######## block 1 ########
**Block 1: wiring heat map**

Scale: 2 px per um. The die is cut into 32 by 32 equal tiles; white is low, dark blue is high, scaled to the fullest tile. Values are wire area over tile area, all layers added.
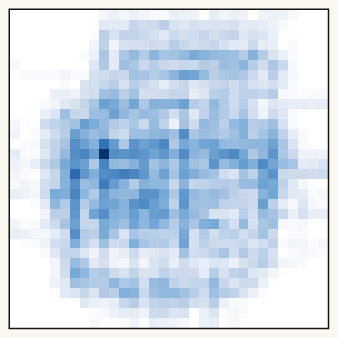
**Block 1: I/O nets highlighted**

Scale: 3 px per um.
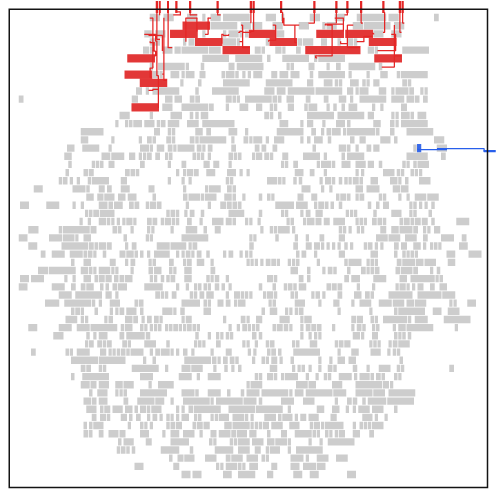
**Block 1: clock wires, drivers and flops**

Scale: 3 px per um.
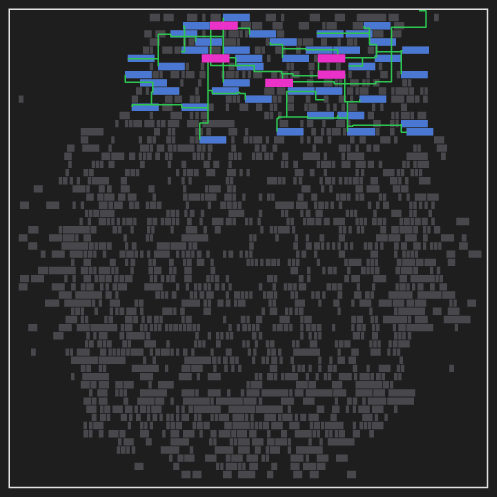
`config.mk`:
```
export PLATFORM = sky130hd
export DESIGN_NAME = alu_seq_flat
export DESIGN_NICKNAME = d
export VERILOG_FILES = /design/src/rtl/alu_seq_if.sv /design/src/rtl/alu_seq.sv /design/src/flat_wrapper.sv
export SDC_FILE = /design/constraint.sdc
export NUM_CORES = 1
export LEC_CHECK = 0
export ABC_AREA = 1
export CELL_PAD_IN_SITES_DETAIL_PLACEMENT = 0
export CELL_PAD_IN_SITES_GLOBAL_PLACEMENT = 2
export CORE_UTILIZATION = 28
export CTS_BUF_LIST = sky130_fd_sc_hd__clkbuf_16
export CTS_CLUSTER_DIAMETER = 30
export DETAILED_ROUTE_END_ITERATION = 12
export GPL_TIMING_DRIVEN = 0
export PLACE_DENSITY = 0.89
export SLEW_MARGIN = 20
export SYNTH_ARGS = -nofsm -noshare
export SYNTH_HDL_FRONTEND = slang
export SYNTH_SLANG_ARGS = --single-unit
```
`constraint.sdc`:
```
create_clock -name clk -period 2.4 [get_ports clk]
set_input_delay 0.48 -clock clk [delete_from_list [all_inputs] [get_ports clk]]
set_output_delay 0.48 -clock clk [all_outputs]
set_load 0.01 [all_outputs]
```
`src/rtl/alu_seq_if.sv`:
```
// alu_seq operand/result bundle.
// Master launches ops; slave is the ALU.
interface alu_seq_if #(
    parameter int WIDTH = 16
);
    logic             start;
    logic [3:0]       fsel;
    logic [WIDTH-1:0] abus;
    logic [WIDTH-1:0] bbus;
    logic             cin;
    logic             chain;
    logic [WIDTH-1:0] fout;
    logic             z;
    logic             s;
    logic             c;
    logic             v;
    logic             busy;
    logic             done;

    modport master (
        output start, fsel, abus, bbus, cin, chain,
        input  fout, z, s, c, v, busy, done
    );

    modport slave (
        input  start, fsel, abus, bbus, cin, chain,
        output fout, z, s, c, v, busy, done
    );
endinterface

```
`src/rtl/alu_seq.sv`:
```
// Registered ALU with flag register, carry chaining
// and a multi-cycle rotate-left-by-N operation.
module alu_seq #(
    parameter int WIDTH = 16
) (
    input logic     clk,
    input logic     rst_n,
    alu_seq_if.slave bus
);
    localparam int SHW = $clog2(WIDTH);
    localparam int NB  = WIDTH / 8;

    localparam logic [0:0] IDLE = 1'b0;
    localparam logic [0:0] ROT  = 1'b1;

    localparam logic [3:0] OP_TSA  = 4'h0;
    localparam logic [3:0] OP_INC  = 4'h1;
    localparam logic [3:0] OP_DEC  = 4'h2;
    localparam logic [3:0] OP_ADD  = 4'h3;
    localparam logic [3:0] OP_SUB  = 4'h4;
    localparam logic [3:0] OP_AND  = 4'h5;
    localparam logic [3:0] OP_OR   = 4'h6;
    localparam logic [3:0] OP_XOR  = 4'h7;
    localparam logic [3:0] OP_NOT  = 4'h8;
    localparam logic [3:0] OP_SHL  = 4'h9;
    localparam logic [3:0] OP_SHR  = 4'hA;
    localparam logic [3:0] OP_ASR  = 4'hB;
    localparam logic [3:0] OP_RLC  = 4'hC;
    localparam logic [3:0] OP_RRC  = 4'hD;
    localparam logic [3:0] OP_BREV = 4'hE;
    localparam logic [3:0] OP_ROLN = 4'hF;

    logic [0:0]       state;
    logic [SHW-1:0]   cnt;
    logic [WIDTH-1:0] acc;
    logic [WIDTH-1:0] fout_q;
    logic             z_q;
    logic             s_q;
    logic             c_q;
    logic             v_q;
    logic             done_q;

    logic [WIDTH-1:0] a;
    logic [WIDTH-1:0] b;
    logic [SHW-1:0]   n;
    logic             cin_sh;
    logic [WIDTH:0]   cadd;
    logic [WIDTH:0]   one_w;
    logic [WIDTH:0]   wide;
    logic [WIDTH-1:0] f_nxt;
    logic             c_nxt;
    logic             v_nxt;
    logic             z_nxt;
    logic             multi;
    logic [WIDTH-1:0] acc_rot;

    assign a      = bus.abus;
    assign b      = bus.bbus;
    assign n      = bus.bbus[SHW-1:0];
    assign cin_sh = bus.chain ? c_q : bus.cin;
    assign cadd   = {{WIDTH{1'b0}}, bus.chain & c_q};
    assign one_w  = {{WIDTH{1'b0}}, 1'b1};
    assign multi  = (bus.fsel == OP_ROLN) && (n != '0);
    assign acc_rot = {acc[WIDTH-2:0], acc[WIDTH-1]};

    // Single-cycle result and flag computation from live operands
    always_comb begin
        wide  = '0;
        f_nxt = '0;
        c_nxt = 1'b0;
        v_nxt = 1'b0;
        unique case (bus.fsel)
            OP_TSA: f_nxt = a;
            OP_INC: begin
                wide  = {1'b0, a} + one_w;
                f_nxt = wide[WIDTH-1:0];
                c_nxt = wide[WIDTH];
                v_nxt = ~a[WIDTH-1] & f_nxt[WIDTH-1];
            end
            OP_DEC: begin
                wide  = {1'b0, a} - one_w;
                f_nxt = wide[WIDTH-1:0];
                c_nxt = wide[WIDTH];
                v_nxt = a[WIDTH-1] & ~f_nxt[WIDTH-1];
            end
            OP_ADD: begin
                wide  = {1'b0, a} + {1'b0, b} + cadd;
                f_nxt = wide[WIDTH-1:0];
                c_nxt = wide[WIDTH];
                v_nxt = (a[WIDTH-1] == b[WIDTH-1]) &&
                        (f_nxt[WIDTH-1] != a[WIDTH-1]);
            end
            OP_SUB: begin
                wide  = {1'b0, a} - {1'b0, b} - cadd;
                f_nxt = wide[WIDTH-1:0];
                c_nxt = wide[WIDTH];
                v_nxt = (a[WIDTH-1] != b[WIDTH-1]) &&
                        (f_nxt[WIDTH-1] != a[WIDTH-1]);
            end
            OP_AND: f_nxt = a & b;
            OP_OR:  f_nxt = a | b;
            OP_XOR: f_nxt = a ^ b;
            OP_NOT: f_nxt = ~a;
            OP_SHL: begin
                f_nxt = {a[WIDTH-2:0], 1'b0};
                c_nxt = a[WIDTH-1];
                v_nxt = a[WIDTH-1] ^ f_nxt[WIDTH-1];
            end
            OP_SHR: begin
                f_nxt = {1'b0, a[WIDTH-1:1]};
                c_nxt = a[0];
                v_nxt = a[WIDTH-1] ^ f_nxt[WIDTH-1];
            end
            OP_ASR: begin
                f_nxt = {a[WIDTH-1], a[WIDTH-1:1]};
                c_nxt = a[0];
            end
            OP_RLC: begin
                f_nxt = {a[WIDTH-2:0], cin_sh};
                c_nxt = a[WIDTH-1];
                v_nxt = a[WIDTH-1] ^ f_nxt[WIDTH-1];
            end
            OP_RRC: begin
                f_nxt = {cin_sh, a[WIDTH-1:1]};
                c_nxt = a[0];
                v_nxt = a[WIDTH-1] ^ f_nxt[WIDTH-1];
            end
            OP_BREV: begin
                for (int i = 0; i < NB; i++)
                    f_nxt[8*i +: 8] = a[8*(NB-1-i) +: 8];
            end
            OP_ROLN: f_nxt = a;
        endcase
        // Multiword Z: a word chain is zero only if every word was
        z_nxt = (f_nxt == '0);
        if (bus.chain && (bus.fsel == OP_ADD || bus.fsel == OP_SUB))
            z_nxt = z_q & (f_nxt == '0);
    end

    // Op sequencing, rotate engine and result/flag registers
    always_ff @(posedge clk or negedge rst_n) begin
        if (!rst_n) begin
            state  <= IDLE;
            cnt    <= '0;
            acc    <= '0;
            fout_q <= '0;
            z_q    <= 1'b0;
            s_q    <= 1'b0;
            c_q    <= 1'b0;
            v_q    <= 1'b0;
            done_q <= 1'b0;
        end else begin
            done_q <= 1'b0;
            unique case (state)
                IDLE: begin
                    if (bus.start && multi) begin
                        state <= ROT;
                        cnt   <= n;
                        acc   <= a;
                    end else if (bus.start) begin
                        fout_q <= f_nxt;
                        z_q    <= z_nxt;
                        s_q    <= f_nxt[WIDTH-1];
                        c_q    <= c_nxt;
                        v_q    <= v_nxt;
                        done_q <= 1'b1;
                    end
                end
                ROT: begin
                    acc <= acc_rot;
                    cnt <= cnt - SHW'(1);
                    if (cnt == SHW'(1)) begin
                        state  <= IDLE;
                        fout_q <= acc_rot;
                        z_q    <= (acc_rot == '0);
                        s_q    <= acc_rot[WIDTH-1];
                        c_q    <= acc_rot[0];
                        v_q    <= 1'b0;
                        done_q <= 1'b1;
                    end
                end
                default: state <= IDLE;
            endcase
        end
    end

    assign bus.fout = fout_q;
    assign bus.z    = z_q;
    assign bus.s    = s_q;
    assign bus.c    = c_q;
    assign bus.v    = v_q;
    assign bus.busy = (state == ROT);
    assign bus.done = done_q;
endmodule

```
`src/flat_wrapper.sv`:
```
// flat-port wrapper written by rule: the top's interface ports become plain ports
module alu_seq_flat 
#(
    parameter int WIDTH = 16
)
  (clk, rst_n, bus_start, bus_fsel, bus_abus, bus_bbus, bus_cin, bus_chain, bus_fout, bus_z, bus_s, bus_c, bus_v, bus_busy, bus_done);
  alu_seq_if #(.WIDTH(WIDTH)) bus_i ();
  input logic clk;
  input logic rst_n;
  input wire logic [$bits(bus_i.start)-1:0] bus_start;
  input wire logic [$bits(bus_i.fsel)-1:0] bus_fsel;
  input wire logic [$bits(bus_i.abus)-1:0] bus_abus;
  input wire logic [$bits(bus_i.bbus)-1:0] bus_bbus;
  input wire logic [$bits(bus_i.cin)-1:0] bus_cin;
  input wire logic [$bits(bus_i.chain)-1:0] bus_chain;
  output wire logic [$bits(bus_i.fout)-1:0] bus_fout;
  output wire logic [$bits(bus_i.z)-1:0] bus_z;
  output wire logic [$bits(bus_i.s)-1:0] bus_s;
  output wire logic [$bits(bus_i.c)-1:0] bus_c;
  output wire logic [$bits(bus_i.v)-1:0] bus_v;
  output wire logic [$bits(bus_i.busy)-1:0] bus_busy;
  output wire logic [$bits(bus_i.done)-1:0] bus_done;
  assign bus_i.start = bus_start;
  assign bus_i.fsel = bus_fsel;
  assign bus_i.abus = bus_abus;
  assign bus_i.bbus = bus_bbus;
  assign bus_i.cin = bus_cin;
  assign bus_i.chain = bus_chain;
  assign bus_fout = bus_i.fout;
  assign bus_z = bus_i.z;
  assign bus_s = bus_i.s;
  assign bus_c = bus_i.c;
  assign bus_v = bus_i.v;
  assign bus_busy = bus_i.busy;
  assign bus_done = bus_i.done;
  alu_seq #(.WIDTH(WIDTH)) u_core (.clk(clk), .rst_n(rst_n), .bus(bus_i));
endmodule
```
==> impl_metrics.py <==
# Metrics from the implementation run
metrics = {
    "status": {
        "outcome": "finished, violations left",
        "violations": "negative setup slack",
    },
    "final_timing": {
        "max_freq_mhz": 353,
        "relSlewSlack_pct": 50.0,
        "final_hold_viol_count": 0,
        "maxSlewViolCount": 0,
        "setup_violations": 14,
        "rsz0062_at_grt": "true",
        "fin_crit_sh_pct": 118,
        "timing.hold.ws_ns": 0.180,
        "setup_ws_ns": -0.435,
    },
    "layout": {
        "finalInstanceArea_sq_um": 9810,
        "ff_count": 41,
        "clock_area_share_pct": 1.63,
        "logic_area_sq_um": 6120,
        "layout_top_cell": "nand2_1",
        "fillers": 2695,
        "bufAreaShareNonClock_pct": 13.2,
        "clkbuf_count": 5,
    },
    "placed_design": {
        "place_ws_ns": -1.47,
        "gp_congestion": 0.938,
        "place_area_sq_um": 8150,
        "place_hpwl_mm": 24.2,
        "dp.cells": 1613,
    },
    "route": {
        "wl_met3_mm": 1.78,
        "wl_met2_mm": 14.2,
    },
    "floorplan": {
        "die_y_um": 159,
        "tap_cells": 324,
        "coreArea_sq_um": 24200,
        "rows": 57,
    },
    "power": {
        "leakagePower_nw": 4.71,
        "vdd_drop_max_v": 0.000405,
        "switching_share_pct": 46.0,
        "power_mw": 5.43,
    },
    "clocking": {
        "cts_tree": "built",
        "post_cts_resize_count": 294,
        "cts_made_buffers": 5,
    },
    "yosys": {
        "ys_cells": 1226,
        "synth_warnings": 0,
        "top_cell_area_share_pct": 21.3,
        "synth.area.mux_share_pct": 0,
        "syn-cell-area_sq_um": 6890,
        "yosys.area_share.simple_pct": 45.4,
        "top_cell": "nand2_1",
        "top_area_cell": "nand2_1",
        "yosys_area_sq_um": 6890,
        "logic_family": "simple AND/OR/NAND/NOR gates",
        "synthArstFlopShare_pct": 100,
        "synthDistinctLibCells": 39,
    },
    "global_route": {
        "met1_usage_pct": 34.1,
        "grt_pass1_wl_mm": 47.5,
        "met2_usage_pct": 38.7,
    },
    "worst_setup_path": {
        "cp_cell_sequence": "nand2_8, inv_4, fa_2, inv_2, ha_4, inv_2, nand2_4, nand2_4, nand2_4, buf_4, buf_6, nand3_4, nand4_1, nand3_4, nand3_4, nand2_1, nand3_1, nor2_1, nand3_1, a21oi_2",
        "path_buffers": 5,
        "worstSetupPathDepth": 20,
        "r2r-end": "u_core.bus.z",
    },
}
## Picture notes: 'wiring heat map' of block 1
mean over tiles: 0.20
densest ninth of the die: centre
nearly empty tiles: 22%
tiles over half the peak: 9.1%
fullest tile: 0.91
GRT Overall Usage: 24.3%
vias post-DR: 8604
WL per Instance: 18.7 um
final wirelength: 31.2 mm

## Picture notes: 'I/O nets highlighted' of block 1
legend:
  red:
    port: bus_fout
    bits: 16
    direction: output
    edge: north
    end_cells: 16
    buffers: 17
    wire: 343 um
  blue:
    port: bus_cin
    bits: 1
    direction: input
    edge: east
    end_cells: 1
    buffers: 1
    wire: 27.2 um

## Picture notes: 'clock wires, drivers and flops' of block 1
legend:
  blue:
    item: flip-flops
    count: 41
  magenta:
    item: cells driving clock nets
    count: 5
  green:
    item: clock wires
    length: 538 um
routed clock nets: 6
clock power share: 13.6%
Layout Skew: 0.00425 ns
Clk power: 0.740 mW
clk latency late pin: 0.28 ns


######## block 2 ########
### src/rtl/cpu_clk_ctrl.sv
// -----------------------------------------------------------------------------
// cpu_clk_ctrl
//
// Run/halt/single-step sequencer for the CPU clock domain. It is clocked by the
// CPU clock wizard output and controls CPU progress only through a registered
// clock enable. The clock net is never gated.
//
// Sequence after rst_n is released:
//   WAIT_LOCK : wait until `locked` has been high for LOCK_WAIT consecutive edges
//   RST_HOLD  : keep the CPU in reset for RST_HOLD cycles
//   HALTED    : CPU out of reset, cpu_ce low, waiting for run/step requests
//   RUN       : cpu_ce high every cycle until halt_req
//   STEP      : cpu_ce high for exactly the loaded number of cycles
// If `locked` drops in any state after WAIT_LOCK, the block returns to
// WAIT_LOCK and the CPU goes back into reset.
//
// Ports:
//   clk         in   CPU clock; all logic uses the rising edge
//   rst_n       in   synchronous, active-low reset
//   locked      in   clock wizard lock indicator, synchronous to clk
//   run_req     in   start free-running (level or pulse)
//   halt_req    in   stop enabling (level or pulse)
//   step_req    in   single-cycle pulse: run step_num enabled cycles
//   step_num    in   [STEP_W] step count sampled with step_req; 0 acts as 1
//   cpu_ce      out  registered CPU clock enable
//   cpu_rst_n   out  registered active-low CPU reset
//   state       out  [3] current state (WAIT_LOCK=0 .. STEP=4)
//   steps_left  out  [STEP_W] remaining step cycles
//   cycle_cnt   out  [CNT_W] number of cycles with cpu_ce=1, wraps silently
// -----------------------------------------------------------------------------
module cpu_clk_ctrl #(
   parameter int LOCK_WAIT = 16,
   parameter int RST_HOLD  = 8,
   parameter int STEP_W    = 8,
   parameter int CNT_W     = 32
) (
   input  logic              clk,
   input  logic              rst_n,
   input  logic              locked,
   input  logic              run_req,
   input  logic              halt_req,
   input  logic              step_req,
   input  logic [STEP_W-1:0] step_num,
   output logic              cpu_ce,
   output logic              cpu_rst_n,
   output logic [2:0]        state,
   output logic [STEP_W-1:0] steps_left,
   output logic [CNT_W-1:0]  cycle_cnt
);

   // State codes are visible on the `state` port, so the encoding is fixed.
   typedef enum logic [2:0] {
      ST_WAIT_LOCK = 3'd0,
      ST_RST_HOLD  = 3'd1,
      ST_HALTED    = 3'd2,
      ST_RUN       = 3'd3,
      ST_STEP      = 3'd4
   } state_t;

   // Counters only need to reach LOCK_WAIT-1 / RST_HOLD-1.
   localparam int LOCK_W = (LOCK_WAIT > 1) ? $clog2(LOCK_WAIT) : 1;
   localparam int HOLD_W = (RST_HOLD  > 1) ? $clog2(RST_HOLD)  : 1;

   localparam logic [LOCK_W-1:0] LOCK_LAST = LOCK_W'(LOCK_WAIT - 1);
   localparam logic [HOLD_W-1:0] HOLD_LAST = HOLD_W'(RST_HOLD - 1);
   localparam logic [STEP_W-1:0] STEP_ONE  = STEP_W'(1);

   // ---------------------------------------------------------------------------
   // Registers
   // ---------------------------------------------------------------------------
   state_t              r_state;
   logic [LOCK_W-1:0]   r_lock_cnt;
   logic [HOLD_W-1:0]   r_hold_cnt;
   logic [STEP_W-1:0]   r_steps_left;
   logic                r_cpu_ce;
   logic                r_cpu_rst_n;
   logic [CNT_W-1:0]    r_cycle_cnt;

   // ---------------------------------------------------------------------------
   // Next-state values
   // ---------------------------------------------------------------------------
   state_t              w_state_nxt;
   logic [LOCK_W-1:0]   w_lock_cnt_nxt;
   logic [HOLD_W-1:0]   w_hold_cnt_nxt;
   logic [STEP_W-1:0]   w_steps_left_nxt;
   logic                w_cycle_clr;
   logic                w_cpu_ce_nxt;
   logic                w_cpu_rst_n_nxt;
   logic [STEP_W-1:0]   w_step_load;

   // A zero step count still executes one cycle.
   assign w_step_load = (step_num == '0) ? STEP_ONE : step_num;

   // ---------------------------------------------------------------------------
   // Next-state / datapath logic
   // ---------------------------------------------------------------------------
   always_comb begin
      // NOTE: every signal gets a default before the case so that no path
      // leaves one unassigned, which would otherwise infer a latch.
      w_state_nxt      = r_state;
      w_lock_cnt_nxt   = '0;
      w_hold_cnt_nxt   = r_hold_cnt;
      w_steps_left_nxt = r_steps_left;
      w_cycle_clr      = 1'b0;

      case (r_state)
         ST_WAIT_LOCK: begin
            w_steps_left_nxt = '0;
            // lock_cnt counts the current run of consecutive locked cycles;
            // it falls back to zero (the default) whenever locked is low.
            if (locked) begin
               if (r_lock_cnt == LOCK_LAST) begin
                  w_state_nxt    = ST_RST_HOLD;
                  w_hold_cnt_nxt = '0;
                  w_cycle_clr    = 1'b1;
               end else begin
                  w_lock_cnt_nxt = r_lock_cnt + LOCK_W'(1);
               end
            end
         end

         ST_RST_HOLD: begin
            if (r_hold_cnt == HOLD_LAST) begin
               w_state_nxt = ST_HALTED;
            end else begin
               w_hold_cnt_nxt = r_hold_cnt + HOLD_W'(1);
            end
         end

         ST_HALTED: begin
            // Priority: halt > step > run. A halt simply keeps us here.
            if (halt_req) begin
               w_state_nxt = ST_HALTED;
            end else if (step_req) begin
               w_state_nxt      = ST_STEP;
               w_steps_left_nxt = w_step_load;
            end else if (run_req) begin
               w_state_nxt = ST_RUN;
            end
         end

         ST_RUN: begin
            if (halt_req) begin
               w_state_nxt = ST_HALTED;
            end
         end

         ST_STEP: begin
            // cpu_ce is high for every cycle spent in STEP, so the count
            // decrements on every edge here; the last one returns to HALTED.
            if (halt_req || (r_steps_left == STEP_ONE)) begin
               w_state_nxt      = ST_HALTED;
               w_steps_left_nxt = '0;
            end else begin
               w_steps_left_nxt = r_steps_left - STEP_ONE;
            end
         end

         default: begin
            // Unused codes 5-7 recover through WAIT_LOCK.
            w_state_nxt      = ST_WAIT_LOCK;
            w_steps_left_nxt = '0;
            w_hold_cnt_nxt   = '0;
         end
      endcase

      // Losing lock outranks every request: drop back and re-qualify.
      if (!locked && (r_state != ST_WAIT_LOCK)) begin
         w_state_nxt      = ST_WAIT_LOCK;
         w_steps_left_nxt = '0;
         w_lock_cnt_nxt   = '0;
         w_cycle_clr      = 1'b0;
      end
   end

   // Enable and CPU reset are pure functions of the state being entered, so
   // registering them keeps them aligned with `state` on the same edge.
   assign w_cpu_ce_nxt    = (w_state_nxt == ST_RUN) || (w_state_nxt == ST_STEP);
   assign w_cpu_rst_n_nxt = w_cpu_ce_nxt || (w_state_nxt == ST_HALTED);

   // ---------------------------------------------------------------------------
   // State register
   // ---------------------------------------------------------------------------
   always_ff @(posedge clk) begin
      // NOTE: the reset here is synchronous -- it is sampled on the clock edge
      // like any other input, so rst_n does not appear in the sensitivity list.
      if (!rst_n) begin
         r_state      <= ST_WAIT_LOCK;
         r_lock_cnt   <= '0;
         r_hold_cnt   <= '0;
         r_steps_left <= '0;
         r_cpu_ce     <= 1'b0;
         r_cpu_rst_n  <= 1'b0;
         r_cycle_cnt  <= '0;
      end else begin
         // NOTE: non-blocking assignments so every register samples the
         // pre-edge values regardless of statement order.
         r_state      <= w_state_nxt;
         r_lock_cnt   <= w_lock_cnt_nxt;
         r_hold_cnt   <= w_hold_cnt_nxt;
         r_steps_left <= w_steps_left_nxt;
         r_cpu_ce     <= w_cpu_ce_nxt;
         r_cpu_rst_n  <= w_cpu_rst_n_nxt;
         // Counts cycles in which the CPU actually advanced (registered
         // cpu_ce), wrapping without a flag. Entry to RST_HOLD restarts it.
         if (w_cycle_clr) begin
            r_cycle_cnt <= '0;
         end else if (r_cpu_ce) begin
            r_cycle_cnt <= r_cycle_cnt + CNT_W'(1);
         end
      end
   end

   // ---------------------------------------------------------------------------
   // Outputs
   // ---------------------------------------------------------------------------
   assign cpu_ce     = r_cpu_ce;
   assign cpu_rst_n  = r_cpu_rst_n;
   assign state      = r_state;
   assign steps_left = r_steps_left;
   assign cycle_cnt  = r_cycle_cnt;

endmodule
### config.mk
export PLATFORM = sky130hd
export DESIGN_NAME = cpu_clk_ctrl
export DESIGN_NICKNAME = d
export VERILOG_FILES = /design/src/rtl/cpu_clk_ctrl.sv
export SDC_FILE = /design/constraint.sdc
export NUM_CORES = 1
export LEC_CHECK = 0
export ABC_AREA = 1
export CAP_MARGIN = 20
export CORE_ASPECT_RATIO = 1.4
export CORE_UTILIZATION = 51
export DETAILED_ROUTE_END_ITERATION = 10
export PLACE_DENSITY = 0.8
export SLEW_MARGIN = 20
export SYNTH_ARGS = -nofsm -noshare
export SYNTH_HDL_FRONTEND = slang
export SYNTH_SLANG_ARGS = --single-unit
### constraint.sdc
create_clock -name clk -period 1.85 [get_ports clk]
set_input_delay 0.37 -clock clk [delete_from_list [all_inputs] [get_ports clk]]
set_output_delay 0.37 -clock clk [all_outputs]
set_load 0.005 [all_outputs]
**Block 2: wiring heat map**

Scale: 4 px per um. The die is cut into 13 by 18 equal tiles; white is low, dark blue is high, scaled to the fullest tile. Values are wire area over tile area, all layers added.
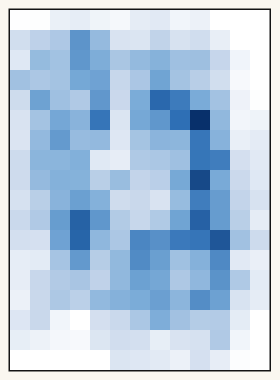
mean over tiles: 0.18
nearly empty tiles: 8.5%
emptiest ninth of the die: south-west
fullest tile: 0.58
densest ninth of the die: east
final wirelength: 6.76 mm
GRT Overall Usage: 24.8%

==> impl_metrics.py <==
# Metrics from the implementation run
metrics = {
    "status": {
        "outcome": "complete, no violations",
    },
    "yosys": {
        "top_area_cell": "dfxtp_1",
        "top_cell": "nand2_1",
        "synth_warnings": 0,
        "yosys_area_sq_um": 2820,
        "syn-cell-area_sq_um": 2820,
        "fp_nets": 440,
        "synth.area.mux_share_pct": 0,
        "xor_share_pct": 3.72,
        "ff_type": "dfxtp_1",
        "ys_seq_share_pct": 36.9,
        "edf_count": 0,
        "area_leaders": "dfxtp_1 37%, nand2_1 14%, nor2_1 8.1%, inv_1 7.0%, nand3_1 5.3%",
        "syn_area_per_cell_sq_um": 6.72,
        "ys_top_cells_by_count": "104 x nand2_1, 61 x nor2_1, 53 x inv_1",
    },
    "placed_design": {
        "place_hpwl_mm": 5.27,
        "gp_congestion": 1.00,
        "dp.cells": 550,
    },
    "route": {
        "drt_iter0_markers": 188,
        "wl_met2_mm": 3.56,
        "drc": 0,
        "met1Wirelength_mm": 2.79,
        "drt_pre_antenna_iters": 4,
        "wl_met3_um": 229,
        "detail-route-antenna-nets": 0,
        "drt-vias-per-instance": 5.23,
    },
    "layout": {
        "comb_share_pct": 43.2,
        "stdcell_count": 557,
        "finalInstanceArea_sq_um": 3620,
        "largest_reg_flops": 32,
        "ff_count": 52,
        "logic_area_sq_um": 1560,
        "fin_util_pct": 69.1,
        "bufAreaShareNonClock_pct": 18.1,
        "clock_area_share_pct": 2.14,
    },
    "global_route": {
        "overflow": 0,
        "grt.met3_usage_pct": 4.06,
        "grt_max_degree": 15,
        "grt_pass1_vias": 2777,
        "antenna_found_initial": 0,
    },
    "worst_setup_path": {
        "worstSetupEndpoint": "cpu_ce",
        "setup.worst_path.start_class": "flip-flop",
        "path_buffers": 2,
        "end_kind": "output port",
        "startpoint": "cpu_ce",
    },
    "clocking": {
        "post_cts_resize_count": 0,
        "cts_made_buffers": 5,
        "path_clk_slew_ns": 0.08,
        "cts-hold-fix-buffers": 0,
        "cts-htree-levels": 2,
        "insertion_delay_ns": 0.30,
    },
    "final_timing": {
        "worst_slew_pin_slew_ns": 0.403,
        "min_period_ns": 1.79,
        "setup_tns_ns": 0,
        "setup_ws_ns": 0.0601,
        "clock-skew-final_ns": 0.00511,
    },
    "floorplan": {
        "core_util_floorplan_pct": 53.9,
        "io_pins": 59,
        "die-area_sq_um": 5840,
    },
    "min_path": {
        "min-delay-start": "r_lock_cnt[0]",
        "whs_path_depth": 1,
    },
    "run": {
        "max_cap_violations": 0,
    },
    "power": {
        "power_frac_comb_pct": 4.1,
        "internal-power_mw": 1.42,
        "pg_clk_mw": 0.609,
        "leakagePower_nw": 1.39,
        "vdd_drop_max_v": 0.000486,
        "power_mw": 1.81,
        "power_density_nw_per_um2": 499,
        "power_frac_seq_pct": 62.1,
    },
}
**Block 2: clock wires, drivers and flops**

Scale: 4 px per um.
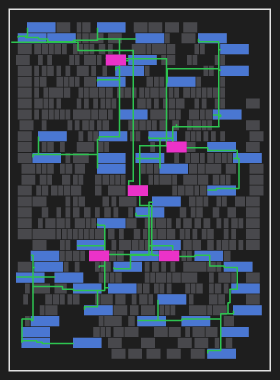
legend:
  green:
    item: clock wires
    length: 606 um
  magenta:
    item: cells driving clock nets
    count: 5
  blue:
    item: flip-flops
    count: 52
routed clock nets: 6


######## block 3 ########
<file path="src/rtl/cache_mem_arbiter_pkg.sv">
// Shared types and constants for the cache-to-main-memory arbiter.
package cache_mem_pkg;

  localparam int WORDS_PER_BLOCK = 8;
  localparam int WORD_IDX_W      = 3;
  localparam int DEFAULT_MEM_LAT = 4;

  typedef enum logic [2:0] {
    ST_HOLD,
    ST_IDLE,
    ST_FILL,
    ST_DRAIN,
    ST_WRITE
  } state_e;

  typedef enum logic {
    OWN_I = 1'b0,
    OWN_D = 1'b1
  } owner_e;

  // Word-aligned address of word idx inside the block starting at base
  function automatic logic [15:0] fill_addr(input logic [11:0] base,
                                            input logic [WORD_IDX_W-1:0] idx);
    return {base, idx, 1'b0};
  endfunction

endpackage

</file>
<file path="src/rtl/cache_mem_arbiter_if.sv">
// Cache request/response and memory request/response bundle seen by the arbiter.
interface cache_mem_arbiter_if;
  import cache_mem_pkg::*;

  logic                  i_req;
  logic [15:0]           i_addr;
  logic                  i_grant;
  logic                  i_rvalid;
  logic                  i_done;

  logic                  d_req;
  logic                  d_wr;
  logic [15:0]           d_addr;
  logic [15:0]           d_wdata;
  logic                  d_grant;
  logic                  d_rvalid;
  logic                  d_done;

  logic [15:0]           rdata;
  logic [WORD_IDX_W-1:0] rword;

  logic [15:0]           mem_addr;
  logic [15:0]           mem_wdata;
  logic                  mem_en;
  logic                  mem_wr;
  logic [15:0]           mem_rdata;
  logic                  mem_data_valid;

  // The arbiter serves the caches and drives the memory request
  modport slave (
    input  i_req, i_addr, d_req, d_wr, d_addr, d_wdata, mem_rdata, mem_data_valid,
    output i_grant, i_rvalid, i_done, d_grant, d_rvalid, d_done, rdata, rword,
    output mem_addr, mem_wdata, mem_en, mem_wr
  );

  modport master (
    output i_req, i_addr, d_req, d_wr, d_addr, d_wdata, mem_rdata, mem_data_valid,
    input  i_grant, i_rvalid, i_done, d_grant, d_rvalid, d_done, rdata, rword,
    input  mem_addr, mem_wdata, mem_en, mem_wr
  );

endinterface

</file>
<file path="src/rtl/cache_mem_arbiter_rr_arb2.sv">
// Two-requester round-robin picker; remembers which side was served last.
module rr_arb2
  import cache_mem_pkg::*;
(
  input  logic   clk,
  input  logic   rst_n,
  input  logic   i_reqI,
  input  logic   i_reqD,
  input  logic   i_update,
  output owner_e o_winner,
  output logic   o_anyReq
);

  owner_e r_lastSrv;

  // On a tie the side that was not served last wins
  always_comb begin
    o_anyReq = i_reqI | i_reqD;
    o_winner = OWN_I;
    if (i_reqI && i_reqD) begin
      o_winner = (r_lastSrv == OWN_D) ? OWN_I : OWN_D;
    end else if (i_reqD) begin
      o_winner = OWN_D;
    end
  end

  always_ff @(posedge clk or negedge rst_n) begin
    if (!rst_n) begin
      r_lastSrv <= OWN_D;
    end else if (i_update) begin
      r_lastSrv <= o_winner;
    end
  end

endmodule

</file>
<file path="src/rtl/cache_mem_arbiter.sv">
// Shared-memory arbiter: serialises I/D cache misses into 8-word block fills and
// single-word D-cache write-through stores toward one pipelined main memory.
module cache_mem_arbiter
  import cache_mem_pkg::*;
#(
  parameter int MEM_LAT = DEFAULT_MEM_LAT,
  parameter int WORDS   = WORDS_PER_BLOCK
) (
  input  logic               clk,
  input  logic               rst_n,
  cache_mem_arbiter_if.slave bus
);

  localparam logic [WORD_IDX_W-1:0] LAST_IDX = WORD_IDX_W'(WORDS - 1);

  state_e                r_state;
  owner_e                r_owner;
  logic [11:0]           r_base;
  logic [WORD_IDX_W-1:0] r_issueCnt;
  logic [WORD_IDX_W-1:0] r_recvCnt;
  logic [7:0]            r_holdCnt;
  logic                  r_memEn;
  logic                  r_memWr;
  logic [15:0]           r_memAddr;
  logic [15:0]           r_memWdata;
  logic                  r_iGrant;
  logic                  r_dGrant;
  logic                  r_wrDone;

  owner_e                w_winner;
  logic                  w_anyReq;
  logic                  w_update;
  logic [11:0]           w_selBase;
  logic [WORD_IDX_W-1:0] w_nextIssue;
  logic                  w_busy;
  logic                  w_rsp;
  logic                  w_last;

  assign w_update    = (r_state == ST_IDLE) && w_anyReq;
  assign w_selBase   = (w_winner == OWN_D) ? bus.d_addr[15:4] : bus.i_addr[15:4];
  assign w_nextIssue = r_issueCnt + 1'b1;

  rr_arb2 u_arb (
    .clk      (clk),
    .rst_n    (rst_n),
    .i_reqI   (bus.i_req),
    .i_reqD   (bus.d_req),
    .i_update (w_update),
    .o_winner (w_winner),
    .o_anyReq (w_anyReq)
  );

  always_ff @(posedge clk or negedge rst_n) begin
    if (!rst_n) begin
      r_state    <= ST_HOLD;
      r_owner    <= OWN_I;
      r_base     <= '0;
      r_issueCnt <= '0;
      r_recvCnt  <= '0;
      r_holdCnt  <= 8'(MEM_LAT);
      r_memEn    <= 1'b0;
      r_memWr    <= 1'b0;
      r_memAddr  <= '0;
      r_memWdata <= '0;
      r_iGrant   <= 1'b0;
      r_dGrant   <= 1'b0;
      r_wrDone   <= 1'b0;
    end else begin
      r_iGrant <= 1'b0;
      r_dGrant <= 1'b0;
      r_wrDone <= 1'b0;
      case (r_state)
        // Let responses to requests issued before reset fall out of the memory
        ST_HOLD: begin
          if (r_holdCnt == '0) begin
            r_state <= ST_IDLE;
          end else begin
            r_holdCnt <= r_holdCnt - 8'd1;
          end
        end
        ST_IDLE: begin
          if (w_anyReq) begin
            r_owner    <= w_winner;
            r_issueCnt <= '0;
            r_recvCnt  <= '0;
            r_memEn    <= 1'b1;
            if ((w_winner == OWN_D) && bus.d_wr) begin
              r_state    <= ST_WRITE;
              r_memWr    <= 1'b1;
              r_memAddr  <= {bus.d_addr[15:1], 1'b0};
              r_memWdata <= bus.d_wdata;
              r_dGrant   <= 1'b1;
              r_wrDone   <= 1'b1;
            end else begin
              r_state   <= ST_FILL;
              r_memWr   <= 1'b0;
              r_base    <= w_selBase;
              r_memAddr <= fill_addr(w_selBase, '0);
              r_iGrant  <= (w_winner == OWN_I);
              r_dGrant  <= (w_winner == OWN_D);
            end
          end
        end
        // Early responses can arrive while words are still being issued
        ST_FILL: begin
          if (r_issueCnt == LAST_IDX) begin
            r_memEn <= 1'b0;
            r_state <= ST_DRAIN;
          end else begin
            r_issueCnt <= w_nextIssue;
            r_memAddr  <= fill_addr(r_base, w_nextIssue);
          end
          if (bus.mem_data_valid) begin
            r_recvCnt <= r_recvCnt + 1'b1;
            if (r_recvCnt == LAST_IDX) begin
              r_memEn <= 1'b0;
              r_state <= ST_IDLE;
            end
          end
        end
        ST_DRAIN: begin
          if (bus.mem_data_valid) begin
            r_recvCnt <= r_recvCnt + 1'b1;
            if (r_recvCnt == LAST_IDX) begin
              r_state <= ST_IDLE;
            end
          end
        end
        ST_WRITE: begin
          r_memEn <= 1'b0;
          r_memWr <= 1'b0;
          r_state <= ST_IDLE;
        end
        default: r_state <= ST_HOLD;
      endcase
    end
  end

  // Response routing uses only state and the registered owner
  assign w_busy = (r_state == ST_FILL) || (r_state == ST_DRAIN);
  assign w_rsp  = w_busy && bus.mem_data_valid;
  assign w_last = w_rsp && (r_recvCnt == LAST_IDX);

  assign bus.i_grant   = r_iGrant;
  assign bus.d_grant   = r_dGrant;
  assign bus.i_rvalid  = w_rsp && (r_owner == OWN_I);
  assign bus.d_rvalid  = w_rsp && (r_owner == OWN_D);
  assign bus.i_done    = w_last && (r_owner == OWN_I);
  assign bus.d_done    = (w_last && (r_owner == OWN_D)) || r_wrDone;
  assign bus.rdata     = w_busy ? bus.mem_rdata : '0;
  assign bus.rword     = r_recvCnt;
  assign bus.mem_en    = r_memEn;
  assign bus.mem_wr    = r_memWr;
  assign bus.mem_addr  = r_memAddr;
  assign bus.mem_wdata = r_memWdata;

endmodule

</file>
<file path="src/flat_wrapper.sv">
// flat-port wrapper written by rule: the top's interface ports become plain ports
module cache_mem_arbiter_flat import cache_mem_pkg::*;
#(
  parameter int MEM_LAT = DEFAULT_MEM_LAT,
  parameter int WORDS   = WORDS_PER_BLOCK
)
  (clk, rst_n, bus_i_req, bus_i_addr, bus_d_req, bus_d_wr, bus_d_addr, bus_d_wdata, bus_mem_rdata, bus_mem_data_valid, bus_i_grant, bus_i_rvalid, bus_i_done, bus_d_grant, bus_d_rvalid, bus_d_done, bus_rdata, bus_rword, bus_mem_addr, bus_mem_wdata, bus_mem_en, bus_mem_wr);
  cache_mem_arbiter_if bus_i ();
  input  logic clk;
  input  logic rst_n;
  input wire logic [$bits(bus_i.i_req)-1:0] bus_i_req;
  input wire logic [$bits(bus_i.i_addr)-1:0] bus_i_addr;
  input wire logic [$bits(bus_i.d_req)-1:0] bus_d_req;
  input wire logic [$bits(bus_i.d_wr)-1:0] bus_d_wr;
  input wire logic [$bits(bus_i.d_addr)-1:0] bus_d_addr;
  input wire logic [$bits(bus_i.d_wdata)-1:0] bus_d_wdata;
  input wire logic [$bits(bus_i.mem_rdata)-1:0] bus_mem_rdata;
  input wire logic [$bits(bus_i.mem_data_valid)-1:0] bus_mem_data_valid;
  output wire logic [$bits(bus_i.i_grant)-1:0] bus_i_grant;
  output wire logic [$bits(bus_i.i_rvalid)-1:0] bus_i_rvalid;
  output wire logic [$bits(bus_i.i_done)-1:0] bus_i_done;
  output wire logic [$bits(bus_i.d_grant)-1:0] bus_d_grant;
  output wire logic [$bits(bus_i.d_rvalid)-1:0] bus_d_rvalid;
  output wire logic [$bits(bus_i.d_done)-1:0] bus_d_done;
  output wire logic [$bits(bus_i.rdata)-1:0] bus_rdata;
  output wire logic [$bits(bus_i.rword)-1:0] bus_rword;
  output wire logic [$bits(bus_i.mem_addr)-1:0] bus_mem_addr;
  output wire logic [$bits(bus_i.mem_wdata)-1:0] bus_mem_wdata;
  output wire logic [$bits(bus_i.mem_en)-1:0] bus_mem_en;
  output wire logic [$bits(bus_i.mem_wr)-1:0] bus_mem_wr;
  assign bus_i.i_req = bus_i_req;
  assign bus_i.i_addr = bus_i_addr;
  assign bus_i.d_req = bus_d_req;
  assign bus_i.d_wr = bus_d_wr;
  assign bus_i.d_addr = bus_d_addr;
  assign bus_i.d_wdata = bus_d_wdata;
  assign bus_i.mem_rdata = bus_mem_rdata;
  assign bus_i.mem_data_valid = bus_mem_data_valid;
  assign bus_i_grant = bus_i.i_grant;
  assign bus_i_rvalid = bus_i.i_rvalid;
  assign bus_i_done = bus_i.i_done;
  assign bus_d_grant = bus_i.d_grant;
  assign bus_d_rvalid = bus_i.d_rvalid;
  assign bus_d_done = bus_i.d_done;
  assign bus_rdata = bus_i.rdata;
  assign bus_rword = bus_i.rword;
  assign bus_mem_addr = bus_i.mem_addr;
  assign bus_mem_wdata = bus_i.mem_wdata;
  assign bus_mem_en = bus_i.mem_en;
  assign bus_mem_wr = bus_i.mem_wr;
  cache_mem_arbiter #(.MEM_LAT(MEM_LAT), .WORDS(WORDS)) u_core (.clk(clk), .rst_n(rst_n), .bus(bus_i));
endmodule
</file>
<file path="config.mk">
export PLATFORM = sky130hd
export DESIGN_NAME = cache_mem_arbiter_flat
export DESIGN_NICKNAME = d
export VERILOG_FILES = /design/src/rtl/cache_mem_arbiter_pkg.sv /design/src/rtl/cache_mem_arbiter_if.sv /design/src/rtl/cache_mem_arbiter_rr_arb2.sv /design/src/rtl/cache_mem_arbiter.sv /design/src/flat_wrapper.sv
export SDC_FILE = /design/constraint.sdc
export NUM_CORES = 1
export LEC_CHECK = 0
export ABC_AREA = 0
export CORE_MARGIN = 4
export CORE_UTILIZATION = 44
export DETAILED_ROUTE_END_ITERATION = 10
export PLACE_DENSITY = 0.9
export SLEW_MARGIN = 40
export SYNTH_ARGS = -nofsm -noshare
export SYNTH_HDL_FRONTEND = slang
export SYNTH_HIERARCHICAL = 1
export SYNTH_SLANG_ARGS = --single-unit
</file>
<file path="constraint.sdc">
create_clock -name clk -period 2.65 [get_ports clk]
set_input_delay 0.53 -clock clk [delete_from_list [all_inputs] [get_ports clk]]
set_output_delay 0.53 -clock clk [all_outputs]
set_load 0.1 [all_outputs]
</file>
**Block 3: logic cells by family**

Scale: 4 px per um.
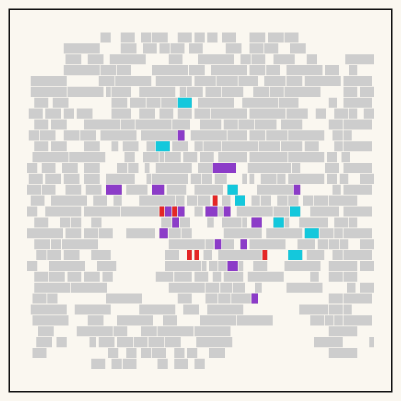
legend:
  red:
    family: inverters
    cells: 6
    most_used: inv_1
    where: centre
  purple:
    family: inverting AOI/OAI gates
    cells: 16
    most_used: o21ai_0
    where: centre
  cyan:
    family: AND-OR and OR-AND gates
    cells: 8
    most_used: a21o_1

**Block 3: wiring heat map**

Scale: 4 px per um. The die is cut into 19 by 19 equal tiles; white is low, dark blue is high, scaled to the fullest tile. Values are wire area over tile area, all layers added.
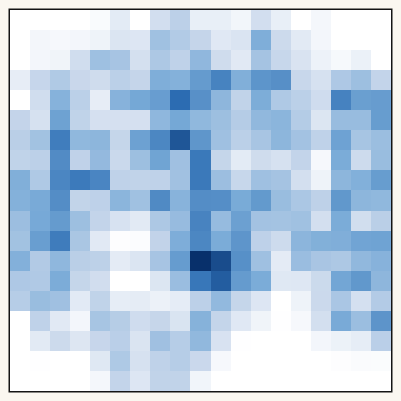
fullest tile: 0.51
nearly empty tiles: 14%
tiles over half the peak: 15%
mean over tiles: 0.15
final wirelength: 8.07 mm
vias post-DR: 2538
GRT Overall Usage: 18.7%
WL per Instance: 16.6 um

**Block 3: clock wires, drivers and flops**

Scale: 4 px per um.
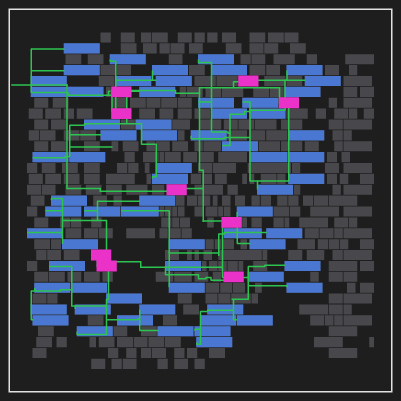
legend:
  blue:
    item: flip-flops
    count: 67
  magenta:
    item: cells driving clock nets
    count: 9
  green:
    item: clock wires
    length: 838 um
flops lie: all over the die
routed clock nets: 10

==> impl_metrics.py <==
# Metrics from the implementation run
metrics = {
    "worst_setup_path": {
        "worstSetupPathDepth": 5,
        "cpMaxStageDelayCell": "clkdlybuf4s50_1",
        "r2r_cells": 3,
        "end_kind": "output port",
        "worstSetupPathType": "in -> out",
        "path_buffers": 2,
        "cp_max_fo": 7,
        "worstPathRequired_ns": 2.12,
        "arrival_ns": 1.85,
        "cp_cell_sequence": "clkdlybuf4s50_1, nand3b_1, nor2_4, and2_2, buf_12",
    },
    "yosys": {
        "numSynthFlops": 67,
        "syn_area_per_cell_sq_um": 13.1,
        "top_cell_area_share_pct": 48.5,
        "ys_cells": 256,
        "netlist_instances": 256,
        "synthDistinctLibCells": 49,
        "area_leaders": "dfrtp_1 49%, mux2_2 19%, mux2_4 5.8%, and2_1 3.4%, ha_1 2.2%",
        "synth.area.mux_share_pct": 26.5,
        "edf_count": 0,
        "fp_nets": 332,
        "yosys.area_share.simple_pct": 10.9,
        "logic_family": "multiplexers",
    },
    "placed_design": {
        "place_area_sq_um": 4820,
    },
    "route": {
        "drc": 0,
        "detail-route-antenna-nets": 0,
        "drt_pre_antenna_iters": 4,
        "wl_met3_um": 855,
    },
    "min_path": {
        "hold_path_class": "in -> async",
    },
    "layout": {
        "register_area_sq_um": 1680,
        "inv_count": 6,
        "comb_share_pct": 30.9,
        "bufAreaShareNonClock_pct": 28.5,
        "clock_area_share_pct": 4.51,
        "largest_class": "registers",
        "ff_count": 67,
        "finalInstanceArea_sq_um": 5050,
        "comb_cells": 168,
    },
    "global_route": {
        "antenna_found_initial": 0,
        "grt.met3_usage_pct": 7.42,
        "grt_max_degree": 38,
        "met1_usage_pct": 20.7,
        "met2_usage_pct": 33.5,
        "grt_pass1_wl_mm": 13.2,
    },
    "floorplan": {
        "die-area_sq_um": 9080,
        "die_w_um": 95.3,
        "io_pins": 129,
        "coreArea_sq_um": 7330,
    },
    "final_timing": {
        "timing.hold.ws_ns": 0.241,
        "relSlewSlack_pct": 45.4,
        "worst_slew_pin_slew_ns": 0.820,
        "min_period_ns": 2.38,
    },
    "status": {
        "outcome": "complete, no violations",
    },
    "run": {
        "max_cap_violations": 0,
    },
    "clocking": {
        "post_cts_resize_count": 0,
        "cts-htree-levels": 3,
    },
}

######## block 4 ########
`src/rtl/mips_mc_ctrl_if.sv`:
```
// Control/datapath bundle for the multicycle MIPS main controller.
// master = controller (mips_mc_ctrl), slave = datapath / instruction register side.
interface mips_mc_ctrl_if;
  logic [5:0] opcode;
  logic [5:0] funct;
  logic       zero;
  logic       mem_ready;
  logic [3:0] alu_op;
  logic       alu_src_a;
  logic [1:0] alu_src_b;
  logic       imm_zext;
  logic [1:0] pc_src;
  logic       pc_en;
  logic       iord;
  logic       mem_write;
  logic       ir_write;
  logic       reg_dst;
  logic       mem_to_reg;
  logic       reg_write;
  logic       illegal;
  logic [3:0] state;

  modport master (
    input  opcode, funct, zero, mem_ready,
    output alu_op, alu_src_a, alu_src_b, imm_zext, pc_src, pc_en, iord,
           mem_write, ir_write, reg_dst, mem_to_reg, reg_write, illegal, state
  );

  modport slave (
    output opcode, funct, zero, mem_ready,
    input  alu_op, alu_src_a, alu_src_b, imm_zext, pc_src, pc_en, iord,
           mem_write, ir_write, reg_dst, mem_to_reg, reg_write, illegal, state
  );
endinterface

```
`src/rtl/mips_mc_ctrl.sv`:
```
// Multicycle MIPS main control FSM (Moore outputs, async active-low reset).
// Define CTRL_MEMWAIT_EN to stall FETCH/MEMRD/MEMWR on mem_ready.
module mips_mc_ctrl (
  input  logic           clk,
  input  logic           rst_n,
  mips_mc_ctrl_if.master bus
);

  typedef enum logic [3:0] {
    S_FETCH   = 4'd0,
    S_DECODE  = 4'd1,
    S_MEMADR  = 4'd2,
    S_MEMRD   = 4'd3,
    S_MEMWB   = 4'd4,
    S_MEMWR   = 4'd5,
    S_RTEXEC  = 4'd6,
    S_RTWB    = 4'd7,
    S_BRANCH  = 4'd8,
    S_IMMEXEC = 4'd9,
    S_IMMWB   = 4'd10,
    S_JUMP    = 4'd11
  } state_e;

  localparam logic [5:0] OP_RTYPE = 6'b000000;
  localparam logic [5:0] OP_LW    = 6'b100011;
  localparam logic [5:0] OP_SW    = 6'b101011;
  localparam logic [5:0] OP_BEQ   = 6'b000100;
  localparam logic [5:0] OP_BNE   = 6'b000101;
  localparam logic [5:0] OP_ADDI  = 6'b001000;
  localparam logic [5:0] OP_ANDI  = 6'b001100;
  localparam logic [5:0] OP_ORI   = 6'b001101;
  localparam logic [5:0] OP_XORI  = 6'b001110;
  localparam logic [5:0] OP_SLTI  = 6'b001010;
  localparam logic [5:0] OP_J     = 6'b000010;

  localparam logic [3:0] ALU_ADD = 4'b0000;
  localparam logic [3:0] ALU_SUB = 4'b0010;
  localparam logic [3:0] ALU_AND = 4'b0100;
  localparam logic [3:0] ALU_OR  = 4'b0101;
  localparam logic [3:0] ALU_XOR = 4'b0110;
  localparam logic [3:0] ALU_NOR = 4'b0111;
  localparam logic [3:0] ALU_SLT = 4'b1010;

  // Returns {known, alu_op}; known=0 marks an undecodable R-type funct.
  function automatic logic [4:0] funct_alu(input logic [5:0] fn);
    case (fn)
      6'b100000: funct_alu = {1'b1, ALU_ADD};
      6'b100010: funct_alu = {1'b1, ALU_SUB};
      6'b100100: funct_alu = {1'b1, ALU_AND};
      6'b100101: funct_alu = {1'b1, ALU_OR};
      6'b100110: funct_alu = {1'b1, ALU_XOR};
      6'b100111: funct_alu = {1'b1, ALU_NOR};
      6'b101010: funct_alu = {1'b1, ALU_SLT};
      default:   funct_alu = {1'b0, ALU_ADD};
    endcase
  endfunction

  function automatic logic [3:0] imm_alu(input logic [5:0] op);
    case (op)
      OP_ANDI: imm_alu = ALU_AND;
      OP_ORI:  imm_alu = ALU_OR;
      OP_XORI: imm_alu = ALU_XOR;
      OP_SLTI: imm_alu = ALU_SLT;
      default: imm_alu = ALU_ADD;
    endcase
  endfunction

  state_e     state_q, state_d;
  logic       mem_rdy;
  logic [4:0] rt_dec;

  logic [3:0] alu_op_c;
  logic       src_a_c;
  logic [1:0] src_b_c;
  logic [1:0] pc_src_c;
  logic       pc_en_c, iord_c, mem_write_c, ir_write_c;
  logic       reg_dst_c, mem_to_reg_c, reg_write_c, illegal_c;

`ifdef CTRL_MEMWAIT_EN
  assign mem_rdy = bus.mem_ready;
`else
  logic unused_mem_ready;
  assign unused_mem_ready = bus.mem_ready;
  assign mem_rdy          = 1'b1;
`endif

  assign rt_dec = funct_alu(bus.funct);

  always_ff @(posedge clk or negedge rst_n) begin
    if (!rst_n) state_q <= S_FETCH;
    else        state_q <= state_d;
  end

  always_comb begin
    state_d      = state_q;
    alu_op_c     = ALU_ADD;
    src_a_c      = 1'b0;
    src_b_c      = 2'b00;
    pc_src_c     = 2'b00;
    pc_en_c      = 1'b0;
    iord_c       = 1'b0;
    mem_write_c  = 1'b0;
    ir_write_c   = 1'b0;
    reg_dst_c    = 1'b0;
    mem_to_reg_c = 1'b0;
    reg_write_c  = 1'b0;
    illegal_c    = 1'b0;
    case (state_q)
      S_FETCH: begin
        src_b_c    = 2'b01;
        ir_write_c = mem_rdy;
        pc_en_c    = mem_rdy;
        if (mem_rdy) state_d = S_DECODE;
      end
      S_DECODE: begin
        src_b_c = 2'b11;
        case (bus.opcode)
          OP_RTYPE:                                state_d = S_RTEXEC;
          OP_LW, OP_SW:                            state_d = S_MEMADR;
          OP_BEQ, OP_BNE:                          state_d = S_BRANCH;
          OP_ADDI, OP_ANDI, OP_ORI, OP_XORI,
          OP_SLTI:                                 state_d = S_IMMEXEC;
          OP_J:                                    state_d = S_JUMP;
          default: begin
            state_d   = S_FETCH;
            illegal_c = 1'b1;
          end
        endcase
      end
      S_MEMADR: begin
        src_a_c = 1'b1;
        src_b_c = 2'b10;
        if (bus.opcode == OP_LW)      state_d = S_MEMRD;
        else if (bus.opcode == OP_SW) state_d = S_MEMWR;
        else                          state_d = S_FETCH;
      end
      S_MEMRD: begin
        iord_c = 1'b1;
        if (mem_rdy) state_d = S_MEMWB;
      end
      S_MEMWB: begin
        mem_to_reg_c = 1'b1;
        reg_write_c  = 1'b1;
        state_d      = S_FETCH;
      end
      S_MEMWR: begin
        iord_c      = 1'b1;
        mem_write_c = 1'b1;
        if (mem_rdy) state_d = S_FETCH;
      end
      S_RTEXEC: begin
        src_a_c  = 1'b1;
        alu_op_c = rt_dec[3:0];
        if (rt_dec[4]) begin
          state_d = S_RTWB;
        end else begin
          state_d   = S_FETCH;
          illegal_c = 1'b1;
        end
      end
      S_RTWB: begin
        reg_dst_c   = 1'b1;
        reg_write_c = 1'b1;
        state_d     = S_FETCH;
      end
      S_BRANCH: begin
        // Branch target was latched into ALUOut during DECODE; the ALU now compares.
        src_a_c  = 1'b1;
        alu_op_c = ALU_SUB;
        pc_src_c = 2'b01;
        pc_en_c  = (bus.opcode == OP_BEQ) ? bus.zero : ~bus.zero;
        state_d  = S_FETCH;
      end
      S_IMMEXEC: begin
        src_a_c  = 1'b1;
        src_b_c  = 2'b10;
        alu_op_c = imm_alu(bus.opcode);
        state_d  = S_IMMWB;
      end
      S_IMMWB: begin
        reg_write_c = 1'b1;
        state_d     = S_FETCH;
      end
      S_JUMP: begin
        pc_src_c = 2'b10;
        pc_en_c  = 1'b1;
        state_d  = S_FETCH;
      end
      default: state_d = S_FETCH;
    endcase
  end

  assign bus.imm_zext   = (bus.opcode == OP_ANDI) || (bus.opcode == OP_ORI) ||
                          (bus.opcode == OP_XORI);
  assign bus.alu_op     = alu_op_c;
  assign bus.alu_src_a  = src_a_c;
  assign bus.alu_src_b  = src_b_c;
  assign bus.pc_src     = pc_src_c;
  assign bus.iord       = iord_c;
  assign bus.reg_dst    = reg_dst_c;
  assign bus.mem_to_reg = mem_to_reg_c;
  assign bus.state      = state_q;

  // Strobes are masked by rst_n so nothing fires while reset is held.
  assign bus.pc_en      = pc_en_c     & rst_n;
  assign bus.ir_write   = ir_write_c  & rst_n;
  assign bus.mem_write  = mem_write_c & rst_n;
  assign bus.reg_write  = reg_write_c & rst_n;
  assign bus.illegal    = illegal_c   & rst_n;

endmodule

```
`src/flat_wrapper.sv`:
```
// flat-port wrapper written by rule: the top's interface ports become plain ports
module mips_mc_ctrl_flat 
  (clk, rst_n, bus_opcode, bus_funct, bus_zero, bus_mem_ready, bus_alu_op, bus_alu_src_a, bus_alu_src_b, bus_imm_zext, bus_pc_src, bus_pc_en, bus_iord, bus_mem_write, bus_ir_write, bus_reg_dst, bus_mem_to_reg, bus_reg_write, bus_illegal, bus_state);
  mips_mc_ctrl_if bus_i ();
  input  logic clk;
  input  logic rst_n;
  input wire logic [$bits(bus_i.opcode)-1:0] bus_opcode;
  input wire logic [$bits(bus_i.funct)-1:0] bus_funct;
  input wire logic [$bits(bus_i.zero)-1:0] bus_zero;
  input wire logic [$bits(bus_i.mem_ready)-1:0] bus_mem_ready;
  output wire logic [$bits(bus_i.alu_op)-1:0] bus_alu_op;
  output wire logic [$bits(bus_i.alu_src_a)-1:0] bus_alu_src_a;
  output wire logic [$bits(bus_i.alu_src_b)-1:0] bus_alu_src_b;
  output wire logic [$bits(bus_i.imm_zext)-1:0] bus_imm_zext;
  output wire logic [$bits(bus_i.pc_src)-1:0] bus_pc_src;
  output wire logic [$bits(bus_i.pc_en)-1:0] bus_pc_en;
  output wire logic [$bits(bus_i.iord)-1:0] bus_iord;
  output wire logic [$bits(bus_i.mem_write)-1:0] bus_mem_write;
  output wire logic [$bits(bus_i.ir_write)-1:0] bus_ir_write;
  output wire logic [$bits(bus_i.reg_dst)-1:0] bus_reg_dst;
  output wire logic [$bits(bus_i.mem_to_reg)-1:0] bus_mem_to_reg;
  output wire logic [$bits(bus_i.reg_write)-1:0] bus_reg_write;
  output wire logic [$bits(bus_i.illegal)-1:0] bus_illegal;
  output wire logic [$bits(bus_i.state)-1:0] bus_state;
  assign bus_i.opcode = bus_opcode;
  assign bus_i.funct = bus_funct;
  assign bus_i.zero = bus_zero;
  assign bus_i.mem_ready = bus_mem_ready;
  assign bus_alu_op = bus_i.alu_op;
  assign bus_alu_src_a = bus_i.alu_src_a;
  assign bus_alu_src_b = bus_i.alu_src_b;
  assign bus_imm_zext = bus_i.imm_zext;
  assign bus_pc_src = bus_i.pc_src;
  assign bus_pc_en = bus_i.pc_en;
  assign bus_iord = bus_i.iord;
  assign bus_mem_write = bus_i.mem_write;
  assign bus_ir_write = bus_i.ir_write;
  assign bus_reg_dst = bus_i.reg_dst;
  assign bus_mem_to_reg = bus_i.mem_to_reg;
  assign bus_reg_write = bus_i.reg_write;
  assign bus_illegal = bus_i.illegal;
  assign bus_state = bus_i.state;
  mips_mc_ctrl u_core (.clk(clk), .rst_n(rst_n), .bus(bus_i));
endmodule
```
`config.mk`:
```
export PLATFORM = sky130hd
export DESIGN_NAME = mips_mc_ctrl_flat
export DESIGN_NICKNAME = d
export VERILOG_FILES = /design/src/rtl/mips_mc_ctrl_if.sv /design/src/rtl/mips_mc_ctrl.sv /design/src/flat_wrapper.sv
export SDC_FILE = /design/constraint.sdc
export NUM_CORES = 1
export LEC_CHECK = 0
export CAP_MARGIN = 10
export CORE_MARGIN = 4
export CORE_UTILIZATION = 40
export CTS_BUF_LIST = sky130_fd_sc_hd__clkbuf_4 sky130_fd_sc_hd__clkbuf_8 sky130_fd_sc_hd__clkbuf_16
export DETAILED_ROUTE_END_ITERATION = 7
export GPL_ROUTABILITY_DRIVEN = 0
export PLACE_DENSITY = 0.9
export SLEW_MARGIN = 15
export SYNTH_ARGS = -nofsm -noshare
export SYNTH_HDL_FRONTEND = slang
export SYNTH_SLANG_ARGS = --single-unit
```
`constraint.sdc`:
```
create_clock -name clk -period 4 [get_ports clk]
set_input_delay 0.4 -clock clk [delete_from_list [all_inputs] [get_ports clk]]
set_output_delay 0.4 -clock clk [all_outputs]
set_load 0.01 [all_outputs]
```
==> impl_metrics.py <==
# Metrics from the implementation run
metrics = {
    "yosys": {
        "yosys_area_sq_um": 643,
        "area_leaders": "dfrtp_1 16%, nand2b_1 8.8%, nor2_1 6.4%, nand2_1 5.3%, inv_1 3.5%",
        "ys_cells": 94,
        "top_cell_area_share_pct": 15.6,
        "syn_area_per_cell_sq_um": 6.84,
        "synthAoiAreaFrac_pct": 21.8,
        "synthArstFlopShare_pct": 100,
        "ys_seq_share_pct": 15.6,
        "fp_nets": 110,
        "top_cell": "nor2_1",
    },
    "run": {
        "warnings": 27,
    },
    "layout": {
        "inv_count": 6,
        "layout_top_cells": "36 x clkdlybuf4s50_1, 11 x nor2_1, 9 x nand2b_1, 9 x nand2_1, 6 x inv_1",
        "comb_share_pct": 48.7,
        "ff_count": 4,
    },
    "worst_setup_path": {
        "worstSetupPathType": "in -> out",
        "reg2reg_slack_ns": 2.60,
        "cp_cell_sequence": "clkdlybuf4s50_1, nor4_2, a31oi_1, nor3_1, o211a_1, clkdlybuf4s50_1",
    },
    "power": {
        "p_switching_mw": 0.161,
        "vdd_drop_max_v": 0.000318,
        "power_mw": 0.387,
    },
    "floorplan": {
        "die_y_um": 48.1,
        "tap_cells": 16,
        "die-area_sq_um": 2310,
    },
    "clocking": {
        "cts_made_buffers": 3,
        "cts.sinks": 4,
        "cts-hold-fix-buffers": 0,
    },
    "placed_design": {
        "place_hpwl_mm": 1.64,
    },
    "final_timing": {
        "setup_violations": 0,
        "maxSlewViolCount": 0,
    },
    "global_route": {
        "grt_max_degree": 13,
        "overflow": 0,
    },
    "route": {
        "wl_per_cell_um": 13.6,
        "routed_wirelength_mm": 1.97,
        "met1Wirelength_um": 815,
        "vias": 793,
    },
    "min_path": {
        "hold_path_class": "in -> async",
    },
    "status": {
        "outcome": "complete, no violations",
    },
}
**Block 4: clock wires, drivers and flops**

Scale: 10 px per um.
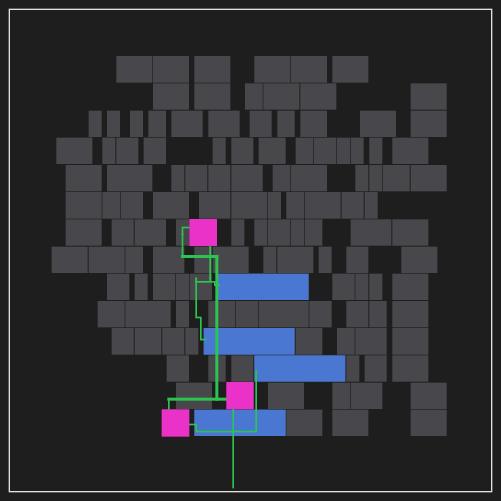
legend:
  magenta:
    item: cells driving clock nets
    count: 3
  blue:
    item: flip-flops
    count: 4
  green:
    item: clock wires
    length: 69.2 um
flops lie: south
clk latency late pin: 0.24 ns
clock power share: 13.3%
Layout Skew: 0.00145 ns

**Block 4: wiring heat map**

Scale: 8 px per um. The die is cut into 10 by 10 equal tiles; white is low, dark blue is high, scaled to the fullest tile. Values are wire area over tile area, all layers added.
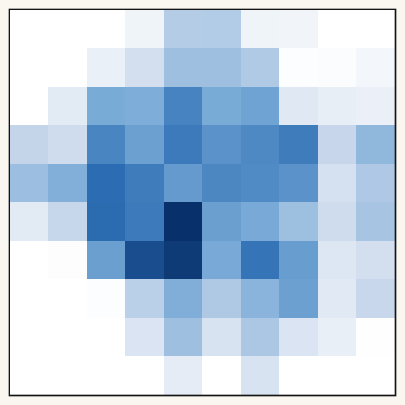
nearly empty tiles: 27%
fullest tile: 0.46
mean over tiles: 0.14


######## block 5 ########
**config.mk**
```make
export PLATFORM = sky130hd
export DESIGN_NAME = l2_port_arbiter
export DESIGN_NICKNAME = d
export VERILOG_FILES = /design/src/rtl/l2_port_arbiter.sv
export SDC_FILE = /design/constraint.sdc
export NUM_CORES = 1
export LEC_CHECK = 0
export CORE_AREA = 2 2 86 88
export CTS_CLUSTER_SIZE = 40
export DETAILED_ROUTE_END_ITERATION = 6
export DIE_AREA = 0 0 88 90
export GPL_ROUTABILITY_DRIVEN = 0
export PLACE_DENSITY = 0.73
export SLEW_MARGIN = 20
export SYNTH_ARGS = -nofsm -noshare
export SYNTH_HDL_FRONTEND = slang
export SYNTH_SLANG_ARGS = --single-unit
```
**constraint.sdc**
```tcl
create_clock -name clk -period 1.74 [get_ports clk]
set_input_delay 0.348 -clock clk [delete_from_list [all_inputs] [get_ports clk]]
set_output_delay 0.348 -clock clk [all_outputs]
set_load 0.01 [all_outputs]
```
**src/rtl/l2_port_arbiter.sv**
```systemverilog
// ---------------------------------------------------------------------------
// l2_port_arbiter
//
// Shares the single L2 request port between two L1 caches: requester 0
// (L1 instruction) and requester 1 (L1 data). Grants are round-robin and
// each grant is held for one complete L2 transaction, from the request
// until the L2 ready pulse. Each transaction is a block fill (we=0) or a
// block writeback (we=1).
//
// Every transaction passes through one IDLE arbitration cycle. The
// requesters update their request on the edge after their ready pulse, so
// requests seen in the ready cycle are stale and are not re-arbitrated
// until the next IDLE cycle.
//
// Optional feature macro: ARB_STATS_EN
//   Defined   -> adds saturating counters stat_grant0, stat_grant1 and
//                stat_conflict (STAT_W bits each).
//   Undefined -> those ports, counters and the STAT_W parameter do not exist.
//
// Ports
//   clk, rst_n          clock (rising edge), asynchronous active-low reset
//   rN_request          requester N level request, held until rN_ready
//   rN_we               requester N: 1 = writeback, 0 = fill
//   rN_addr             requester N block address
//   rN_din              requester N writeback block
//   rN_ready            requester N transaction done, 1-cycle pulse
//   rN_dout             requester N fill block (copy of l2_dout)
//   l2_request/we/addr/din   granted requester's request towards L2
//   l2_ready, l2_dout   L2 done pulse and fill block
//   stat_*              statistics counters (ARB_STATS_EN only)
// ---------------------------------------------------------------------------
module l2_port_arbiter #(
    parameter int ADDR_W = 6,
    parameter int DATA_W = 32
`ifdef ARB_STATS_EN
    ,
    parameter int STAT_W = 16
`endif
) (
    input  logic              clk,
    input  logic              rst_n,
    input  logic              r0_request,
    input  logic              r0_we,
    input  logic [ADDR_W-1:0] r0_addr,
    input  logic [DATA_W-1:0] r0_din,
    output logic              r0_ready,
    output logic [DATA_W-1:0] r0_dout,
    input  logic              r1_request,
    input  logic              r1_we,
    input  logic [ADDR_W-1:0] r1_addr,
    input  logic [DATA_W-1:0] r1_din,
    output logic              r1_ready,
    output logic [DATA_W-1:0] r1_dout,
    output logic              l2_request,
    output logic              l2_we,
    output logic [ADDR_W-1:0] l2_addr,
    output logic [DATA_W-1:0] l2_din,
    input  logic              l2_ready,
    input  logic [DATA_W-1:0] l2_dout
`ifdef ARB_STATS_EN
    ,
    output logic [STAT_W-1:0] stat_grant0,
    output logic [STAT_W-1:0] stat_grant1,
    output logic [STAT_W-1:0] stat_conflict
`endif
);

    typedef enum logic [1:0] {
        IDLE   = 2'd0,
        GRANT0 = 2'd1,
        GRANT1 = 2'd2
    } state_t;

    state_t state_reg, state_next;
    // Requester preferred on the next conflict.
    logic   ptr_reg, ptr_next;

    always_ff @(posedge clk or negedge rst_n) begin
        if (!rst_n) begin
            state_reg <= IDLE;
            ptr_reg   <= 1'b0;
        end else begin
            state_reg <= state_next;
            ptr_reg   <= ptr_next;
        end
    end

    always_comb begin
        state_next = state_reg;
        ptr_next   = ptr_reg;
        l2_request = 1'b0;
        l2_we      = 1'b0;
        l2_addr    = '0;
        l2_din     = '0;
        r0_ready   = 1'b0;
        r1_ready   = 1'b0;
        case (state_reg)
            IDLE: begin
                // l2_ready seen here is spurious and deliberately ignored.
                if (r0_request && r1_request) begin
                    state_next = ptr_reg ? GRANT1 : GRANT0;
                end else if (r0_request) begin
                    state_next = GRANT0;
                end else if (r1_request) begin
                    state_next = GRANT1;
                end
            end
            GRANT0: begin
                // l2_request follows the live request even if the requester
                // misbehaves and drops it; the grant itself is held.
                l2_request = r0_request;
                l2_we      = r0_we;
                l2_addr    = r0_addr;
                l2_din     = r0_din;
                r0_ready   = l2_ready;
                if (l2_ready) begin
                    state_next = IDLE;
                    ptr_next   = 1'b1;
                end
            end
            GRANT1: begin
                l2_request = r1_request;
                l2_we      = r1_we;
                l2_addr    = r1_addr;
                l2_din     = r1_din;
                r1_ready   = l2_ready;
                if (l2_ready) begin
                    state_next = IDLE;
                    ptr_next   = 1'b0;
                end
            end
            default: begin
                state_next = IDLE;
            end
        endcase
    end

    // Fill data is broadcast; each requester only looks at it with its ready.
    assign r0_dout = l2_dout;
    assign r1_dout = l2_dout;

`ifdef ARB_STATS_EN
    // Index 0: grants to r0, 1: grants to r1, 2: IDLE cycles with a conflict.
    logic [2:0]        stat_inc;
    logic [STAT_W-1:0] stat_reg [3];

    assign stat_inc[0] = (state_reg == IDLE) && (state_next == GRANT0);
    assign stat_inc[1] = (state_reg == IDLE) && (state_next == GRANT1);
    assign stat_inc[2] = (state_reg == IDLE) && r0_request && r1_request;

    always_ff @(posedge clk or negedge rst_n) begin
        if (!rst_n) begin
            for (int i = 0; i < 3; i++) begin
                stat_reg[i] <= '0;
            end
        end else begin
            for (int i = 0; i < 3; i++) begin
                // Saturate at all-ones instead of wrapping.
                if (stat_inc[i] && (stat_reg[i] != '1)) begin
                    stat_reg[i] <= stat_reg[i] + STAT_W'(1);
                end
            end
        end
    end

    assign stat_grant0   = stat_reg[0];
    assign stat_grant1   = stat_reg[1];
    assign stat_conflict = stat_reg[2];
`endif

endmodule

```
**Block 5: I/O nets highlighted**

Scale: 6 px per um.
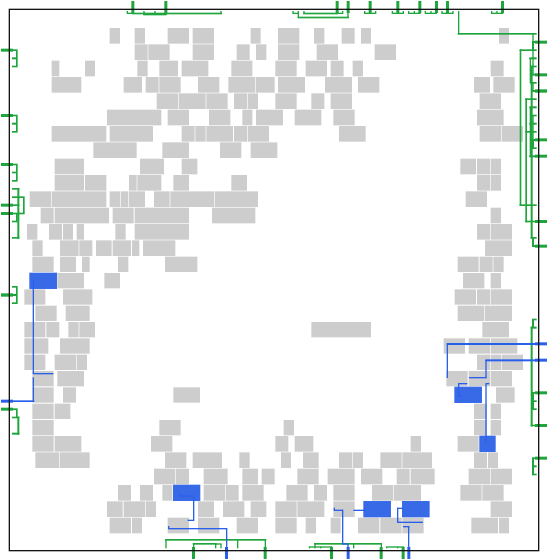
legend:
  blue:
    port: r0_addr
    bits: 6
    direction: input
    edge: 3 south, 2 east, 1 west
    end_cells: 6
    buffers: 6
    wire: 119 um
  green:
    port: r1_dout
    bits: 32
    direction: output
    edge: 10 east, 10 north, 7 west, 5 south
    end_cells: 0
    buffers: 0
    wire: 317 um

==> impl_metrics.py <==
# Metrics from the implementation run
metrics = {
    "power": {
        "switching_share_pct": 42.1,
        "vdd_drop_max_v": 0.000838,
        "powerSeq_mw": 0.129,
        "leakagePower_nw": 0.943,
        "comb-power_mw": 2.69,
    },
    "clocking": {
        "insertion_delay_ns": 0.21,
        "post_cts_resize_count": 203,
        "cts_tree": "built",
        "cts_made_buffers": 3,
    },
    "layout": {
        "inv_count": 4,
        "layout.nets": 367,
        "clkbuf_count": 4,
        "comb_share_pct": 37.4,
        "logic_area_sq_um": 918,
        "nNonClkBuffers": 140,
        "bufAreaShareNonClock_pct": 52.1,
    },
    "placed_design": {
        "place_area_sq_um": 2270,
    },
    "worst_setup_path": {
        "setup.worst_path.start_class": "flip-flop",
        "worstSetupPathDepth": 6,
    },
    "final_timing": {
        "setup_violations": 40,
        "max_freq_mhz": 534,
        "worst_slew_pin_slew_ns": 0.208,
        "setup_ws_ns": -0.131,
        "relSlewSlack_pct": 86.1,
    },
    "status": {
        "outcome": "finished, violations left",
        "violations": "negative setup slack",
    },
    "global_route": {
        "met2_usage_pct": 23.4,
        "grt_pass1_wl_mm": 7.63,
        "antenna_found_initial": 0,
        "grt_pass1_vias": 1529,
        "grt.met3_usage_pct": 2.11,
        "grt_busiest_layer": "met2",
    },
    "route": {
        "drt_pre_antenna_iters": 2,
    },
    "floorplan": {
        "tap_cells": 99,
        "die-area_sq_um": 7920,
    },
    "yosys": {
        "top_area_cell": "buf_4",
        "syn_area_per_cell_sq_um": 7.48,
        "netlist_instances": 180,
        "adder_share_pct": 3.72,
    },
    "min_path": {
        "hold_path_class": "in -> async",
    },
}

######## block 6 ########
**Block 6: I/O nets highlighted**

Scale: 2 px per um.
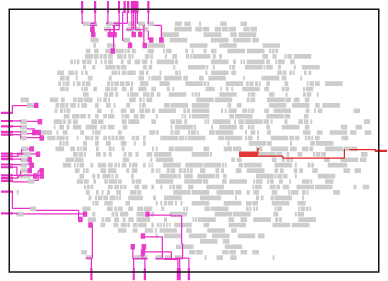
**Block 6: wiring heat map**

Scale: 2 px per um. The die is cut into 37 by 26 equal tiles; white is low, dark blue is high, scaled to the fullest tile. Values are wire area over tile area, all layers added.
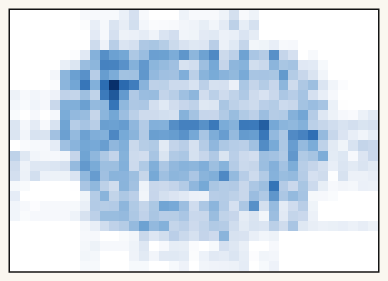
===== config.mk =====
export PLATFORM = sky130hd
export DESIGN_NAME = axis_packet_sum
export DESIGN_NICKNAME = d
export VERILOG_FILES = /design/src/rtl/axis_packet_sum.sv
export SDC_FILE = /design/constraint.sdc
export NUM_CORES = 1
export LEC_CHECK = 0
export CAP_MARGIN = 40
export CORE_ASPECT_RATIO = 0.7
export CORE_MARGIN = 3
export CORE_UTILIZATION = 30
export DETAILED_ROUTE_END_ITERATION = 7
export PLACE_DENSITY = 0.54
export RECOVER_POWER = 100
export SETUP_SLACK_MARGIN = 0.5
export SYNTH_ARGS = -nofsm -noshare
export SYNTH_HDL_FRONTEND = slang
export SYNTH_SLANG_ARGS = --single-unit

===== constraint.sdc =====
create_clock -name axis_clk -period 3.8 [get_ports axis_clk]
set_clock_uncertainty 0.15 [all_clocks]
set_input_delay 0.38 -clock axis_clk [delete_from_list [all_inputs] [get_ports axis_clk]]
set_output_delay 0.38 -clock axis_clk [all_outputs]
set_load 0.02 [all_outputs]

===== src/rtl/axis_packet_sum.sv =====
`timescale 1ns/1ps
// axis_packet_sum
// Reduces each AXI-Stream input packet to a two-beat result packet:
// beat 0 carries the byte-masked sum, beat 1 carries {overflow, beat count}.
//
// Ports
//   axis_clk           single clock, rising edge
//   axis_reset         asynchronous active-high reset
//   S_AXIS_Sum_*       input stream (TDATA/TKEEP/TLAST/TVALID in, TREADY out)
//   M_AXIS_Sum_*       result stream (TDATA/TKEEP/TLAST/TVALID out, TREADY in)
//
// SATURATE = 1 clamps the sum at all-ones on overflow; 0 wraps modulo 2^32.
module axis_packet_sum #(
    parameter bit SATURATE = 1'b1
) (
    input  logic        axis_clk,
    input  logic        axis_reset,
    input  logic [31:0] S_AXIS_Sum_TDATA,
    input  logic [3:0]  S_AXIS_Sum_TKEEP,
    input  logic        S_AXIS_Sum_TLAST,
    input  logic        S_AXIS_Sum_TVALID,
    output logic        S_AXIS_Sum_TREADY,
    output logic [31:0] M_AXIS_Sum_TDATA,
    output logic [3:0]  M_AXIS_Sum_TKEEP,
    output logic        M_AXIS_Sum_TLAST,
    output logic        M_AXIS_Sum_TVALID,
    input  logic        M_AXIS_Sum_TREADY
);

    localparam int unsigned DATA_W = 32;
    localparam int unsigned KEEP_W = 4;
    localparam int unsigned CNT_W  = 31;
    localparam logic [CNT_W-1:0] CNT_MAX = '1;

    typedef enum logic [1:0] {
        ACCUM    = 2'd0,
        OUT_SUM  = 2'd1,
        OUT_STAT = 2'd2
    } state_t;

    state_t              state, state_n;
    logic [DATA_W-1:0]   acc, acc_n;
    logic [CNT_W-1:0]    cnt, cnt_n;
    logic                ovf, ovf_n;

    logic                s_ready_q, s_ready_n;
    logic                m_valid_q, m_valid_n;
    logic                m_last_q, m_last_n;
    logic [DATA_W-1:0]   m_data_q, m_data_n;

    logic [DATA_W-1:0]   masked;
    logic [DATA_W:0]     sum33;
    logic                accept;
    logic                m_xfer;

    // Zero out bytes whose keep bit is clear before they enter the sum
    always_comb begin
        masked = '0;
        for (int i = 0; i < int'(KEEP_W); i++) begin
            if (S_AXIS_Sum_TKEEP[i]) begin
                masked[8*i +: 8] = S_AXIS_Sum_TDATA[8*i +: 8];
            end
        end
    end

    assign sum33  = {1'b0, acc} + {1'b0, masked};
    assign accept = S_AXIS_Sum_TVALID & s_ready_q;
    assign m_xfer = m_valid_q & M_AXIS_Sum_TREADY;

    // State register
    always_ff @(posedge axis_clk or posedge axis_reset) begin
        if (axis_reset) begin
            state <= ACCUM;
        end else begin
            state <= state_n;
        end
    end

    // Next state, accumulator update and next registered outputs
    always_comb begin
        state_n  = state;
        acc_n    = acc;
        cnt_n    = cnt;
        ovf_n    = ovf;
        s_ready_n = 1'b0;
        m_valid_n = 1'b0;
        m_last_n  = 1'b0;
        m_data_n  = '0;

        case (state)
            ACCUM: begin
                if (accept) begin
                    if (sum33[DATA_W]) begin
                        ovf_n = 1'b1;
                        acc_n = SATURATE ? '1 : sum33[DATA_W-1:0];
                    end else begin
                        acc_n = sum33[DATA_W-1:0];
                    end
                    // Beat count sticks at its maximum rather than wrapping
                    cnt_n = (cnt == CNT_MAX) ? cnt : cnt + CNT_W'(1);
                    if (S_AXIS_Sum_TLAST) begin
                        state_n = OUT_SUM;
                    end
                end
            end
            OUT_SUM: begin
                if (m_xfer) begin
                    state_n = OUT_STAT;
                end
            end
            OUT_STAT: begin
                if (m_xfer) begin
                    state_n = ACCUM;
                    acc_n   = '0;
                    cnt_n   = '0;
                    ovf_n   = 1'b0;
                end
            end
            default: begin
                state_n = ACCUM;
            end
        endcase

        // Handshake outputs follow the state being entered, so they are pure flops
        case (state_n)
            ACCUM: begin
                s_ready_n = 1'b1;
            end
            OUT_SUM: begin
                m_valid_n = 1'b1;
                m_data_n  = acc_n;
            end
            OUT_STAT: begin
                m_valid_n = 1'b1;
                m_last_n  = 1'b1;
                m_data_n  = {ovf_n, cnt_n};
            end
            default: begin
                s_ready_n = 1'b0;
            end
        endcase
    end

    // Datapath and output registers
    always_ff @(posedge axis_clk or posedge axis_reset) begin
        if (axis_reset) begin
            acc       <= '0;
            cnt       <= '0;
            ovf       <= 1'b0;
            s_ready_q <= 1'b0;
            m_valid_q <= 1'b0;
            m_last_q  <= 1'b0;
            m_data_q  <= '0;
        end else begin
            acc       <= acc_n;
            cnt       <= cnt_n;
            ovf       <= ovf_n;
            s_ready_q <= s_ready_n;
            m_valid_q <= m_valid_n;
            m_last_q  <= m_last_n;
            m_data_q  <= m_data_n;
        end
    end

    assign S_AXIS_Sum_TREADY = s_ready_q;
    assign M_AXIS_Sum_TVALID = m_valid_q;
    assign M_AXIS_Sum_TLAST  = m_last_q;
    assign M_AXIS_Sum_TDATA  = m_data_q;
    assign M_AXIS_Sum_TKEEP  = {KEEP_W{1'b1}};

endmodule


==> impl_metrics.py <==
# Metrics from the implementation run
metrics = {
    "worst_setup_path": {
        "path_buffers": 2,
        "worstPathRequired_ns": 3.93,
        "startpoint": "S_AXIS_Sum_TDATA[0]",
        "cp_max_fo": 7,
        "arrival_ns": 3.46,
        "worstSetupEndpoint": "M_AXIS_Sum_TDATA[17]",
        "reg2reg_slack_ns": 0.71,
        "r2r-end": "M_AXIS_Sum_TDATA[17]",
    },
    "route": {
        "drt-vias-per-instance": 5.40,
        "top_layer_used": "met4",
        "met1Wirelength_mm": 11.4,
        "drc": 0,
        "drt_iter0_markers": 589,
    },
    "status": {
        "violations": "max-capacitance violations, max-slew violations",
        "outcome": "finished, violations left",
    },
    "final_timing": {
        "maxSlewViolCount": 36,
        "setup_violations": 0,
        "relSlewSlack_pct": -5.16,
        "final_hold_viol_count": 0,
        "timing.hold.ws_ns": 0.355,
        "setup_tns_ns": 0,
    },
    "min_path": {
        "whs_path_depth": 2,
    },
    "power": {
        "power_frac_comb_pct": 53.0,
        "comb-power_mw": 2.97,
        "internal-power_mw": 3.07,
        "power_mw": 5.61,
        "pg_clk_mw": 0.963,
        "power_density_nw_per_um2": 689,
        "power.group.top": "combinational logic",
        "leakagePower_nw": 3.68,
    },
    "yosys": {
        "numSynthFlops": 101,
        "area_leaders": "dfrtp_1 38%, ha_1 6.8%, nand2_1 6.1%, and2_1 4.0%, o21ai_0 3.8%",
        "ff_type": "dfrtp_1",
        "ys_seq_share_pct": 38.0,
        "syn-cell-area_sq_um": 6660,
        "synthAoiAreaFrac_pct": 24.8,
    },
    "global_route": {
        "met1_usage_pct": 29.9,
        "grt_pass1_vias": 5478,
        "grt_pass1_wl_mm": 32.6,
    },
    "layout": {
        "nNonClkBuffers": 108,
        "comb_share_pct": 47.6,
        "inv_count": 16,
        "ff_count": 101,
        "bufAreaShareNonClock_pct": 12.5,
        "logic_area_sq_um": 3870,
        "syn_to_final_growth_pct": 22.2,
    },
    "clocking": {
        "cts-hold-fix-buffers": 0,
    },
    "floorplan": {
        "coreArea_sq_um": 21300,
        "core_util_floorplan_pct": 31.3,
    },
    "placed_design": {
        "port_buffers": 75,
        "place_area_sq_um": 7860,
    },
    "run": {
        "max_cap_violations": 1,
    },
}
## Picture notes: 'I/O nets highlighted' of block 6
legend:
  red:
    port: S_AXIS_Sum_TREADY
    bits: 1
    direction: output
    edge: east
    end_cells: 1
    buffers: 1
    wire: 67.5 um
  magenta:
    port: S_AXIS_Sum_TDATA
    bits: 32
    direction: input
    edge: 15 west, 11 north, 6 south
    end_cells: 32
    buffers: 32
    wire: 591 um

## Picture notes: 'wiring heat map' of block 6
densest ninth of the die: centre
nearly empty tiles: 26%
mean over tiles: 0.14
fullest tile: 0.68
WL per Instance: 18.9 um
GRT Overall Usage: 17.6%


######## block 7 ########
**Block 7: wiring heat map**

Scale: 3 px per um. The die is cut into 22 by 22 equal tiles; white is low, dark blue is high, scaled to the fullest tile. Values are wire area over tile area, all layers added.
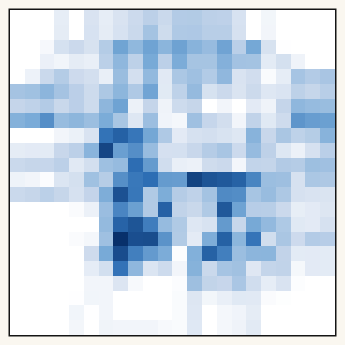
**src/rtl/instr_sequencer_pkg.sv**
```systemverilog
// Shared processor definitions: sequencer states, opcode map, error codes
// and the instruction-memory unit select.
package instr_sequencer_pkg;

    typedef enum logic [2:0] {
        S_IDLE, S_FETCH, S_LATCH, S_DECODE, S_DISPATCH, S_WAIT, S_HALT, S_ERROR
    } seq_state_t;

    typedef enum logic [1:0] {
        ERR_NONE    = 2'd0,
        ERR_ILLEGAL = 2'd1,
        ERR_TIMEOUT = 2'd2
    } err_code_t;

    typedef enum logic [1:0] { CL_MAT, CL_INT, CL_STOP, CL_BAD } op_class_t;

    typedef struct packed {
        logic [7:0] opcode;
        logic [7:0] dest;
        logic [7:0] src1;
        logic [7:0] src2;
    } instr_t;

    localparam logic [3:0] InstrMemEn = 4'h1;

    localparam logic [7:0] MMULT1    = 8'h00;
    localparam logic [7:0] MMULT2    = 8'h01;
    localparam logic [7:0] MMULT3    = 8'h02;
    localparam logic [7:0] MADD      = 8'h03;
    localparam logic [7:0] MSUB      = 8'h04;
    localparam logic [7:0] MTRANS    = 8'h05;
    localparam logic [7:0] MSCALE    = 8'h06;
    localparam logic [7:0] MSCALEIMM = 8'h07;
    localparam logic [7:0] INTADD    = 8'h10;
    localparam logic [7:0] INTSUB    = 8'h11;
    localparam logic [7:0] INTMUL    = 8'h12;
    localparam logic [7:0] INTDIV    = 8'h13;
    localparam logic [7:0] STOP      = 8'hFF;

    function automatic op_class_t classify(input logic [7:0] op);
        if (op >= MMULT1 && op <= MSCALEIMM)
            return CL_MAT;
        else if (op >= INTADD && op <= INTDIV)
            return CL_INT;
        else if (op == STOP)
            return CL_STOP;
        else
            return CL_BAD;
    endfunction

endpackage

```
**src/rtl/instr_sequencer_watchdog.sv**
```systemverilog
// 8-bit saturating WAIT-cycle counter; expired flags the cycle whose
// increment would reach the limit.
module seq_watchdog (
    input  logic       Clk,
    input  logic       nReset,
    input  logic       clear,
    input  logic       enable,
    input  logic [7:0] limit,
    output logic       expired
);
    logic [7:0] cnt;

    always_ff @(posedge Clk or negedge nReset) begin
        if (!nReset)
            cnt <= 8'd0;
        else if (clear)
            cnt <= 8'd0;
        else if (enable && cnt != 8'hFF)
            cnt <= cnt + 8'd1;
    end

    assign expired = enable && (({1'b0, cnt} + 9'd1) >= {1'b0, limit});

endmodule

```
**src/rtl/instr_sequencer.sv**
```systemverilog
// Instruction sequencer: fetches 32-bit words from ROM, dispatches them to
// the matrix or integer ALU and waits for completion under a watchdog.
module instr_sequencer
    import instr_sequencer_pkg::*;
#(
    parameter logic [3:0] INSTR_EN = InstrMemEn,
    parameter int         TIMEOUT  = 255
) (
    input  logic        Clk,
    input  logic        nReset,
    input  logic        Start,
    output logic [15:0] address,
    output logic        nRead,
    input  logic [31:0] InstrData,
    output logic [7:0]  Opcode,
    output logic [7:0]  Dest,
    output logic [7:0]  Src1,
    output logic [7:0]  Src2,
    output logic        MatGo,
    output logic        IntGo,
    input  logic        MatDone,
    input  logic        IntDone,
    output logic        Busy,
    output logic        Halted,
    output logic        Error,
    output logic [11:0] Pc,
    output logic [1:0]  ErrCode
);
    localparam logic [7:0] WD_LIMIT = (TIMEOUT > 255) ? 8'hFF : 8'(TIMEOUT);

    seq_state_t state, nxt;
    instr_t     ir;
    op_class_t  cls;
    logic       is_mat;
    logic       done_hit;
    logic       wd_clr, wd_en, wd_exp;
    logic [11:0] pc_nxt;
    logic [1:0]  err_nxt;

    assign cls      = classify(ir.opcode);
    assign done_hit = is_mat ? MatDone : IntDone;
    assign wd_clr   = (state == S_DISPATCH);
    assign wd_en    = (state == S_WAIT) && !done_hit;

    seq_watchdog u_wd (
        .Clk     (Clk),
        .nReset  (nReset),
        .clear   (wd_clr),
        .enable  (wd_en),
        .limit   (WD_LIMIT),
        .expired (wd_exp)
    );

    always_ff @(posedge Clk or negedge nReset) begin
        if (!nReset)
            state <= S_IDLE;
        else
            state <= nxt;
    end

    always_comb begin
        nxt     = state;
        pc_nxt  = Pc;
        err_nxt = ErrCode;
        case (state)
            S_IDLE, S_HALT, S_ERROR:
                if (Start) begin
                    nxt     = S_FETCH;
                    pc_nxt  = 12'd0;
                    err_nxt = ERR_NONE;
                end
            S_FETCH:    nxt = S_LATCH;
            S_LATCH:    nxt = S_DECODE;
            S_DECODE:
                case (cls)
                    CL_MAT, CL_INT: nxt = S_DISPATCH;
                    CL_STOP:        nxt = S_HALT;
                    default: begin
                        nxt     = S_ERROR;
                        err_nxt = ERR_ILLEGAL;
                    end
                endcase
            S_DISPATCH: nxt = S_WAIT;
            S_WAIT:
                // a completion on the expiry cycle still counts as success
                if (done_hit) begin
                    pc_nxt = Pc + 12'd1;
                    nxt    = S_FETCH;
                end else if (wd_exp) begin
                    nxt     = S_ERROR;
                    err_nxt = ERR_TIMEOUT;
                end
            default:    nxt = S_IDLE;
        endcase
    end

    // Bus and strobe outputs are registered from the next state.
    always_ff @(posedge Clk or negedge nReset) begin
        if (!nReset) begin
            Pc      <= 12'd0;
            ErrCode <= ERR_NONE;
            ir      <= '0;
            is_mat  <= 1'b0;
            address <= 16'h0;
            nRead   <= 1'b1;
            MatGo   <= 1'b0;
            IntGo   <= 1'b0;
            Busy    <= 1'b0;
            Halted  <= 1'b0;
            Error   <= 1'b0;
        end else begin
            Pc      <= pc_nxt;
            ErrCode <= err_nxt;
            if (state == S_LATCH)
                ir <= InstrData;
            if (state == S_DECODE)
                is_mat <= (cls == CL_MAT);
            nRead   <= (nxt != S_FETCH);
            address <= (nxt == S_FETCH) ? {INSTR_EN, pc_nxt} : 16'h0;
            MatGo   <= (nxt == S_DISPATCH) && (cls == CL_MAT);
            IntGo   <= (nxt == S_DISPATCH) && (cls == CL_INT);
            Busy    <= !(nxt inside {S_IDLE, S_HALT, S_ERROR});
            Halted  <= (nxt == S_HALT);
            Error   <= (nxt == S_ERROR);
        end
    end

    assign Opcode = ir.opcode;
    assign Dest   = ir.dest;
    assign Src1   = ir.src1;
    assign Src2   = ir.src2;

endmodule

```
**config.mk**
```make
export PLATFORM = sky130hd
export DESIGN_NAME = instr_sequencer
export DESIGN_NICKNAME = d
export VERILOG_FILES = /design/src/rtl/instr_sequencer_pkg.sv /design/src/rtl/instr_sequencer_watchdog.sv /design/src/rtl/instr_sequencer.sv
export SDC_FILE = /design/constraint.sdc
export NUM_CORES = 1
export LEC_CHECK = 0
export CAP_MARGIN = 20
export CORE_MARGIN = 10
export CORE_UTILIZATION = 45
export CTS_CLUSTER_DIAMETER = 50
export DETAILED_ROUTE_END_ITERATION = 12
export DONT_BUFFER_PORTS = 1
export PLACE_DENSITY_LB_ADDON = 0.3
export SETUP_SLACK_MARGIN = 0.1
export SLEW_MARGIN = 30
export SYNTH_ARGS = -nofsm -noshare
export SYNTH_HDL_FRONTEND = slang
export SYNTH_SLANG_ARGS = --single-unit
```
**constraint.sdc**
```tcl
create_clock -name Clk -period 2.1 [get_ports Clk]
set_input_delay 0.42 -clock Clk [delete_from_list [all_inputs] [get_ports Clk]]
set_output_delay 0.42 -clock Clk [all_outputs]
set_load 0.02 [all_outputs]
```
==> impl_metrics.py <==
# Metrics from the implementation run
metrics = {
    "status": {
        "outcome": "finished, violations left",
        "violations": "negative hold slack",
    },
    "final_timing": {
        "setup_violations": 0,
        "timing.hold.ws_ns": -0.243,
        "maxSlewViolCount": 0,
        "final_hold_viol_count": 77,
        "min_period_ns": 1.92,
    },
    "worst_setup_path": {
        "cpLargestDelayFamily": "AND-OR/OR-AND gates",
        "worstSetupPathDepth": 7,
        "r2r-end": "Busy",
        "worstSetupEndpoint": "Busy",
        "end_kind": "flip-flop",
        "cp_cell_sequence": "inv_1, ha_1, nor2b_1, a2111oi_2, a211o_1, o211a_1, a21oi_1",
        "cpMaxStageDelayCell": "dfrtp_2",
        "worstSetupPathType": "reg -> reg",
    },
    "route": {
        "drt_pre_antenna_iters": 4,
        "met1Wirelength_mm": 3.27,
        "detail-route-antenna-nets": 0,
        "drt_iter0_markers": 164,
        "wl_per_cell_um": 18.8,
    },
    "yosys": {
        "ys_top_cells_by_count": "76 x dfrtp_1, 33 x mux2_2, 25 x nor2_1",
        "adder_share_pct": 1.07,
        "numSynthFlops": 77,
        "synthAoiAreaFrac_pct": 13.6,
        "synth_warnings": 0,
        "logic_family": "AND-OR/OR-AND gates",
        "yosys.area_share.simple_pct": 13.5,
        "edf_count": 0,
        "ys_cells": 305,
    },
    "layout": {
        "comb_cells": 208,
        "syn_to_final_growth_pct": 10.9,
        "stdcell_count": 427,
        "layout_top_cells": "75 x dfrtp_1, 33 x mux2_2, 25 x nor2_1",
        "antennaDiodeCount": 0,
        "bufAreaShareNonClock_pct": 3.60,
        "inv_count": 7,
        "fillers": 658,
        "seq_share_pct": 49.5,
        "fin_util_pct": 51.0,
        "clock_area_share_pct": 4.65,
    },
    "clocking": {
        "postCtsSetupRepairBufs": 0,
        "path_clk_slew_ns": 0.08,
        "cts-htree-levels": 3,
        "cts.sinks": 77,
    },
    "power": {
        "power_mw": 5.47,
        "power_frac_seq_pct": 51.9,
        "switching_share_pct": 41.5,
        "powerSeq_mw": 2.84,
        "power_density_nw_per_um2": 1400,
        "internal-power_mw": 3.20,
        "comb-power_mw": 1.60,
        "leakagePower_nw": 1.70,
        "power.group.top": "sequential cells",
        "pwr-share-clk_pct": 18.8,
    },
    "run": {
        "max_cap_violations": 0,
    },
    "floorplan": {
        "coreArea_sq_um": 7650,
        "die_w_um": 108,
        "io_pins": 105,
    },
    "placed_design": {
        "place_area_sq_um": 3700,
    },
    "global_route": {
        "met2_usage_pct": 19.5,
        "grt.met3_usage_pct": 5.41,
        "grt_usage_pct": 13.3,
    },
}
## Picture notes: 'wiring heat map' of block 7
fullest tile: 0.48
tiles over half the peak: 12%
densest ninth of the die: centre
mean over tiles: 0.11
emptiest ninth of the die: south-west
nearly empty tiles: 23%


######## block 8 ########
===== config.mk =====
export PLATFORM = sky130hd
export DESIGN_NAME = svc_rv_regfile
export DESIGN_NICKNAME = d
export VERILOG_FILES = /design/src/rtl/svc_rv_regfile.sv
export SDC_FILE = /design/constraint.sdc
export NUM_CORES = 2
export LEC_CHECK = 0
export CAP_MARGIN = 30
export CORE_ASPECT_RATIO = 0.7
export CORE_MARGIN = 1
export CORE_UTILIZATION = 55
export DETAILED_ROUTE_END_ITERATION = 8
export GPL_TIMING_DRIVEN = 0
export PLACE_DENSITY_LB_ADDON = 0.3
export SYNTH_ARGS = -nofsm -noshare
export SYNTH_HDL_FRONTEND = slang
export SYNTH_SLANG_ARGS = --single-unit

===== constraint.sdc =====
create_clock -name i_clk -period 5 [get_ports i_clk]
set_input_delay 1 -clock i_clk [delete_from_list [all_inputs] [get_ports i_clk]]
set_output_delay 1 -clock i_clk [all_outputs]
set_load 0.03 [all_outputs]

===== src/rtl/svc_rv_regfile.sv =====
// Integer register file for the svc_rv core: two read ports, one write port, x0 hardwired to zero.
// Read data is either combinational or registered with stall hold and write-back refresh.
module svc_rv_regfile #(
    parameter int XLEN   = 32,
    parameter int NREGS  = 32,
    parameter int FWD    = 1,
    parameter int RD_REG = 0
) (
    input  logic            i_clk,
    input  logic            i_rst_n,
    input  logic            i_rs_en,
    input  logic [4:0]      i_rs1_addr,
    input  logic [4:0]      i_rs2_addr,
    output logic [XLEN-1:0] o_rs1_data,
    output logic [XLEN-1:0] o_rs2_data,
    input  logic            i_rd_en,
    input  logic [4:0]      i_rd_addr,
    input  logic [XLEN-1:0] i_rd_data
);

    localparam int         AW      = (NREGS > 1) ? $clog2(NREGS) : 1;
    localparam logic [5:0] NREGS_W = 6'(NREGS);

    // Out-of-range indices are compared on the full address, never truncated.
    function automatic logic in_range(input logic [4:0] a);
        return (a != 5'd0) && ({1'b0, a} < NREGS_W);
    endfunction

    logic [XLEN-1:0] r_regs [NREGS];
    logic            w_wr_ok;
    logic [XLEN-1:0] w_rd1;
    logic [XLEN-1:0] w_rd2;

    assign w_wr_ok = i_rd_en && in_range(i_rd_addr);

    // Register array update; x0 is reset and never written.
    always_ff @(posedge i_clk or negedge i_rst_n) begin
        if (!i_rst_n) begin
            for (int i = 0; i < NREGS; i++) begin
                r_regs[i] <= '0;
            end
        end else if (w_wr_ok) begin
            r_regs[i_rd_addr[AW-1:0]] <= i_rd_data;
        end
    end

    // Read value for both ports, with optional same-cycle bypass.
    always_comb begin
        w_rd1 = '0;
        w_rd2 = '0;
        if (in_range(i_rs1_addr)) begin
            if ((FWD != 0) && w_wr_ok && (i_rd_addr == i_rs1_addr)) begin
                w_rd1 = i_rd_data;
            end else begin
                w_rd1 = r_regs[i_rs1_addr[AW-1:0]];
            end
        end else begin
            w_rd1 = '0;
        end
        if (in_range(i_rs2_addr)) begin
            if ((FWD != 0) && w_wr_ok && (i_rd_addr == i_rs2_addr)) begin
                w_rd2 = i_rd_data;
            end else begin
                w_rd2 = r_regs[i_rs2_addr[AW-1:0]];
            end
        end else begin
            w_rd2 = '0;
        end
    end

    if (RD_REG != 0) begin : g_reg
        logic [4:0]      r_la1;
        logic [4:0]      r_la2;
        logic [XLEN-1:0] r_q1;
        logic [XLEN-1:0] r_q2;

        // Capture on advance; while stalled, refresh from write-back so the held value never goes stale.
        always_ff @(posedge i_clk or negedge i_rst_n) begin
            if (!i_rst_n) begin
                r_la1 <= 5'd0;
                r_la2 <= 5'd0;
                r_q1  <= '0;
                r_q2  <= '0;
            end else if (i_rs_en) begin
                r_la1 <= i_rs1_addr;
                r_la2 <= i_rs2_addr;
                r_q1  <= w_rd1;
                r_q2  <= w_rd2;
            end else begin
                if (w_wr_ok && (i_rd_addr == r_la1)) begin
                    r_q1 <= i_rd_data;
                end else begin
                    r_q1 <= r_q1;
                end
                if (w_wr_ok && (i_rd_addr == r_la2)) begin
                    r_q2 <= i_rd_data;
                end else begin
                    r_q2 <= r_q2;
                end
            end
        end

        assign o_rs1_data = r_q1;
        assign o_rs2_data = r_q2;
    end else begin : g_comb
        logic w_unused_rs_en;
        assign w_unused_rs_en = i_rs_en;
        assign o_rs1_data     = w_rd1;
        assign o_rs2_data     = w_rd2;
    end

endmodule


==> impl_metrics.py <==
# Metrics from the implementation run
metrics = {
    "power": {
        "power_mw": 25.5,
        "comb-power_mw": 6.10,
        "internal-power_mw": 17.7,
        "leakagePower_nw": 27.7,
    },
    "layout": {
        "clkbuf_count": 134,
        "layout.nets": 4116,
        "logic_area_sq_um": 27700,
        "largest_reg_flops": 1024,
    },
    "worst_setup_path": {
        "worstPathRequired_ns": 4.00,
        "startpoint": "i_rs2_addr[4]",
    },
    "yosys": {
        "ff_type": "dfrtp_1",
        "numSynthFlops": 1024,
        "fp_nets": 3810,
        "top_cell": "mux2_2",
        "adder_share_pct": 0,
    },
    "final_timing": {
        "setup_violations": 17,
        "setup_ws_ns": -0.160,
        "relSlewSlack_pct": 20.3,
    },
    "clocking": {
        "post_cts_resize_count": 279,
        "postCtsSetupRepairBufs": 14,
        "path_clk_slew_ns": 0.06,
        "root_buffer": "clkbuf_16",
        "cts_made_buffers": 100,
        "cts_tree": "built",
        "cts.sinks": 1024,
    },
    "floorplan": {
        "tap_cells": 1323,
        "die-area_sq_um": 101000,
    },
    "status": {
        "violations": "negative setup slack",
        "outcome": "finished, violations left",
    },
    "global_route": {
        "grt_busiest_layer": "met2",
        "grt_usage_pct": 47.2,
    },
    "route": {
        "wl_met2_mm": 90.6,
        "wl_per_cell_um": 43.6,
    },
}
**Block 8: track usage over the die**

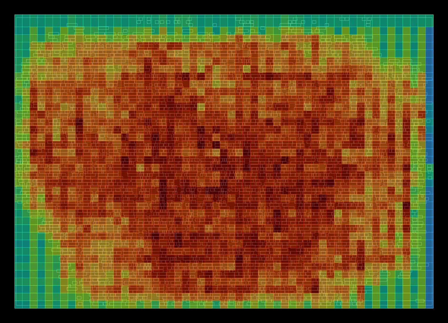
met2 Track Usage GR: 59.0%
met3 GRT Util: 33.7%


######## block 9 ########
**Block 9: I/O nets highlighted**

Scale: 8 px per um.
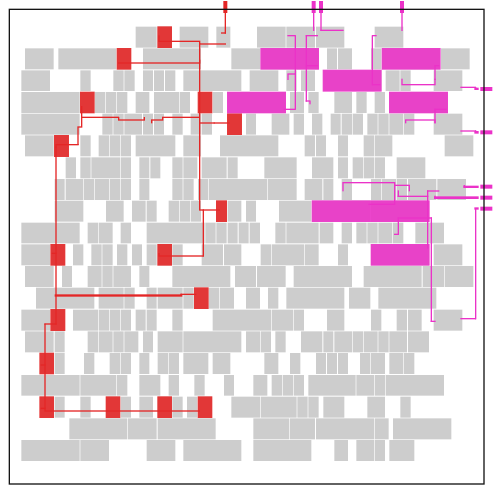
`config.mk`:
```
export PLATFORM = sky130hd
export DESIGN_NAME = decoder_3x8_seq
export DESIGN_NICKNAME = d
export VERILOG_FILES = /design/src/rtl/decoder_3x8_seq.sv
export SDC_FILE = /design/constraint.sdc
export NUM_CORES = 1
export LEC_CHECK = 0
export ABC_AREA = 1
export CAP_MARGIN = 20
export CORE_UTILIZATION = 55
export DETAILED_ROUTE_END_ITERATION = 7
export GPL_TIMING_DRIVEN = 0
export PLACE_DENSITY = 0.84
export SETUP_SLACK_MARGIN = 0.02
export SLEW_MARGIN = 20
export SYNTH_ARGS = -nofsm -noshare
export SYNTH_HDL_FRONTEND = slang
export SYNTH_SLANG_ARGS = --single-unit
```
`constraint.sdc`:
```
create_clock -name clk -period 3.7 [get_ports clk]
set_input_delay 0.555 -clock clk [delete_from_list [all_inputs] [get_ports clk]]
set_output_delay 0.555 -clock clk [all_outputs]
set_load 0.005 [all_outputs]
```
`src/rtl/decoder_3x8_seq.sv`:
```
// 3-to-8 one-hot decoder that holds each accepted code on Y for HOLD_CYC cycles.
// Back-to-back accepts on the last hold cycle produce a gapless Y stream.
module decoder_3x8_seq #(
    parameter int unsigned HOLD_CYC = 4
) (
    input  logic        clk,
    input  logic        rst,
    input  logic        en,
    input  logic [2:0]  In,
    input  logic        in_valid,
    output logic        in_ready,
    output logic [7:0]  Y,
    output logic        out_valid,
    output logic        busy,
    output logic [15:0] dec_cnt
);

    typedef enum logic [0:0] {StIdle, StActive} state_e;

    localparam logic [7:0] HoldLoad = 8'(HOLD_CYC - 1);

    state_e      state_q;
    logic [7:0]  hcnt_q;
    logic        accept;

    // Ready in idle, or on the final hold cycle so the next code follows with no gap.
    assign in_ready = !rst && en && ((state_q == StIdle) ||
                                     ((state_q == StActive) && (hcnt_q == 8'd0)));
    assign accept   = in_valid && in_ready;

    always_ff @(posedge clk) begin
        if (rst) begin
            state_q   <= StIdle;
            hcnt_q    <= 8'd0;
            Y         <= 8'h00;
            out_valid <= 1'b0;
            busy      <= 1'b0;
            dec_cnt   <= 16'h0000;
        end else if (!en) begin
            state_q   <= StIdle;
            hcnt_q    <= 8'd0;
            Y         <= 8'h00;
            out_valid <= 1'b0;
            busy      <= 1'b0;
        end else if (accept) begin
            state_q   <= StActive;
            hcnt_q    <= HoldLoad;
            Y         <= 8'd1 << In;
            out_valid <= 1'b1;
            busy      <= 1'b1;
            dec_cnt   <= dec_cnt + 16'd1;
        end else begin
            unique case (state_q)
                StIdle: begin
                    hcnt_q    <= 8'd0;
                    Y         <= 8'h00;
                    out_valid <= 1'b0;
                    busy      <= 1'b0;
                end
                StActive: begin
                    if (hcnt_q != 8'd0) begin
                        hcnt_q <= hcnt_q - 8'd1;
                    end else begin
                        state_q   <= StIdle;
                        Y         <= 8'h00;
                        out_valid <= 1'b0;
                        busy      <= 1'b0;
                    end
                end
                default: begin
                    state_q   <= StIdle;
                    hcnt_q    <= 8'd0;
                    Y         <= 8'h00;
                    out_valid <= 1'b0;
                    busy      <= 1'b0;
                end
            endcase
        end
    end

endmodule

```
==> impl_metrics.py <==
# Metrics from the implementation run
metrics = {
    "yosys": {
        "fp_nets": 277,
        "top_cell": "nand2_1",
        "ys_cells": 267,
        "yosys.area_share.simple_pct": 36.3,
        "ff_type": "dfxtp_1",
        "syn_area_per_cell_sq_um": 6.73,
        "synth.area.mux_share_pct": 0,
        "area_leaders": "dfxtp_1 38%, nand2_1 18%, a21oi_1 7.5%, nor2_1 7.3%, inv_1 5.2%",
        "xor_share_pct": 4.39,
        "yosys_area_sq_um": 1800,
        "ys_seq_share_pct": 37.9,
        "netlist_instances": 267,
    },
    "layout": {
        "register_area_sq_um": 681,
        "drive_above_1_share_pct": 8.14,
        "comb_share_pct": 43.3,
        "logic_area_sq_um": 967,
        "layout.nets": 316,
        "ff_count": 34,
        "stdcell_count": 351,
        "regMostFlops": "dec_cnt",
        "syn_to_final_growth_pct": 24.2,
        "fin_util_pct": 72.5,
        "comb_cells": 200,
        "bufAreaShareNonClock_pct": 16.6,
        "top_regs": "dec_cnt: 16 flops, Y: 8 flops, hcnt_q: 8 flops",
        "layout_top_cells": "85 x nand2_1, 35 x nor2_1, 34 x dfxtp_1",
    },
    "min_path": {
        "hold_path_class": "in -> reg",
        "whs_path_depth": 2,
        "min-delay-start": "rst",
    },
    "global_route": {
        "grt_usage_pct": 24.5,
        "met1_usage_pct": 31.4,
        "grt_busiest_layer": "met2",
        "grt_pass1_wl_mm": 6.36,
    },
    "route": {
        "drt-vias-per-instance": 4.98,
        "drc": 0,
        "wl_met3_um": 154,
        "wl_met2_mm": 1.76,
        "drt_pre_antenna_iters": 4,
        "detail-route-antenna-nets": 0,
    },
    "status": {
        "outcome": "complete, no violations",
    },
    "worst_setup_path": {
        "path_buffers": 4,
        "reg2reg_slack_ns": 2.07,
        "arrival_ns": 2.00,
        "worstPathRequired_ns": 3.14,
        "worstSetupPathType": "in -> out",
        "worstSetupPathDepth": 6,
        "cpMaxStageDelayCell": "clkdlybuf4s50_1",
        "cpPeakStageDelay_ns": 0.49,
        "setup.worst_path.start_class": "input pin",
    },
    "placed_design": {
        "place_area_sq_um": 2170,
        "place_hpwl_mm": 2.77,
    },
    "power": {
        "p_switching_mw": 0.175,
        "power_mw": 0.662,
        "powerSeq_mw": 0.373,
        "vdd_drop_max_v": 0.000190,
    },
    "run": {
        "warnings": 27,
        "max_cap_violations": 0,
    },
    "final_timing": {
        "timing.hold.ws_ns": 0.458,
        "max_freq_mhz": 392,
        "maxSlewViolCount": 0,
        "final_hold_viol_count": 0,
        "min_period_ns": 2.55,
        "setup_ws_ns": 1.15,
        "rsz0062_at_grt": "false",
    },
    "clocking": {
        "cts_tree": "built",
        "cts-hold-fix-buffers": 0,
        "postCtsSetupRepairBufs": 0,
        "post_cts_resize_count": 0,
    },
}
## Picture notes: 'I/O nets highlighted' of block 9
legend:
  red:
    port: rst
    bits: 1
    direction: input
    edge: north
    end_cells: 16
    buffers: 2
    wire: 158 um
  magenta:
    port: Y
    bits: 8
    direction: output
    edge: 5 east, 3 north
    end_cells: 8
    buffers: 8
    wire: 133 um


######## block 10 ########
**Block 10: logic cells by family**

Scale: 3 px per um.
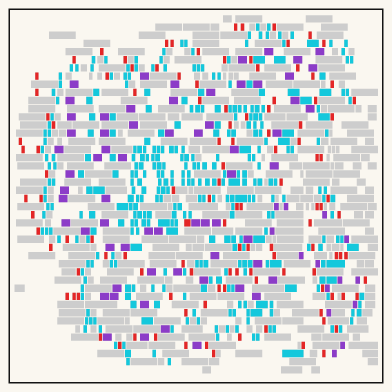
File: config.mk
export PLATFORM = sky130hd
export DESIGN_NAME = led_matrix_scan_driver
export DESIGN_NICKNAME = d
export VERILOG_FILES = /design/src/rtl/led_matrix_scan_driver.sv
export SDC_FILE = /design/constraint.sdc
export NUM_CORES = 1
export LEC_CHECK = 0
export ABC_AREA = 1
export CORE_MARGIN = 1
export CORE_UTILIZATION = 50
export CTS_BUF_LIST = sky130_fd_sc_hd__clkbuf_4 sky130_fd_sc_hd__clkbuf_8 sky130_fd_sc_hd__clkbuf_16
export CTS_CLUSTER_SIZE = 40
export DETAILED_ROUTE_END_ITERATION = 8
export GPL_TIMING_DRIVEN = 0
export PLACE_DENSITY = 0.7
export SETUP_SLACK_MARGIN = 0.1
export SYNTH_ARGS = -nofsm -noshare
export SYNTH_HDL_FRONTEND = slang
export SYNTH_SLANG_ARGS = --single-unit
File: constraint.sdc
create_clock -name clk -period 1.83 [get_ports clk]
set_clock_uncertainty 0.15 [all_clocks]
set_input_delay 0.366 -clock clk [delete_from_list [all_inputs] [get_ports clk]]
set_output_delay 0.366 -clock clk [all_outputs]
set_load 0.005 [all_outputs]
File: src/rtl/led_matrix_scan_driver.sv
// Double-buffered one-hot column scan driver with tear-free frame latch, brightness PWM
// and anti-ghost blanking (enabled by defining LED_MATRIX_BLANK_EN).
module led_matrix_scan_driver #(
  parameter int NCOLS     = 8,
  parameter int NROWS     = 8,
  parameter int SCAN_DIV  = 16,
  parameter int BLANK_CYC = 2,
  parameter int BRIGHT_W  = $clog2(SCAN_DIV) + 1
) (
  input  logic                clk,
  input  logic                rst_n,
  input  logic                ena,
  input  logic                shift_in,
  input  logic                shift_en,
  input  logic                latch,
  input  logic [BRIGHT_W-1:0] brightness,
  output logic [NROWS-1:0]    col_data,
  output logic [NCOLS-1:0]    col_select,
  output logic                latch_pending,
  output logic                frame_start
);

  localparam int NBITS = NCOLS * NROWS;
  localparam int DW    = $clog2(SCAN_DIV);
  localparam int CW    = (NCOLS > 1) ? $clog2(NCOLS) : 1;
`ifdef LED_MATRIX_BLANK_EN
  localparam bit BLANK_EN = 1'b1;
`else
  localparam bit BLANK_EN = 1'b0;
`endif
  localparam int BLANK_EFF = BLANK_EN ? BLANK_CYC : 0;
  localparam logic [DW-1:0]       D_LAST    = DW'(SCAN_DIV - 1);
  localparam logic [CW-1:0]       C_LAST    = CW'(NCOLS - 1);
  localparam logic [BRIGHT_W-1:0] BR_MAX    = BRIGHT_W'(SCAN_DIV - BLANK_EFF);
  localparam logic [BRIGHT_W:0]   BLANK_EXT = (BRIGHT_W + 1)'(BLANK_EFF);

  logic [NBITS-1:0]    chain_q, chain_d;
  logic [NBITS-1:0]    vbuf_q, vbuf_d;
  logic [DW-1:0]       d_q, d_d;
  logic [CW-1:0]       c_q, c_d;
  logic [BRIGHT_W-1:0] bright_q, bright_d;
  logic                latch_q;
  logic                pend_q, pend_d;
  logic [NROWS-1:0]    col_data_q, col_data_d;
  logic [NCOLS-1:0]    col_select_q, col_select_d;
  logic                frame_start_q, frame_start_d;

  logic              latch_edge;
  logic              boundary;
  logic              lit;
  logic [BRIGHT_W:0] d_ext;
  logic [BRIGHT_W:0] br_ext;

  assign d_ext  = (BRIGHT_W + 1)'(d_q);
  assign br_ext = (BRIGHT_W + 1)'(bright_q);

  generate
    if (BLANK_EFF > 0) begin : g_blank
      assign lit = (d_ext >= BLANK_EXT) && (d_ext < BLANK_EXT + br_ext);
    end else begin : g_noblank
      assign lit = d_ext < br_ext;
    end
  endgenerate

  always_comb begin
    chain_d      = shift_en ? {chain_q[NBITS-2:0], shift_in} : chain_q;
    latch_edge   = latch & ~latch_q;
    boundary     = ena && (d_q == D_LAST) && (c_q == C_LAST);
    vbuf_d       = vbuf_q;
    pend_d       = pend_q;
    bright_d     = bright_q;
    d_d          = d_q;
    c_d          = c_q;

    // Transfer captures the chain including a shift landing on the boundary cycle.
    if (boundary) begin
      if (pend_q || latch_edge) vbuf_d = chain_d;
      pend_d   = 1'b0;
      bright_d = (brightness > BR_MAX) ? BR_MAX : brightness;
    end else if (latch_edge) begin
      pend_d = 1'b1;
    end

    if (ena) begin
      if (d_q == D_LAST) begin
        d_d = '0;
        c_d = (c_q == C_LAST) ? '0 : c_q + 1'b1;
      end else begin
        d_d = d_q + 1'b1;
      end
    end

    col_select_d  = ena ? (NCOLS'(1) << c_q) : '0;
    col_data_d    = (ena && lit) ? vbuf_q[c_q*NROWS +: NROWS] : '0;
    frame_start_d = ena && (c_q == '0) && (d_q == '0);
  end

  always_ff @(posedge clk or negedge rst_n) begin
    if (!rst_n) begin
      chain_q       <= '0;
      vbuf_q        <= '0;
      d_q           <= '0;
      c_q           <= '0;
      bright_q      <= '0;
      latch_q       <= 1'b0;
      pend_q        <= 1'b0;
      col_data_q    <= '0;
      col_select_q  <= '0;
      frame_start_q <= 1'b0;
    end else begin
      chain_q       <= chain_d;
      vbuf_q        <= vbuf_d;
      d_q           <= d_d;
      c_q           <= c_d;
      bright_q      <= bright_d;
      latch_q       <= latch;
      pend_q        <= pend_d;
      col_data_q    <= col_data_d;
      col_select_q  <= col_select_d;
      frame_start_q <= frame_start_d;
    end
  end

  assign col_data      = col_data_q;
  assign col_select    = col_select_q;
  assign latch_pending = pend_q;
  assign frame_start   = frame_start_q;

endmodule
==> impl_metrics.py <==
# Metrics from the implementation run
metrics = {
    "final_timing": {
        "timing.hold.ws_ns": 0.257,
        "maxSlewViolCount": 0,
        "setup_ws_ns": 0.0913,
        "worst_slew_pin_slew_ns": 0.611,
        "max_freq_mhz": 575,
        "final_hold_viol_count": 0,
    },
    "floorplan": {
        "rows": 44,
        "core_util_floorplan_pct": 51.2,
        "io_pins": 29,
        "die_w_um": 124,
        "die-area_sq_um": 15400,
    },
    "layout": {
        "antennaDiodeCount": 0,
        "fin_util_pct": 63.8,
        "comb_share_pct": 32.4,
        "largest_class": "registers",
        "fillers": 1209,
        "ff_count": 159,
        "clkbuf_count": 22,
        "stdcell_count": 1105,
        "register_area_sq_um": 3980,
    },
    "worst_setup_path": {
        "worstSetupEndpoint": "vbuf_q[12]",
        "cp_cell_sequence": "ha_4, ha_4, nand2_4, nor2_8, nand2_8, buf_12, clkbuf_16, nand2_4, o21ai_2",
        "cpMaxStageDelayCell": "dfrtp_2",
        "worstSetupPathType": "reg -> reg",
        "r2r_cells": 9,
    },
    "yosys": {
        "adder_share_pct": 1.85,
        "logic_family": "simple AND/OR/NAND/NOR gates",
        "synth.area.mux_share_pct": 0,
        "syn-cell-area_sq_um": 7440,
        "top_cell": "nand2_1",
        "yosys.area_share.simple_pct": 26.6,
    },
    "placed_design": {
        "port_buffers": 28,
        "gp_congestion": 0.824,
        "place_ws_ns": -0.313,
        "place_area_sq_um": 7990,
    },
    "power": {
        "vdd_drop_max_v": 0.000941,
        "comb-power_mw": 2.57,
        "power_density_nw_per_um2": 1090,
        "leakagePower_nw": 4.78,
        "power_frac_comb_pct": 25.4,
        "powerSeq_mw": 4.09,
    },
    "global_route": {
        "antenna_found_initial": 0,
        "grt_pass1_vias": 5089,
        "grt.met3_usage_pct": 5.63,
    },
    "clocking": {
        "cts.sinks": 159,
        "postCtsSetupRepairBufs": 8,
        "cts_tree": "built",
    },
    "status": {
        "outcome": "complete, no violations",
    },
    "route": {
        "wl_met2_mm": 7.81,
        "detail-route-antenna-nets": 0,
        "routed_wirelength_mm": 16.2,
        "wl_per_cell_um": 14.6,
    },
}
About 'logic cells by family' of block 10:
legend:
  cyan:
    family: NAND gates
    cells: 348
    most_used: nand2_1
    where: all over the die
  red:
    family: inverters
    cells: 117
    most_used: inv_1
    where: all over the die
  purple:
    family: inverting AOI/OAI gates
    cells: 78
    most_used: o21ai_2


######## block 11 ########
**Block 11: clock wires, drivers and flops**

Scale: 1 px per um.
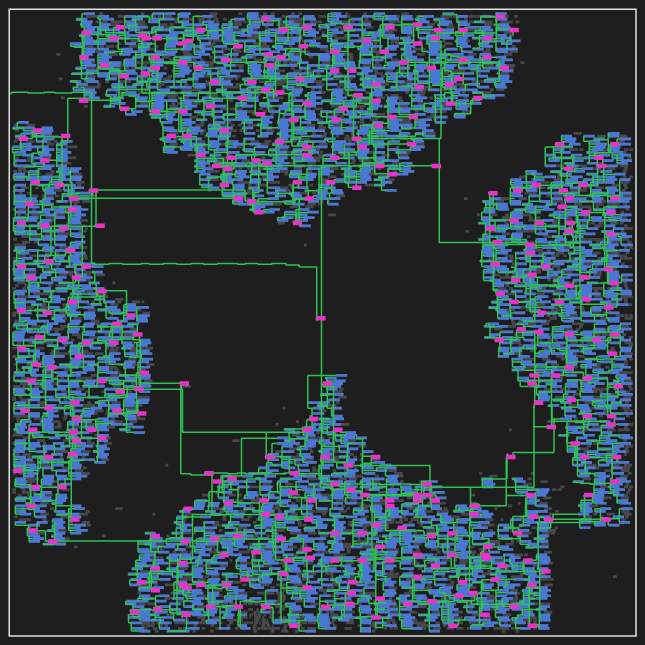
**Block 11: track usage over the die**

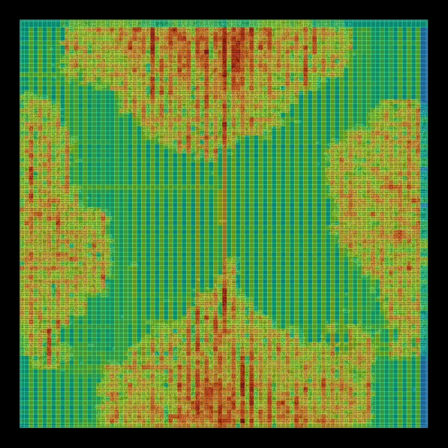
[config.mk]
export PLATFORM = sky130hd
export DESIGN_NAME = instr_queue
export DESIGN_NICKNAME = d
export VERILOG_FILES = /design/src/rtl/instr_queue.sv
export SDC_FILE = /design/constraint.sdc
export NUM_CORES = 2
export LEC_CHECK = 0
export CAP_MARGIN = 20
export CORE_MARGIN = 2
export CORE_UTILIZATION = 30
export DETAILED_ROUTE_END_ITERATION = 8
export GPL_TIMING_DRIVEN = 1
export SLEW_MARGIN = 20
export SYNTH_ARGS = -nofsm -noshare
export SYNTH_HDL_FRONTEND = slang
export SYNTH_SLANG_ARGS = --single-unit
[constraint.sdc]
create_clock -name clk -period 28.3 [get_ports clk]
set_input_delay 7.075 -clock clk [delete_from_list [all_inputs] [get_ports clk]]
set_output_delay 7.075 -clock clk [all_outputs]
set_load 0.01 [all_outputs]
[src/rtl/instr_queue.sv]
//------------------------------------------------------------------------------
// instr_queue
//
// Circular instruction FIFO between the decode stage and dispatch. Each entry
// holds one decoded control word and its rvfi word. Decode enqueues using the
// ld_iq/iq_ack handshake, dispatch dequeues the oldest entry using
// iq_valid/dispatch_ready, and a mispredict flush discards every entry.
//
// Ports
//   clk             clock, all state changes on the rising edge
//   rst             asynchronous active-low reset
//   flush_ip        mispredict flush; empties the queue at the next edge
//   ld_iq           decode requests an enqueue, held until iq_ack
//   cw_in           control word to enqueue
//   rvfi_in         rvfi word to enqueue
//   iq_ack          enqueue accepted this cycle (combinational)
//   iq_valid        head entry is available to dispatch
//   cw_out          head control word
//   rvfi_out        head rvfi word
//   dispatch_ready  dispatch consumes the head this cycle when iq_valid
//   full            occupancy equals DEPTH
//   empty           occupancy is zero
//   count           current occupancy
//------------------------------------------------------------------------------
module instr_queue #(
    parameter int DEPTH  = 8,
    parameter int CW_W   = 128,
    parameter int RVFI_W = 256
) (
    input  logic                     clk,
    input  logic                     rst,
    input  logic                     flush_ip,
    input  logic                     ld_iq,
    input  logic [CW_W-1:0]          cw_in,
    input  logic [RVFI_W-1:0]        rvfi_in,
    output logic                     iq_ack,
    output logic                     iq_valid,
    output logic [CW_W-1:0]          cw_out,
    output logic [RVFI_W-1:0]        rvfi_out,
    input  logic                     dispatch_ready,
    output logic                     full,
    output logic                     empty,
    output logic [$clog2(DEPTH):0]   count
);

    localparam int PTR_W = $clog2(DEPTH);
    localparam int CNT_W = PTR_W + 1;
    localparam logic [CNT_W-1:0] FULL_CNT = CNT_W'(DEPTH);

    // Pointers and occupancy
    logic [PTR_W-1:0] r_head;
    logic [PTR_W-1:0] r_tail;
    logic [CNT_W-1:0] r_count;

    // Entry storage; contents are never reset, only the pointers are
    logic [CW_W-1:0]   r_cw_mem   [DEPTH];
    logic [RVFI_W-1:0] r_rvfi_mem [DEPTH];

    logic w_full;
    logic w_empty;
    logic w_enq;
    logic w_deq;

    // full/empty come from the occupancy counter so that head==tail is never
    // ambiguous when the pointers wrap.
    assign w_full  = (r_count == FULL_CNT);
    assign w_empty = (r_count == '0);

    // Decode samples the ack in the same cycle it raises ld_iq, so the ack
    // must be combinational. A full queue refuses even if dispatch frees a
    // slot this cycle; decode simply retries next cycle.
    assign iq_ack   = ld_iq & ~w_full & ~flush_ip;
    assign iq_valid = ~w_empty & ~flush_ip;

    assign w_enq = iq_ack;
    assign w_deq = iq_valid & dispatch_ready;

    assign full     = w_full;
    assign empty    = w_empty;
    assign count    = r_count;
    assign cw_out   = r_cw_mem[r_head];
    assign rvfi_out = r_rvfi_mem[r_head];

    //--------------------------------------------------------------------------
    // Storage write port
    //--------------------------------------------------------------------------
    always_ff @(posedge clk) begin
        if (w_enq) begin
            r_cw_mem[r_tail]   <= cw_in;
            r_rvfi_mem[r_tail] <= rvfi_in;
        end
    end

    //--------------------------------------------------------------------------
    // Pointer and occupancy control
    //--------------------------------------------------------------------------
    always_ff @(posedge clk or negedge rst) begin
        if (!rst) begin
            r_head  <= '0;
            r_tail  <= '0;
            r_count <= '0;
        end else if (flush_ip) begin
            // w_enq/w_deq are already gated off by flush_ip; the queue is
            // simply emptied and restarted at index 0.
            r_head  <= '0;
            r_tail  <= '0;
            r_count <= '0;
        end else begin
            if (w_enq) begin
                r_tail <= r_tail + PTR_W'(1);
            end
            if (w_deq) begin
                r_head <= r_head + PTR_W'(1);
            end
            case ({w_enq, w_deq})
                2'b10:   r_count <= r_count + CNT_W'(1);
                2'b01:   r_count <= r_count - CNT_W'(1);
                default: r_count <= r_count;
            endcase
        end
    end

    //--------------------------------------------------------------------------
    // Protocol checks
    //--------------------------------------------------------------------------
    // Remembers that decode was left waiting (request raised, not acked, no
    // flush) so that a withdrawn request can be flagged next cycle.
    logic r_ld_wait;

    always_ff @(posedge clk or negedge rst) begin
        if (!rst) begin
            r_ld_wait <= 1'b0;
        end else begin
            r_ld_wait <= ld_iq & ~iq_ack & ~flush_ip;
        end
    end

    always @(posedge clk) begin
        if (rst) begin
            assert (DEPTH >= 2 && (DEPTH & (DEPTH - 1)) == 0)
                else $error("instr_queue: DEPTH must be a power of 2 and >= 2");
            assert (r_count <= FULL_CNT)
                else $error("instr_queue: occupancy exceeds DEPTH");
            assert (!(w_deq && w_empty))
                else $error("instr_queue: dequeue while empty");
            assert (!(w_enq && w_full))
                else $error("instr_queue: enqueue while full");
            assert (!(r_ld_wait && !ld_iq && !flush_ip))
                else $warning("instr_queue: ld_iq dropped before iq_ack");
        end
    end

endmodule

==> impl_metrics.py <==
# Metrics from the implementation run
metrics = {
    "status": {
        "outcome": "complete, no violations",
    },
    "layout": {
        "nNonClkBuffers": 877,
        "fillers": 34600,
        "inv_count": 5,
        "bufAreaShareNonClock_pct": 6.24,
        "layout_top_cell": "edfxtp_1",
    },
    "yosys": {
        "ys_top_cells_by_count": "3072 x edfxtp_1, 768 x mux4_2, 388 x mux2_2",
        "yosys_area_sq_um": 116000,
        "netlist_instances": 4515,
        "top_cell": "edfxtp_1",
        "adder_share_pct": 0.0605,
    },
    "worst_setup_path": {
        "cpPeakStageDelay_ns": 0.62,
        "worstSetupEndpoint": "iq_ack",
        "end_kind": "output port",
        "path_common_cell": "clkdlybuf4s50_1",
    },
    "final_timing": {
        "setup_ws_ns": 12.39,
        "relSlewSlack_pct": 26.8,
        "final_hold_viol_count": 0,
        "timing.hold.ws_ns": 0.606,
    },
    "power": {
        "leakagePower_nw": 41.9,
        "power_density_nw_per_um2": 75.8,
    },
    "global_route": {
        "grt_max_degree": 140,
    },
    "floorplan": {
        "tap_cells": 5060,
        "die-area_sq_um": 391000,
    },
    "clocking": {
        "root_buffer": "clkbuf_16",
        "cts-hold-fix-buffers": 0,
        "cts.sinks": 3082,
    },
    "run": {
        "warnings": 45,
    },
    "min_path": {
        "min_to": "count[2]",
    },
}
About 'clock wires, drivers and flops' of block 11:
legend:
  blue:
    item: flip-flops
    count: 3082
  green:
    item: clock wires
    length: 36.1 mm
  magenta:
    item: cells driving clock nets
    count: 328
routed clock nets: 329
clk latency late pin: 0.93 ns
Clk power: 4.06 mW

About 'track usage over the die' of block 11:
Finished Core Util: 36.3%
WL per Instance: 24.7 um
met2 Track Usage GR: 22.8%
GRT Overall Usage: 13.3%


######## block 12 ########
**Block 12: clock wires, drivers and flops**

Scale: 1.5 px per um.
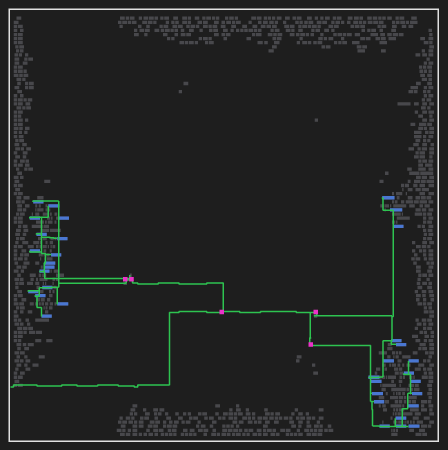
<file path="config.mk">
export PLATFORM = sky130hd
export DESIGN_NAME = mem_arbiter
export DESIGN_NICKNAME = d
export VERILOG_FILES = /design/src/rtl/lc3b_types.sv /design/src/rtl/sat_counter.sv /design/src/rtl/mem_arbiter.sv
export SDC_FILE = /design/constraint.sdc
export NUM_CORES = 1
export LEC_CHECK = 0
export CORE_AREA = 2 2 283 285
export CTS_BUF_LIST = sky130_fd_sc_hd__clkbuf_4
export DETAILED_ROUTE_END_ITERATION = 16
export DIE_AREA = 0 0 285 287
export GPL_ROUTABILITY_DRIVEN = 0
export GPL_TIMING_DRIVEN = 0
export SKIP_CTS_REPAIR_TIMING = 1
export SYNTH_ARGS = -nofsm -noshare
export SYNTH_HDL_FRONTEND = slang
export SYNTH_HIERARCHICAL = 1
export SYNTH_SLANG_ARGS = --single-unit
</file>
<file path="constraint.sdc">
create_clock -name clk -period 1.83 [get_ports clk]
set_input_delay 0.2745 -clock clk [delete_from_list [all_inputs] [get_ports clk]]
set_output_delay 0.2745 -clock clk [all_outputs]
set_load 0.02 [all_outputs]
</file>
<file path="src/rtl/lc3b_types.sv">
// lc3b_types: shared LC-3b datapath widths and the memory arbiter state encoding
//   lc3b_word   : 16-bit byte address
//   lc3b_c_line : 128-bit cacheline
//   arb_state_t : arbiter FSM states
package lc3b_types;
  typedef logic [15:0] lc3b_word;
  typedef logic [127:0] lc3b_c_line;
  typedef enum logic [1:0] {IDLE, SERVE_I, SERVE_D, RELEASE} arb_state_t;
endpackage

</file>
<file path="src/rtl/sat_counter.sv">
// sat_counter: saturating up-counter with synchronous clear
//   clk, rst : clock, synchronous active-high reset
//   inc      : count up by one, holding at all-ones
//   clear    : zero the count, overriding a same-cycle inc
//   count    : current value
module sat_counter #(
  parameter int CNT_W = 16
) (
  input  logic             clk,
  input  logic             rst,
  input  logic             inc,
  input  logic             clear,
  output logic [CNT_W-1:0] count
);
  always_ff @(posedge clk)
    if (rst || clear) count <= '0;
    else if (inc && !(&count)) count <= count + 1'b1;
endmodule

</file>
<file path="src/rtl/mem_arbiter.sv">
// mem_arbiter: shares one pmem port between I-cache and D-cache, one line at a time
//   i_mem_*     : I-cache miss port (read only)
//   d_mem_*     : D-cache miss port (read or write-back)
//   pmem_*      : physical memory port
//   cnt_clear   : synchronous clear of both miss counters
//   *_miss_count: saturating count of grants per port
module mem_arbiter
  import lc3b_types::*;
#(
  parameter int ADDR_W = 16,
  parameter int LINE_W = 128,
  parameter int CNT_W  = 16
) (
  input  logic              clk,
  input  logic              rst,
  input  logic              i_mem_read,
  input  logic [ADDR_W-1:0] i_mem_address,
  output logic [LINE_W-1:0] i_mem_rdata,
  output logic              i_mem_resp,
  input  logic              d_mem_read,
  input  logic              d_mem_write,
  input  logic [ADDR_W-1:0] d_mem_address,
  input  logic [LINE_W-1:0] d_mem_wdata,
  output logic [LINE_W-1:0] d_mem_rdata,
  output logic              d_mem_resp,
  output logic              pmem_read,
  output logic              pmem_write,
  output logic [ADDR_W-1:0] pmem_address,
  output logic [LINE_W-1:0] pmem_wdata,
  input  logic [LINE_W-1:0] pmem_rdata,
  input  logic              pmem_resp,
  input  logic              cnt_clear,
  output logic [CNT_W-1:0]  i_miss_count,
  output logic [CNT_W-1:0]  d_miss_count
);
  arb_state_t state, state_n;
  logic last_d, grant_i, grant_d, serve;
  always_ff @(posedge clk)
    if (rst) begin
      state  <= IDLE;
      last_d <= 1'b0;
    end else begin
      state  <= state_n;
      last_d <= grant_d ? 1'b1 : grant_i ? 1'b0 : last_d;
    end
  // On a tie the port that did not win last time gets the grant
  always_comb begin
    serve   = state == SERVE_I || state == SERVE_D;
    grant_d = state == IDLE && (d_mem_read || d_mem_write) && (!i_mem_read || !last_d);
    grant_i = state == IDLE && i_mem_read && !grant_d;
    state_n = grant_i ? SERVE_I :
              grant_d ? SERVE_D :
              serve   ? (pmem_resp ? RELEASE : state) :
              IDLE;
  end
  // A D request with both strobes set is a write-back; the read is dropped
  assign pmem_read    = state == SERVE_I ? i_mem_read : state == SERVE_D && d_mem_read && !d_mem_write;
  assign pmem_write   = state == SERVE_D && d_mem_write;
  assign pmem_address = state == SERVE_D ? d_mem_address : i_mem_address;
  assign pmem_wdata   = d_mem_wdata;
  assign i_mem_rdata  = pmem_rdata;
  assign d_mem_rdata  = pmem_rdata;
  assign i_mem_resp   = state == SERVE_I && pmem_resp;
  assign d_mem_resp   = state == SERVE_D && pmem_resp;
  sat_counter #(.CNT_W(CNT_W)) u_i_cnt (.clk(clk), .rst(rst), .inc(grant_i), .clear(cnt_clear), .count(i_miss_count));
  sat_counter #(.CNT_W(CNT_W)) u_d_cnt (.clk(clk), .rst(rst), .inc(grant_d), .clear(cnt_clear), .count(d_miss_count));
endmodule

</file>
==> impl_metrics.py <==
# Metrics from the implementation run
metrics = {
    "status": {
        "outcome": "finished, violations left",
        "violations": "negative setup slack",
    },
    "power": {
        "power_frac_comb_pct": 71.2,
        "vdd_drop_max_v": 0.000228,
        "leakagePower_nw": 5.26,
        "switching_share_pct": 38.9,
        "internal-power_mw": 2.85,
        "pwr-share-clk_pct": 11.2,
        "power_density_nw_per_um2": 397,
    },
    "final_timing": {
        "relSlewSlack_pct": 41.4,
        "setup_ws_ns": -0.187,
        "timing.hold.ws_ns": 0.496,
        "final_hold_viol_count": 0,
        "setup_tns_ns": -3.20,
        "min_period_ns": 2.02,
        "setup_violations": 30,
    },
    "yosys": {
        "ys_seq_share_pct": 14.1,
        "xor_share_pct": 0.353,
        "yosys_area_sq_um": 4960,
        "top_cell": "buf_4",
        "synthAoiAreaFrac_pct": 9.43,
        "numSynthFlops": 35,
        "syn-cell-area_sq_um": 4960,
        "synthArstFlopShare_pct": 0,
        "top_area_cell": "buf_4",
    },
    "route": {
        "met1Wirelength_mm": 9.12,
        "drt_pre_antenna_iters": 5,
    },
    "worst_setup_path": {
        "cp_cell_sequence": "inv_4, ha_4, buf_8, buf_12, mux2_4, buf_6",
        "reg2reg_slack_ns": -0.13,
        "arrival_ns": 1.74,
        "worstSetupPathType": "reg -> out",
        "cp_max_fo": 5,
        "worstPathRequired_ns": 1.56,
        "setup.worst_path.start_class": "flip-flop",
    },
    "layout": {
        "largest_class": "non-clock buffers",
        "clkbuf_count": 5,
        "stdcell_count": 2174,
        "logic_area_sq_um": 1590,
        "antennaDiodeCount": 6,
        "seq_share_pct": 6.14,
        "ff_count": 35,
        "inv_count": 9,
        "layout_top_cell": "clkdlybuf4s50_1",
        "top_regs": "u_d_cnt/count: 16 flops, u_i_cnt/count: 16 flops, state: 2 flops",
        "register_area_sq_um": 721,
    },
    "clocking": {
        "cts.sinks": 35,
        "path_clk_slew_ns": 0.14,
        "insertion_delay_ns": 0.39,
    },
    "floorplan": {
        "io_pins": 731,
        "die_w_um": 285,
        "coreArea_sq_um": 78600,
    },
    "global_route": {
        "grt_busiest_layer": "met2",
        "grt_pass1_wl_mm": 33.5,
        "overflow": 0,
    },
    "min_path": {
        "hold_path_class": "reg -> reg",
    },
    "run": {
        "max_cap_violations": 0,
    },
    "placed_design": {
        "port_buffers": 474,
    },
}
## Picture notes: 'clock wires, drivers and flops' of block 12
legend:
  green:
    item: clock wires
    length: 1090 um
  magenta:
    item: cells driving clock nets
    count: 5
  blue:
    item: flip-flops
    count: 35
routed clock nets: 6


######## block 13 ########
**Block 13: clock wires, drivers and flops**

Scale: 10 px per um.
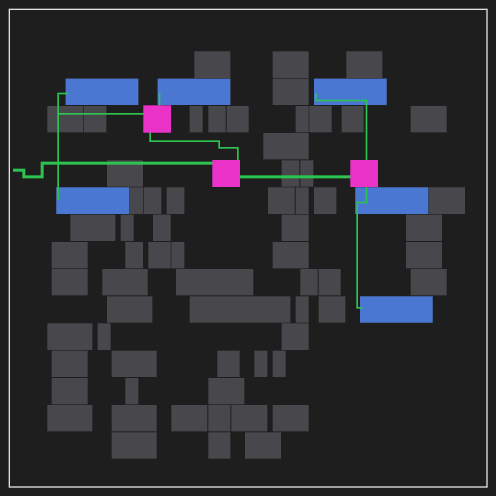
===== config.mk =====
export PLATFORM = sky130hd
export DESIGN_NAME = rf_ctx_engine_flat
export DESIGN_NICKNAME = d
export VERILOG_FILES = /design/src/rtl/rf_ctx_engine_if.sv /design/src/rtl/rf_ctx_engine.sv /design/src/flat_wrapper.sv
export SDC_FILE = /design/constraint.sdc
export NUM_CORES = 1
export LEC_CHECK = 0
export CORE_MARGIN = 2
export CORE_UTILIZATION = 33
export DETAILED_ROUTE_END_ITERATION = 8
export PLACE_DENSITY_LB_ADDON = 0.05
export SETUP_SLACK_MARGIN = 0.05
export SLEW_MARGIN = 20
export SYNTH_ARGS = -nofsm -noshare
export SYNTH_HDL_FRONTEND = slang
export SYNTH_SLANG_ARGS = --single-unit

===== constraint.sdc =====
create_clock -name clk -period 4.9 [get_ports clk]
set_input_delay 0.98 -clock clk [delete_from_list [all_inputs] [get_ports clk]]
set_output_delay 0.98 -clock clk [all_outputs]
set_load 0.02 [all_outputs]

===== src/rtl/rf_ctx_engine_if.sv =====
// Register-file port and save/restore stream bundle for rf_ctx_engine.
// master = the engine, slave = the register file / stream environment.
interface rf_ctx_engine_if #(
  parameter int ADDR_W = 4,
  parameter int DATA_W = 8
);
  logic [ADDR_W-1:0] rf_rd_addr;
  logic [DATA_W-1:0] rf_rd_data;
  logic              rf_wr_en;
  logic [ADDR_W-1:0] rf_wr_addr;
  logic [DATA_W-1:0] rf_wr_data;
  logic [DATA_W-1:0] out_data;
  logic              out_valid;
  logic              out_ready;
  logic              out_last;
  logic [DATA_W-1:0] in_data;
  logic              in_valid;
  logic              in_ready;

  modport master (
    output rf_rd_addr, rf_wr_en, rf_wr_addr, rf_wr_data,
    output out_data, out_valid, out_last, in_ready,
    input  rf_rd_data, out_ready, in_data, in_valid
  );
  modport slave (
    input  rf_rd_addr, rf_wr_en, rf_wr_addr, rf_wr_data,
    input  out_data, out_valid, out_last, in_ready,
    output rf_rd_data, out_ready, in_data, in_valid
  );
endinterface


===== src/rtl/rf_ctx_engine.sv =====
// Register-file context save/restore sequencer; owns the RF ports while busy.
// Optional RF_CTX_CSUM_EN appends/checks a mod-2**DATA_W checksum word.
module rf_ctx_engine #(
  parameter int ADDR_W = 4,
  parameter int DATA_W = 8
) (
  input  logic clk,
  input  logic rst_n,
  input  logic start_save,
  input  logic start_restore,
  output logic busy,
  output logic done,
`ifdef RF_CTX_CSUM_EN
  output logic csum_err,
`endif
  rf_ctx_engine_if.master bus
);
  localparam logic [1:0] IDLE    = 2'd0;
  localparam logic [1:0] SAVE    = 2'd1;
  localparam logic [1:0] RESTORE = 2'd2;
  localparam logic [1:0] DONE    = 2'd3;
  localparam logic [ADDR_W-1:0] IDX_MAX = '1;

  logic [1:0]        state;
  logic [ADDR_W-1:0] idx;
  logic              at_max;
  logic              last_beat;

  assign at_max = (idx == IDX_MAX);

  assign busy = (state == SAVE) || (state == RESTORE);
  assign done = (state == DONE);

  assign bus.rf_rd_addr = idx;
  assign bus.rf_wr_addr = idx;
  assign bus.rf_wr_data = bus.in_data;
  assign bus.out_valid  = (state == SAVE);
  assign bus.in_ready   = (state == RESTORE);

`ifdef RF_CTX_CSUM_EN
  // ck_ph marks the trailing checksum beat; idx stays parked on the last entry.
  logic              ck_ph;
  logic [DATA_W-1:0] sum;

  assign last_beat    = ck_ph;
  assign bus.out_data = ck_ph ? sum : bus.rf_rd_data;
  assign bus.out_last = (state == SAVE) && ck_ph;
  assign bus.rf_wr_en = (state == RESTORE) && bus.in_valid && !ck_ph;

  always_ff @(posedge clk) begin
    if (!rst_n) begin
      state    <= IDLE;
      idx      <= '0;
      ck_ph    <= 1'b0;
      sum      <= '0;
      csum_err <= 1'b0;
    end else begin
      case (state)
        IDLE: begin
          if (start_save || start_restore) begin
            state    <= start_save ? SAVE : RESTORE;
            idx      <= '0;
            ck_ph    <= 1'b0;
            sum      <= '0;
            csum_err <= 1'b0;
          end
        end
        SAVE: begin
          if (bus.out_ready) begin
            if (last_beat) begin
              state <= DONE;
            end else begin
              sum <= sum + bus.rf_rd_data;
              if (at_max) ck_ph <= 1'b1;
              else        idx   <= idx + 1'b1;
            end
          end
        end
        RESTORE: begin
          if (bus.in_valid) begin
            if (last_beat) begin
              state <= DONE;
              if (bus.in_data != sum) csum_err <= 1'b1;
            end else begin
              sum <= sum + bus.in_data;
              if (at_max) ck_ph <= 1'b1;
              else        idx   <= idx + 1'b1;
            end
          end
        end
        default: state <= IDLE;
      endcase
    end
  end
`else
  assign last_beat    = at_max;
  assign bus.out_data = bus.rf_rd_data;
  assign bus.out_last = (state == SAVE) && at_max;
  assign bus.rf_wr_en = (state == RESTORE) && bus.in_valid;

  always_ff @(posedge clk) begin
    if (!rst_n) begin
      state <= IDLE;
      idx   <= '0;
    end else begin
      case (state)
        IDLE: begin
          if (start_save || start_restore) begin
            state <= start_save ? SAVE : RESTORE;
            idx   <= '0;
          end
        end
        SAVE: begin
          if (bus.out_ready) begin
            idx <= idx + 1'b1;
            if (last_beat) state <= DONE;
          end
        end
        RESTORE: begin
          if (bus.in_valid) begin
            idx <= idx + 1'b1;
            if (last_beat) state <= DONE;
          end
        end
        default: state <= IDLE;
      endcase
    end
  end
`endif
endmodule


===== src/flat_wrapper.sv =====
// flat-port wrapper written by rule: the top's interface ports become plain ports
module rf_ctx_engine_flat 
#(
  parameter int ADDR_W = 4,
  parameter int DATA_W = 8
)
  (clk, rst_n, start_save, start_restore, busy, done, bus_rf_rd_addr, bus_rf_wr_en, bus_rf_wr_addr, bus_rf_wr_data, bus_out_data, bus_out_valid, bus_out_last, bus_in_ready, bus_rf_rd_data, bus_out_ready, bus_in_data, bus_in_valid);
  rf_ctx_engine_if #(.ADDR_W(ADDR_W), .DATA_W(DATA_W)) bus_i ();
  input  logic clk;
  input  logic rst_n;
  input  logic start_save;
  input  logic start_restore;
  output logic busy;
  output logic done;
  output wire logic [$bits(bus_i.rf_rd_addr)-1:0] bus_rf_rd_addr;
  output wire logic [$bits(bus_i.rf_wr_en)-1:0] bus_rf_wr_en;
  output wire logic [$bits(bus_i.rf_wr_addr)-1:0] bus_rf_wr_addr;
  output wire logic [$bits(bus_i.rf_wr_data)-1:0] bus_rf_wr_data;
  output wire logic [$bits(bus_i.out_data)-1:0] bus_out_data;
  output wire logic [$bits(bus_i.out_valid)-1:0] bus_out_valid;
  output wire logic [$bits(bus_i.out_last)-1:0] bus_out_last;
  output wire logic [$bits(bus_i.in_ready)-1:0] bus_in_ready;
  input wire logic [$bits(bus_i.rf_rd_data)-1:0] bus_rf_rd_data;
  input wire logic [$bits(bus_i.out_ready)-1:0] bus_out_ready;
  input wire logic [$bits(bus_i.in_data)-1:0] bus_in_data;
  input wire logic [$bits(bus_i.in_valid)-1:0] bus_in_valid;
  assign bus_rf_rd_addr = bus_i.rf_rd_addr;
  assign bus_rf_wr_en = bus_i.rf_wr_en;
  assign bus_rf_wr_addr = bus_i.rf_wr_addr;
  assign bus_rf_wr_data = bus_i.rf_wr_data;
  assign bus_out_data = bus_i.out_data;
  assign bus_out_valid = bus_i.out_valid;
  assign bus_out_last = bus_i.out_last;
  assign bus_in_ready = bus_i.in_ready;
  assign bus_i.rf_rd_data = bus_rf_rd_data;
  assign bus_i.out_ready = bus_out_ready;
  assign bus_i.in_data = bus_in_data;
  assign bus_i.in_valid = bus_in_valid;
  rf_ctx_engine #(.ADDR_W(ADDR_W), .DATA_W(DATA_W)) u_core (.clk(clk), .rst_n(rst_n), .start_save(start_save), .start_restore(start_restore), .busy(busy), .done(done), .bus(bus_i));
endmodule

==> impl_metrics.py <==
# Metrics from the implementation run
metrics = {
    "yosys": {
        "yosys_area_sq_um": 628,
        "ff_type": "dfxtp_1",
        "area_leaders": "buf_4 24%, dfxtp_1 19%, ha_1 16%, a2111oi_4 4.4%, nand2_1 3.6%",
        "syn_area_per_cell_sq_um": 8.60,
        "synthArstFlopShare_pct": 0,
        "ys_seq_share_pct": 19.1,
        "logic_family": "buffers and inverters",
        "netlist_instances": 73,
        "ys_cells": 73,
        "top_area_cell": "buf_4",
        "yosys.area_share.simple_pct": 23.3,
    },
    "final_timing": {
        "setup_ws_ns": 1.76,
        "setup_tns_ns": 0,
        "final_hold_viol_count": 0,
        "maxSlewViolCount": 0,
    },
    "global_route": {
        "grt.met3_usage_pct": 7.92,
        "grt_pass1_wl_mm": 1.68,
        "antenna_found_initial": 0,
        "overflow": 0,
        "met2_usage_pct": 17.3,
    },
    "placed_design": {
        "place_area_sq_um": 696,
    },
    "floorplan": {
        "die_w_um": 47.6,
        "io_pins": 52,
    },
    "worst_setup_path": {
        "cp_cell_sequence": "clkdlybuf4s50_1, and2_1, clkdlybuf4s50_1",
        "cpMaxStageDelayCell": "clkdlybuf4s50_1",
        "arrival_ns": 2.16,
        "path_common_cell": "clkdlybuf4s50_1",
        "startpoint": "bus_in_valid",
    },
    "route": {
        "drt_iter0_markers": 9,
        "drt-vias-per-instance": 4.37,
        "routed_wirelength_mm": 1.06,
    },
    "layout": {
        "comb_share_pct": 47.2,
        "seq_share_pct": 16.7,
        "syn_to_final_growth_pct": 14.3,
        "largest_class": "multi-input combinational cells",
    },
    "status": {
        "outcome": "complete, no violations",
    },
    "power": {
        "switching_share_pct": 44.1,
    },
    "run": {
        "max_cap_violations": 0,
    },
    "clocking": {
        "cts-hold-fix-buffers": 0,
    },
}
Notes on 'clock wires, drivers and flops' of block 13 above:
legend:
  magenta:
    item: cells driving clock nets
    count: 3
  green:
    item: clock wires
    length: 104 um
  blue:
    item: flip-flops
    count: 6
routed clock nets: 4
clock power share: 11.9%
Layout Skew: 0.00101 ns
Clk power: 0.0447 mW
clk latency late pin: 0.24 ns


######## block 14 ########
**Block 14: logic cells by family**

Scale: 6 px per um.
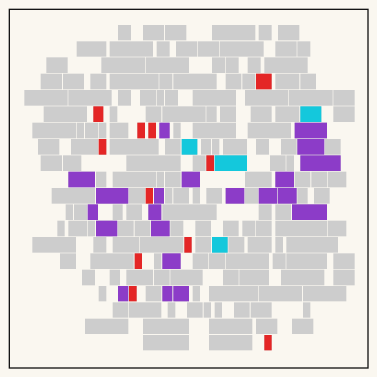
**Block 14: track usage over the die**

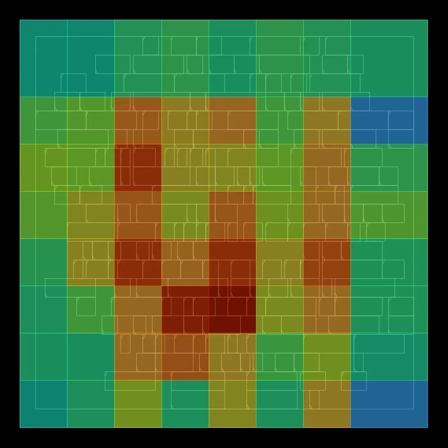
[src/rtl/linear_proj_pkg.sv]
// Shared constants, FSM state type and a width helper for the linear-projection controller.
package linear_proj_pkg;

  // Output tile grid of one Q/K/V projection
  localparam int ROW_SIZE_MAT_C  = 2;
  localparam int COL_SIZE_MAT_C  = 2;
  // Index of the final tile in the grid
  localparam int MAX_FLAG        = ROW_SIZE_MAT_C * COL_SIZE_MAT_C - 1;

  // Inner-dimension blocking
  localparam int INNER_DIMENSION = 12;
  localparam int BLOCK_SIZE      = 4;
  localparam int INNER_BLOCKS_C  = INNER_DIMENSION / BLOCK_SIZE;

  // BRAM characteristics
  localparam int RD_LATENCY_C    = 2;
  localparam int ADDR_WIDTH_A_C  = 3;
  localparam int ADDR_WIDTH_B_C  = 3;

  typedef enum logic [2:0] {
    S_IDLE    = 3'd0,
    S_ISSUE   = 3'd1,
    S_WAIT_MM = 3'd2,
    S_OUTPUT  = 3'd3,
    S_DONE    = 3'd4
  } lp_state_e;

  // Index width that never collapses to zero bits
  function automatic int clog2_min1(input int n);
    return (n <= 1) ? 1 : $clog2(n);
  endfunction

endpackage

[src/rtl/linear_proj_ctrl_if.sv]
// BRAM read, matmul strobe and tile-output handshake bundle of the projection controller.
interface linear_proj_ctrl_if
  import linear_proj_pkg::*;
#(
  parameter int AW_A  = ADDR_WIDTH_A_C,
  parameter int AW_B  = ADDR_WIDTH_B_C,
  parameter int ROW_W = clog2_min1(ROW_SIZE_MAT_C),
  parameter int COL_W = clog2_min1(COL_SIZE_MAT_C)
) ();

  logic            bram_a_en;
  logic [AW_A-1:0] bram_a_addr;
  logic            bram_b_en;
  logic [AW_B-1:0] bram_b_addr;
  logic            mm_en;
  logic            mm_first;
  logic            mm_last;
  logic            mm_done;
  logic            out_valid;
  logic            out_ready;
  logic [ROW_W-1:0] out_row;
  logic [COL_W-1:0] out_col;

  // Controller side
  modport master (
    output bram_a_en, bram_a_addr, bram_b_en, bram_b_addr,
    output mm_en, mm_first, mm_last,
    input  mm_done,
    output out_valid, out_row, out_col,
    input  out_ready
  );

  // Datapath / writer side
  modport slave (
    input  bram_a_en, bram_a_addr, bram_b_en, bram_b_addr,
    input  mm_en, mm_first, mm_last,
    output mm_done,
    input  out_valid, out_row, out_col,
    output out_ready
  );

endinterface

[src/rtl/lp_valid_delay.sv]
// Shift register aligning {en, first, last} read strobes with BRAM read data.
module lp_valid_delay
  import linear_proj_pkg::*;
#(
  parameter int DEPTH = RD_LATENCY_C
) (
  input  logic       clk_i,
  input  logic       rst_i,
  input  logic [2:0] d_i,
  output logic [2:0] q_o,
  output logic       busy_o
);

  logic [DEPTH-1:0][2:0] stage_q;

  // Shift the strobe triple one stage per cycle; synchronous clear empties the line
  always_ff @(posedge clk_i) begin
    if (rst_i) begin
      stage_q <= '0;
    end else begin
      stage_q[0] <= d_i;
      for (int i = 1; i < DEPTH; i++) begin
        stage_q[i] <= stage_q[i-1];
      end
    end
  end

  // A stage is occupied when its en bit is set
  always_comb begin
    busy_o = 1'b0;
    for (int i = 0; i < DEPTH; i++) begin
      busy_o = busy_o | stage_q[i][2];
    end
  end

  assign q_o = stage_q[DEPTH-1];

endmodule

[src/rtl/linear_proj_ctrl.sv]
// Tile sequencer: walks row x col tiles, issues inner-block BRAM reads,
// waits for the matmul array and hands each tile to the writer.
module linear_proj_ctrl
  import linear_proj_pkg::*;
#(
  parameter int ROW_TILES    = ROW_SIZE_MAT_C,
  parameter int COL_TILES    = COL_SIZE_MAT_C,
  parameter int INNER_BLOCKS = INNER_BLOCKS_C,
  parameter int RD_LATENCY   = RD_LATENCY_C,
  parameter int ADDR_WIDTH_A = ADDR_WIDTH_A_C,
  parameter int ADDR_WIDTH_B = ADDR_WIDTH_B_C,
  parameter int ROW_W        = clog2_min1(ROW_SIZE_MAT_C),
  parameter int COL_W        = clog2_min1(COL_SIZE_MAT_C)
) (
  input  logic clk_i,
  input  logic rst_i,
  input  logic start_i,
  output logic busy_o,
  output logic done_o,
  linear_proj_ctrl_if.master bus_if
);

  localparam int KW = clog2_min1(INNER_BLOCKS);
  localparam logic [KW-1:0]           K_LAST   = KW'(INNER_BLOCKS - 1);
  localparam logic [ROW_W-1:0]        ROW_LAST = ROW_W'(ROW_TILES - 1);
  localparam logic [COL_W-1:0]        COL_LAST = COL_W'(COL_TILES - 1);
  localparam logic [ADDR_WIDTH_A-1:0] IB_A     = ADDR_WIDTH_A'(INNER_BLOCKS);
  localparam logic [ADDR_WIDTH_B-1:0] IB_B     = ADDR_WIDTH_B'(INNER_BLOCKS);

  lp_state_e state_q, state_d;
  logic [KW-1:0]           k_q, k_d;
  logic [ROW_W-1:0]        row_q, row_d;
  logic [COL_W-1:0]        col_q, col_d;
  // Tile base addresses replace row*INNER_BLOCKS / col*INNER_BLOCKS
  logic [ADDR_WIDTH_A-1:0] a_base_q, a_base_d;
  logic [ADDR_WIDTH_B-1:0] b_base_q, b_base_d;

  logic                    issue_q, first_q, last_q;
  logic [ADDR_WIDTH_A-1:0] a_addr_q;
  logic [ADDR_WIDTH_B-1:0] b_addr_q;
  logic                    out_valid_q, busy_q, done_q;
  logic [ROW_W-1:0]        out_row_q;
  logic [COL_W-1:0]        out_col_q;
  logic [2:0]              dly_q_s;
  logic                    pipe_busy_s;

  // FSM state register
  always_ff @(posedge clk_i) begin
    if (rst_i) state_q <= S_IDLE;
    else       state_q <= state_d;
  end

  // Next-state and tile/step counter logic
  always_comb begin
    state_d  = state_q;
    k_d      = k_q;
    row_d    = row_q;
    col_d    = col_q;
    a_base_d = a_base_q;
    b_base_d = b_base_q;
    case (state_q)
      S_IDLE: begin
        if (start_i) begin
          state_d  = S_ISSUE;
          k_d      = '0;
          row_d    = '0;
          col_d    = '0;
          a_base_d = '0;
          b_base_d = '0;
        end else begin
          state_d = S_IDLE;
        end
      end
      S_ISSUE: begin
        if (k_q == K_LAST) begin
          state_d = S_WAIT_MM;
          k_d     = '0;
        end else begin
          k_d = k_q + KW'(1);
        end
      end
      S_WAIT_MM: begin
        // A completion is only trusted once every read strobe has left the delay line
        if (bus_if.mm_done && !pipe_busy_s) state_d = S_OUTPUT;
        else                                state_d = S_WAIT_MM;
      end
      S_OUTPUT: begin
        if (bus_if.out_ready) begin
          if (col_q == COL_LAST) begin
            col_d    = '0;
            b_base_d = '0;
            row_d    = row_q + ROW_W'(1);
            a_base_d = a_base_q + IB_A;
          end else begin
            col_d    = col_q + COL_W'(1);
            b_base_d = b_base_q + IB_B;
          end
          if ((row_q == ROW_LAST) && (col_q == COL_LAST)) begin
            state_d  = S_DONE;
            row_d    = '0;
            a_base_d = '0;
          end else begin
            state_d = S_ISSUE;
            k_d     = '0;
          end
        end else begin
          state_d = S_OUTPUT;
        end
      end
      S_DONE:  state_d = S_IDLE;
      default: state_d = S_IDLE;
    endcase
  end

  // Counter and base-address registers
  always_ff @(posedge clk_i) begin
    if (rst_i) begin
      k_q      <= '0;
      row_q    <= '0;
      col_q    <= '0;
      a_base_q <= '0;
      b_base_q <= '0;
    end else begin
      k_q      <= k_d;
      row_q    <= row_d;
      col_q    <= col_d;
      a_base_q <= a_base_d;
      b_base_q <= b_base_d;
    end
  end

  // Output registers loaded from next-state so they line up with the state they describe
  always_ff @(posedge clk_i) begin
    if (rst_i) begin
      issue_q     <= 1'b0;
      first_q     <= 1'b0;
      last_q      <= 1'b0;
      a_addr_q    <= '0;
      b_addr_q    <= '0;
      out_valid_q <= 1'b0;
      out_row_q   <= '0;
      out_col_q   <= '0;
      busy_q      <= 1'b0;
      done_q      <= 1'b0;
    end else begin
      issue_q     <= (state_d == S_ISSUE);
      first_q     <= (state_d == S_ISSUE) && (k_d == '0);
      last_q      <= (state_d == S_ISSUE) && (k_d == K_LAST);
      a_addr_q    <= (state_d == S_ISSUE) ? a_base_d + ADDR_WIDTH_A'(k_d) : '0;
      b_addr_q    <= (state_d == S_ISSUE) ? b_base_d + ADDR_WIDTH_B'(k_d) : '0;
      out_valid_q <= (state_d == S_OUTPUT);
      out_row_q   <= (state_d == S_OUTPUT) ? row_d : '0;
      out_col_q   <= (state_d == S_OUTPUT) ? col_d : '0;
      busy_q      <= (state_d != S_IDLE);
      done_q      <= (state_d == S_DONE);
    end
  end

  lp_valid_delay #(.DEPTH(RD_LATENCY)) u_delay (
    .clk_i  (clk_i),
    .rst_i  (rst_i),
    .d_i    ({issue_q, first_q, last_q}),
    .q_o    (dly_q_s),
    .busy_o (pipe_busy_s)
  );

  assign bus_if.bram_a_en   = issue_q;
  assign bus_if.bram_a_addr = a_addr_q;
  assign bus_if.bram_b_en   = issue_q;
  assign bus_if.bram_b_addr = b_addr_q;
  assign bus_if.mm_en       = dly_q_s[2];
  assign bus_if.mm_first    = dly_q_s[1];
  assign bus_if.mm_last     = dly_q_s[0];
  assign bus_if.out_valid   = out_valid_q;
  assign bus_if.out_row     = out_row_q;
  assign bus_if.out_col     = out_col_q;
  assign busy_o             = busy_q;
  assign done_o             = done_q;

endmodule
[src/flat_wrapper.sv]
// flat-port wrapper written by rule: the top's interface ports become plain ports
module linear_proj_ctrl_flat import linear_proj_pkg::*;
#(
  parameter int ROW_TILES    = ROW_SIZE_MAT_C,
  parameter int COL_TILES    = COL_SIZE_MAT_C,
  parameter int INNER_BLOCKS = INNER_BLOCKS_C,
  parameter int RD_LATENCY   = RD_LATENCY_C,
  parameter int ADDR_WIDTH_A = ADDR_WIDTH_A_C,
  parameter int ADDR_WIDTH_B = ADDR_WIDTH_B_C,
  parameter int ROW_W        = clog2_min1(ROW_SIZE_MAT_C),
  parameter int COL_W        = clog2_min1(COL_SIZE_MAT_C)
)
  (clk_i, rst_i, start_i, busy_o, done_o, bus_if_bram_a_en, bus_if_bram_a_addr, bus_if_bram_b_en, bus_if_bram_b_addr, bus_if_mm_en, bus_if_mm_first, bus_if_mm_last, bus_if_mm_done, bus_if_out_valid, bus_if_out_row, bus_if_out_col, bus_if_out_ready);
  linear_proj_ctrl_if #(.ROW_W(ROW_W), .COL_W(COL_W)) bus_if_i ();
  input  logic clk_i;
  input  logic rst_i;
  input  logic start_i;
  output logic busy_o;
  output logic done_o;
  output wire logic [$bits(bus_if_i.bram_a_en)-1:0] bus_if_bram_a_en;
  output wire logic [$bits(bus_if_i.bram_a_addr)-1:0] bus_if_bram_a_addr;
  output wire logic [$bits(bus_if_i.bram_b_en)-1:0] bus_if_bram_b_en;
  output wire logic [$bits(bus_if_i.bram_b_addr)-1:0] bus_if_bram_b_addr;
  output wire logic [$bits(bus_if_i.mm_en)-1:0] bus_if_mm_en;
  output wire logic [$bits(bus_if_i.mm_first)-1:0] bus_if_mm_first;
  output wire logic [$bits(bus_if_i.mm_last)-1:0] bus_if_mm_last;
  input wire logic [$bits(bus_if_i.mm_done)-1:0] bus_if_mm_done;
  output wire logic [$bits(bus_if_i.out_valid)-1:0] bus_if_out_valid;
  output wire logic [$bits(bus_if_i.out_row)-1:0] bus_if_out_row;
  output wire logic [$bits(bus_if_i.out_col)-1:0] bus_if_out_col;
  input wire logic [$bits(bus_if_i.out_ready)-1:0] bus_if_out_ready;
  assign bus_if_bram_a_en = bus_if_i.bram_a_en;
  assign bus_if_bram_a_addr = bus_if_i.bram_a_addr;
  assign bus_if_bram_b_en = bus_if_i.bram_b_en;
  assign bus_if_bram_b_addr = bus_if_i.bram_b_addr;
  assign bus_if_mm_en = bus_if_i.mm_en;
  assign bus_if_mm_first = bus_if_i.mm_first;
  assign bus_if_mm_last = bus_if_i.mm_last;
  assign bus_if_i.mm_done = bus_if_mm_done;
  assign bus_if_out_valid = bus_if_i.out_valid;
  assign bus_if_out_row = bus_if_i.out_row;
  assign bus_if_out_col = bus_if_i.out_col;
  assign bus_if_i.out_ready = bus_if_out_ready;
  linear_proj_ctrl #(.ROW_TILES(ROW_TILES), .COL_TILES(COL_TILES), .INNER_BLOCKS(INNER_BLOCKS), .RD_LATENCY(RD_LATENCY), .ADDR_WIDTH_A(ADDR_WIDTH_A), .ADDR_WIDTH_B(ADDR_WIDTH_B), .ROW_W(ROW_W), .COL_W(COL_W)) u_core (.clk_i(clk_i), .rst_i(rst_i), .start_i(start_i), .busy_o(busy_o), .done_o(done_o), .bus_if(bus_if_i));
endmodule
[config.mk]
export PLATFORM = sky130hd
export DESIGN_NAME = linear_proj_ctrl_flat
export DESIGN_NICKNAME = d
export VERILOG_FILES = /design/src/rtl/linear_proj_pkg.sv /design/src/rtl/linear_proj_ctrl_if.sv /design/src/rtl/lp_valid_delay.sv /design/src/rtl/linear_proj_ctrl.sv /design/src/flat_wrapper.sv
export SDC_FILE = /design/constraint.sdc
export NUM_CORES = 1
export LEC_CHECK = 0
export ABC_CLOCK_PERIOD_IN_PS = 2000
export CAP_MARGIN = 20
export CORE_MARGIN = 2
export CORE_UTILIZATION = 48
export DETAILED_ROUTE_END_ITERATION = 10
export PLACE_DENSITY = 0.75
export SLEW_MARGIN = 20
export SYNTH_ARGS = -nofsm -noshare
export SYNTH_HDL_FRONTEND = slang
export SYNTH_SLANG_ARGS = --single-unit
[constraint.sdc]
create_clock -name clk_i -period 2 [get_ports clk_i]
set_input_delay 0.4 -clock clk_i [delete_from_list [all_inputs] [get_ports clk_i]]
set_output_delay 0.4 -clock clk_i [all_outputs]
set_load 0.02 [all_outputs]
==> impl_metrics.py <==
# Metrics from the implementation run
metrics = {
    "yosys": {
        "ff_type": "dfxtp_1",
        "ys_cells": 149,
        "logic_family": "simple AND/OR/NAND/NOR gates",
        "synth_warnings": 0,
        "netlist_instances": 149,
        "yosys.area_share.simple_pct": 24.4,
        "numSynthFlops": 33,
        "yosys_area_sq_um": 1480,
        "syn-cell-area_sq_um": 1480,
        "synthArstFlopShare_pct": 0,
        "adder_share_pct": 7.78,
    },
    "min_path": {
        "min-delay-start": "u_core.u_delay.stage_q[0]",
        "hold_path_class": "reg -> reg",
    },
    "route": {
        "drc": 0,
        "drt_iter0_markers": 31,
        "met1Wirelength_mm": 1.32,
    },
    "global_route": {
        "met1_usage_pct": 25.7,
        "grt_busiest_layer": "met2",
        "grt_pass1_vias": 1186,
        "antenna_found_initial": 0,
    },
    "layout": {
        "comb_cells": 98,
        "fillers": 228,
        "bufAreaShareNonClock_pct": 19.2,
        "seq_share_pct": 33.0,
        "clkbuf_count": 7,
        "layout_top_cells": "29 x dfxtp_1, 24 x buf_4, 18 x clkdlybuf4s50_1",
        "finalInstanceArea_sq_um": 2030,
        "layout_top_cell": "dfxtp_1",
    },
    "placed_design": {
        "place_area_sq_um": 1850,
        "gp_congestion": 0.881,
    },
    "worst_setup_path": {
        "cpMaxStageDelayCell": "dfxtp_2",
        "end_kind": "flip-flop",
        "startpoint": "u_core.col_q",
        "r2r-end": "u_core.bus_if.bram_a_addr[2]",
        "path_common_cell": "ha_4",
        "arrival_ns": 2.30,
        "worstSetupPathDepth": 9,
        "worstSetupPathType": "reg -> reg",
        "worstSetupEndpoint": "u_core.bus_if.bram_a_addr[2]",
        "reg2reg_slack_ns": -0.03,
    },
    "run": {
        "max_cap_violations": 0,
    },
    "final_timing": {
        "setup_violations": 3,
        "rsz0062_at_grt": "true",
        "min_period_ns": 2.03,
        "maxSlewViolCount": 0,
        "setup_tns_ns": -0.0635,
        "setup_ws_ns": -0.0281,
        "clock-skew-final_ns": 0.00424,
        "relSlewSlack_pct": 71.8,
    },
    "status": {
        "outcome": "finished, violations left",
        "violations": "negative setup slack",
    },
    "floorplan": {
        "rows": 20,
        "io_pins": 21,
        "die-area_sq_um": 3540,
    },
    "power": {
        "switching_share_pct": 24.4,
        "comb-power_mw": 0.160,
        "leakagePower_nw": 0.820,
        "power.group.top": "sequential cells",
        "internal-power_mw": 0.954,
    },
    "clocking": {
        "cts_made_buffers": 5,
        "path_clk_slew_ns": 0.10,
        "cts_tree": "built",
        "cts-htree-levels": 2,
        "cts-hold-fix-buffers": 0,
        "insertion_delay_ns": 0.33,
        "root_buffer": "clkbuf_4",
    },
}
About 'logic cells by family' of block 14:
legend:
  red:
    family: inverters
    cells: 11
    most_used: inv_1
  purple:
    family: inverting AOI/OAI gates
    cells: 21
  cyan:
    family: AND-OR and OR-AND gates
    cells: 4
    where: centre

About 'track usage over the die' of block 14:
Finished Core Util: 67.6%
WL per Instance: 14.4 um


######## block 15 ########
**Block 15: logic cells by family**

Scale: 4 px per um.
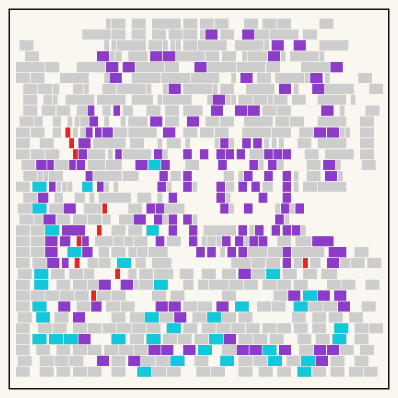
$ cat src/rtl/shift_arbiter.sv
// rtl/shift_arbiter.sv - round-robin arbiter sharing one left-rotating barrel shifter among NREQ requesters
// Optional burst lock enabled by defining SHIFT_ARB_LOCK_EN.
module shift_arbiter #(
    parameter int CTRL  = 5,
    parameter int WIDTH = 2**CTRL,
    parameter int NREQ  = 4,
    parameter int IDW   = $clog2(NREQ)
) (
    input  logic                  clk,
    input  logic                  rst,
    input  logic [NREQ-1:0]       req_valid,
    output logic [NREQ-1:0]       req_ready,
    input  logic [NREQ*WIDTH-1:0] req_data,
    input  logic [NREQ*CTRL-1:0]  req_shift,
    input  logic [NREQ-1:0]       req_lock,
    output logic                  out_valid,
    input  logic                  out_ready,
    output logic [WIDTH-1:0]      out_data,
    output logic [IDW-1:0]        out_id
);

    logic                 acc;
    logic [IDW-1:0]       ptr;
    logic [IDW-1:0]       grant;
    logic                 grant_found;
    logic                 hs;
    logic [IDW-1:0]       ptr_next;
    logic [IDW:0]         cand;
    logic [WIDTH-1:0]     sel_data;
    logic [CTRL-1:0]      sel_shift;
    logic [2*WIDTH-1:0]   doubled;
    logic [WIDTH-1:0]     rotated;

`ifdef SHIFT_ARB_LOCK_EN
    logic                 locked;
    logic [IDW-1:0]       lock_id;
`else
    logic                 unused_lock;
    assign unused_lock = ^req_lock;
`endif

    assign acc = !out_valid || out_ready;

    // Descending scan so the candidate closest to ptr is the last one written.
    always_comb begin
        grant       = ptr;
        grant_found = 1'b0;
        cand        = '0;
        for (int k = NREQ - 1; k >= 0; k--) begin
            cand = {1'b0, ptr} + (IDW+1)'(k);
            if (cand >= (IDW+1)'(NREQ)) begin
                cand = cand - (IDW+1)'(NREQ);
            end
            if (req_valid[cand[IDW-1:0]]) begin
                grant       = cand[IDW-1:0];
                grant_found = 1'b1;
            end
        end
`ifdef SHIFT_ARB_LOCK_EN
        if (locked) begin
            grant       = lock_id;
            grant_found = req_valid[lock_id];
        end
`endif
    end

    assign hs = !rst && acc && grant_found;

    always_comb begin
        req_ready = '0;
        for (int i = 0; i < NREQ; i++) begin
            req_ready[i] = hs && (grant == IDW'(i));
        end
    end

    always_comb begin
        sel_data  = '0;
        sel_shift = '0;
        for (int i = 0; i < NREQ; i++) begin
            if (grant == IDW'(i)) begin
                sel_data  = req_data[i*WIDTH +: WIDTH];
                sel_shift = req_shift[i*CTRL +: CTRL];
            end
        end
    end

    // Bits shifted out of the upper copy are refilled from the lower copy.
    assign doubled  = {sel_data, sel_data} << sel_shift;
    assign rotated  = doubled[2*WIDTH-1:WIDTH];
    assign ptr_next = (grant == IDW'(NREQ - 1)) ? '0 : grant + 1'b1;

    always_ff @(posedge clk) begin
        if (rst) begin
            out_valid <= 1'b0;
            out_data  <= '0;
            out_id    <= '0;
            ptr       <= '0;
        end else if (hs) begin
            out_valid <= 1'b1;
            out_data  <= rotated;
            out_id    <= grant;
            ptr       <= ptr_next;
        end else if (out_ready) begin
            out_valid <= 1'b0;
        end
    end

`ifdef SHIFT_ARB_LOCK_EN
    always_ff @(posedge clk) begin
        if (rst) begin
            locked  <= 1'b0;
            lock_id <= '0;
        end else if (hs) begin
            locked  <= req_lock[grant];
            if (req_lock[grant]) begin
                lock_id <= grant;
            end
        end
    end
`endif

endmodule

$ cat config.mk
export PLATFORM = sky130hd
export DESIGN_NAME = shift_arbiter
export DESIGN_NICKNAME = d
export VERILOG_FILES = /design/src/rtl/shift_arbiter.sv
export SDC_FILE = /design/constraint.sdc
export NUM_CORES = 1
export LEC_CHECK = 0
export CAP_MARGIN = 30
export CORE_UTILIZATION = 43
export DETAILED_ROUTE_END_ITERATION = 7
export PLACE_DENSITY = 0.95
export SYNTH_ARGS = -nofsm -noshare
export SYNTH_HDL_FRONTEND = slang
export SYNTH_SLANG_ARGS = --single-unit
$ cat constraint.sdc
create_clock -name clk -period 6.2 [get_ports clk]
set_clock_uncertainty 0.05 [all_clocks]
set_input_delay 0.93 -clock clk [delete_from_list [all_inputs] [get_ports clk]]
set_output_delay 0.93 -clock clk [all_outputs]
set_load 0.01 [all_outputs]
==> impl_metrics.py <==
# Metrics from the implementation run
metrics = {
    "min_path": {
        "min_to": "out_data[31]",
        "hold_path_class": "reg -> reg",
    },
    "layout": {
        "finalInstanceArea_sq_um": 5730,
        "comb_cells": 353,
        "logic_area_sq_um": 2690,
        "nNonClkBuffers": 207,
        "comb_share_pct": 46.9,
        "clkbuf_count": 5,
        "layout.nets": 777,
        "bufAreaShareNonClock_pct": 35.7,
        "regMostFlops": "out_data",
        "seq_share_pct": 12.9,
    },
    "route": {
        "wl_met3_mm": 1.24,
        "drt_iter0_markers": 381,
        "wl_met2_mm": 7.57,
        "met1Wirelength_mm": 5.81,
        "drc": 0,
    },
    "final_timing": {
        "setup_tns_ns": 0,
        "min_period_ns": 5.32,
        "worst_slew_pin_slew_ns": 0.997,
        "maxSlewViolCount": 0,
    },
    "floorplan": {
        "coreArea_sq_um": 8260,
    },
    "power": {
        "p_switching_mw": 1.41,
        "power_frac_comb_pct": 80.2,
    },
    "yosys": {
        "xor_share_pct": 0,
        "ys_top_cells_by_count": "63 x o221ai_1, 62 x o22ai_1, 51 x mux2i_1",
        "synthArstFlopShare_pct": 0,
        "top_cell_area_share_pct": 20.1,
        "syn_area_per_cell_sq_um": 8.20,
        "top_area_cell": "dfxtp_1",
    },
    "global_route": {
        "met1_usage_pct": 38.9,
        "met2_usage_pct": 58.7,
        "grt_usage_pct": 33.2,
    },
    "clocking": {
        "cts-hold-fix-buffers": 0,
        "root_buffer": "clkbuf_8",
        "clockBufferDepth": 2,
        "postCtsSetupRepairBufs": 0,
        "cts.sinks": 37,
    },
    "worst_setup_path": {
        "worstPathRequired_ns": 6.38,
        "worstSetupPathDepth": 16,
        "r2r-end": "out_data[18]",
        "cpLargestDelayFamily": "simple AND/OR/NAND/NOR gates",
    },
    "status": {
        "outcome": "complete, no violations",
    },
    "placed_design": {
        "place_hpwl_mm": 11.7,
        "dp.cells": 712,
    },
}
About 'logic cells by family' of block 15:
legend:
  purple:
    family: inverting AOI/OAI gates
    cells: 149
    most_used: o221ai_1
  red:
    family: inverters
    cells: 10
    most_used: inv_1
  cyan:
    family: AND-OR and OR-AND gates
    cells: 36
    most_used: a221o_1


######## block 16 ########
**Block 16: wiring heat map**

Scale: 8 px per um. The die is cut into 9 by 9 equal tiles; white is low, dark blue is high, scaled to the fullest tile. Values are wire area over tile area, all layers added.
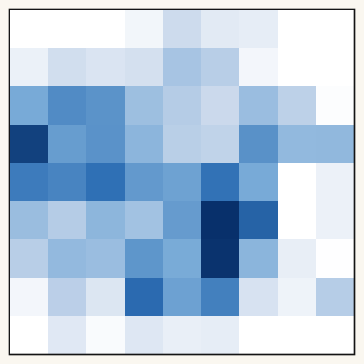
**Block 16: track usage over the die**

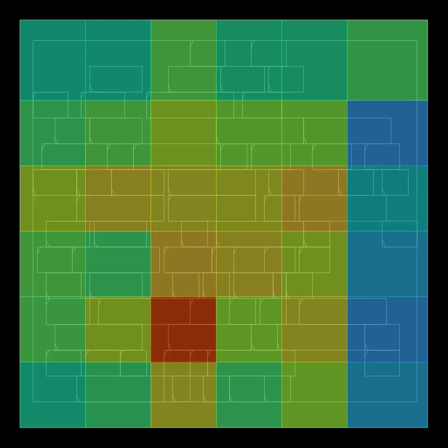
**Block 16: logic cells by family**

Scale: 8 px per um.
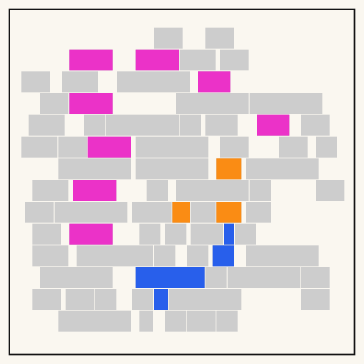
**src/rtl/cdc_handshake_tx_pkg.sv**
```systemverilog
// Shared definitions for the 4-phase req/ack crossing. The receiver side reuses
// the state encoding and the minimum synchronizer depth from here.
package cdc_handshake_tx_pkg;

    // Handshake phase encoding; 2'd3 is unused and recovers to idle.
    typedef enum logic [1:0] {
        ST_IDLE = 2'd0,
        ST_REQ  = 2'd1,
        ST_REL  = 2'd2
    } hs_state_t;

    // Fewest flops that can be trusted to resolve metastability.
    localparam int unsigned MIN_SYNC_DEPTH = 2;

    // Local cycles for one transfer when the far side answers instantly.
    function automatic int unsigned min_xfer_cycles(input int unsigned sync_depth);
        return 2 * (sync_depth + 1);
    endfunction

endpackage

```
**src/rtl/cdc_ack_sync.sv**
```systemverilog
// Multi-flop synchronizer for the far-domain acknowledge.
// Kept as its own module so timing constraints can target its instance.
//
// Ports:
//   iw_clk    local clock
//   iw_rst_n  asynchronous active-low reset; all stages clear to 0
//   iw_async  signal from the far clock domain
//   ow_sync   iw_async delayed by p_SYNC_DEPTH local flops
module cdc_ack_sync
    import cdc_handshake_tx_pkg::*;
#(
    parameter int unsigned p_SYNC_DEPTH = 2
) (
    input  logic iw_clk,
    input  logic iw_rst_n,
    input  logic iw_async,
    output logic ow_sync
);

    // Depths below the safe minimum are raised to it.
    localparam int unsigned DEPTH = (p_SYNC_DEPTH < MIN_SYNC_DEPTH) ? MIN_SYNC_DEPTH
                                                                     : p_SYNC_DEPTH;

    logic [DEPTH-1:0] sync_q;

    // Shift chain; stage 0 is the only flop that may go metastable.
    always_ff @(posedge iw_clk or negedge iw_rst_n) begin
        if (!iw_rst_n) begin
            sync_q <= '0;
        end else begin
            sync_q <= {sync_q[DEPTH-2:0], iw_async};
        end
    end

    assign ow_sync = sync_q[DEPTH-1];

endmodule

```
**src/rtl/cdc_handshake_tx.sv**
```systemverilog
// Source side of a 4-phase req/ack clock-domain crossing. Captures a word on
// accept, holds it on a registered bus, raises a registered request, and waits
// for the synchronized acknowledge to rise and fall before taking another word.
//
// Ports:
//   iw_clk        local clock
//   iw_rst_n      asynchronous active-low reset
//   iwv_data      word to transfer, sampled on accept
//   iw_valid      source offers iwv_data
//   ow_ready      block can accept (from state and synchronized ack only)
//   owv_data      registered data toward the far domain
//   ow_req        registered request toward the far domain
//   iw_ack        asynchronous acknowledge from the far domain
//   ow_done       one-cycle pulse when a transfer completes
//   ow_proto_err  one-cycle pulse on an acknowledge protocol violation
module cdc_handshake_tx
    import cdc_handshake_tx_pkg::*;
#(
    parameter int unsigned          p_WIDTH      = 8,
    parameter int unsigned          p_SYNC_DEPTH = 2,
    parameter logic [p_WIDTH-1:0]   p_INIT_VALUE = '0
) (
    input  logic               iw_clk,
    input  logic               iw_rst_n,
    input  logic [p_WIDTH-1:0] iwv_data,
    input  logic               iw_valid,
    output logic               ow_ready,
    output logic [p_WIDTH-1:0] owv_data,
    output logic               ow_req,
    input  logic               iw_ack,
    output logic               ow_done,
    output logic               ow_proto_err
);

    hs_state_t state;
    logic      ack_s;
    logic      ack_q;
    logic      ack_rise;
    logic      ack_fall;
    logic      accept;

    // The raw acknowledge is used nowhere except as this synchronizer's input.
    cdc_ack_sync #(
        .p_SYNC_DEPTH (p_SYNC_DEPTH)
    ) u_ack_sync (
        .iw_clk   (iw_clk),
        .iw_rst_n (iw_rst_n),
        .iw_async (iw_ack),
        .ow_sync  (ack_s)
    );

    // Edge detection on the synchronized ack, used only for error reporting.
    assign ack_rise = ack_s & ~ack_q;
    assign ack_fall = ~ack_s & ack_q;

    // A lingering ack in idle blocks new work until the far side lets go.
    assign ow_ready = (state == ST_IDLE) && !ack_s;
    assign accept   = iw_valid && ow_ready;

    // Handshake sequencer with registered req, data and status pulses.
    always_ff @(posedge iw_clk or negedge iw_rst_n) begin
        if (!iw_rst_n) begin
            state        <= ST_IDLE;
            ow_req       <= 1'b0;
            owv_data     <= p_INIT_VALUE;
            ow_done      <= 1'b0;
            ow_proto_err <= 1'b0;
            ack_q        <= 1'b0;
        end else begin
            ow_done      <= 1'b0;
            ow_proto_err <= 1'b0;
            ack_q        <= ack_s;

            case (state)
                ST_IDLE: begin
                    // An ack rising with no request outstanding is a far-side fault.
                    if (ack_rise) begin
                        ow_proto_err <= 1'b1;
                    end else if (accept) begin
                        owv_data <= iwv_data;
                        ow_req   <= 1'b1;
                        state    <= ST_REQ;
                    end
                end

                ST_REQ: begin
                    if (ack_s) begin
                        ow_req <= 1'b0;
                        state  <= ST_REL;
                    end else if (ack_fall) begin
                        // Ack dropped before it was ever seen high here.
                        ow_proto_err <= 1'b1;
                    end
                end

                ST_REL: begin
                    if (!ack_s) begin
                        ow_done <= 1'b1;
                        state   <= ST_IDLE;
                    end
                end

                default: begin
                    ow_req <= 1'b0;
                    state  <= ST_IDLE;
                end
            endcase
        end
    end

endmodule

```
**config.mk**
```make
export PLATFORM = sky130hd
export DESIGN_NAME = cdc_handshake_tx
export DESIGN_NICKNAME = d
export VERILOG_FILES = /design/src/rtl/cdc_handshake_tx_pkg.sv /design/src/rtl/cdc_ack_sync.sv /design/src/rtl/cdc_handshake_tx.sv
export SDC_FILE = /design/constraint.sdc
export NUM_CORES = 1
export LEC_CHECK = 0
export CAP_MARGIN = 30
export CORE_UTILIZATION = 36
export CTS_CLUSTER_DIAMETER = 40
export DETAILED_ROUTE_END_ITERATION = 10
export PLACE_DENSITY = 0.75
export SYNTH_ARGS = -nofsm -noshare
export SYNTH_HDL_FRONTEND = slang
export SYNTH_SLANG_ARGS = --single-unit
```
**constraint.sdc**
```tcl
create_clock -name iw_clk -period 1.4 [get_ports iw_clk]
set_input_delay 0.21 -clock iw_clk [delete_from_list [all_inputs] [get_ports iw_clk]]
set_output_delay 0.21 -clock iw_clk [all_outputs]
set_load 0.005 [all_outputs]
```
==> impl_metrics.py <==
# Metrics from the implementation run
metrics = {
    "clocking": {
        "root_buffer": "clkbuf_4",
        "cts.sinks": 16,
        "insertion_delay_ns": 0.28,
    },
    "floorplan": {
        "rows": 14,
        "tap_cells": 16,
    },
    "route": {
        "drc": 0,
        "wl_met3_um": 69,
        "detail-route-antenna-nets": 0,
    },
    "worst_setup_path": {
        "cpLargestDelayFamily": "flip-flops",
        "path_buffers": 2,
        "startpoint": "state[1]",
        "worstSetupPathType": "reg -> reg",
        "cpPeakStageDelay_ns": 0.41,
        "cp_cell_sequence": "buf_6, nor4b_4, buf_4, mux2_2",
    },
    "layout": {
        "inv_count": 0,
        "clkbuf_count": 4,
        "drive_above_1_share_pct": 41.3,
        "register_area_sq_um": 402,
        "antennaDiodeCount": 0,
        "layout_top_cells": "16 x clkdlybuf4s50_1, 15 x dfrtp_1, 10 x buf_4",
    },
    "yosys": {
        "synthArstFlopShare_pct": 100,
        "synthAoiAreaFrac_pct": 3.73,
        "netlist_instances": 37,
        "top_cell": "dfrtp_1",
        "syn_area_per_cell_sq_um": 16.3,
        "synth.area.mux_share_pct": 14.9,
        "numSynthFlops": 16,
        "syn-cell-area_sq_um": 604,
    },
    "run": {
        "max_cap_violations": 0,
        "warnings": 29,
    },
    "status": {
        "violations": "negative setup slack",
        "outcome": "finished, violations left",
    },
    "final_timing": {
        "setup_ws_ns": -0.0111,
        "clock-skew-final_ns": 0.00137,
        "setup_violations": 7,
        "max_freq_mhz": 709,
        "fin_crit_sh_pct": 101,
        "rsz0062_at_grt": "true",
        "relSlewSlack_pct": 85.7,
    },
    "global_route": {
        "grt_pass1_vias": 415,
        "grt.met3_usage_pct": 4.26,
        "overflow": 0,
    },
    "power": {
        "power.group.top": "sequential cells",
        "internal-power_mw": 1.02,
        "powerSeq_mw": 0.605,
        "power_frac_seq_pct": 45.4,
        "power_density_nw_per_um2": 1310,
        "comb-power_mw": 0.431,
    },
    "placed_design": {
        "place_hpwl_um": 703,
        "gp_congestion": 0.618,
    },
}
## Picture notes: 'wiring heat map' of block 16
fullest tile: 0.30
densest ninth of the die: west
mean over tiles: 0.096
nearly empty tiles: 19%
emptiest ninth of the die: north-east
final wirelength: 1.12 mm
vias post-DR: 426
WL per Instance: 12.3 um
GRT Overall Usage: 13.5%

## Picture notes: 'track usage over the die' of block 16
Finished Core Util: 65.8%
met2 Track Usage GR: 20.6%
Top Usage Layer GRT: met2

## Picture notes: 'logic cells by family' of block 16
legend:
  orange:
    family: AND and OR gates
    cells: 3
  magenta:
    family: multiplexers
    cells: 8
    most_used: mux2_4
  blue:
    family: NOR gates
    cells: 4
    where: south
Comb/total area: 21.6%
Commonest Layout Cell: clkdlybuf4s50_1
Finished Layout Cells: 91


######## block 17 ########
**Block 17: wiring heat map**

Scale: 2 px per um. The die is cut into 36 by 37 equal tiles; white is low, dark blue is high, scaled to the fullest tile. Values are wire area over tile area, all layers added.
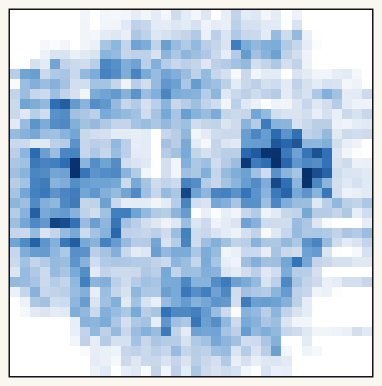
### src/rtl/mpu_rx_unpack.sv
// Unpacks the 14-byte MPU-6050 burst (0x3B..0x48) into seven signed words,
// committing them atomically and flagging short, overrun, NACKed or stalled bursts.
module mpu_rx_unpack #(
  parameter int unsigned TIMEOUT_CYC = 50000
) (
  input  logic        clk,
  input  logic        rst_n,
  input  logic        en_start,
  input  logic        rd_now,
  input  logic [7:0]  rx_byte,
  input  logic        rx_valid,
  input  logic        rx_done,
  input  logic        ack_err,
  output logic [15:0] accel_x,
  output logic [15:0] accel_y,
  output logic [15:0] accel_z,
  output logic [15:0] temp,
  output logic [15:0] gyro_x,
  output logic [15:0] gyro_y,
  output logic [15:0] gyro_z,
  output logic        sample_valid,
  output logic        busy,
  output logic        err,
  output logic [2:0]  err_code,
  output logic [15:0] sample_cnt
);

  localparam int unsigned TMO_W = (TIMEOUT_CYC > 1) ? $clog2(TIMEOUT_CYC) : 1;
  localparam logic [TMO_W-1:0] TMO_LAST = TMO_W'(TIMEOUT_CYC - 1);

  localparam logic [2:0] CODE_NONE    = 3'd0;
  localparam logic [2:0] CODE_SHORT   = 3'd1;
  localparam logic [2:0] CODE_OVERRUN = 3'd2;
  localparam logic [2:0] CODE_NACK    = 3'd3;
  localparam logic [2:0] CODE_TMO     = 3'd4;

  typedef enum logic [2:0] {
    S_IDLE      = 3'd0,
    S_COLLECT   = 3'd1,
    S_WAIT_DONE = 3'd2,
    S_COMMIT    = 3'd3,
    S_ERR       = 3'd4
  } state_t;

  state_t           state_r;
  logic             en_start_d_r;
  logic [3:0]       idx_r;
  logic [TMO_W-1:0] tmo_r;
  logic [7:0]       shadow_r [14];
  logic [7:0]       shadow_s [14];
  logic [15:0]      word_s   [7];
  logic [15:0]      word_r   [7];
  logic             sample_valid_r;
  logic             err_r;
  logic [2:0]       err_code_r;
  logic [15:0]      cnt_r;
  logic             busy_r;
  logic             start_s;
  logic             last_byte_s;
  logic             tmo_hit_s;
  logic [2:0]       fault_s;
  logic             commit_s;

  assign start_s     = en_start & ~en_start_d_r;
  assign last_byte_s = rx_valid && (idx_r == 4'd13);
  assign tmo_hit_s   = (tmo_r == TMO_LAST);

  // Shadow including the byte arriving this cycle, so a final byte coincident with rx_done commits.
  always_comb begin
    shadow_s = shadow_r;
    if ((state_r == S_COLLECT) && rx_valid) begin
      shadow_s[idx_r] = rx_byte;
    end else begin
      shadow_s = shadow_r;
    end
    for (int k = 0; k < 7; k++) begin
      word_s[k] = {shadow_s[2*k], shadow_s[2*k+1]};
    end
  end

  // Event decode: NACK first, then framing errors, then timeout only when nothing happened.
  always_comb begin
    fault_s  = CODE_NONE;
    commit_s = 1'b0;
    case (state_r)
      S_COLLECT: begin
        if (ack_err) begin
          fault_s = CODE_NACK;
        end else if (rx_done && !last_byte_s) begin
          fault_s = CODE_SHORT;
        end else if (rx_done) begin
          commit_s = 1'b1;
        end else if (!rx_valid && tmo_hit_s) begin
          fault_s = CODE_TMO;
        end else begin
          fault_s = CODE_NONE;
        end
      end
      S_WAIT_DONE: begin
        if (ack_err) begin
          fault_s = CODE_NACK;
        end else if (rx_valid) begin
          fault_s = CODE_OVERRUN;
        end else if (rx_done) begin
          commit_s = 1'b1;
        end else if (tmo_hit_s) begin
          fault_s = CODE_TMO;
        end else begin
          fault_s = CODE_NONE;
        end
      end
      default: begin
        fault_s  = CODE_NONE;
        commit_s = 1'b0;
      end
    endcase
  end

  // Sequencer FSM with registered outputs.
  always_ff @(posedge clk or negedge rst_n) begin
    if (!rst_n) begin
      state_r        <= S_IDLE;
      en_start_d_r   <= 1'b0;
      idx_r          <= 4'd0;
      tmo_r          <= '0;
      sample_valid_r <= 1'b0;
      err_r          <= 1'b0;
      err_code_r     <= 3'd0;
      cnt_r          <= 16'd0;
      busy_r         <= 1'b0;
      for (int i = 0; i < 14; i++) shadow_r[i] <= 8'h00;
      for (int k = 0; k < 7; k++) word_r[k] <= 16'h0000;
    end else begin
      en_start_d_r   <= en_start;
      shadow_r       <= shadow_s;
      sample_valid_r <= 1'b0;
      err_r          <= 1'b0;
      case (state_r)
        S_IDLE: begin
          if (start_s && rd_now) begin
            idx_r   <= 4'd0;
            tmo_r   <= '0;
            busy_r  <= 1'b1;
            state_r <= S_COLLECT;
          end else begin
            state_r <= S_IDLE;
          end
        end
        S_COLLECT, S_WAIT_DONE: begin
          if (fault_s != CODE_NONE) begin
            err_r      <= 1'b1;
            err_code_r <= fault_s;
            state_r    <= S_ERR;
          end else if (commit_s) begin
            word_r         <= word_s;
            sample_valid_r <= 1'b1;
            cnt_r          <= cnt_r + 16'd1;
            state_r        <= S_COMMIT;
          end else if ((state_r == S_COLLECT) && rx_valid) begin
            idx_r <= idx_r + 4'd1;
            tmo_r <= '0;
            if (last_byte_s) begin
              state_r <= S_WAIT_DONE;
            end else begin
              state_r <= S_COLLECT;
            end
          end else begin
            tmo_r <= tmo_r + TMO_W'(1);
          end
        end
        S_COMMIT, S_ERR: begin
          busy_r  <= 1'b0;
          state_r <= S_IDLE;
        end
        default: begin
          busy_r  <= 1'b0;
          state_r <= S_IDLE;
        end
      endcase
    end
  end

  assign accel_x      = word_r[0];
  assign accel_y      = word_r[1];
  assign accel_z      = word_r[2];
  assign temp         = word_r[3];
  assign gyro_x       = word_r[4];
  assign gyro_y       = word_r[5];
  assign gyro_z       = word_r[6];
  assign sample_valid = sample_valid_r;
  assign busy         = busy_r;
  assign err          = err_r;
  assign err_code     = err_code_r;
  assign sample_cnt   = cnt_r;

endmodule

### config.mk
export PLATFORM = sky130hd
export DESIGN_NAME = mpu_rx_unpack
export DESIGN_NICKNAME = d
export VERILOG_FILES = /design/src/rtl/mpu_rx_unpack.sv
export SDC_FILE = /design/constraint.sdc
export NUM_CORES = 1
export LEC_CHECK = 0
export CAP_MARGIN = 40
export CORE_AREA = 2 2 179 181
export DETAILED_ROUTE_END_ITERATION = 8
export DIE_AREA = 0 0 181 183
export GPL_TIMING_DRIVEN = 0
export PLACE_DENSITY_LB_ADDON = 0.3
export SYNTH_ARGS = -nofsm -noshare
export SYNTH_HDL_FRONTEND = slang
export SYNTH_SLANG_ARGS = --single-unit
### constraint.sdc
create_clock -name clk -period 5.1 [get_ports clk]
set_clock_uncertainty 0.1 [all_clocks]
set_input_delay 0.51 -clock clk [delete_from_list [all_inputs] [get_ports clk]]
set_output_delay 0.51 -clock clk [all_outputs]
set_load 0.05 [all_outputs]
==> impl_metrics.py <==
# Metrics from the implementation run
metrics = {
    "status": {
        "outcome": "complete, no violations",
    },
    "route": {
        "detail-route-antenna-nets": 0,
        "drt-vias-per-instance": 4.72,
        "top_layer_used": "met4",
    },
    "floorplan": {
        "coreArea_sq_um": 31200,
        "tap_cells": 402,
        "die-area_sq_um": 33100,
    },
    "placed_design": {
        "place_hpwl_mm": 18.1,
    },
    "yosys": {
        "xor_share_pct": 1.30,
        "numSynthFlops": 270,
        "netlist_instances": 979,
    },
    "min_path": {
        "min_to": "en_start_d_r",
        "whs_path_depth": 1,
        "hold_path_class": "in -> reg",
    },
    "global_route": {
        "grt_pass1_vias": 7844,
        "grt.met3_usage_pct": 4.37,
    },
    "worst_setup_path": {
        "r2r-end": "state_r[0]",
        "arrival_ns": 3.66,
        "worstPathRequired_ns": 5.38,
    },
    "power": {
        "power_frac_comb_pct": 23.2,
        "power_frac_seq_pct": 41.1,
    },
    "final_timing": {
        "timing.hold.ws_ns": 0.326,
        "final_hold_viol_count": 0,
    },
    "layout": {
        "layout_top_cell": "nand2_1",
        "drive_above_1_share_pct": 16.5,
    },
}
## Picture notes: 'wiring heat map' of block 17
tiles over half the peak: 17%
densest ninth of the die: west
mean over tiles: 0.13
vias post-DR: 7497
WL per Instance: 17.0 um
GRT Overall Usage: 16.7%


######## block 18 ########
`src/rtl/bcd_7seg_display_scanner.sv`:
```
// Multiplexed N-digit 7-segment scanner.
// Takes a snapshot of the packed BCD bus and decimal-point mask once per scan
// frame, so a digit never tears mid-frame. It drives one digit per time slot.
// At the start of each slot a short guard window keeps all anodes off, which
// prevents ghosting. Leading zeros are blanked. Every output is registered.
//
// Ports:
//   clk         system clock, rising edge
//   rst         synchronous active-high reset
//   en          scan enable; low keeps the display dark and freezes the scan state
//   BCD         packed digits, digit k = BCD[4k+3:4k], digit 0 is the LSD
//   dp_mask     decimal point per digit (1 = lit), captured with the BCD snapshot
//   seg         {g,f,e,d,c,b,a}; polarity set by ACT_LOW
//   dp          decimal point; polarity set by ACT_LOW
//   anode       one-hot digit select; polarity set by ACT_LOW
//   frame_start one-cycle pulse as the digit 0 slot begins on a fresh snapshot
module bcd_7seg_display_scanner #(
  parameter int unsigned N        = 3,
  parameter int unsigned SCAN_DIV = 100000,
  parameter int unsigned GUARD    = 16,
  parameter bit          ACT_LOW  = 1'b1,
  parameter bit          BLANK_LZ = 1'b1
) (
  input  logic           clk,
  input  logic           rst,
  input  logic           en,
  input  logic [4*N-1:0] BCD,
  input  logic [N-1:0]   dp_mask,
  output logic [6:0]     seg,
  output logic           dp,
  output logic [N-1:0]   anode,
  output logic           frame_start
);

  localparam int unsigned DivW = (SCAN_DIV > 1) ? $clog2(SCAN_DIV) : 1;
  localparam int unsigned SelW = (N > 1) ? $clog2(N) : 1;
  localparam logic [DivW-1:0] DivMax = DivW'(SCAN_DIV - 1);
  localparam logic [SelW-1:0] SelMax = SelW'(N - 1);

  // Active-high segment pattern for one BCD code. Codes A-F show a dash.
  function automatic logic [6:0] decode(input logic [3:0] d);
    logic [6:0] s;
    case (d)
      4'd0:    s = 7'h3F;
      4'd1:    s = 7'h06;
      4'd2:    s = 7'h5B;
      4'd3:    s = 7'h4F;
      4'd4:    s = 7'h66;
      4'd5:    s = 7'h6D;
      4'd6:    s = 7'h7D;
      4'd7:    s = 7'h07;
      4'd8:    s = 7'h7F;
      4'd9:    s = 7'h6F;
      default: s = 7'h40;
    endcase
    return s;
  endfunction

  // Scan state
  logic [DivW-1:0] div_cnt_q, div_cnt_d;
  logic [SelW-1:0] sel_q, sel_d;
  logic [4*N-1:0]  shadow_bcd_q, shadow_bcd_d;
  logic [N-1:0]    shadow_dp_q, shadow_dp_d;
  logic            load_pending_q, load_pending_d;
  logic            tick, load;

  // Registered outputs
  logic [6:0]   seg_q, seg_d;
  logic         dp_q, dp_d;
  logic [N-1:0] anode_q, anode_d;
  logic         frame_start_q;

  // Next-state for the divider, the slot select and the snapshot
  always_comb begin
    div_cnt_d      = div_cnt_q;
    sel_d          = sel_q;
    shadow_bcd_d   = shadow_bcd_q;
    shadow_dp_d    = shadow_dp_q;
    load_pending_d = load_pending_q;

    tick = en && (div_cnt_q == DivMax);
    // Snapshot as the last slot of a frame ends, or on the first enabled cycle after reset.
    load = en && (load_pending_q || (tick && (sel_q == SelMax)));

    if (en) begin
      div_cnt_d = tick ? '0 : div_cnt_q + 1'b1;
    end
    if (tick) begin
      sel_d = (sel_q == SelMax) ? '0 : sel_q + 1'b1;
    end
    if (load) begin
      shadow_bcd_d   = BCD;
      shadow_dp_d    = dp_mask;
      load_pending_d = 1'b0;
    end
  end

  // lz[k] is set when shadow digits N-1..k are all zero. lz[0] stays 0, so digit 0
  // is never blanked.
  logic [N-1:0] lz;
  logic         zero_run;
  always_comb begin
    lz       = '0;
    zero_run = 1'b1;
    for (int k = int'(N) - 1; k >= 1; k--) begin
      zero_run = zero_run && (shadow_bcd_q[4*k +: 4] == 4'd0);
      lz[k]    = zero_run;
    end
  end

  // Output decode for the current slot, worked out in the active-high view
  logic [3:0]   digit;
  logic         digit_dp, digit_blank;
  logic [6:0]   seg_hi;
  logic         dp_hi;
  logic [N-1:0] anode_hi;
  always_comb begin
    digit       = '0;
    digit_dp    = 1'b0;
    digit_blank = 1'b0;
    anode_hi    = '0;
    for (int k = 0; k < int'(N); k++) begin
      if (sel_q == SelW'(k)) begin
        digit       = shadow_bcd_q[4*k +: 4];
        digit_dp    = shadow_dp_q[k];
        digit_blank = BLANK_LZ && lz[k];
        // Anodes stay dark during the guard window; seg/dp settle meanwhile.
        if (32'(div_cnt_q) >= GUARD) begin
          anode_hi[k] = 1'b1;
        end
      end
    end

    seg_hi = digit_blank ? 7'h00 : decode(digit);
    dp_hi  = digit_dp;
    if (!en) begin
      seg_hi   = '0;
      dp_hi    = 1'b0;
      anode_hi = '0;
    end

    seg_d   = ACT_LOW ? ~seg_hi : seg_hi;
    dp_d    = ACT_LOW ? ~dp_hi : dp_hi;
    anode_d = ACT_LOW ? ~anode_hi : anode_hi;
  end

  always_ff @(posedge clk) begin
    if (rst) begin
      div_cnt_q      <= '0;
      sel_q          <= '0;
      shadow_bcd_q   <= '0;
      shadow_dp_q    <= '0;
      load_pending_q <= 1'b1;
      seg_q          <= {7{ACT_LOW}};
      dp_q           <= ACT_LOW;
      anode_q        <= {N{ACT_LOW}};
      frame_start_q  <= 1'b0;
    end else begin
      div_cnt_q      <= div_cnt_d;
      sel_q          <= sel_d;
      shadow_bcd_q   <= shadow_bcd_d;
      shadow_dp_q    <= shadow_dp_d;
      load_pending_q <= load_pending_d;
      seg_q          <= seg_d;
      dp_q           <= dp_d;
      anode_q        <= anode_d;
      frame_start_q  <= load;
    end
  end

  assign seg         = seg_q;
  assign dp          = dp_q;
  assign anode       = anode_q;
  assign frame_start = frame_start_q;

endmodule

```
`config.mk`:
```
export PLATFORM = sky130hd
export DESIGN_NAME = bcd_7seg_display_scanner
export DESIGN_NICKNAME = d
export VERILOG_FILES = /design/src/rtl/bcd_7seg_display_scanner.sv
export SDC_FILE = /design/constraint.sdc
export NUM_CORES = 1
export LEC_CHECK = 0
export CORE_MARGIN = 2
export CORE_UTILIZATION = 28
export DETAILED_ROUTE_END_ITERATION = 8
export GPL_TIMING_DRIVEN = 0
export HOLD_SLACK_MARGIN = 0.08
export MAX_ROUTING_LAYER = met4
export PLACE_DENSITY = 0.44
export SYNTH_ARGS = -nofsm -noshare
export SYNTH_HDL_FRONTEND = slang
export SYNTH_SLANG_ARGS = --single-unit
```
`constraint.sdc`:
```
create_clock -name clk -period 2.2 [get_ports clk]
set_input_delay 0.22 -clock clk [delete_from_list [all_inputs] [get_ports clk]]
set_output_delay 0.22 -clock clk [all_outputs]
set_load 0.02 [all_outputs]
```
==> impl_metrics.py <==
# Metrics from the implementation run
metrics = {
    "route": {
        "wl_met2_mm": 2.06,
        "top_layer_used": "met4",
        "met1Wirelength_mm": 2.68,
        "detail-route-antenna-nets": 0,
        "routed_wirelength_mm": 5.00,
        "drt_pre_antenna_iters": 4,
    },
    "yosys": {
        "adder_share_pct": 3.71,
        "synth.area.mux_share_pct": 10.7,
        "fp_nets": 275,
        "ys_cells": 250,
        "numSynthFlops": 47,
        "ys_seq_share_pct": 39.9,
        "area_leaders": "dfxtp_1 40%, mux2i_1 10%, nand2b_1 8.7%, ha_1 3.7%, xnor2_1 2.6%",
        "synthDistinctLibCells": 45,
    },
    "power": {
        "power_frac_comb_pct": 11.9,
        "power_density_nw_per_um2": 566,
        "leakagePower_nw": 1.12,
        "pwr-share-clk_pct": 32.2,
        "power_mw": 1.61,
        "switching_share_pct": 25.1,
        "p_switching_mw": 0.404,
    },
    "final_timing": {
        "final_hold_viol_count": 0,
        "min_period_ns": 1.94,
        "setup_violations": 0,
        "setup_ws_ns": 0.263,
        "max_freq_mhz": 516,
        "setup_tns_ns": 0,
    },
    "floorplan": {
        "rows": 33,
        "tap_cells": 105,
        "die_y_um": 95.8,
    },
    "clocking": {
        "postCtsSetupRepairBufs": 0,
        "insertion_delay_ns": 0.30,
        "cts-hold-fix-buffers": 0,
        "cts_tree": "built",
        "post_cts_resize_count": 0,
        "cts_made_buffers": 5,
        "cts.sinks": 47,
        "cts-htree-levels": 2,
    },
    "run": {
        "max_cap_violations": 0,
        "warnings": 32,
    },
    "worst_setup_path": {
        "cpMaxStageDelayCell": "dfxtp_1",
        "end_kind": "flip-flop",
        "r2r-end": "div_cnt_q[2]",
        "r2r_cells": 7,
        "setup.worst_path.start_class": "flip-flop",
        "rr_startpoint": "div_cnt_q[1]",
        "path_buffers": 2,
        "cpLargestDelayFamily": "simple AND/OR/NAND/NOR gates",
        "startpoint": "div_cnt_q[1]",
        "cp_cell_sequence": "ha_1, and3_1, buf_2, nand4_1, o21bai_2, buf_4, nor2_1",
    },
    "layout": {
        "stdcell_count": 390,
        "layout_top_cells": "47 x dfxtp_1, 33 x nand2b_1, 27 x clkdlybuf4s50_1",
        "antennaDiodeCount": 0,
        "nNonClkBuffers": 40,
        "seq_share_pct": 33.1,
        "comb_cells": 182,
        "drive_above_1_share_pct": 9.12,
        "largest_class": "multi-input combinational cells",
        "layout.nets": 309,
        "finalInstanceArea_sq_um": 2850,
        "clkbuf_count": 6,
        "comb_share_pct": 45.8,
        "inv_count": 8,
    },
    "status": {
        "outcome": "complete, no violations",
    },
    "min_path": {
        "hold_path_class": "in -> reg",
        "whs_path_depth": 3,
    },
    "placed_design": {
        "place_area_sq_um": 2760,
    },
    "global_route": {
        "grt_busiest_layer": "met2",
        "grt.met3_usage_pct": 2.66,
        "antenna_found_initial": 0,
    },
}
**Block 18: I/O nets highlighted**

Scale: 4 px per um.
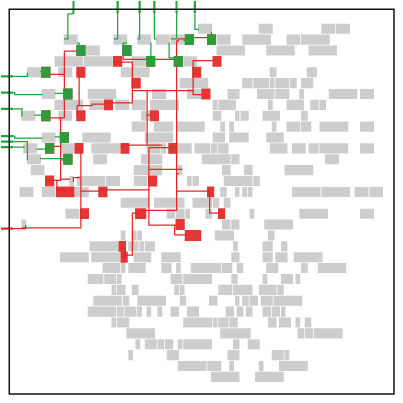
legend:
  green:
    port: BCD
    bits: 12
    direction: input
    edge: 6 west, 6 north
    end_cells: 12
    buffers: 12
    wire: 122 um
  red:
    port: rst
    bits: 1
    direction: input
    edge: west
    end_cells: 37
    buffers: 4
    wire: 381 um
IO buf count: 27
IO Count: 30

**Block 18: track usage over the die**

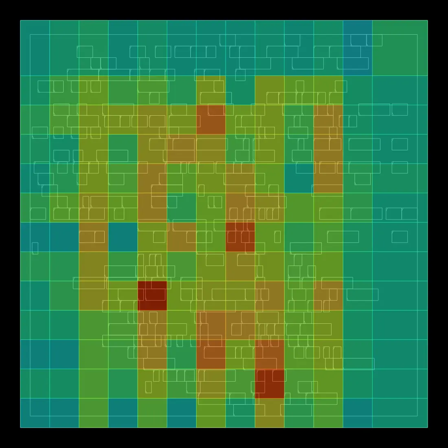
Finished Core Util: 34.8%
met2 Track Usage GR: 17.1%
GRT Overall Usage: 12.0%

**Block 18: logic cells by family**

Scale: 4 px per um.
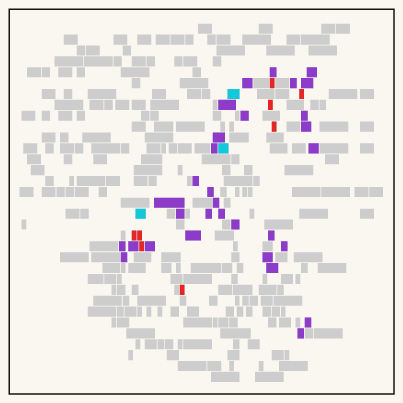
legend:
  purple:
    family: inverting AOI/OAI gates
    cells: 31
    most_used: a21oi_1
  cyan:
    family: AND-OR and OR-AND gates
    cells: 3
    most_used: a21o_1
  red:
    family: inverters
    cells: 8
    most_used: inv_1


######## block 19 ########
**Block 19: track usage over the die**

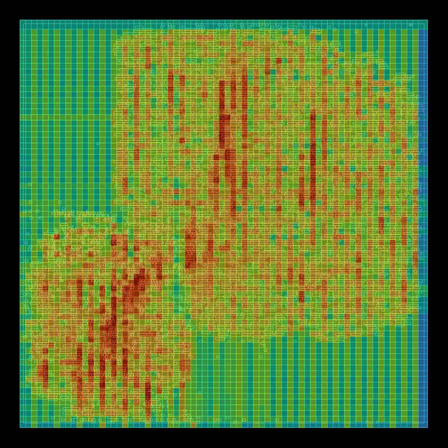
**Block 19: I/O nets highlighted**

Scale: 1 px per um.
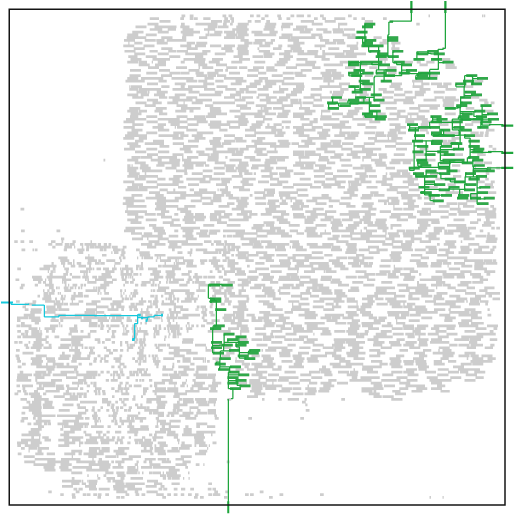
File: src/rtl/mshr_coalescing.sv
// Coalescing miss status holding register for the data-cache miss path.
// Each entry tracks one outstanding cache line. Secondary misses to the same line
// are merged into that entry as extra targets. One fill request is issued per line,
// and every merged target is replayed in arrival order once the fill returns.
module mshr_coalescing #(
  parameter int unsigned NUM_ENTS    = 8,
  parameter int unsigned NUM_TARGETS = 4,
  parameter int unsigned ADDR_W      = 32,
  parameter int unsigned LINE_BYTES  = 32,
  parameter int unsigned ROB_ENTRIES = 64,
  parameter int unsigned ROB_IDX_W   = $clog2(ROB_ENTRIES),
  parameter int unsigned OFF_W       = $clog2(LINE_BYTES),
  parameter int unsigned ID_W        = $clog2(NUM_ENTS)
) (
  input  logic                 clk_i,
  input  logic                 rst_i,
  input  logic                 alloc_valid_i,
  output logic                 alloc_ready_o,
  input  logic                 alloc_is_store_i,
  input  logic [ADDR_W-1:0]    alloc_addr_i,
  input  logic [31:0]          alloc_data_i,
  input  logic [ROB_IDX_W-1:0] alloc_rob_idx_i,
  output logic                 mem_req_valid_o,
  input  logic                 mem_req_ready_i,
  output logic [ADDR_W-1:0]    mem_req_addr_o,
  output logic [ID_W-1:0]      mem_req_id_o,
  input  logic                 mem_resp_valid_i,
  input  logic [ID_W-1:0]      mem_resp_id_i,
  output logic                 replay_valid_o,
  input  logic                 replay_ready_i,
  output logic [ADDR_W-1:0]    replay_addr_o,
  output logic [31:0]          replay_data_o,
  output logic                 replay_is_store_o,
  output logic [ROB_IDX_W-1:0] replay_rob_idx_o,
  output logic [ID_W:0]        occupancy_o
);

  localparam int unsigned LINE_W = ADDR_W - OFF_W;
  localparam int unsigned CNT_W  = $clog2(NUM_TARGETS + 1);
  localparam int unsigned TI_W   = (NUM_TARGETS > 1) ? $clog2(NUM_TARGETS) : 1;

  typedef enum logic [1:0] {
    ST_FREE,
    ST_WAIT_ISSUE,
    ST_WAIT_FILL,
    ST_REPLAY
  } ent_st_e;

  ent_st_e                st_q    [NUM_ENTS];
  ent_st_e                st_d    [NUM_ENTS];
  logic [CNT_W-1:0]       cnt_q   [NUM_ENTS];
  logic [CNT_W-1:0]       cnt_d   [NUM_ENTS];
  logic [LINE_W-1:0]      line_q  [NUM_ENTS];
  logic [LINE_W-1:0]      line_d  [NUM_ENTS];
  logic [OFF_W-1:0]       t_off_q [NUM_ENTS][NUM_TARGETS];
  logic [OFF_W-1:0]       t_off_d [NUM_ENTS][NUM_TARGETS];
  logic                   t_st_q  [NUM_ENTS][NUM_TARGETS];
  logic                   t_st_d  [NUM_ENTS][NUM_TARGETS];
  logic [31:0]            t_data_q[NUM_ENTS][NUM_TARGETS];
  logic [31:0]            t_data_d[NUM_ENTS][NUM_TARGETS];
  logic [ROB_IDX_W-1:0]   t_rob_q [NUM_ENTS][NUM_TARGETS];
  logic [ROB_IDX_W-1:0]   t_rob_d [NUM_ENTS][NUM_TARGETS];

  logic                   req_lock_q, req_lock_d;
  logic [ID_W-1:0]        req_id_q, req_id_d;
  logic                   rep_lock_q, rep_lock_d;
  logic [ID_W-1:0]        rep_id_q, rep_id_d;
  logic [TI_W-1:0]        rep_ptr_q, rep_ptr_d;

  logic [LINE_W-1:0]      alloc_line;
  logic                   hit, hit_full, rep_hit, free_any;
  logic [ID_W-1:0]        hit_id, free_id;
  logic                   iss_found, rpl_found;
  logic [ID_W-1:0]        iss_id, rpl_id;
  logic                   req_hs, rep_hs, rep_last, alloc_fire;
  logic [ID_W-1:0]        tgt_ent;
  logic [TI_W-1:0]        tgt_idx;

  assign alloc_line = alloc_addr_i[ADDR_W-1:OFF_W];
  assign req_hs     = req_lock_q && mem_req_ready_i;
  assign rep_hs     = rep_lock_q && replay_ready_i;
  assign rep_last   = rep_hs && ((CNT_W'(rep_ptr_q) + CNT_W'(1)) == cnt_q[rep_id_q]);
  assign alloc_fire = alloc_valid_i && alloc_ready_o;

  // Line lookup for the incoming miss: merge hit, replay conflict and lowest free entry.
  always_comb begin
    hit      = 1'b0;
    hit_full = 1'b0;
    hit_id   = '0;
    rep_hit  = 1'b0;
    free_any = 1'b0;
    free_id  = '0;
    for (int unsigned i = 0; i < NUM_ENTS; i++) begin
      if ((st_q[i] == ST_WAIT_ISSUE || st_q[i] == ST_WAIT_FILL) && line_q[i] == alloc_line) begin
        hit      = 1'b1;
        hit_id   = ID_W'(i);
        hit_full = (cnt_q[i] == CNT_W'(NUM_TARGETS));
      end
      if (st_q[i] == ST_REPLAY && line_q[i] == alloc_line) rep_hit = 1'b1;
      if (st_q[i] == ST_FREE && !free_any) begin
        free_any = 1'b1;
        free_id  = ID_W'(i);
      end
    end
    if (hit)          alloc_ready_o = !hit_full;
    else if (rep_hit) alloc_ready_o = 1'b0;
    else              alloc_ready_o = free_any;
  end

  // Pick the next entry to issue and the next entry to replay. An entry whose lock is
  // being released this cycle is excluded so a successor can be locked without a gap.
  always_comb begin
    iss_found = 1'b0;
    iss_id    = '0;
    rpl_found = 1'b0;
    rpl_id    = '0;
    for (int unsigned i = 0; i < NUM_ENTS; i++) begin
      if (!iss_found && st_q[i] == ST_WAIT_ISSUE && !(req_hs && ID_W'(i) == req_id_q)) begin
        iss_found = 1'b1;
        iss_id    = ID_W'(i);
      end
      if (!rpl_found && st_q[i] == ST_REPLAY && !(rep_last && ID_W'(i) == rep_id_q)) begin
        rpl_found = 1'b1;
        rpl_id    = ID_W'(i);
      end
    end
  end

  // Next-state for entries, target storage and the issue/replay locks.
  always_comb begin
    for (int unsigned i = 0; i < NUM_ENTS; i++) begin
      st_d[i]   = st_q[i];
      cnt_d[i]  = cnt_q[i];
      line_d[i] = line_q[i];
      for (int unsigned j = 0; j < NUM_TARGETS; j++) begin
        t_off_d[i][j]  = t_off_q[i][j];
        t_st_d[i][j]   = t_st_q[i][j];
        t_data_d[i][j] = t_data_q[i][j];
        t_rob_d[i][j]  = t_rob_q[i][j];
      end
    end
    req_lock_d = req_lock_q;
    req_id_d   = req_id_q;
    rep_lock_d = rep_lock_q;
    rep_id_d   = rep_id_q;
    rep_ptr_d  = rep_ptr_q;
    tgt_ent    = hit ? hit_id : free_id;
    tgt_idx    = hit ? TI_W'(cnt_q[hit_id]) : '0;

    if (req_hs) st_d[req_id_q] = ST_WAIT_FILL;
    if (mem_resp_valid_i && st_q[mem_resp_id_i] == ST_WAIT_FILL) st_d[mem_resp_id_i] = ST_REPLAY;
    if (rep_last) begin
      st_d[rep_id_q]  = ST_FREE;
      cnt_d[rep_id_q] = '0;
    end

    // Merge hits never target a REPLAY entry, so a merge can safely coincide with the
    // fill response of the same entry: the target lands before the replay starts.
    if (alloc_fire) begin
      if (hit) begin
        cnt_d[hit_id] = cnt_q[hit_id] + CNT_W'(1);
      end else begin
        st_d[free_id]   = ST_WAIT_ISSUE;
        line_d[free_id] = alloc_line;
        cnt_d[free_id]  = CNT_W'(1);
      end
      t_off_d[tgt_ent][tgt_idx]  = alloc_addr_i[OFF_W-1:0];
      t_st_d[tgt_ent][tgt_idx]   = alloc_is_store_i;
      t_data_d[tgt_ent][tgt_idx] = alloc_is_store_i ? alloc_data_i : '0;
      t_rob_d[tgt_ent][tgt_idx]  = alloc_rob_idx_i;
    end

    if (!req_lock_q || req_hs) begin
      req_lock_d = iss_found;
      if (iss_found) req_id_d = iss_id;
    end

    if (!rep_lock_q || rep_last) begin
      rep_lock_d = rpl_found;
      if (rpl_found) rep_id_d = rpl_id;
      rep_ptr_d = '0;
    end else if (rep_hs) begin
      rep_ptr_d = rep_ptr_q + TI_W'(1);
    end
  end

  // Entry state, target counts and locks; reset abandons all pending work.
  always_ff @(posedge clk_i or posedge rst_i) begin
    if (rst_i) begin
      for (int unsigned i = 0; i < NUM_ENTS; i++) begin
        st_q[i]  <= ST_FREE;
        cnt_q[i] <= '0;
      end
      req_lock_q <= 1'b0;
      req_id_q   <= '0;
      rep_lock_q <= 1'b0;
      rep_id_q   <= '0;
      rep_ptr_q  <= '0;
    end else begin
      for (int unsigned i = 0; i < NUM_ENTS; i++) begin
        st_q[i]  <= st_d[i];
        cnt_q[i] <= cnt_d[i];
      end
      req_lock_q <= req_lock_d;
      req_id_q   <= req_id_d;
      rep_lock_q <= rep_lock_d;
      rep_id_q   <= rep_id_d;
      rep_ptr_q  <= rep_ptr_d;
    end
  end

  // Line address and target payload storage; only meaningful while the entry is live.
  always_ff @(posedge clk_i) begin
    for (int unsigned i = 0; i < NUM_ENTS; i++) begin
      line_q[i] <= line_d[i];
      for (int unsigned j = 0; j < NUM_TARGETS; j++) begin
        t_off_q[i][j]  <= t_off_d[i][j];
        t_st_q[i][j]   <= t_st_d[i][j];
        t_data_q[i][j] <= t_data_d[i][j];
        t_rob_q[i][j]  <= t_rob_d[i][j];
      end
    end
  end

  // Count of live (non-free) entries.
  always_comb begin
    occupancy_o = '0;
    for (int unsigned i = 0; i < NUM_ENTS; i++) begin
      if (st_q[i] != ST_FREE) occupancy_o = occupancy_o + (ID_W+1)'(1);
    end
  end

  assign mem_req_valid_o   = req_lock_q;
  assign mem_req_id_o      = req_id_q;
  assign mem_req_addr_o    = {line_q[req_id_q], {OFF_W{1'b0}}};
  assign replay_valid_o    = rep_lock_q;
  assign replay_addr_o     = {line_q[rep_id_q], t_off_q[rep_id_q][rep_ptr_q]};
  assign replay_data_o     = t_data_q[rep_id_q][rep_ptr_q];
  assign replay_is_store_o = t_st_q[rep_id_q][rep_ptr_q];
  assign replay_rob_idx_o  = t_rob_q[rep_id_q][rep_ptr_q];

endmodule

File: config.mk
export PLATFORM = sky130hd
export DESIGN_NAME = mshr_coalescing
export DESIGN_NICKNAME = d
export VERILOG_FILES = /design/src/rtl/mshr_coalescing.sv
export SDC_FILE = /design/constraint.sdc
export NUM_CORES = 2
export LEC_CHECK = 0
export CORE_MARGIN = 4
export CORE_UTILIZATION = 30
export DETAILED_ROUTE_END_ITERATION = 8
export PLACE_DENSITY = 0.46
export SKIP_CTS_REPAIR_TIMING = 1
export SKIP_LAST_GASP = 1
export SLEW_MARGIN = 20
export SYNTH_ARGS = -nofsm -noshare
export SYNTH_HDL_FRONTEND = slang
export SYNTH_SLANG_ARGS = --single-unit
File: constraint.sdc
create_clock -name clk_i -period 7.8 [get_ports clk_i]
set_input_delay 1.56 -clock clk_i [delete_from_list [all_inputs] [get_ports clk_i]]
set_output_delay 1.56 -clock clk_i [all_outputs]
set_load 0.02 [all_outputs]
==> impl_metrics.py <==
# Metrics from the implementation run
metrics = {
    "final_timing": {
        "final_hold_viol_count": 0,
        "setup_ws_ns": 0.390,
        "clock-skew-final_ns": 0.0579,
        "timing.hold.ws_ns": 0.601,
        "setup_violations": 0,
        "relSlewSlack_pct": 26.9,
        "setup_tns_ns": 0,
        "min_period_ns": 7.41,
        "max_freq_mhz": 135,
        "fin_crit_sh_pct": 95.0,
    },
    "layout": {
        "layout_top_cell": "edfxtp_1",
        "nNonClkBuffers": 333,
        "seq_share_pct": 59.7,
        "stdcell_count": 7147,
        "antennaDiodeCount": 3,
        "ff_count": 1674,
        "finalInstanceArea_sq_um": 83900,
        "register_area_sq_um": 50000,
        "comb_cells": 1604,
        "regMostFlops": "t_data_q",
        "logic_area_sq_um": 20200,
    },
    "clocking": {
        "cts.sinks": 1674,
        "path_clk_slew_ns": 0.05,
        "insertion_delay_ns": 0.83,
    },
    "power": {
        "comb-power_mw": 12.4,
        "power_frac_seq_pct": 35.6,
        "power_density_nw_per_um2": 387,
        "power_frac_comb_pct": 38.2,
        "power_mw": 32.5,
    },
    "worst_setup_path": {
        "path_buffers": 2,
        "cpMaxStageDelayCell": "clkdlybuf4s50_1",
        "cpPeakStageDelay_ns": 0.77,
        "end_kind": "output port",
        "startpoint": "alloc_addr_i[11]",
        "path_common_cell": "clkdlybuf4s50_1",
        "worstPathRequired_ns": 6.24,
        "rr_startpoint": "line_q[7][1]",
        "cpLargestDelayFamily": "simple AND/OR/NAND/NOR gates",
        "setup.worst_path.start_class": "input pin",
    },
    "yosys": {
        "synthAoiAreaFrac_pct": 1.51,
        "syn-cell-area_sq_um": 70900,
        "synth_warnings": 0,
        "synthArstFlopShare_pct": 2.99,
        "synthDistinctLibCells": 83,
        "ys_seq_share_pct": 70.5,
        "adder_share_pct": 0.618,
        "ys_cells": 3513,
        "ys_top_cells_by_count": "1624 x edfxtp_1, 554 x mux4_2, 150 x xnor2_1",
        "yosys.area_share.simple_pct": 3.98,
    },
    "floorplan": {
        "io_pins": 193,
        "coreArea_sq_um": 235000,
        "die-area_sq_um": 244000,
    },
    "min_path": {
        "whs_path_depth": 2,
        "hold_path_class": "reg -> reg",
        "min-delay-start": "cnt_q[0]",
    },
    "status": {
        "outcome": "complete, no violations",
    },
    "global_route": {
        "antenna_found_initial": 5,
        "grt_usage_pct": 17.5,
    },
    "route": {
        "routed_wirelength_mm": 216,
    },
    "run": {
        "warnings": 49,
    },
}
Notes on 'track usage over the die' of block 19 above:
WL per Instance: 30.2 um
met3 GRT Util: 2.68%
met2 Track Usage GR: 28.3%
Finished Core Util: 35.7%
routing usage on met1: 25.1%

Notes on 'I/O nets highlighted' of block 19 above:
legend:
  cyan:
    port: alloc_valid_i
    bits: 1
    direction: input
    edge: west
    end_cells: 5
    buffers: 1
    wire: 201 um
  green:
    port: alloc_rob_idx_i
    bits: 6
    direction: input
    edge: 3 east, 2 north, 1 south
    end_cells: 192
    buffers: 6
    wire: 2280 um


######## block 20 ########
**Block 20: wiring heat map**

Scale: 1.5 px per um. The die is cut into 27 by 24 equal tiles; white is low, dark blue is high, scaled to the fullest tile. Values are wire area over tile area, all layers added.
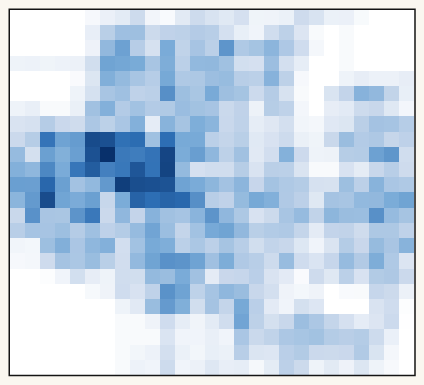
--- src/rtl/panda_risc_v_ifu_fetch_queue_if.sv ---
// Fetch-queue bus bundle: IMEM request/response channel plus the result stream to pre-decode.
// The master modport is the fetch queue side; the slave modport is the bus/consumer side.
interface panda_risc_v_ifu_fetch_queue_if;
    logic [31:0] imem_access_req_addr;
    logic        imem_access_req_valid;
    logic        imem_access_req_ready;
    logic [31:0] imem_access_resp_rdata;
    logic [1:0]  imem_access_resp_err;
    logic        imem_access_resp_valid;
    logic [63:0] if_res_data;
    logic [1:0]  if_res_err;
    logic        if_res_valid;
    logic        if_res_ready;

    modport master (
        output imem_access_req_addr, imem_access_req_valid,
        input  imem_access_req_ready,
        input  imem_access_resp_rdata, imem_access_resp_err, imem_access_resp_valid,
        output if_res_data, if_res_err, if_res_valid,
        input  if_res_ready
    );

    modport slave (
        input  imem_access_req_addr, imem_access_req_valid,
        output imem_access_req_ready,
        output imem_access_resp_rdata, imem_access_resp_err, imem_access_resp_valid,
        input  if_res_data, if_res_err, if_res_valid,
        output if_res_ready
    );
endinterface

--- src/rtl/panda_risc_v_ifu_fetch_queue.sv ---
// PANDA RISC-V IFU fetch queue: credit-based sequential fetch, in-order response matching, result FIFO.
// Optional zero-latency result bypass when PANDA_RISC_V_IFU_FETCH_BYPASS_EN is defined.
module panda_risc_v_ifu_fetch_queue #(
    parameter int          BUF_DEPTH        = 4,
    parameter logic [31:0] RESET_PC         = 32'h0000_0000,
    parameter int          simulation_delay = 1
) (
    input  logic        clk,
    input  logic        rst,
    input  logic        flush_req,
    input  logic [31:0] flush_addr,
    panda_risc_v_ifu_fetch_queue_if.master bus,
    output logic        fetch_halted,
    output logic [4:0]  inflight_n
);
    localparam int PW = $clog2(BUF_DEPTH);

    typedef struct packed {
        logic [31:0] pc;
        logic [31:0] inst;
        logic [1:0]  err;
    } res_t;

    logic [31:0]   pc_reg;
    logic [4:0]    live_n, stale_n, fifo_cnt;
    logic          halted;
    logic [31:0]   pcq [BUF_DEPTH];
    logic [PW-1:0] pcq_wr, pcq_rd;
    res_t          fifo [BUF_DEPTH];
    logic [PW-1:0] fifo_wr, fifo_rd;

    logic       credit_ok, req_fire, resp_drop, resp_take;
    logic       fifo_empty, fifo_push, fifo_pop, bypass, res_valid;
    logic [5:0] occupancy;
    res_t       head, resp_entry;

    // Kept only so existing instantiations that pass it still elaborate.
    logic unused_sim_delay;
    assign unused_sim_delay = (simulation_delay != 0);

    function automatic logic [PW-1:0] ptr_inc(input logic [PW-1:0] p);
        return (p == PW'(BUF_DEPTH - 1)) ? '0 : p + 1'b1;
    endfunction

    // Stale requests still hold credit so a dropped response can never find the FIFO short of room.
    assign occupancy = 6'(live_n) + 6'(stale_n) + 6'(fifo_cnt);
    assign credit_ok = occupancy < 6'(BUF_DEPTH);

    assign bus.imem_access_req_valid = credit_ok & ~halted & ~flush_req;
    assign bus.imem_access_req_addr  = pc_reg;
    assign req_fire   = bus.imem_access_req_valid & bus.imem_access_req_ready;

    assign resp_drop  = bus.imem_access_resp_valid & (stale_n != 5'd0);
    assign resp_take  = bus.imem_access_resp_valid & (stale_n == 5'd0) & ~flush_req;
    assign resp_entry = {pcq[pcq_rd], bus.imem_access_resp_rdata, bus.imem_access_resp_err};

    assign fifo_empty = (fifo_cnt == 5'd0);

`ifdef PANDA_RISC_V_IFU_FETCH_BYPASS_EN
    assign bypass    = resp_take & fifo_empty & bus.if_res_ready;
    assign res_valid = ~flush_req & (~fifo_empty | bypass);
    assign head      = fifo_empty ? resp_entry : fifo[fifo_rd];
`else
    assign bypass    = 1'b0;
    assign res_valid = ~flush_req & ~fifo_empty;
    assign head      = fifo[fifo_rd];
`endif

    assign fifo_push = resp_take & ~bypass;
    assign fifo_pop  = res_valid & bus.if_res_ready & ~fifo_empty;

    assign bus.if_res_valid = res_valid;
    assign bus.if_res_data  = {head.pc, head.inst};
    assign bus.if_res_err   = head.err;
    assign fetch_halted     = halted;
    assign inflight_n       = live_n + stale_n;

    always_ff @(posedge clk) begin
        if (rst) begin
            pc_reg   <= RESET_PC;
            live_n   <= '0;
            stale_n  <= '0;
            fifo_cnt <= '0;
            pcq_wr   <= '0;
            pcq_rd   <= '0;
            fifo_wr  <= '0;
            fifo_rd  <= '0;
            halted   <= 1'b0;
        end else if (flush_req) begin
            // Everything live becomes stale, minus a response that lands in this very cycle.
            pc_reg   <= flush_addr;
            live_n   <= '0;
            stale_n  <= stale_n + live_n - 5'(bus.imem_access_resp_valid);
            fifo_cnt <= '0;
            pcq_wr   <= '0;
            pcq_rd   <= '0;
            fifo_wr  <= '0;
            fifo_rd  <= '0;
            halted   <= 1'b0;
        end else begin
            if (req_fire) begin
                pc_reg <= pc_reg + 32'd4;
                pcq_wr <= ptr_inc(pcq_wr);
            end
            if (resp_take) pcq_rd <= ptr_inc(pcq_rd);
            if (resp_drop) stale_n <= stale_n - 5'd1;
            if (fifo_push) fifo_wr <= ptr_inc(fifo_wr);
            if (fifo_pop)  fifo_rd <= ptr_inc(fifo_rd);
            live_n   <= live_n + 5'(req_fire) - 5'(resp_take);
            fifo_cnt <= fifo_cnt + 5'(fifo_push) - 5'(fifo_pop);
            if (resp_take && bus.imem_access_resp_err != 2'b00) halted <= 1'b1;
        end
    end

    always_ff @(posedge clk) begin
        if (!rst && req_fire)  pcq[pcq_wr]   <= pc_reg;
        if (!rst && fifo_push) fifo[fifo_wr] <= resp_entry;
    end
endmodule

--- src/flat_wrapper.sv ---
// flat-port wrapper written by rule: the top's interface ports become plain ports
module panda_risc_v_ifu_fetch_queue_flat 
#(
    parameter int          BUF_DEPTH        = 4,
    parameter logic [31:0] RESET_PC         = 32'h0000_0000,
    parameter int          simulation_delay = 1
)
  (clk, rst, flush_req, flush_addr, fetch_halted, inflight_n, bus_imem_access_req_addr, bus_imem_access_req_valid, bus_imem_access_req_ready, bus_imem_access_resp_rdata, bus_imem_access_resp_err, bus_imem_access_resp_valid, bus_if_res_data, bus_if_res_err, bus_if_res_valid, bus_if_res_ready);
  panda_risc_v_ifu_fetch_queue_if bus_i ();
  input  logic clk;
  input  logic rst;
  input  logic flush_req;
  input  logic [31:0] flush_addr;
  output logic fetch_halted;
  output logic [4:0] inflight_n;
  output wire logic [$bits(bus_i.imem_access_req_addr)-1:0] bus_imem_access_req_addr;
  output wire logic [$bits(bus_i.imem_access_req_valid)-1:0] bus_imem_access_req_valid;
  input wire logic [$bits(bus_i.imem_access_req_ready)-1:0] bus_imem_access_req_ready;
  input wire logic [$bits(bus_i.imem_access_resp_rdata)-1:0] bus_imem_access_resp_rdata;
  input wire logic [$bits(bus_i.imem_access_resp_err)-1:0] bus_imem_access_resp_err;
  input wire logic [$bits(bus_i.imem_access_resp_valid)-1:0] bus_imem_access_resp_valid;
  output wire logic [$bits(bus_i.if_res_data)-1:0] bus_if_res_data;
  output wire logic [$bits(bus_i.if_res_err)-1:0] bus_if_res_err;
  output wire logic [$bits(bus_i.if_res_valid)-1:0] bus_if_res_valid;
  input wire logic [$bits(bus_i.if_res_ready)-1:0] bus_if_res_ready;
  assign bus_imem_access_req_addr = bus_i.imem_access_req_addr;
  assign bus_imem_access_req_valid = bus_i.imem_access_req_valid;
  assign bus_i.imem_access_req_ready = bus_imem_access_req_ready;
  assign bus_i.imem_access_resp_rdata = bus_imem_access_resp_rdata;
  assign bus_i.imem_access_resp_err = bus_imem_access_resp_err;
  assign bus_i.imem_access_resp_valid = bus_imem_access_resp_valid;
  assign bus_if_res_data = bus_i.if_res_data;
  assign bus_if_res_err = bus_i.if_res_err;
  assign bus_if_res_valid = bus_i.if_res_valid;
  assign bus_i.if_res_ready = bus_if_res_ready;
  panda_risc_v_ifu_fetch_queue #(.BUF_DEPTH(BUF_DEPTH), .RESET_PC(RESET_PC), .simulation_delay(simulation_delay)) u_core (.clk(clk), .rst(rst), .flush_req(flush_req), .flush_addr(flush_addr), .bus(bus_i), .fetch_halted(fetch_halted), .inflight_n(inflight_n));
endmodule
--- config.mk ---
export PLATFORM = sky130hd
export DESIGN_NAME = panda_risc_v_ifu_fetch_queue_flat
export DESIGN_NICKNAME = d
export VERILOG_FILES = /design/src/rtl/panda_risc_v_ifu_fetch_queue_if.sv /design/src/rtl/panda_risc_v_ifu_fetch_queue.sv /design/src/flat_wrapper.sv
export SDC_FILE = /design/constraint.sdc
export NUM_CORES = 1
export LEC_CHECK = 0
export CAP_MARGIN = 0
export CORE_ASPECT_RATIO = 0.9
export CORE_MARGIN = 3
export CORE_UTILIZATION = 29
export DETAILED_ROUTE_END_ITERATION = 6
export PLACE_DENSITY = 0.49
export SETUP_SLACK_MARGIN = 0.02
export SLEW_MARGIN = 20
export SYNTH_ARGS = -nofsm -noshare
export SYNTH_HDL_FRONTEND = slang
export SYNTH_SLANG_ARGS = --single-unit
--- constraint.sdc ---
create_clock -name clk -period 4.2 [get_ports clk]
set_input_delay 0.63 -clock clk [delete_from_list [all_inputs] [get_ports clk]]
set_output_delay 0.63 -clock clk [all_outputs]
set_load 0.03 [all_outputs]
==> impl_metrics.py <==
# Metrics from the implementation run
metrics = {
    "power": {
        "pwr-share-clk_pct": 37.2,
        "power.group.top": "sequential cells",
        "switching_share_pct": 26.9,
    },
    "worst_setup_path": {
        "cpMaxStageDelayCell": "fa_1",
        "worstPathRequired_ns": 3.57,
        "worstSetupEndpoint": "bus_imem_access_req_valid",
        "startpoint": "u_core.fifo_cnt[1]",
    },
    "final_timing": {
        "fin_crit_sh_pct": 94.4,
        "min_period_ns": 3.97,
    },
    "status": {
        "outcome": "complete, no violations",
    },
    "route": {
        "top_layer_used": "met4",
        "detail-route-antenna-nets": 0,
    },
    "floorplan": {
        "core_util_floorplan_pct": 29.4,
    },
    "yosys": {
        "logic_family": "multiplexers",
        "yosys.area_share.simple_pct": 5.55,
    },
    "global_route": {
        "overflow": 0,
        "met1_usage_pct": 19.3,
    },
    "layout": {
        "finalInstanceArea_sq_um": 22800,
    },
}
## Picture notes: 'wiring heat map' of block 20
fullest tile: 0.42
tiles over half the peak: 11%
emptiest ninth of the die: south-west
mean over tiles: 0.11
GRT Overall Usage: 13.7%
final wirelength: 44.9 mm
WL per Instance: 21.3 um
vias post-DR: 9955


######## block 21 ########
**Block 21: clock wires, drivers and flops**

Scale: 4 px per um.
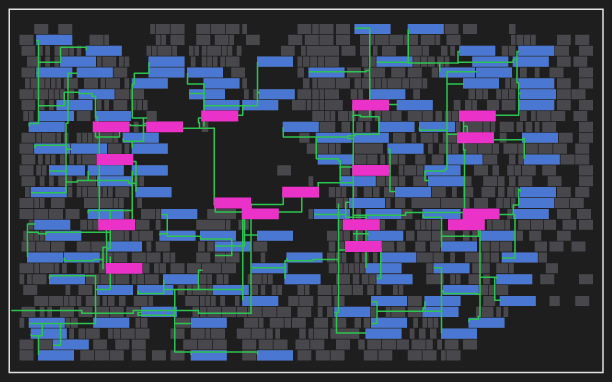
**src/rtl/mem_access_unit_pkg.sv**
```systemverilog
// -----------------------------------------------------------------------------
// mem_access_unit_pkg
// Shared definitions for the memory-stage access unit:
//   - access size encodings (SZ_BYTE / SZ_HALF / SZ_WORD / SZ_ILL)
//   - control FSM state enum
//   - timeout counter width
//   - helpers for alignment checking, byte-enable and store-lane generation
// -----------------------------------------------------------------------------
package mem_access_unit_pkg;

  localparam logic [1:0] SZ_BYTE = 2'b00;
  localparam logic [1:0] SZ_HALF = 2'b01;
  localparam logic [1:0] SZ_WORD = 2'b10;
  localparam logic [1:0] SZ_ILL  = 2'b11;

  localparam int CNT_W = 8;

  typedef enum logic [1:0] {
    IDLE = 2'b00,
    WAIT = 2'b01,
    DONE = 2'b10,
    ERR  = 2'b11
  } state_t;

  // A command is rejected before touching memory if its size is illegal or
  // its address is not naturally aligned for that size.
  function automatic logic bad_cmd(input logic [1:0] size, input logic [1:0] lo);
    case (size)
      SZ_BYTE: bad_cmd = 1'b0;
      SZ_HALF: bad_cmd = lo[0];
      SZ_WORD: bad_cmd = (lo != 2'b00);
      default: bad_cmd = 1'b1;
    endcase
  endfunction

  // Little-endian byte enables; loads use the same lanes as a store.
  function automatic logic [3:0] byte_enables(input logic [1:0] size, input logic [1:0] lo);
    case (size)
      SZ_BYTE: byte_enables = 4'b0001 << lo;
      SZ_HALF: byte_enables = lo[1] ? 4'b1100 : 4'b0011;
      SZ_WORD: byte_enables = 4'b1111;
      default: byte_enables = 4'b0000;
    endcase
  endfunction

  // Store data is replicated across every lane so memory can pick it up with
  // the byte enables alone, independent of the address offset.
  function automatic logic [31:0] store_lanes(input logic [1:0] size, input logic [31:0] wdata);
    case (size)
      SZ_BYTE: store_lanes = {4{wdata[7:0]}};
      SZ_HALF: store_lanes = {2{wdata[15:0]}};
      default: store_lanes = wdata;
    endcase
  endfunction

endpackage

```
**src/rtl/mem_access_unit_load_align.sv**
```systemverilog
// -----------------------------------------------------------------------------
// mem_access_unit_load_align
// Combinational load-lane select and extend.
//   rdata    in  32  raw word from data memory
//   lo       in   2  byte offset (addr[1:0])
//   size     in   2  access size encoding
//   sign_ext in   1  1 = sign-extend, 0 = zero-extend
//   result   out 32  right-justified, extended load value
// -----------------------------------------------------------------------------
module mem_access_unit_load_align
  import mem_access_unit_pkg::*;
(
  input  logic [31:0] rdata,
  input  logic [1:0]  lo,
  input  logic [1:0]  size,
  input  logic        sign_ext,
  output logic [31:0] result
);

  logic [7:0]  byte_lane;
  logic [15:0] half_lane;

  assign byte_lane = rdata[8*lo +: 8];
  assign half_lane = lo[1] ? rdata[31:16] : rdata[15:0];

  // NOTE: every output of a combinational block gets a default first so no
  // path leaves it unassigned; otherwise synthesis infers a latch.
  always_comb begin
    result = rdata;
    case (size)
      SZ_BYTE: result = {{24{sign_ext & byte_lane[7]}}, byte_lane};
      SZ_HALF: result = {{16{sign_ext & half_lane[15]}}, half_lane};
      default: result = rdata;
    endcase
  end

endmodule

```
**src/rtl/mem_access_unit.sv**
```systemverilog
// -----------------------------------------------------------------------------
// mem_access_unit
// Memory-stage load/store unit: runs a req/ack handshake with data memory,
// generates byte enables and replicated store data, aligns/extends load data
// and produces the writeback select for the register-file writeback mux.
//
// Parameters
//   TIMEOUT            cycles mem_req may stay high without ack (1..255)
// Ports
//   clk, rst_n         clock, asynchronous active-low reset
//   start, we, size, sign_ext, addr_in, wdata_in   command (sampled in IDLE)
//   busy, done, err    status: busy outside IDLE, done/err one-cycle pulses
//   load_data, wb_sel  registered writeback word and select
//   mem_req, mem_we, mem_addr, mem_wdata, mem_be   memory request
//   mem_rdata, mem_ack memory response
// -----------------------------------------------------------------------------
module mem_access_unit
  import mem_access_unit_pkg::*;
#(
  parameter int TIMEOUT = 255
) (
  input  logic        clk,
  input  logic        rst_n,
  input  logic        start,
  input  logic        we,
  input  logic [1:0]  size,
  input  logic        sign_ext,
  input  logic [31:0] addr_in,
  input  logic [31:0] wdata_in,
  output logic        busy,
  output logic        done,
  output logic        err,
  output logic [31:0] load_data,
  output logic        wb_sel,
  output logic        mem_req,
  output logic        mem_we,
  output logic [31:0] mem_addr,
  output logic [31:0] mem_wdata,
  output logic [3:0]  mem_be,
  input  logic [31:0] mem_rdata,
  input  logic        mem_ack
);

  localparam logic [CNT_W-1:0] CNT_LAST = CNT_W'(TIMEOUT - 1);

  state_t           state_q, state_d;
  logic [CNT_W-1:0] cnt_q;
  logic             we_q, sext_q;
  logic [1:0]       size_q;
  logic [31:0]      addr_q;
  logic [31:0]      wdata_q;
  logic [3:0]       be_q;
  logic [31:0]      aligned;

  logic accept, expired, acked;

  assign accept  = (state_q == IDLE) && start;
  assign acked   = (state_q == WAIT) && mem_ack;
  assign expired = (state_q == WAIT) && !mem_ack && (cnt_q == CNT_LAST);

  // Status and request strobes decode straight from the state register so a
  // reset drops them immediately, without waiting for a clock edge.
  assign busy    = (state_q != IDLE);
  assign done    = (state_q == DONE) || (state_q == ERR);
  assign err     = (state_q == ERR);
  assign mem_req = (state_q == WAIT);
  assign mem_we  = mem_req & we_q;

  assign mem_addr  = {addr_q[31:2], 2'b00};
  assign mem_wdata = wdata_q;
  assign mem_be    = be_q;

  // NOTE: sequential state uses non-blocking assignments so every register
  // samples pre-edge values, whatever order the statements appear in.
  always_ff @(posedge clk or negedge rst_n) begin
    if (!rst_n) state_q <= IDLE;
    else        state_q <= state_d;
  end

  always_comb begin
    state_d = state_q;
    case (state_q)
      IDLE:    if (start) state_d = bad_cmd(size, addr_in[1:0]) ? ERR : WAIT;
      WAIT:    if (mem_ack) state_d = DONE;
               else if (cnt_q == CNT_LAST) state_d = ERR;
      DONE:    state_d = IDLE;
      ERR:     state_d = IDLE;
      default: state_d = IDLE;
    endcase
  end

  // Command latch: request fields stay constant for the whole WAIT phase.
  always_ff @(posedge clk or negedge rst_n) begin
    if (!rst_n) begin
      we_q    <= 1'b0;
      sext_q  <= 1'b0;
      size_q  <= SZ_BYTE;
      addr_q  <= '0;
      wdata_q <= '0;
      be_q    <= 4'b0000;
    end else if (accept) begin
      we_q    <= we;
      sext_q  <= sign_ext;
      size_q  <= size;
      addr_q  <= addr_in;
      wdata_q <= store_lanes(size, wdata_in);
      be_q    <= byte_enables(size, addr_in[1:0]);
    end
  end

  // Timeout counter: zero on entry to WAIT, one step per WAIT cycle, so
  // mem_req is high for exactly TIMEOUT cycles before giving up.
  always_ff @(posedge clk or negedge rst_n) begin
    if (!rst_n)                  cnt_q <= '0;
    else if (state_q == WAIT)    cnt_q <= cnt_q + 1'b1;
    else                         cnt_q <= '0;
  end

  mem_access_unit_load_align u_load_align (
    .rdata    (mem_rdata),
    .lo       (addr_q[1:0]),
    .size     (size_q),
    .sign_ext (sext_q),
    .result   (aligned)
  );

  // Writeback: load_data only moves on a successful load ack; wb_sel is
  // rewritten on every completion (ack, timeout or rejected command).
  always_ff @(posedge clk or negedge rst_n) begin
    if (!rst_n) begin
      load_data <= '0;
      wb_sel    <= 1'b0;
    end else begin
      if (acked && !we_q) load_data <= aligned;
      if (acked)
        wb_sel <= !we_q;
      else if (expired || (accept && bad_cmd(size, addr_in[1:0])))
        wb_sel <= 1'b0;
    end
  end

endmodule

```
**config.mk**
```make
export PLATFORM = sky130hd
export DESIGN_NAME = mem_access_unit
export DESIGN_NICKNAME = d
export VERILOG_FILES = /design/src/rtl/mem_access_unit_pkg.sv /design/src/rtl/mem_access_unit_load_align.sv /design/src/rtl/mem_access_unit.sv
export SDC_FILE = /design/constraint.sdc
export NUM_CORES = 1
export LEC_CHECK = 0
export CAP_MARGIN = 25
export CORE_ASPECT_RATIO = 0.6
export CORE_MARGIN = 2
export CORE_UTILIZATION = 45
export CTS_CLUSTER_DIAMETER = 200
export CTS_CLUSTER_SIZE = 10
export DETAILED_ROUTE_END_ITERATION = 12
export PLACE_DENSITY = 0.81
export SYNTH_ARGS = -nofsm -noshare
export SYNTH_HDL_FRONTEND = slang
export SYNTH_SLANG_ARGS = --single-unit
```
**constraint.sdc**
```tcl
create_clock -name clk -period 1.87 [get_ports clk]
set_input_delay 0.2805 -clock clk [delete_from_list [all_inputs] [get_ports clk]]
set_output_delay 0.2805 -clock clk [all_outputs]
set_load 0.01 [all_outputs]
```
==> impl_metrics.py <==
# Metrics from the implementation run
metrics = {
    "status": {
        "outcome": "complete, no violations",
    },
    "worst_setup_path": {
        "setup.worst_path.start_class": "flip-flop",
        "rr_startpoint": "addr_q[1]",
        "cpMaxStageDelayCell": "dfrtp_2",
        "startpoint": "state_q[0]",
    },
    "global_route": {
        "grt_busiest_layer": "met2",
        "met2_usage_pct": 38.7,
    },
    "min_path": {
        "hold_path_class": "in -> async",
    },
    "floorplan": {
        "coreArea_sq_um": 12100,
    },
    "route": {
        "detail-route-antenna-nets": 0,
    },
    "layout": {
        "layout_top_cells": "202 x clkdlybuf4s50_1, 169 x nand2_1, 114 x dfrtp_1",
        "comb_share_pct": 27.6,
        "ff_count": 115,
        "bufAreaShareNonClock_pct": 28.4,
    },
    "clocking": {
        "cts_made_buffers": 17,
    },
    "yosys": {
        "ff_type": "dfrtp_1",
        "synthArstFlopShare_pct": 100,
        "top_area_cell": "dfrtp_1",
        "edf_count": 0,
    },
    "power": {
        "power_density_nw_per_um2": 1610,
        "internal-power_mw": 8.60,
        "p_switching_mw": 4.70,
        "leakagePower_nw": 3.79,
    },
    "final_timing": {
        "timing.hold.ws_ns": 0.368,
        "setup_tns_ns": 0,
    },
    "placed_design": {
        "place_area_sq_um": 7740,
    },
}
Notes on 'clock wires, drivers and flops' of block 21 above:
legend:
  magenta:
    item: cells driving clock nets
    count: 17
  green:
    item: clock wires
    length: 1470 um
  blue:
    item: flip-flops
    count: 115
flops lie: all over the die
Layout Skew: 0.0134 ns
Clk power: 2.87 mW


######## block 22 ########
<file path="src/rtl/hms_alarm_watch.sv">
`default_nettype none
// ============================================================================
//  Module   : hms_alarm_watch
//  Purpose  : Hours/minutes/seconds watch with tick prescaler, 12/24-hour
//             display conversion and a settable alarm with timed ring and
//             acknowledge. Controlled by stop_run/next/inc/dec user pulses.
//  Revision : 1.0 - initial release
// ============================================================================
module hms_alarm_watch #(
    parameter int TICKS_PER_SEC = 1,
    parameter int RING_SECS     = 60
) (
    input  logic       clk,
    input  logic       rst,
    input  logic       stop_run,
    input  logic       next,
    input  logic       inc,
    input  logic       dec,
    input  logic       mode12,
    input  logic       alarm_en,
    input  logic       alarm_ack,
    output logic [4:0] hours,
    output logic [5:0] minutes,
    output logic [5:0] seconds,
    output logic       pm,
    output logic [4:0] alarm_hours,
    output logic [5:0] alarm_minutes,
    output logic       alarm_ring,
    output logic       running,
    output logic [2:0] field
);

    localparam int               c_pre_w     = (TICKS_PER_SEC > 1) ? $clog2(TICKS_PER_SEC) : 1;
    localparam logic [c_pre_w-1:0] c_pre_last = c_pre_w'(TICKS_PER_SEC - 1);
    localparam logic [7:0]       c_ring_last = 8'(RING_SECS - 1);

    localparam logic [2:0] c_fld_sec  = 3'd0;
    localparam logic [2:0] c_fld_min  = 3'd1;
    localparam logic [2:0] c_fld_hr   = 3'd2;
    localparam logic [2:0] c_fld_amin = 3'd3;
    localparam logic [2:0] c_fld_ahr  = 3'd4;

    typedef enum logic [0:0] {
        ST_SET = 1'b0,
        ST_RUN = 1'b1
    } state_t;

    state_t             r_state;
    state_t             w_state_nxt;
    logic [c_pre_w-1:0] r_pre;
    logic [5:0]         r_sec, r_min, r_amin;
    logic [4:0]         r_hr, r_ahr;
    logic [2:0]         r_field;
    logic               r_ring;
    logic [7:0]         r_ring_cnt;

    logic [5:0] w_sec_nxt, w_min_nxt, w_amin_nxt;
    logic [4:0] w_hr_nxt, w_ahr_nxt;
    logic       w_tick, w_edit, w_adv, w_chg, w_match;

    // Wrap-around step within 0..59 (up or down)
    function automatic logic [5:0] step60(input logic [5:0] v, input logic up);
        if (up) return (v == 6'd59) ? 6'd0 : v + 6'd1;
        else    return (v == 6'd0) ? 6'd59 : v - 6'd1;
    endfunction

    // Wrap-around step within 0..23 (up or down)
    function automatic logic [4:0] step24(input logic [4:0] v, input logic up);
        if (up) return (v == 5'd23) ? 5'd0 : v + 5'd1;
        else    return (v == 5'd0) ? 5'd23 : v - 5'd1;
    endfunction

    // stop_run wins over edits; next wins over inc/dec; inc+dec cancel
    assign w_tick = (r_state == ST_RUN) && (r_pre == c_pre_last);
    assign w_edit = (r_state == ST_SET) && !stop_run;
    assign w_adv  = w_edit && next;
    assign w_chg  = w_edit && !next && (inc ^ dec);

    // State register
    always_ff @(posedge clk or posedge rst) begin
        if (rst) r_state <= ST_SET;
        else     r_state <= w_state_nxt;
    end

    // Next-state: stop_run toggles between SET and RUN
    always_comb begin
        w_state_nxt = r_state;
        if (stop_run) w_state_nxt = (r_state == ST_SET) ? ST_RUN : ST_SET;
    end

    // Prescaler: cleared on every entry to RUN, free-runs while running
    always_ff @(posedge clk or posedge rst) begin
        if (rst)                  r_pre <= '0;
        else if (r_state == ST_SET) begin
            if (stop_run)         r_pre <= '0;
        end
        else if (w_tick)          r_pre <= '0;
        else                      r_pre <= r_pre + 1'b1;
    end

    // Next time/alarm values: carry chain on tick, single-field edit in SET
    always_comb begin
        w_sec_nxt  = r_sec;
        w_min_nxt  = r_min;
        w_hr_nxt   = r_hr;
        w_amin_nxt = r_amin;
        w_ahr_nxt  = r_ahr;
        if (w_tick) begin
            if (r_sec == 6'd59) begin
                w_sec_nxt = 6'd0;
                if (r_min == 6'd59) begin
                    w_min_nxt = 6'd0;
                    w_hr_nxt  = step24(r_hr, 1'b1);
                end else begin
                    w_min_nxt = r_min + 6'd1;
                end
            end else begin
                w_sec_nxt = r_sec + 6'd1;
            end
        end else if (w_chg) begin
            case (r_field)
                c_fld_sec:  w_sec_nxt  = step60(r_sec, inc);
                c_fld_min:  w_min_nxt  = step60(r_min, inc);
                c_fld_hr:   w_hr_nxt   = step24(r_hr, inc);
                c_fld_amin: w_amin_nxt = step60(r_amin, inc);
                c_fld_ahr:  w_ahr_nxt  = step24(r_ahr, inc);
                default:    ;
            endcase
        end
    end

    // Only a running tick can trigger; SET edits landing on the alarm do not
    assign w_match = w_tick && alarm_en && (w_sec_nxt == 6'd0) &&
                     (w_min_nxt == r_amin) && (w_hr_nxt == r_ahr);

    // Time, alarm setting and edit-field registers
    always_ff @(posedge clk or posedge rst) begin
        if (rst) begin
            r_sec   <= '0;
            r_min   <= '0;
            r_hr    <= '0;
            r_amin  <= '0;
            r_ahr   <= '0;
            r_field <= c_fld_sec;
        end else begin
            r_sec  <= w_sec_nxt;
            r_min  <= w_min_nxt;
            r_hr   <= w_hr_nxt;
            r_amin <= w_amin_nxt;
            r_ahr  <= w_ahr_nxt;
            if (w_adv) r_field <= (r_field == c_fld_ahr) ? c_fld_sec : r_field + 3'd1;
        end
    end

    // Alarm ring: clear beats (re)trigger, timed out after RING_SECS ticks
    always_ff @(posedge clk or posedge rst) begin
        if (rst) begin
            r_ring     <= 1'b0;
            r_ring_cnt <= '0;
        end else if (alarm_ack || !alarm_en) begin
            r_ring <= 1'b0;
        end else if (w_match) begin
            r_ring     <= 1'b1;
            r_ring_cnt <= '0;
        end else if (r_ring && w_tick) begin
            r_ring_cnt <= r_ring_cnt + 8'd1;
            if (r_ring_cnt == c_ring_last) r_ring <= 1'b0;
        end
    end

    // 12/24-hour display conversion from the internal 24-hour value
    always_comb begin
        hours = r_hr;
        if (mode12) begin
            if (r_hr == 5'd0)       hours = 5'd12;
            else if (r_hr > 5'd12)  hours = r_hr - 5'd12;
        end
    end

    assign pm            = (r_hr >= 5'd12);
    assign minutes       = r_min;
    assign seconds       = r_sec;
    assign alarm_hours   = r_ahr;
    assign alarm_minutes = r_amin;
    assign alarm_ring    = r_ring;
    assign running       = (r_state == ST_RUN);
    assign field         = r_field;

endmodule
`default_nettype wire

</file>
<file path="config.mk">
export PLATFORM = sky130hd
export DESIGN_NAME = hms_alarm_watch
export DESIGN_NICKNAME = d
export VERILOG_FILES = /design/src/rtl/hms_alarm_watch.sv
export SDC_FILE = /design/constraint.sdc
export NUM_CORES = 1
export LEC_CHECK = 0
export CAP_MARGIN = 10
export CORE_UTILIZATION = 25
export DETAILED_ROUTE_END_ITERATION = 10
export GPL_ROUTABILITY_DRIVEN = 1
export GPL_TIMING_DRIVEN = 0
export PLACE_DENSITY_LB_ADDON = 0.05
export SYNTH_ARGS = -nofsm -noshare
export SYNTH_HDL_FRONTEND = slang
export SYNTH_SLANG_ARGS = --single-unit
</file>
<file path="constraint.sdc">
create_clock -name clk -period 5.1 [get_ports clk]
set_input_delay 0.51 -clock clk [delete_from_list [all_inputs] [get_ports clk]]
set_output_delay 0.51 -clock clk [all_outputs]
set_load 0.01 [all_outputs]
</file>
==> impl_metrics.py <==
# Metrics from the implementation run
metrics = {
    "status": {
        "outcome": "complete, no violations",
    },
    "placed_design": {
        "dp.cells": 745,
        "gp_congestion": 0.849,
        "place_hpwl_mm": 9.99,
    },
    "global_route": {
        "grt_usage_pct": 16.7,
    },
    "layout": {
        "bufAreaShareNonClock_pct": 12.2,
        "ff_count": 42,
        "nNonClkBuffers": 77,
        "layout_top_cells": "42 x dfrtp_1, 41 x nand2_1, 41 x clkdlybuf4s50_1",
        "clkbuf_count": 5,
    },
    "clocking": {
        "insertion_delay_ns": 0.30,
        "postCtsSetupRepairBufs": 0,
        "cts-hold-fix-buffers": 0,
    },
    "worst_setup_path": {
        "path_buffers": 3,
        "cp_cell_sequence": "clkdlybuf4s50_1, clkbuf_1, buf_1, nand2_1, o311ai_0, a31oi_1, a211oi_1, mux2i_1, nand4_1, nor3_4, o22ai_1",
    },
    "power": {
        "switching_share_pct": 47.4,
        "power.group.top": "combinational logic",
    },
    "floorplan": {
        "die_w_um": 128,
    },
}
**Block 22: I/O nets highlighted**

Scale: 4 px per um.
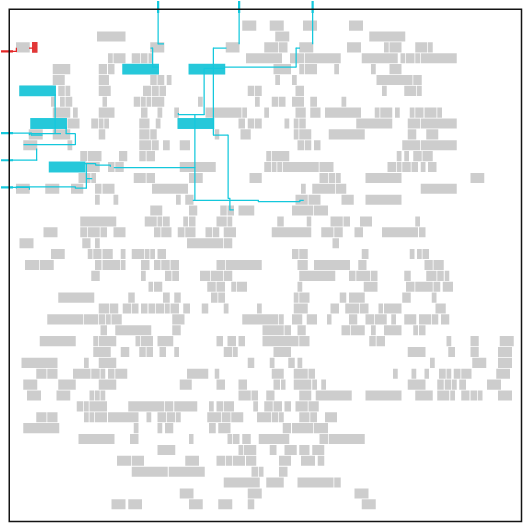
legend:
  red:
    port: rst
    bits: 1
    direction: input
    edge: west
    end_cells: 1
    buffers: 1
    wire: 2.90 um
  cyan:
    port: alarm_minutes
    bits: 6
    direction: output
    edge: 3 west, 3 north
    end_cells: 6
    buffers: 6
    wire: 292 um

**Block 22: track usage over the die**

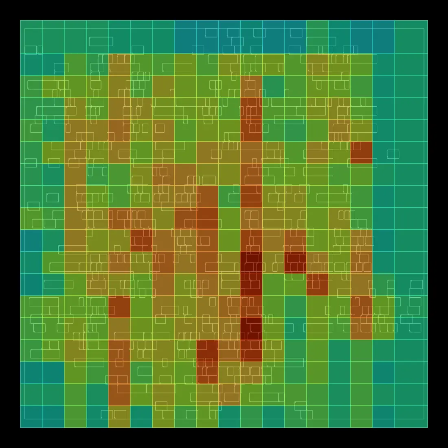
met3 GRT Util: 2.50%
Finished Core Util: 31.3%
Top Usage Layer GRT: met2
met2 Track Usage GR: 27.9%
WL per Instance: 17.5 um


######## block 23 ########
File: src/rtl/score_display_driver.sv
`default_nettype none
// score_display_driver: sequential double-dabble binary->BCD converter feeding
// a time-multiplexed two-digit common 7-segment display. Rev 1.0
module score_display_driver #(
  parameter int BW          = 7,
  parameter int REFRESH_DIV = 1000,
  parameter int MAX_VAL     = 99
) (
  input  logic          clk_i,
  input  logic          rst_i,
  input  logic [BW-1:0] value_i,
  output logic [3:0]    bcd_tens_o,
  output logic [3:0]    bcd_ones_o,
  output logic          valid_o,
  output logic          busy_o,
  output logic          overflow_o,
  output logic [6:0]    seg_o,
  output logic [1:0]    dig_sel_o
);

  localparam int CW = (REFRESH_DIV > 1) ? $clog2(REFRESH_DIV) : 1;
  localparam int SW = $clog2(BW + 1);
  localparam int DW = 12 + BW;

  localparam logic [CW-1:0] C_REFRESH_LAST = CW'(REFRESH_DIV - 1);
  localparam logic [SW-1:0] C_SHIFT_LAST   = SW'(BW - 1);
  localparam logic [SW-1:0] C_SHIFT_ONE    = SW'(1);
  localparam logic [CW-1:0] C_REFRESH_ONE  = CW'(1);
  localparam logic [BW:0]   C_MAX_CMP      = (BW + 1)'(MAX_VAL);

  localparam logic [1:0] C_SEL_ONES = 2'b01;
  localparam logic [1:0] C_SEL_TENS = 2'b10;
  localparam logic [6:0] C_SEG_BLANK = 7'h00;
  localparam logic [6:0] C_SEG_DASH  = 7'h40;

  typedef enum logic [1:0] {
    IDLE  = 2'd0,
    SHIFT = 2'd1,
    DONE  = 2'd2
  } state_t;

  state_t        state;
  logic          start_pend;
  logic [BW-1:0] last_val;
  logic [BW-1:0] bin;
  logic [11:0]   bcd;
  logic [SW-1:0] shift_cnt;

  logic [11:0]   bcd_adj;
  logic [DW-1:0] dd_word;
  logic [DW-1:0] dd_next;

  logic [CW-1:0] refresh_cnt;
  logic [1:0]    sel_next;
  logic [6:0]    seg_next;

  function automatic logic [6:0] seg7(input logic [3:0] digit);
    logic [6:0] pattern;
    case (digit)
      4'd0:    pattern = 7'h3F;
      4'd1:    pattern = 7'h06;
      4'd2:    pattern = 7'h5B;
      4'd3:    pattern = 7'h4F;
      4'd4:    pattern = 7'h66;
      4'd5:    pattern = 7'h6D;
      4'd6:    pattern = 7'h7D;
      4'd7:    pattern = 7'h07;
      4'd8:    pattern = 7'h7F;
      4'd9:    pattern = 7'h6F;
      default: pattern = 7'h00;
    endcase
    return pattern;
  endfunction

  // Add-3 correction on every BCD nibble, then one combined left shift
  always_comb begin
    bcd_adj = bcd;
    for (int i = 0; i < 3; i++) begin
      if (bcd[i*4 +: 4] >= 4'd5) begin
        bcd_adj[i*4 +: 4] = bcd[i*4 +: 4] + 4'd3;
      end
    end
    dd_word = {bcd_adj, bin};
    dd_next = dd_word << 1;
  end

  always_ff @(posedge clk_i or posedge rst_i) begin
    if (rst_i) begin
      state      <= IDLE;
      start_pend <= 1'b1;
      last_val   <= '0;
      bin        <= '0;
      bcd        <= '0;
      shift_cnt  <= '0;
      bcd_tens_o <= 4'd0;
      bcd_ones_o <= 4'd0;
      valid_o    <= 1'b0;
      busy_o     <= 1'b0;
      overflow_o <= 1'b0;
    end else begin
      case (state)
        IDLE: begin
          if (start_pend || (value_i != last_val)) begin
            bin        <= value_i;
            last_val   <= value_i;
            bcd        <= '0;
            shift_cnt  <= '0;
            start_pend <= 1'b0;
            busy_o     <= 1'b1;
            state      <= SHIFT;
          end
        end
        SHIFT: begin
          bcd       <= dd_next[DW-1:BW];
          bin       <= dd_next[BW-1:0];
          shift_cnt <= shift_cnt + C_SHIFT_ONE;
          if (shift_cnt == C_SHIFT_LAST) begin
            state <= DONE;
          end
        end
        DONE: begin
          bcd_tens_o <= bcd[7:4];
          bcd_ones_o <= bcd[3:0];
          overflow_o <= ({1'b0, last_val} > C_MAX_CMP);
          valid_o    <= 1'b1;
          busy_o     <= 1'b0;
          state      <= IDLE;
        end
        default: state <= IDLE;
      endcase
    end
  end

  // Segments are computed for the digit selected after this edge so both move together
  always_comb begin
    sel_next = (refresh_cnt == C_REFRESH_LAST) ? {dig_sel_o[0], dig_sel_o[1]} : dig_sel_o;
    if (!valid_o) begin
      seg_next = C_SEG_BLANK;
    end else if (overflow_o) begin
      seg_next = C_SEG_DASH;
    end else if (sel_next == C_SEL_TENS) begin
      seg_next = (bcd_tens_o == 4'd0) ? C_SEG_BLANK : seg7(bcd_tens_o);
    end else begin
      seg_next = seg7(bcd_ones_o);
    end
  end

  always_ff @(posedge clk_i or posedge rst_i) begin
    if (rst_i) begin
      refresh_cnt <= '0;
      dig_sel_o   <= C_SEL_ONES;
      seg_o       <= C_SEG_BLANK;
    end else begin
      refresh_cnt <= (refresh_cnt == C_REFRESH_LAST) ? '0 : refresh_cnt + C_REFRESH_ONE;
      dig_sel_o   <= sel_next;
      seg_o       <= seg_next;
    end
  end

endmodule
`default_nettype wire

File: config.mk
export PLATFORM = sky130hd
export DESIGN_NAME = score_display_driver
export DESIGN_NICKNAME = d
export VERILOG_FILES = /design/src/rtl/score_display_driver.sv
export SDC_FILE = /design/constraint.sdc
export NUM_CORES = 1
export LEC_CHECK = 0
export ABC_AREA = 1
export CORE_ASPECT_RATIO = 0.5
export CORE_MARGIN = 2
export CORE_UTILIZATION = 58
export DETAILED_ROUTE_END_ITERATION = 8
export PLACE_DENSITY = 0.81
export SYNTH_ARGS = -nofsm -noshare
export SYNTH_HDL_FRONTEND = slang
export SYNTH_SLANG_ARGS = --single-unit
File: constraint.sdc
create_clock -name clk_i -period 4.7 [get_ports clk_i]
set_input_delay 1.175 -clock clk_i [delete_from_list [all_inputs] [get_ports clk_i]]
set_output_delay 1.175 -clock clk_i [all_outputs]
set_load 0.02 [all_outputs]
==> impl_metrics.py <==
# Metrics from the implementation run
metrics = {
    "power": {
        "comb-power_mw": 1.11,
        "leakagePower_nw": 1.79,
        "vdd_drop_max_v": 0.000343,
        "switching_share_pct": 41.0,
    },
    "clocking": {
        "post_cts_resize_count": 0,
        "cts.sinks": 58,
    },
    "yosys": {
        "area_leaders": "dfrtp_1 46%, nand2_1 8.8%, ha_1 6.9%, o21ai_0 5.9%, inv_1 5.8%",
        "synthAoiAreaFrac_pct": 12.2,
        "ys_seq_share_pct": 47.4,
    },
    "route": {
        "drt_pre_antenna_iters": 5,
        "drt_iter0_markers": 110,
        "wl_met2_mm": 3.31,
        "drt-vias-per-instance": 5.30,
    },
    "layout": {
        "seq_share_pct": 39.7,
        "drive_above_1_share_pct": 13.4,
        "layout.nets": 430,
        "layout_top_cells": "72 x nand2_1, 56 x dfrtp_1, 46 x inv_1",
        "ff_count": 58,
        "register_area_sq_um": 1450,
        "layout_top_cell": "nand2_1",
        "inv_count": 54,
        "antennaDiodeCount": 0,
        "comb_cells": 251,
    },
    "min_path": {
        "min_to": "start_pend",
    },
    "global_route": {
        "grt_busiest_layer": "met2",
        "grt_usage_pct": 24.1,
    },
    "placed_design": {
        "dp.cells": 463,
        "place_hpwl_mm": 4.50,
    },
    "floorplan": {
        "coreArea_sq_um": 5000,
        "tap_cells": 70,
    },
    "final_timing": {
        "final_hold_viol_count": 0,
        "fin_crit_sh_pct": 56.6,
        "rsz0062_at_grt": "false",
        "timing.hold.ws_ns": 0.464,
    },
    "run": {
        "max_cap_violations": 0,
    },
    "status": {
        "outcome": "complete, no violations",
    },
    "worst_setup_path": {
        "r2r-end": "bcd[2]",
        "reg2reg_slack_ns": 2.67,
        "cpPeakStageDelay_ns": 0.60,
        "startpoint": "dig_sel_o[0]",
    },
}
**Block 23: I/O nets highlighted**

Scale: 6 px per um.
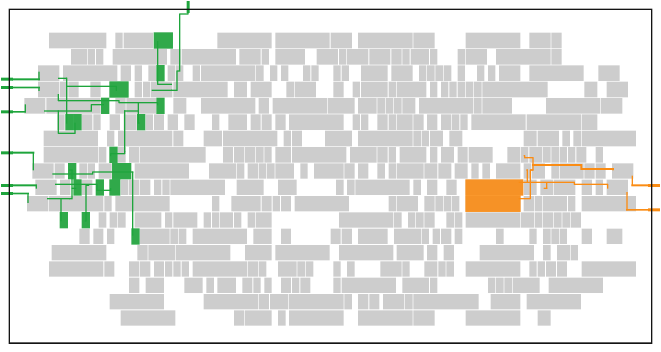
legend:
  orange:
    port: dig_sel_o
    bits: 2
    direction: output
    edge: east
    end_cells: 2
    buffers: 2
    wire: 55.4 um
  green:
    port: value_i
    bits: 7
    direction: input
    edge: 6 west, 1 north
    end_cells: 17
    buffers: 7
    wire: 183 um



## Gallery

Wiring heat map.
(a)
Scale: 4 px per um. The die is cut into 19 by 19 equal tiles; white is low, dark blue is high, scaled to the fullest tile. Values are wire area over tile area, all layers added.
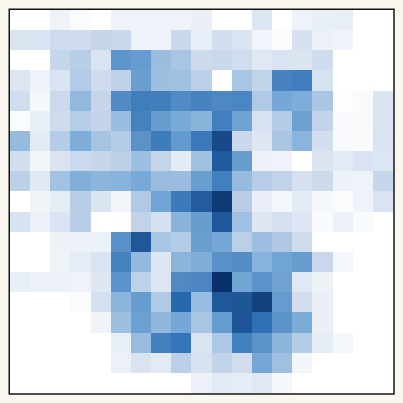
(b)
Scale: 1 px per um. The die is cut into 38 by 27 equal tiles; white is low, dark blue is high, scaled to the fullest tile. Values are wire area over tile area, all layers added.
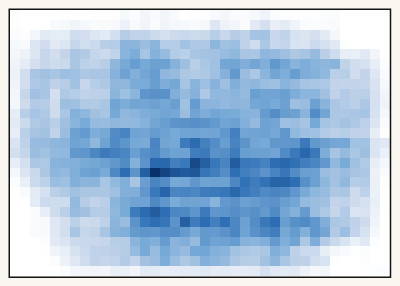
(c)
Scale: 8 px per um. The die is cut into 10 by 10 equal tiles; white is low, dark blue is high, scaled to the fullest tile. Values are wire area over tile area, all layers added.
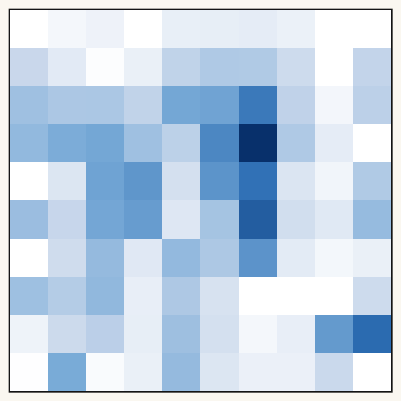
(d)
Scale: 4 px per um. The die is cut into 19 by 19 equal tiles; white is low, dark blue is high, scaled to the fullest tile. Values are wire area over tile area, all layers added.
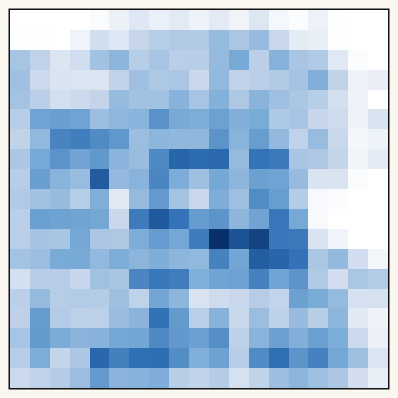
(e)
Scale: 4 px per um. The die is cut into 18 by 18 equal tiles; white is low, dark blue is high, scaled to the fullest tile. Values are wire area over tile area, all layers added.
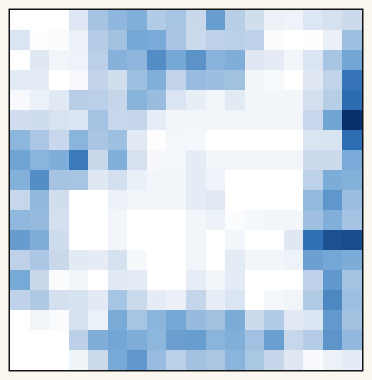
(f)
The die is cut into 25 by 25 equal tiles; white is low, dark blue is high, scaled to the fullest tile. Values are wire area over tile area, all layers added.
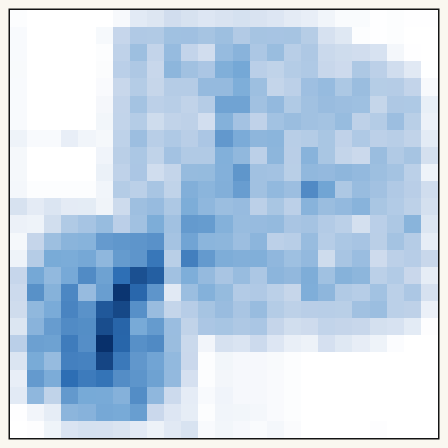
For block 15, see (d).
For block 18, see (a).
For block 8, see (b).
For block 5, see (e).
For block 13, see (c).
For block 19, see (f).
Of these, largest die: (f)
Of these, smallest die: (c)


==> notes/layouts.md <==
Pictures saved along the way, in no particular order.

I/O nets highlighted.
Plate I
Scale: 2 px per um.
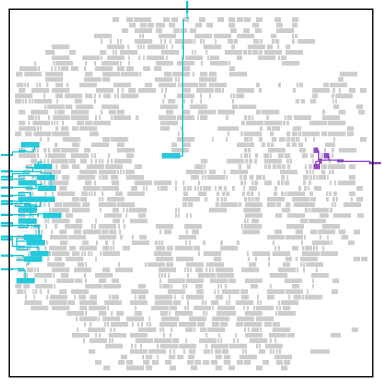
Plate II
Scale: 4 px per um.
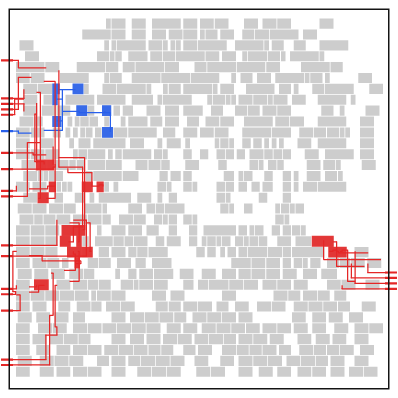
Plate III
Scale: 10 px per um.
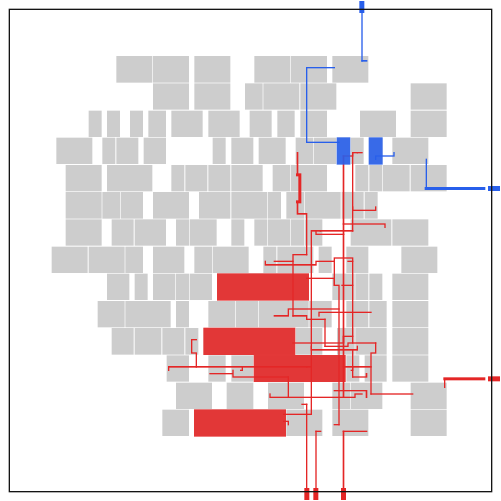
Plate IV
Scale: 1 px per um.
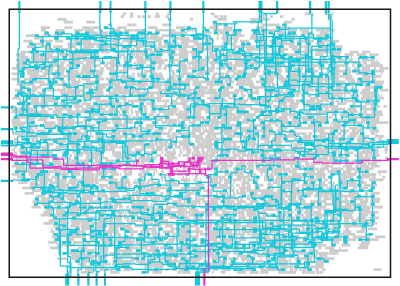
Plate V
Scale: 4 px per um.
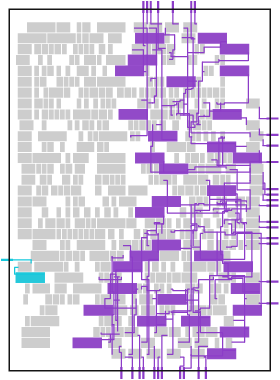
Plate VI
Scale: 2 px per um.
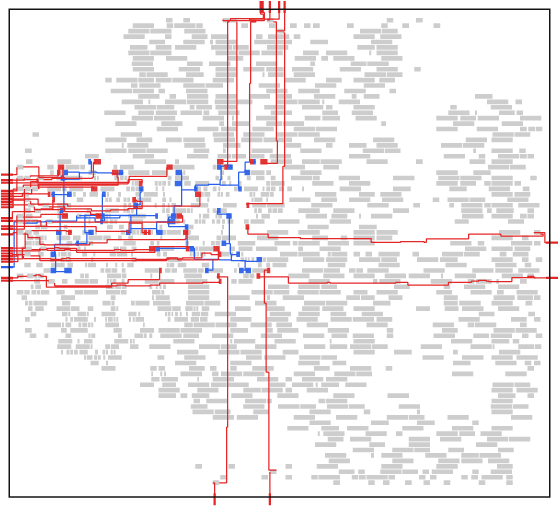
block 20: Plate VI
block 17: Plate I
block 2: Plate V
block 8: Plate IV
block 4: Plate III
block 15: Plate II
- smallest die: Plate III

Key to Plate II:
legend:
  red:
    port: req_shift
    bits: 20
    direction: input
    edge: 16 west, 4 east
    end_cells: 15
    buffers: 20
    wire: 574 um
  blue:
    port: rst
    bits: 1
    direction: input
    edge: west
    end_cells: 7
    buffers: 1
    wire: 44.5 um

No activity file was given, so power comes from the tool's default toggle rates.
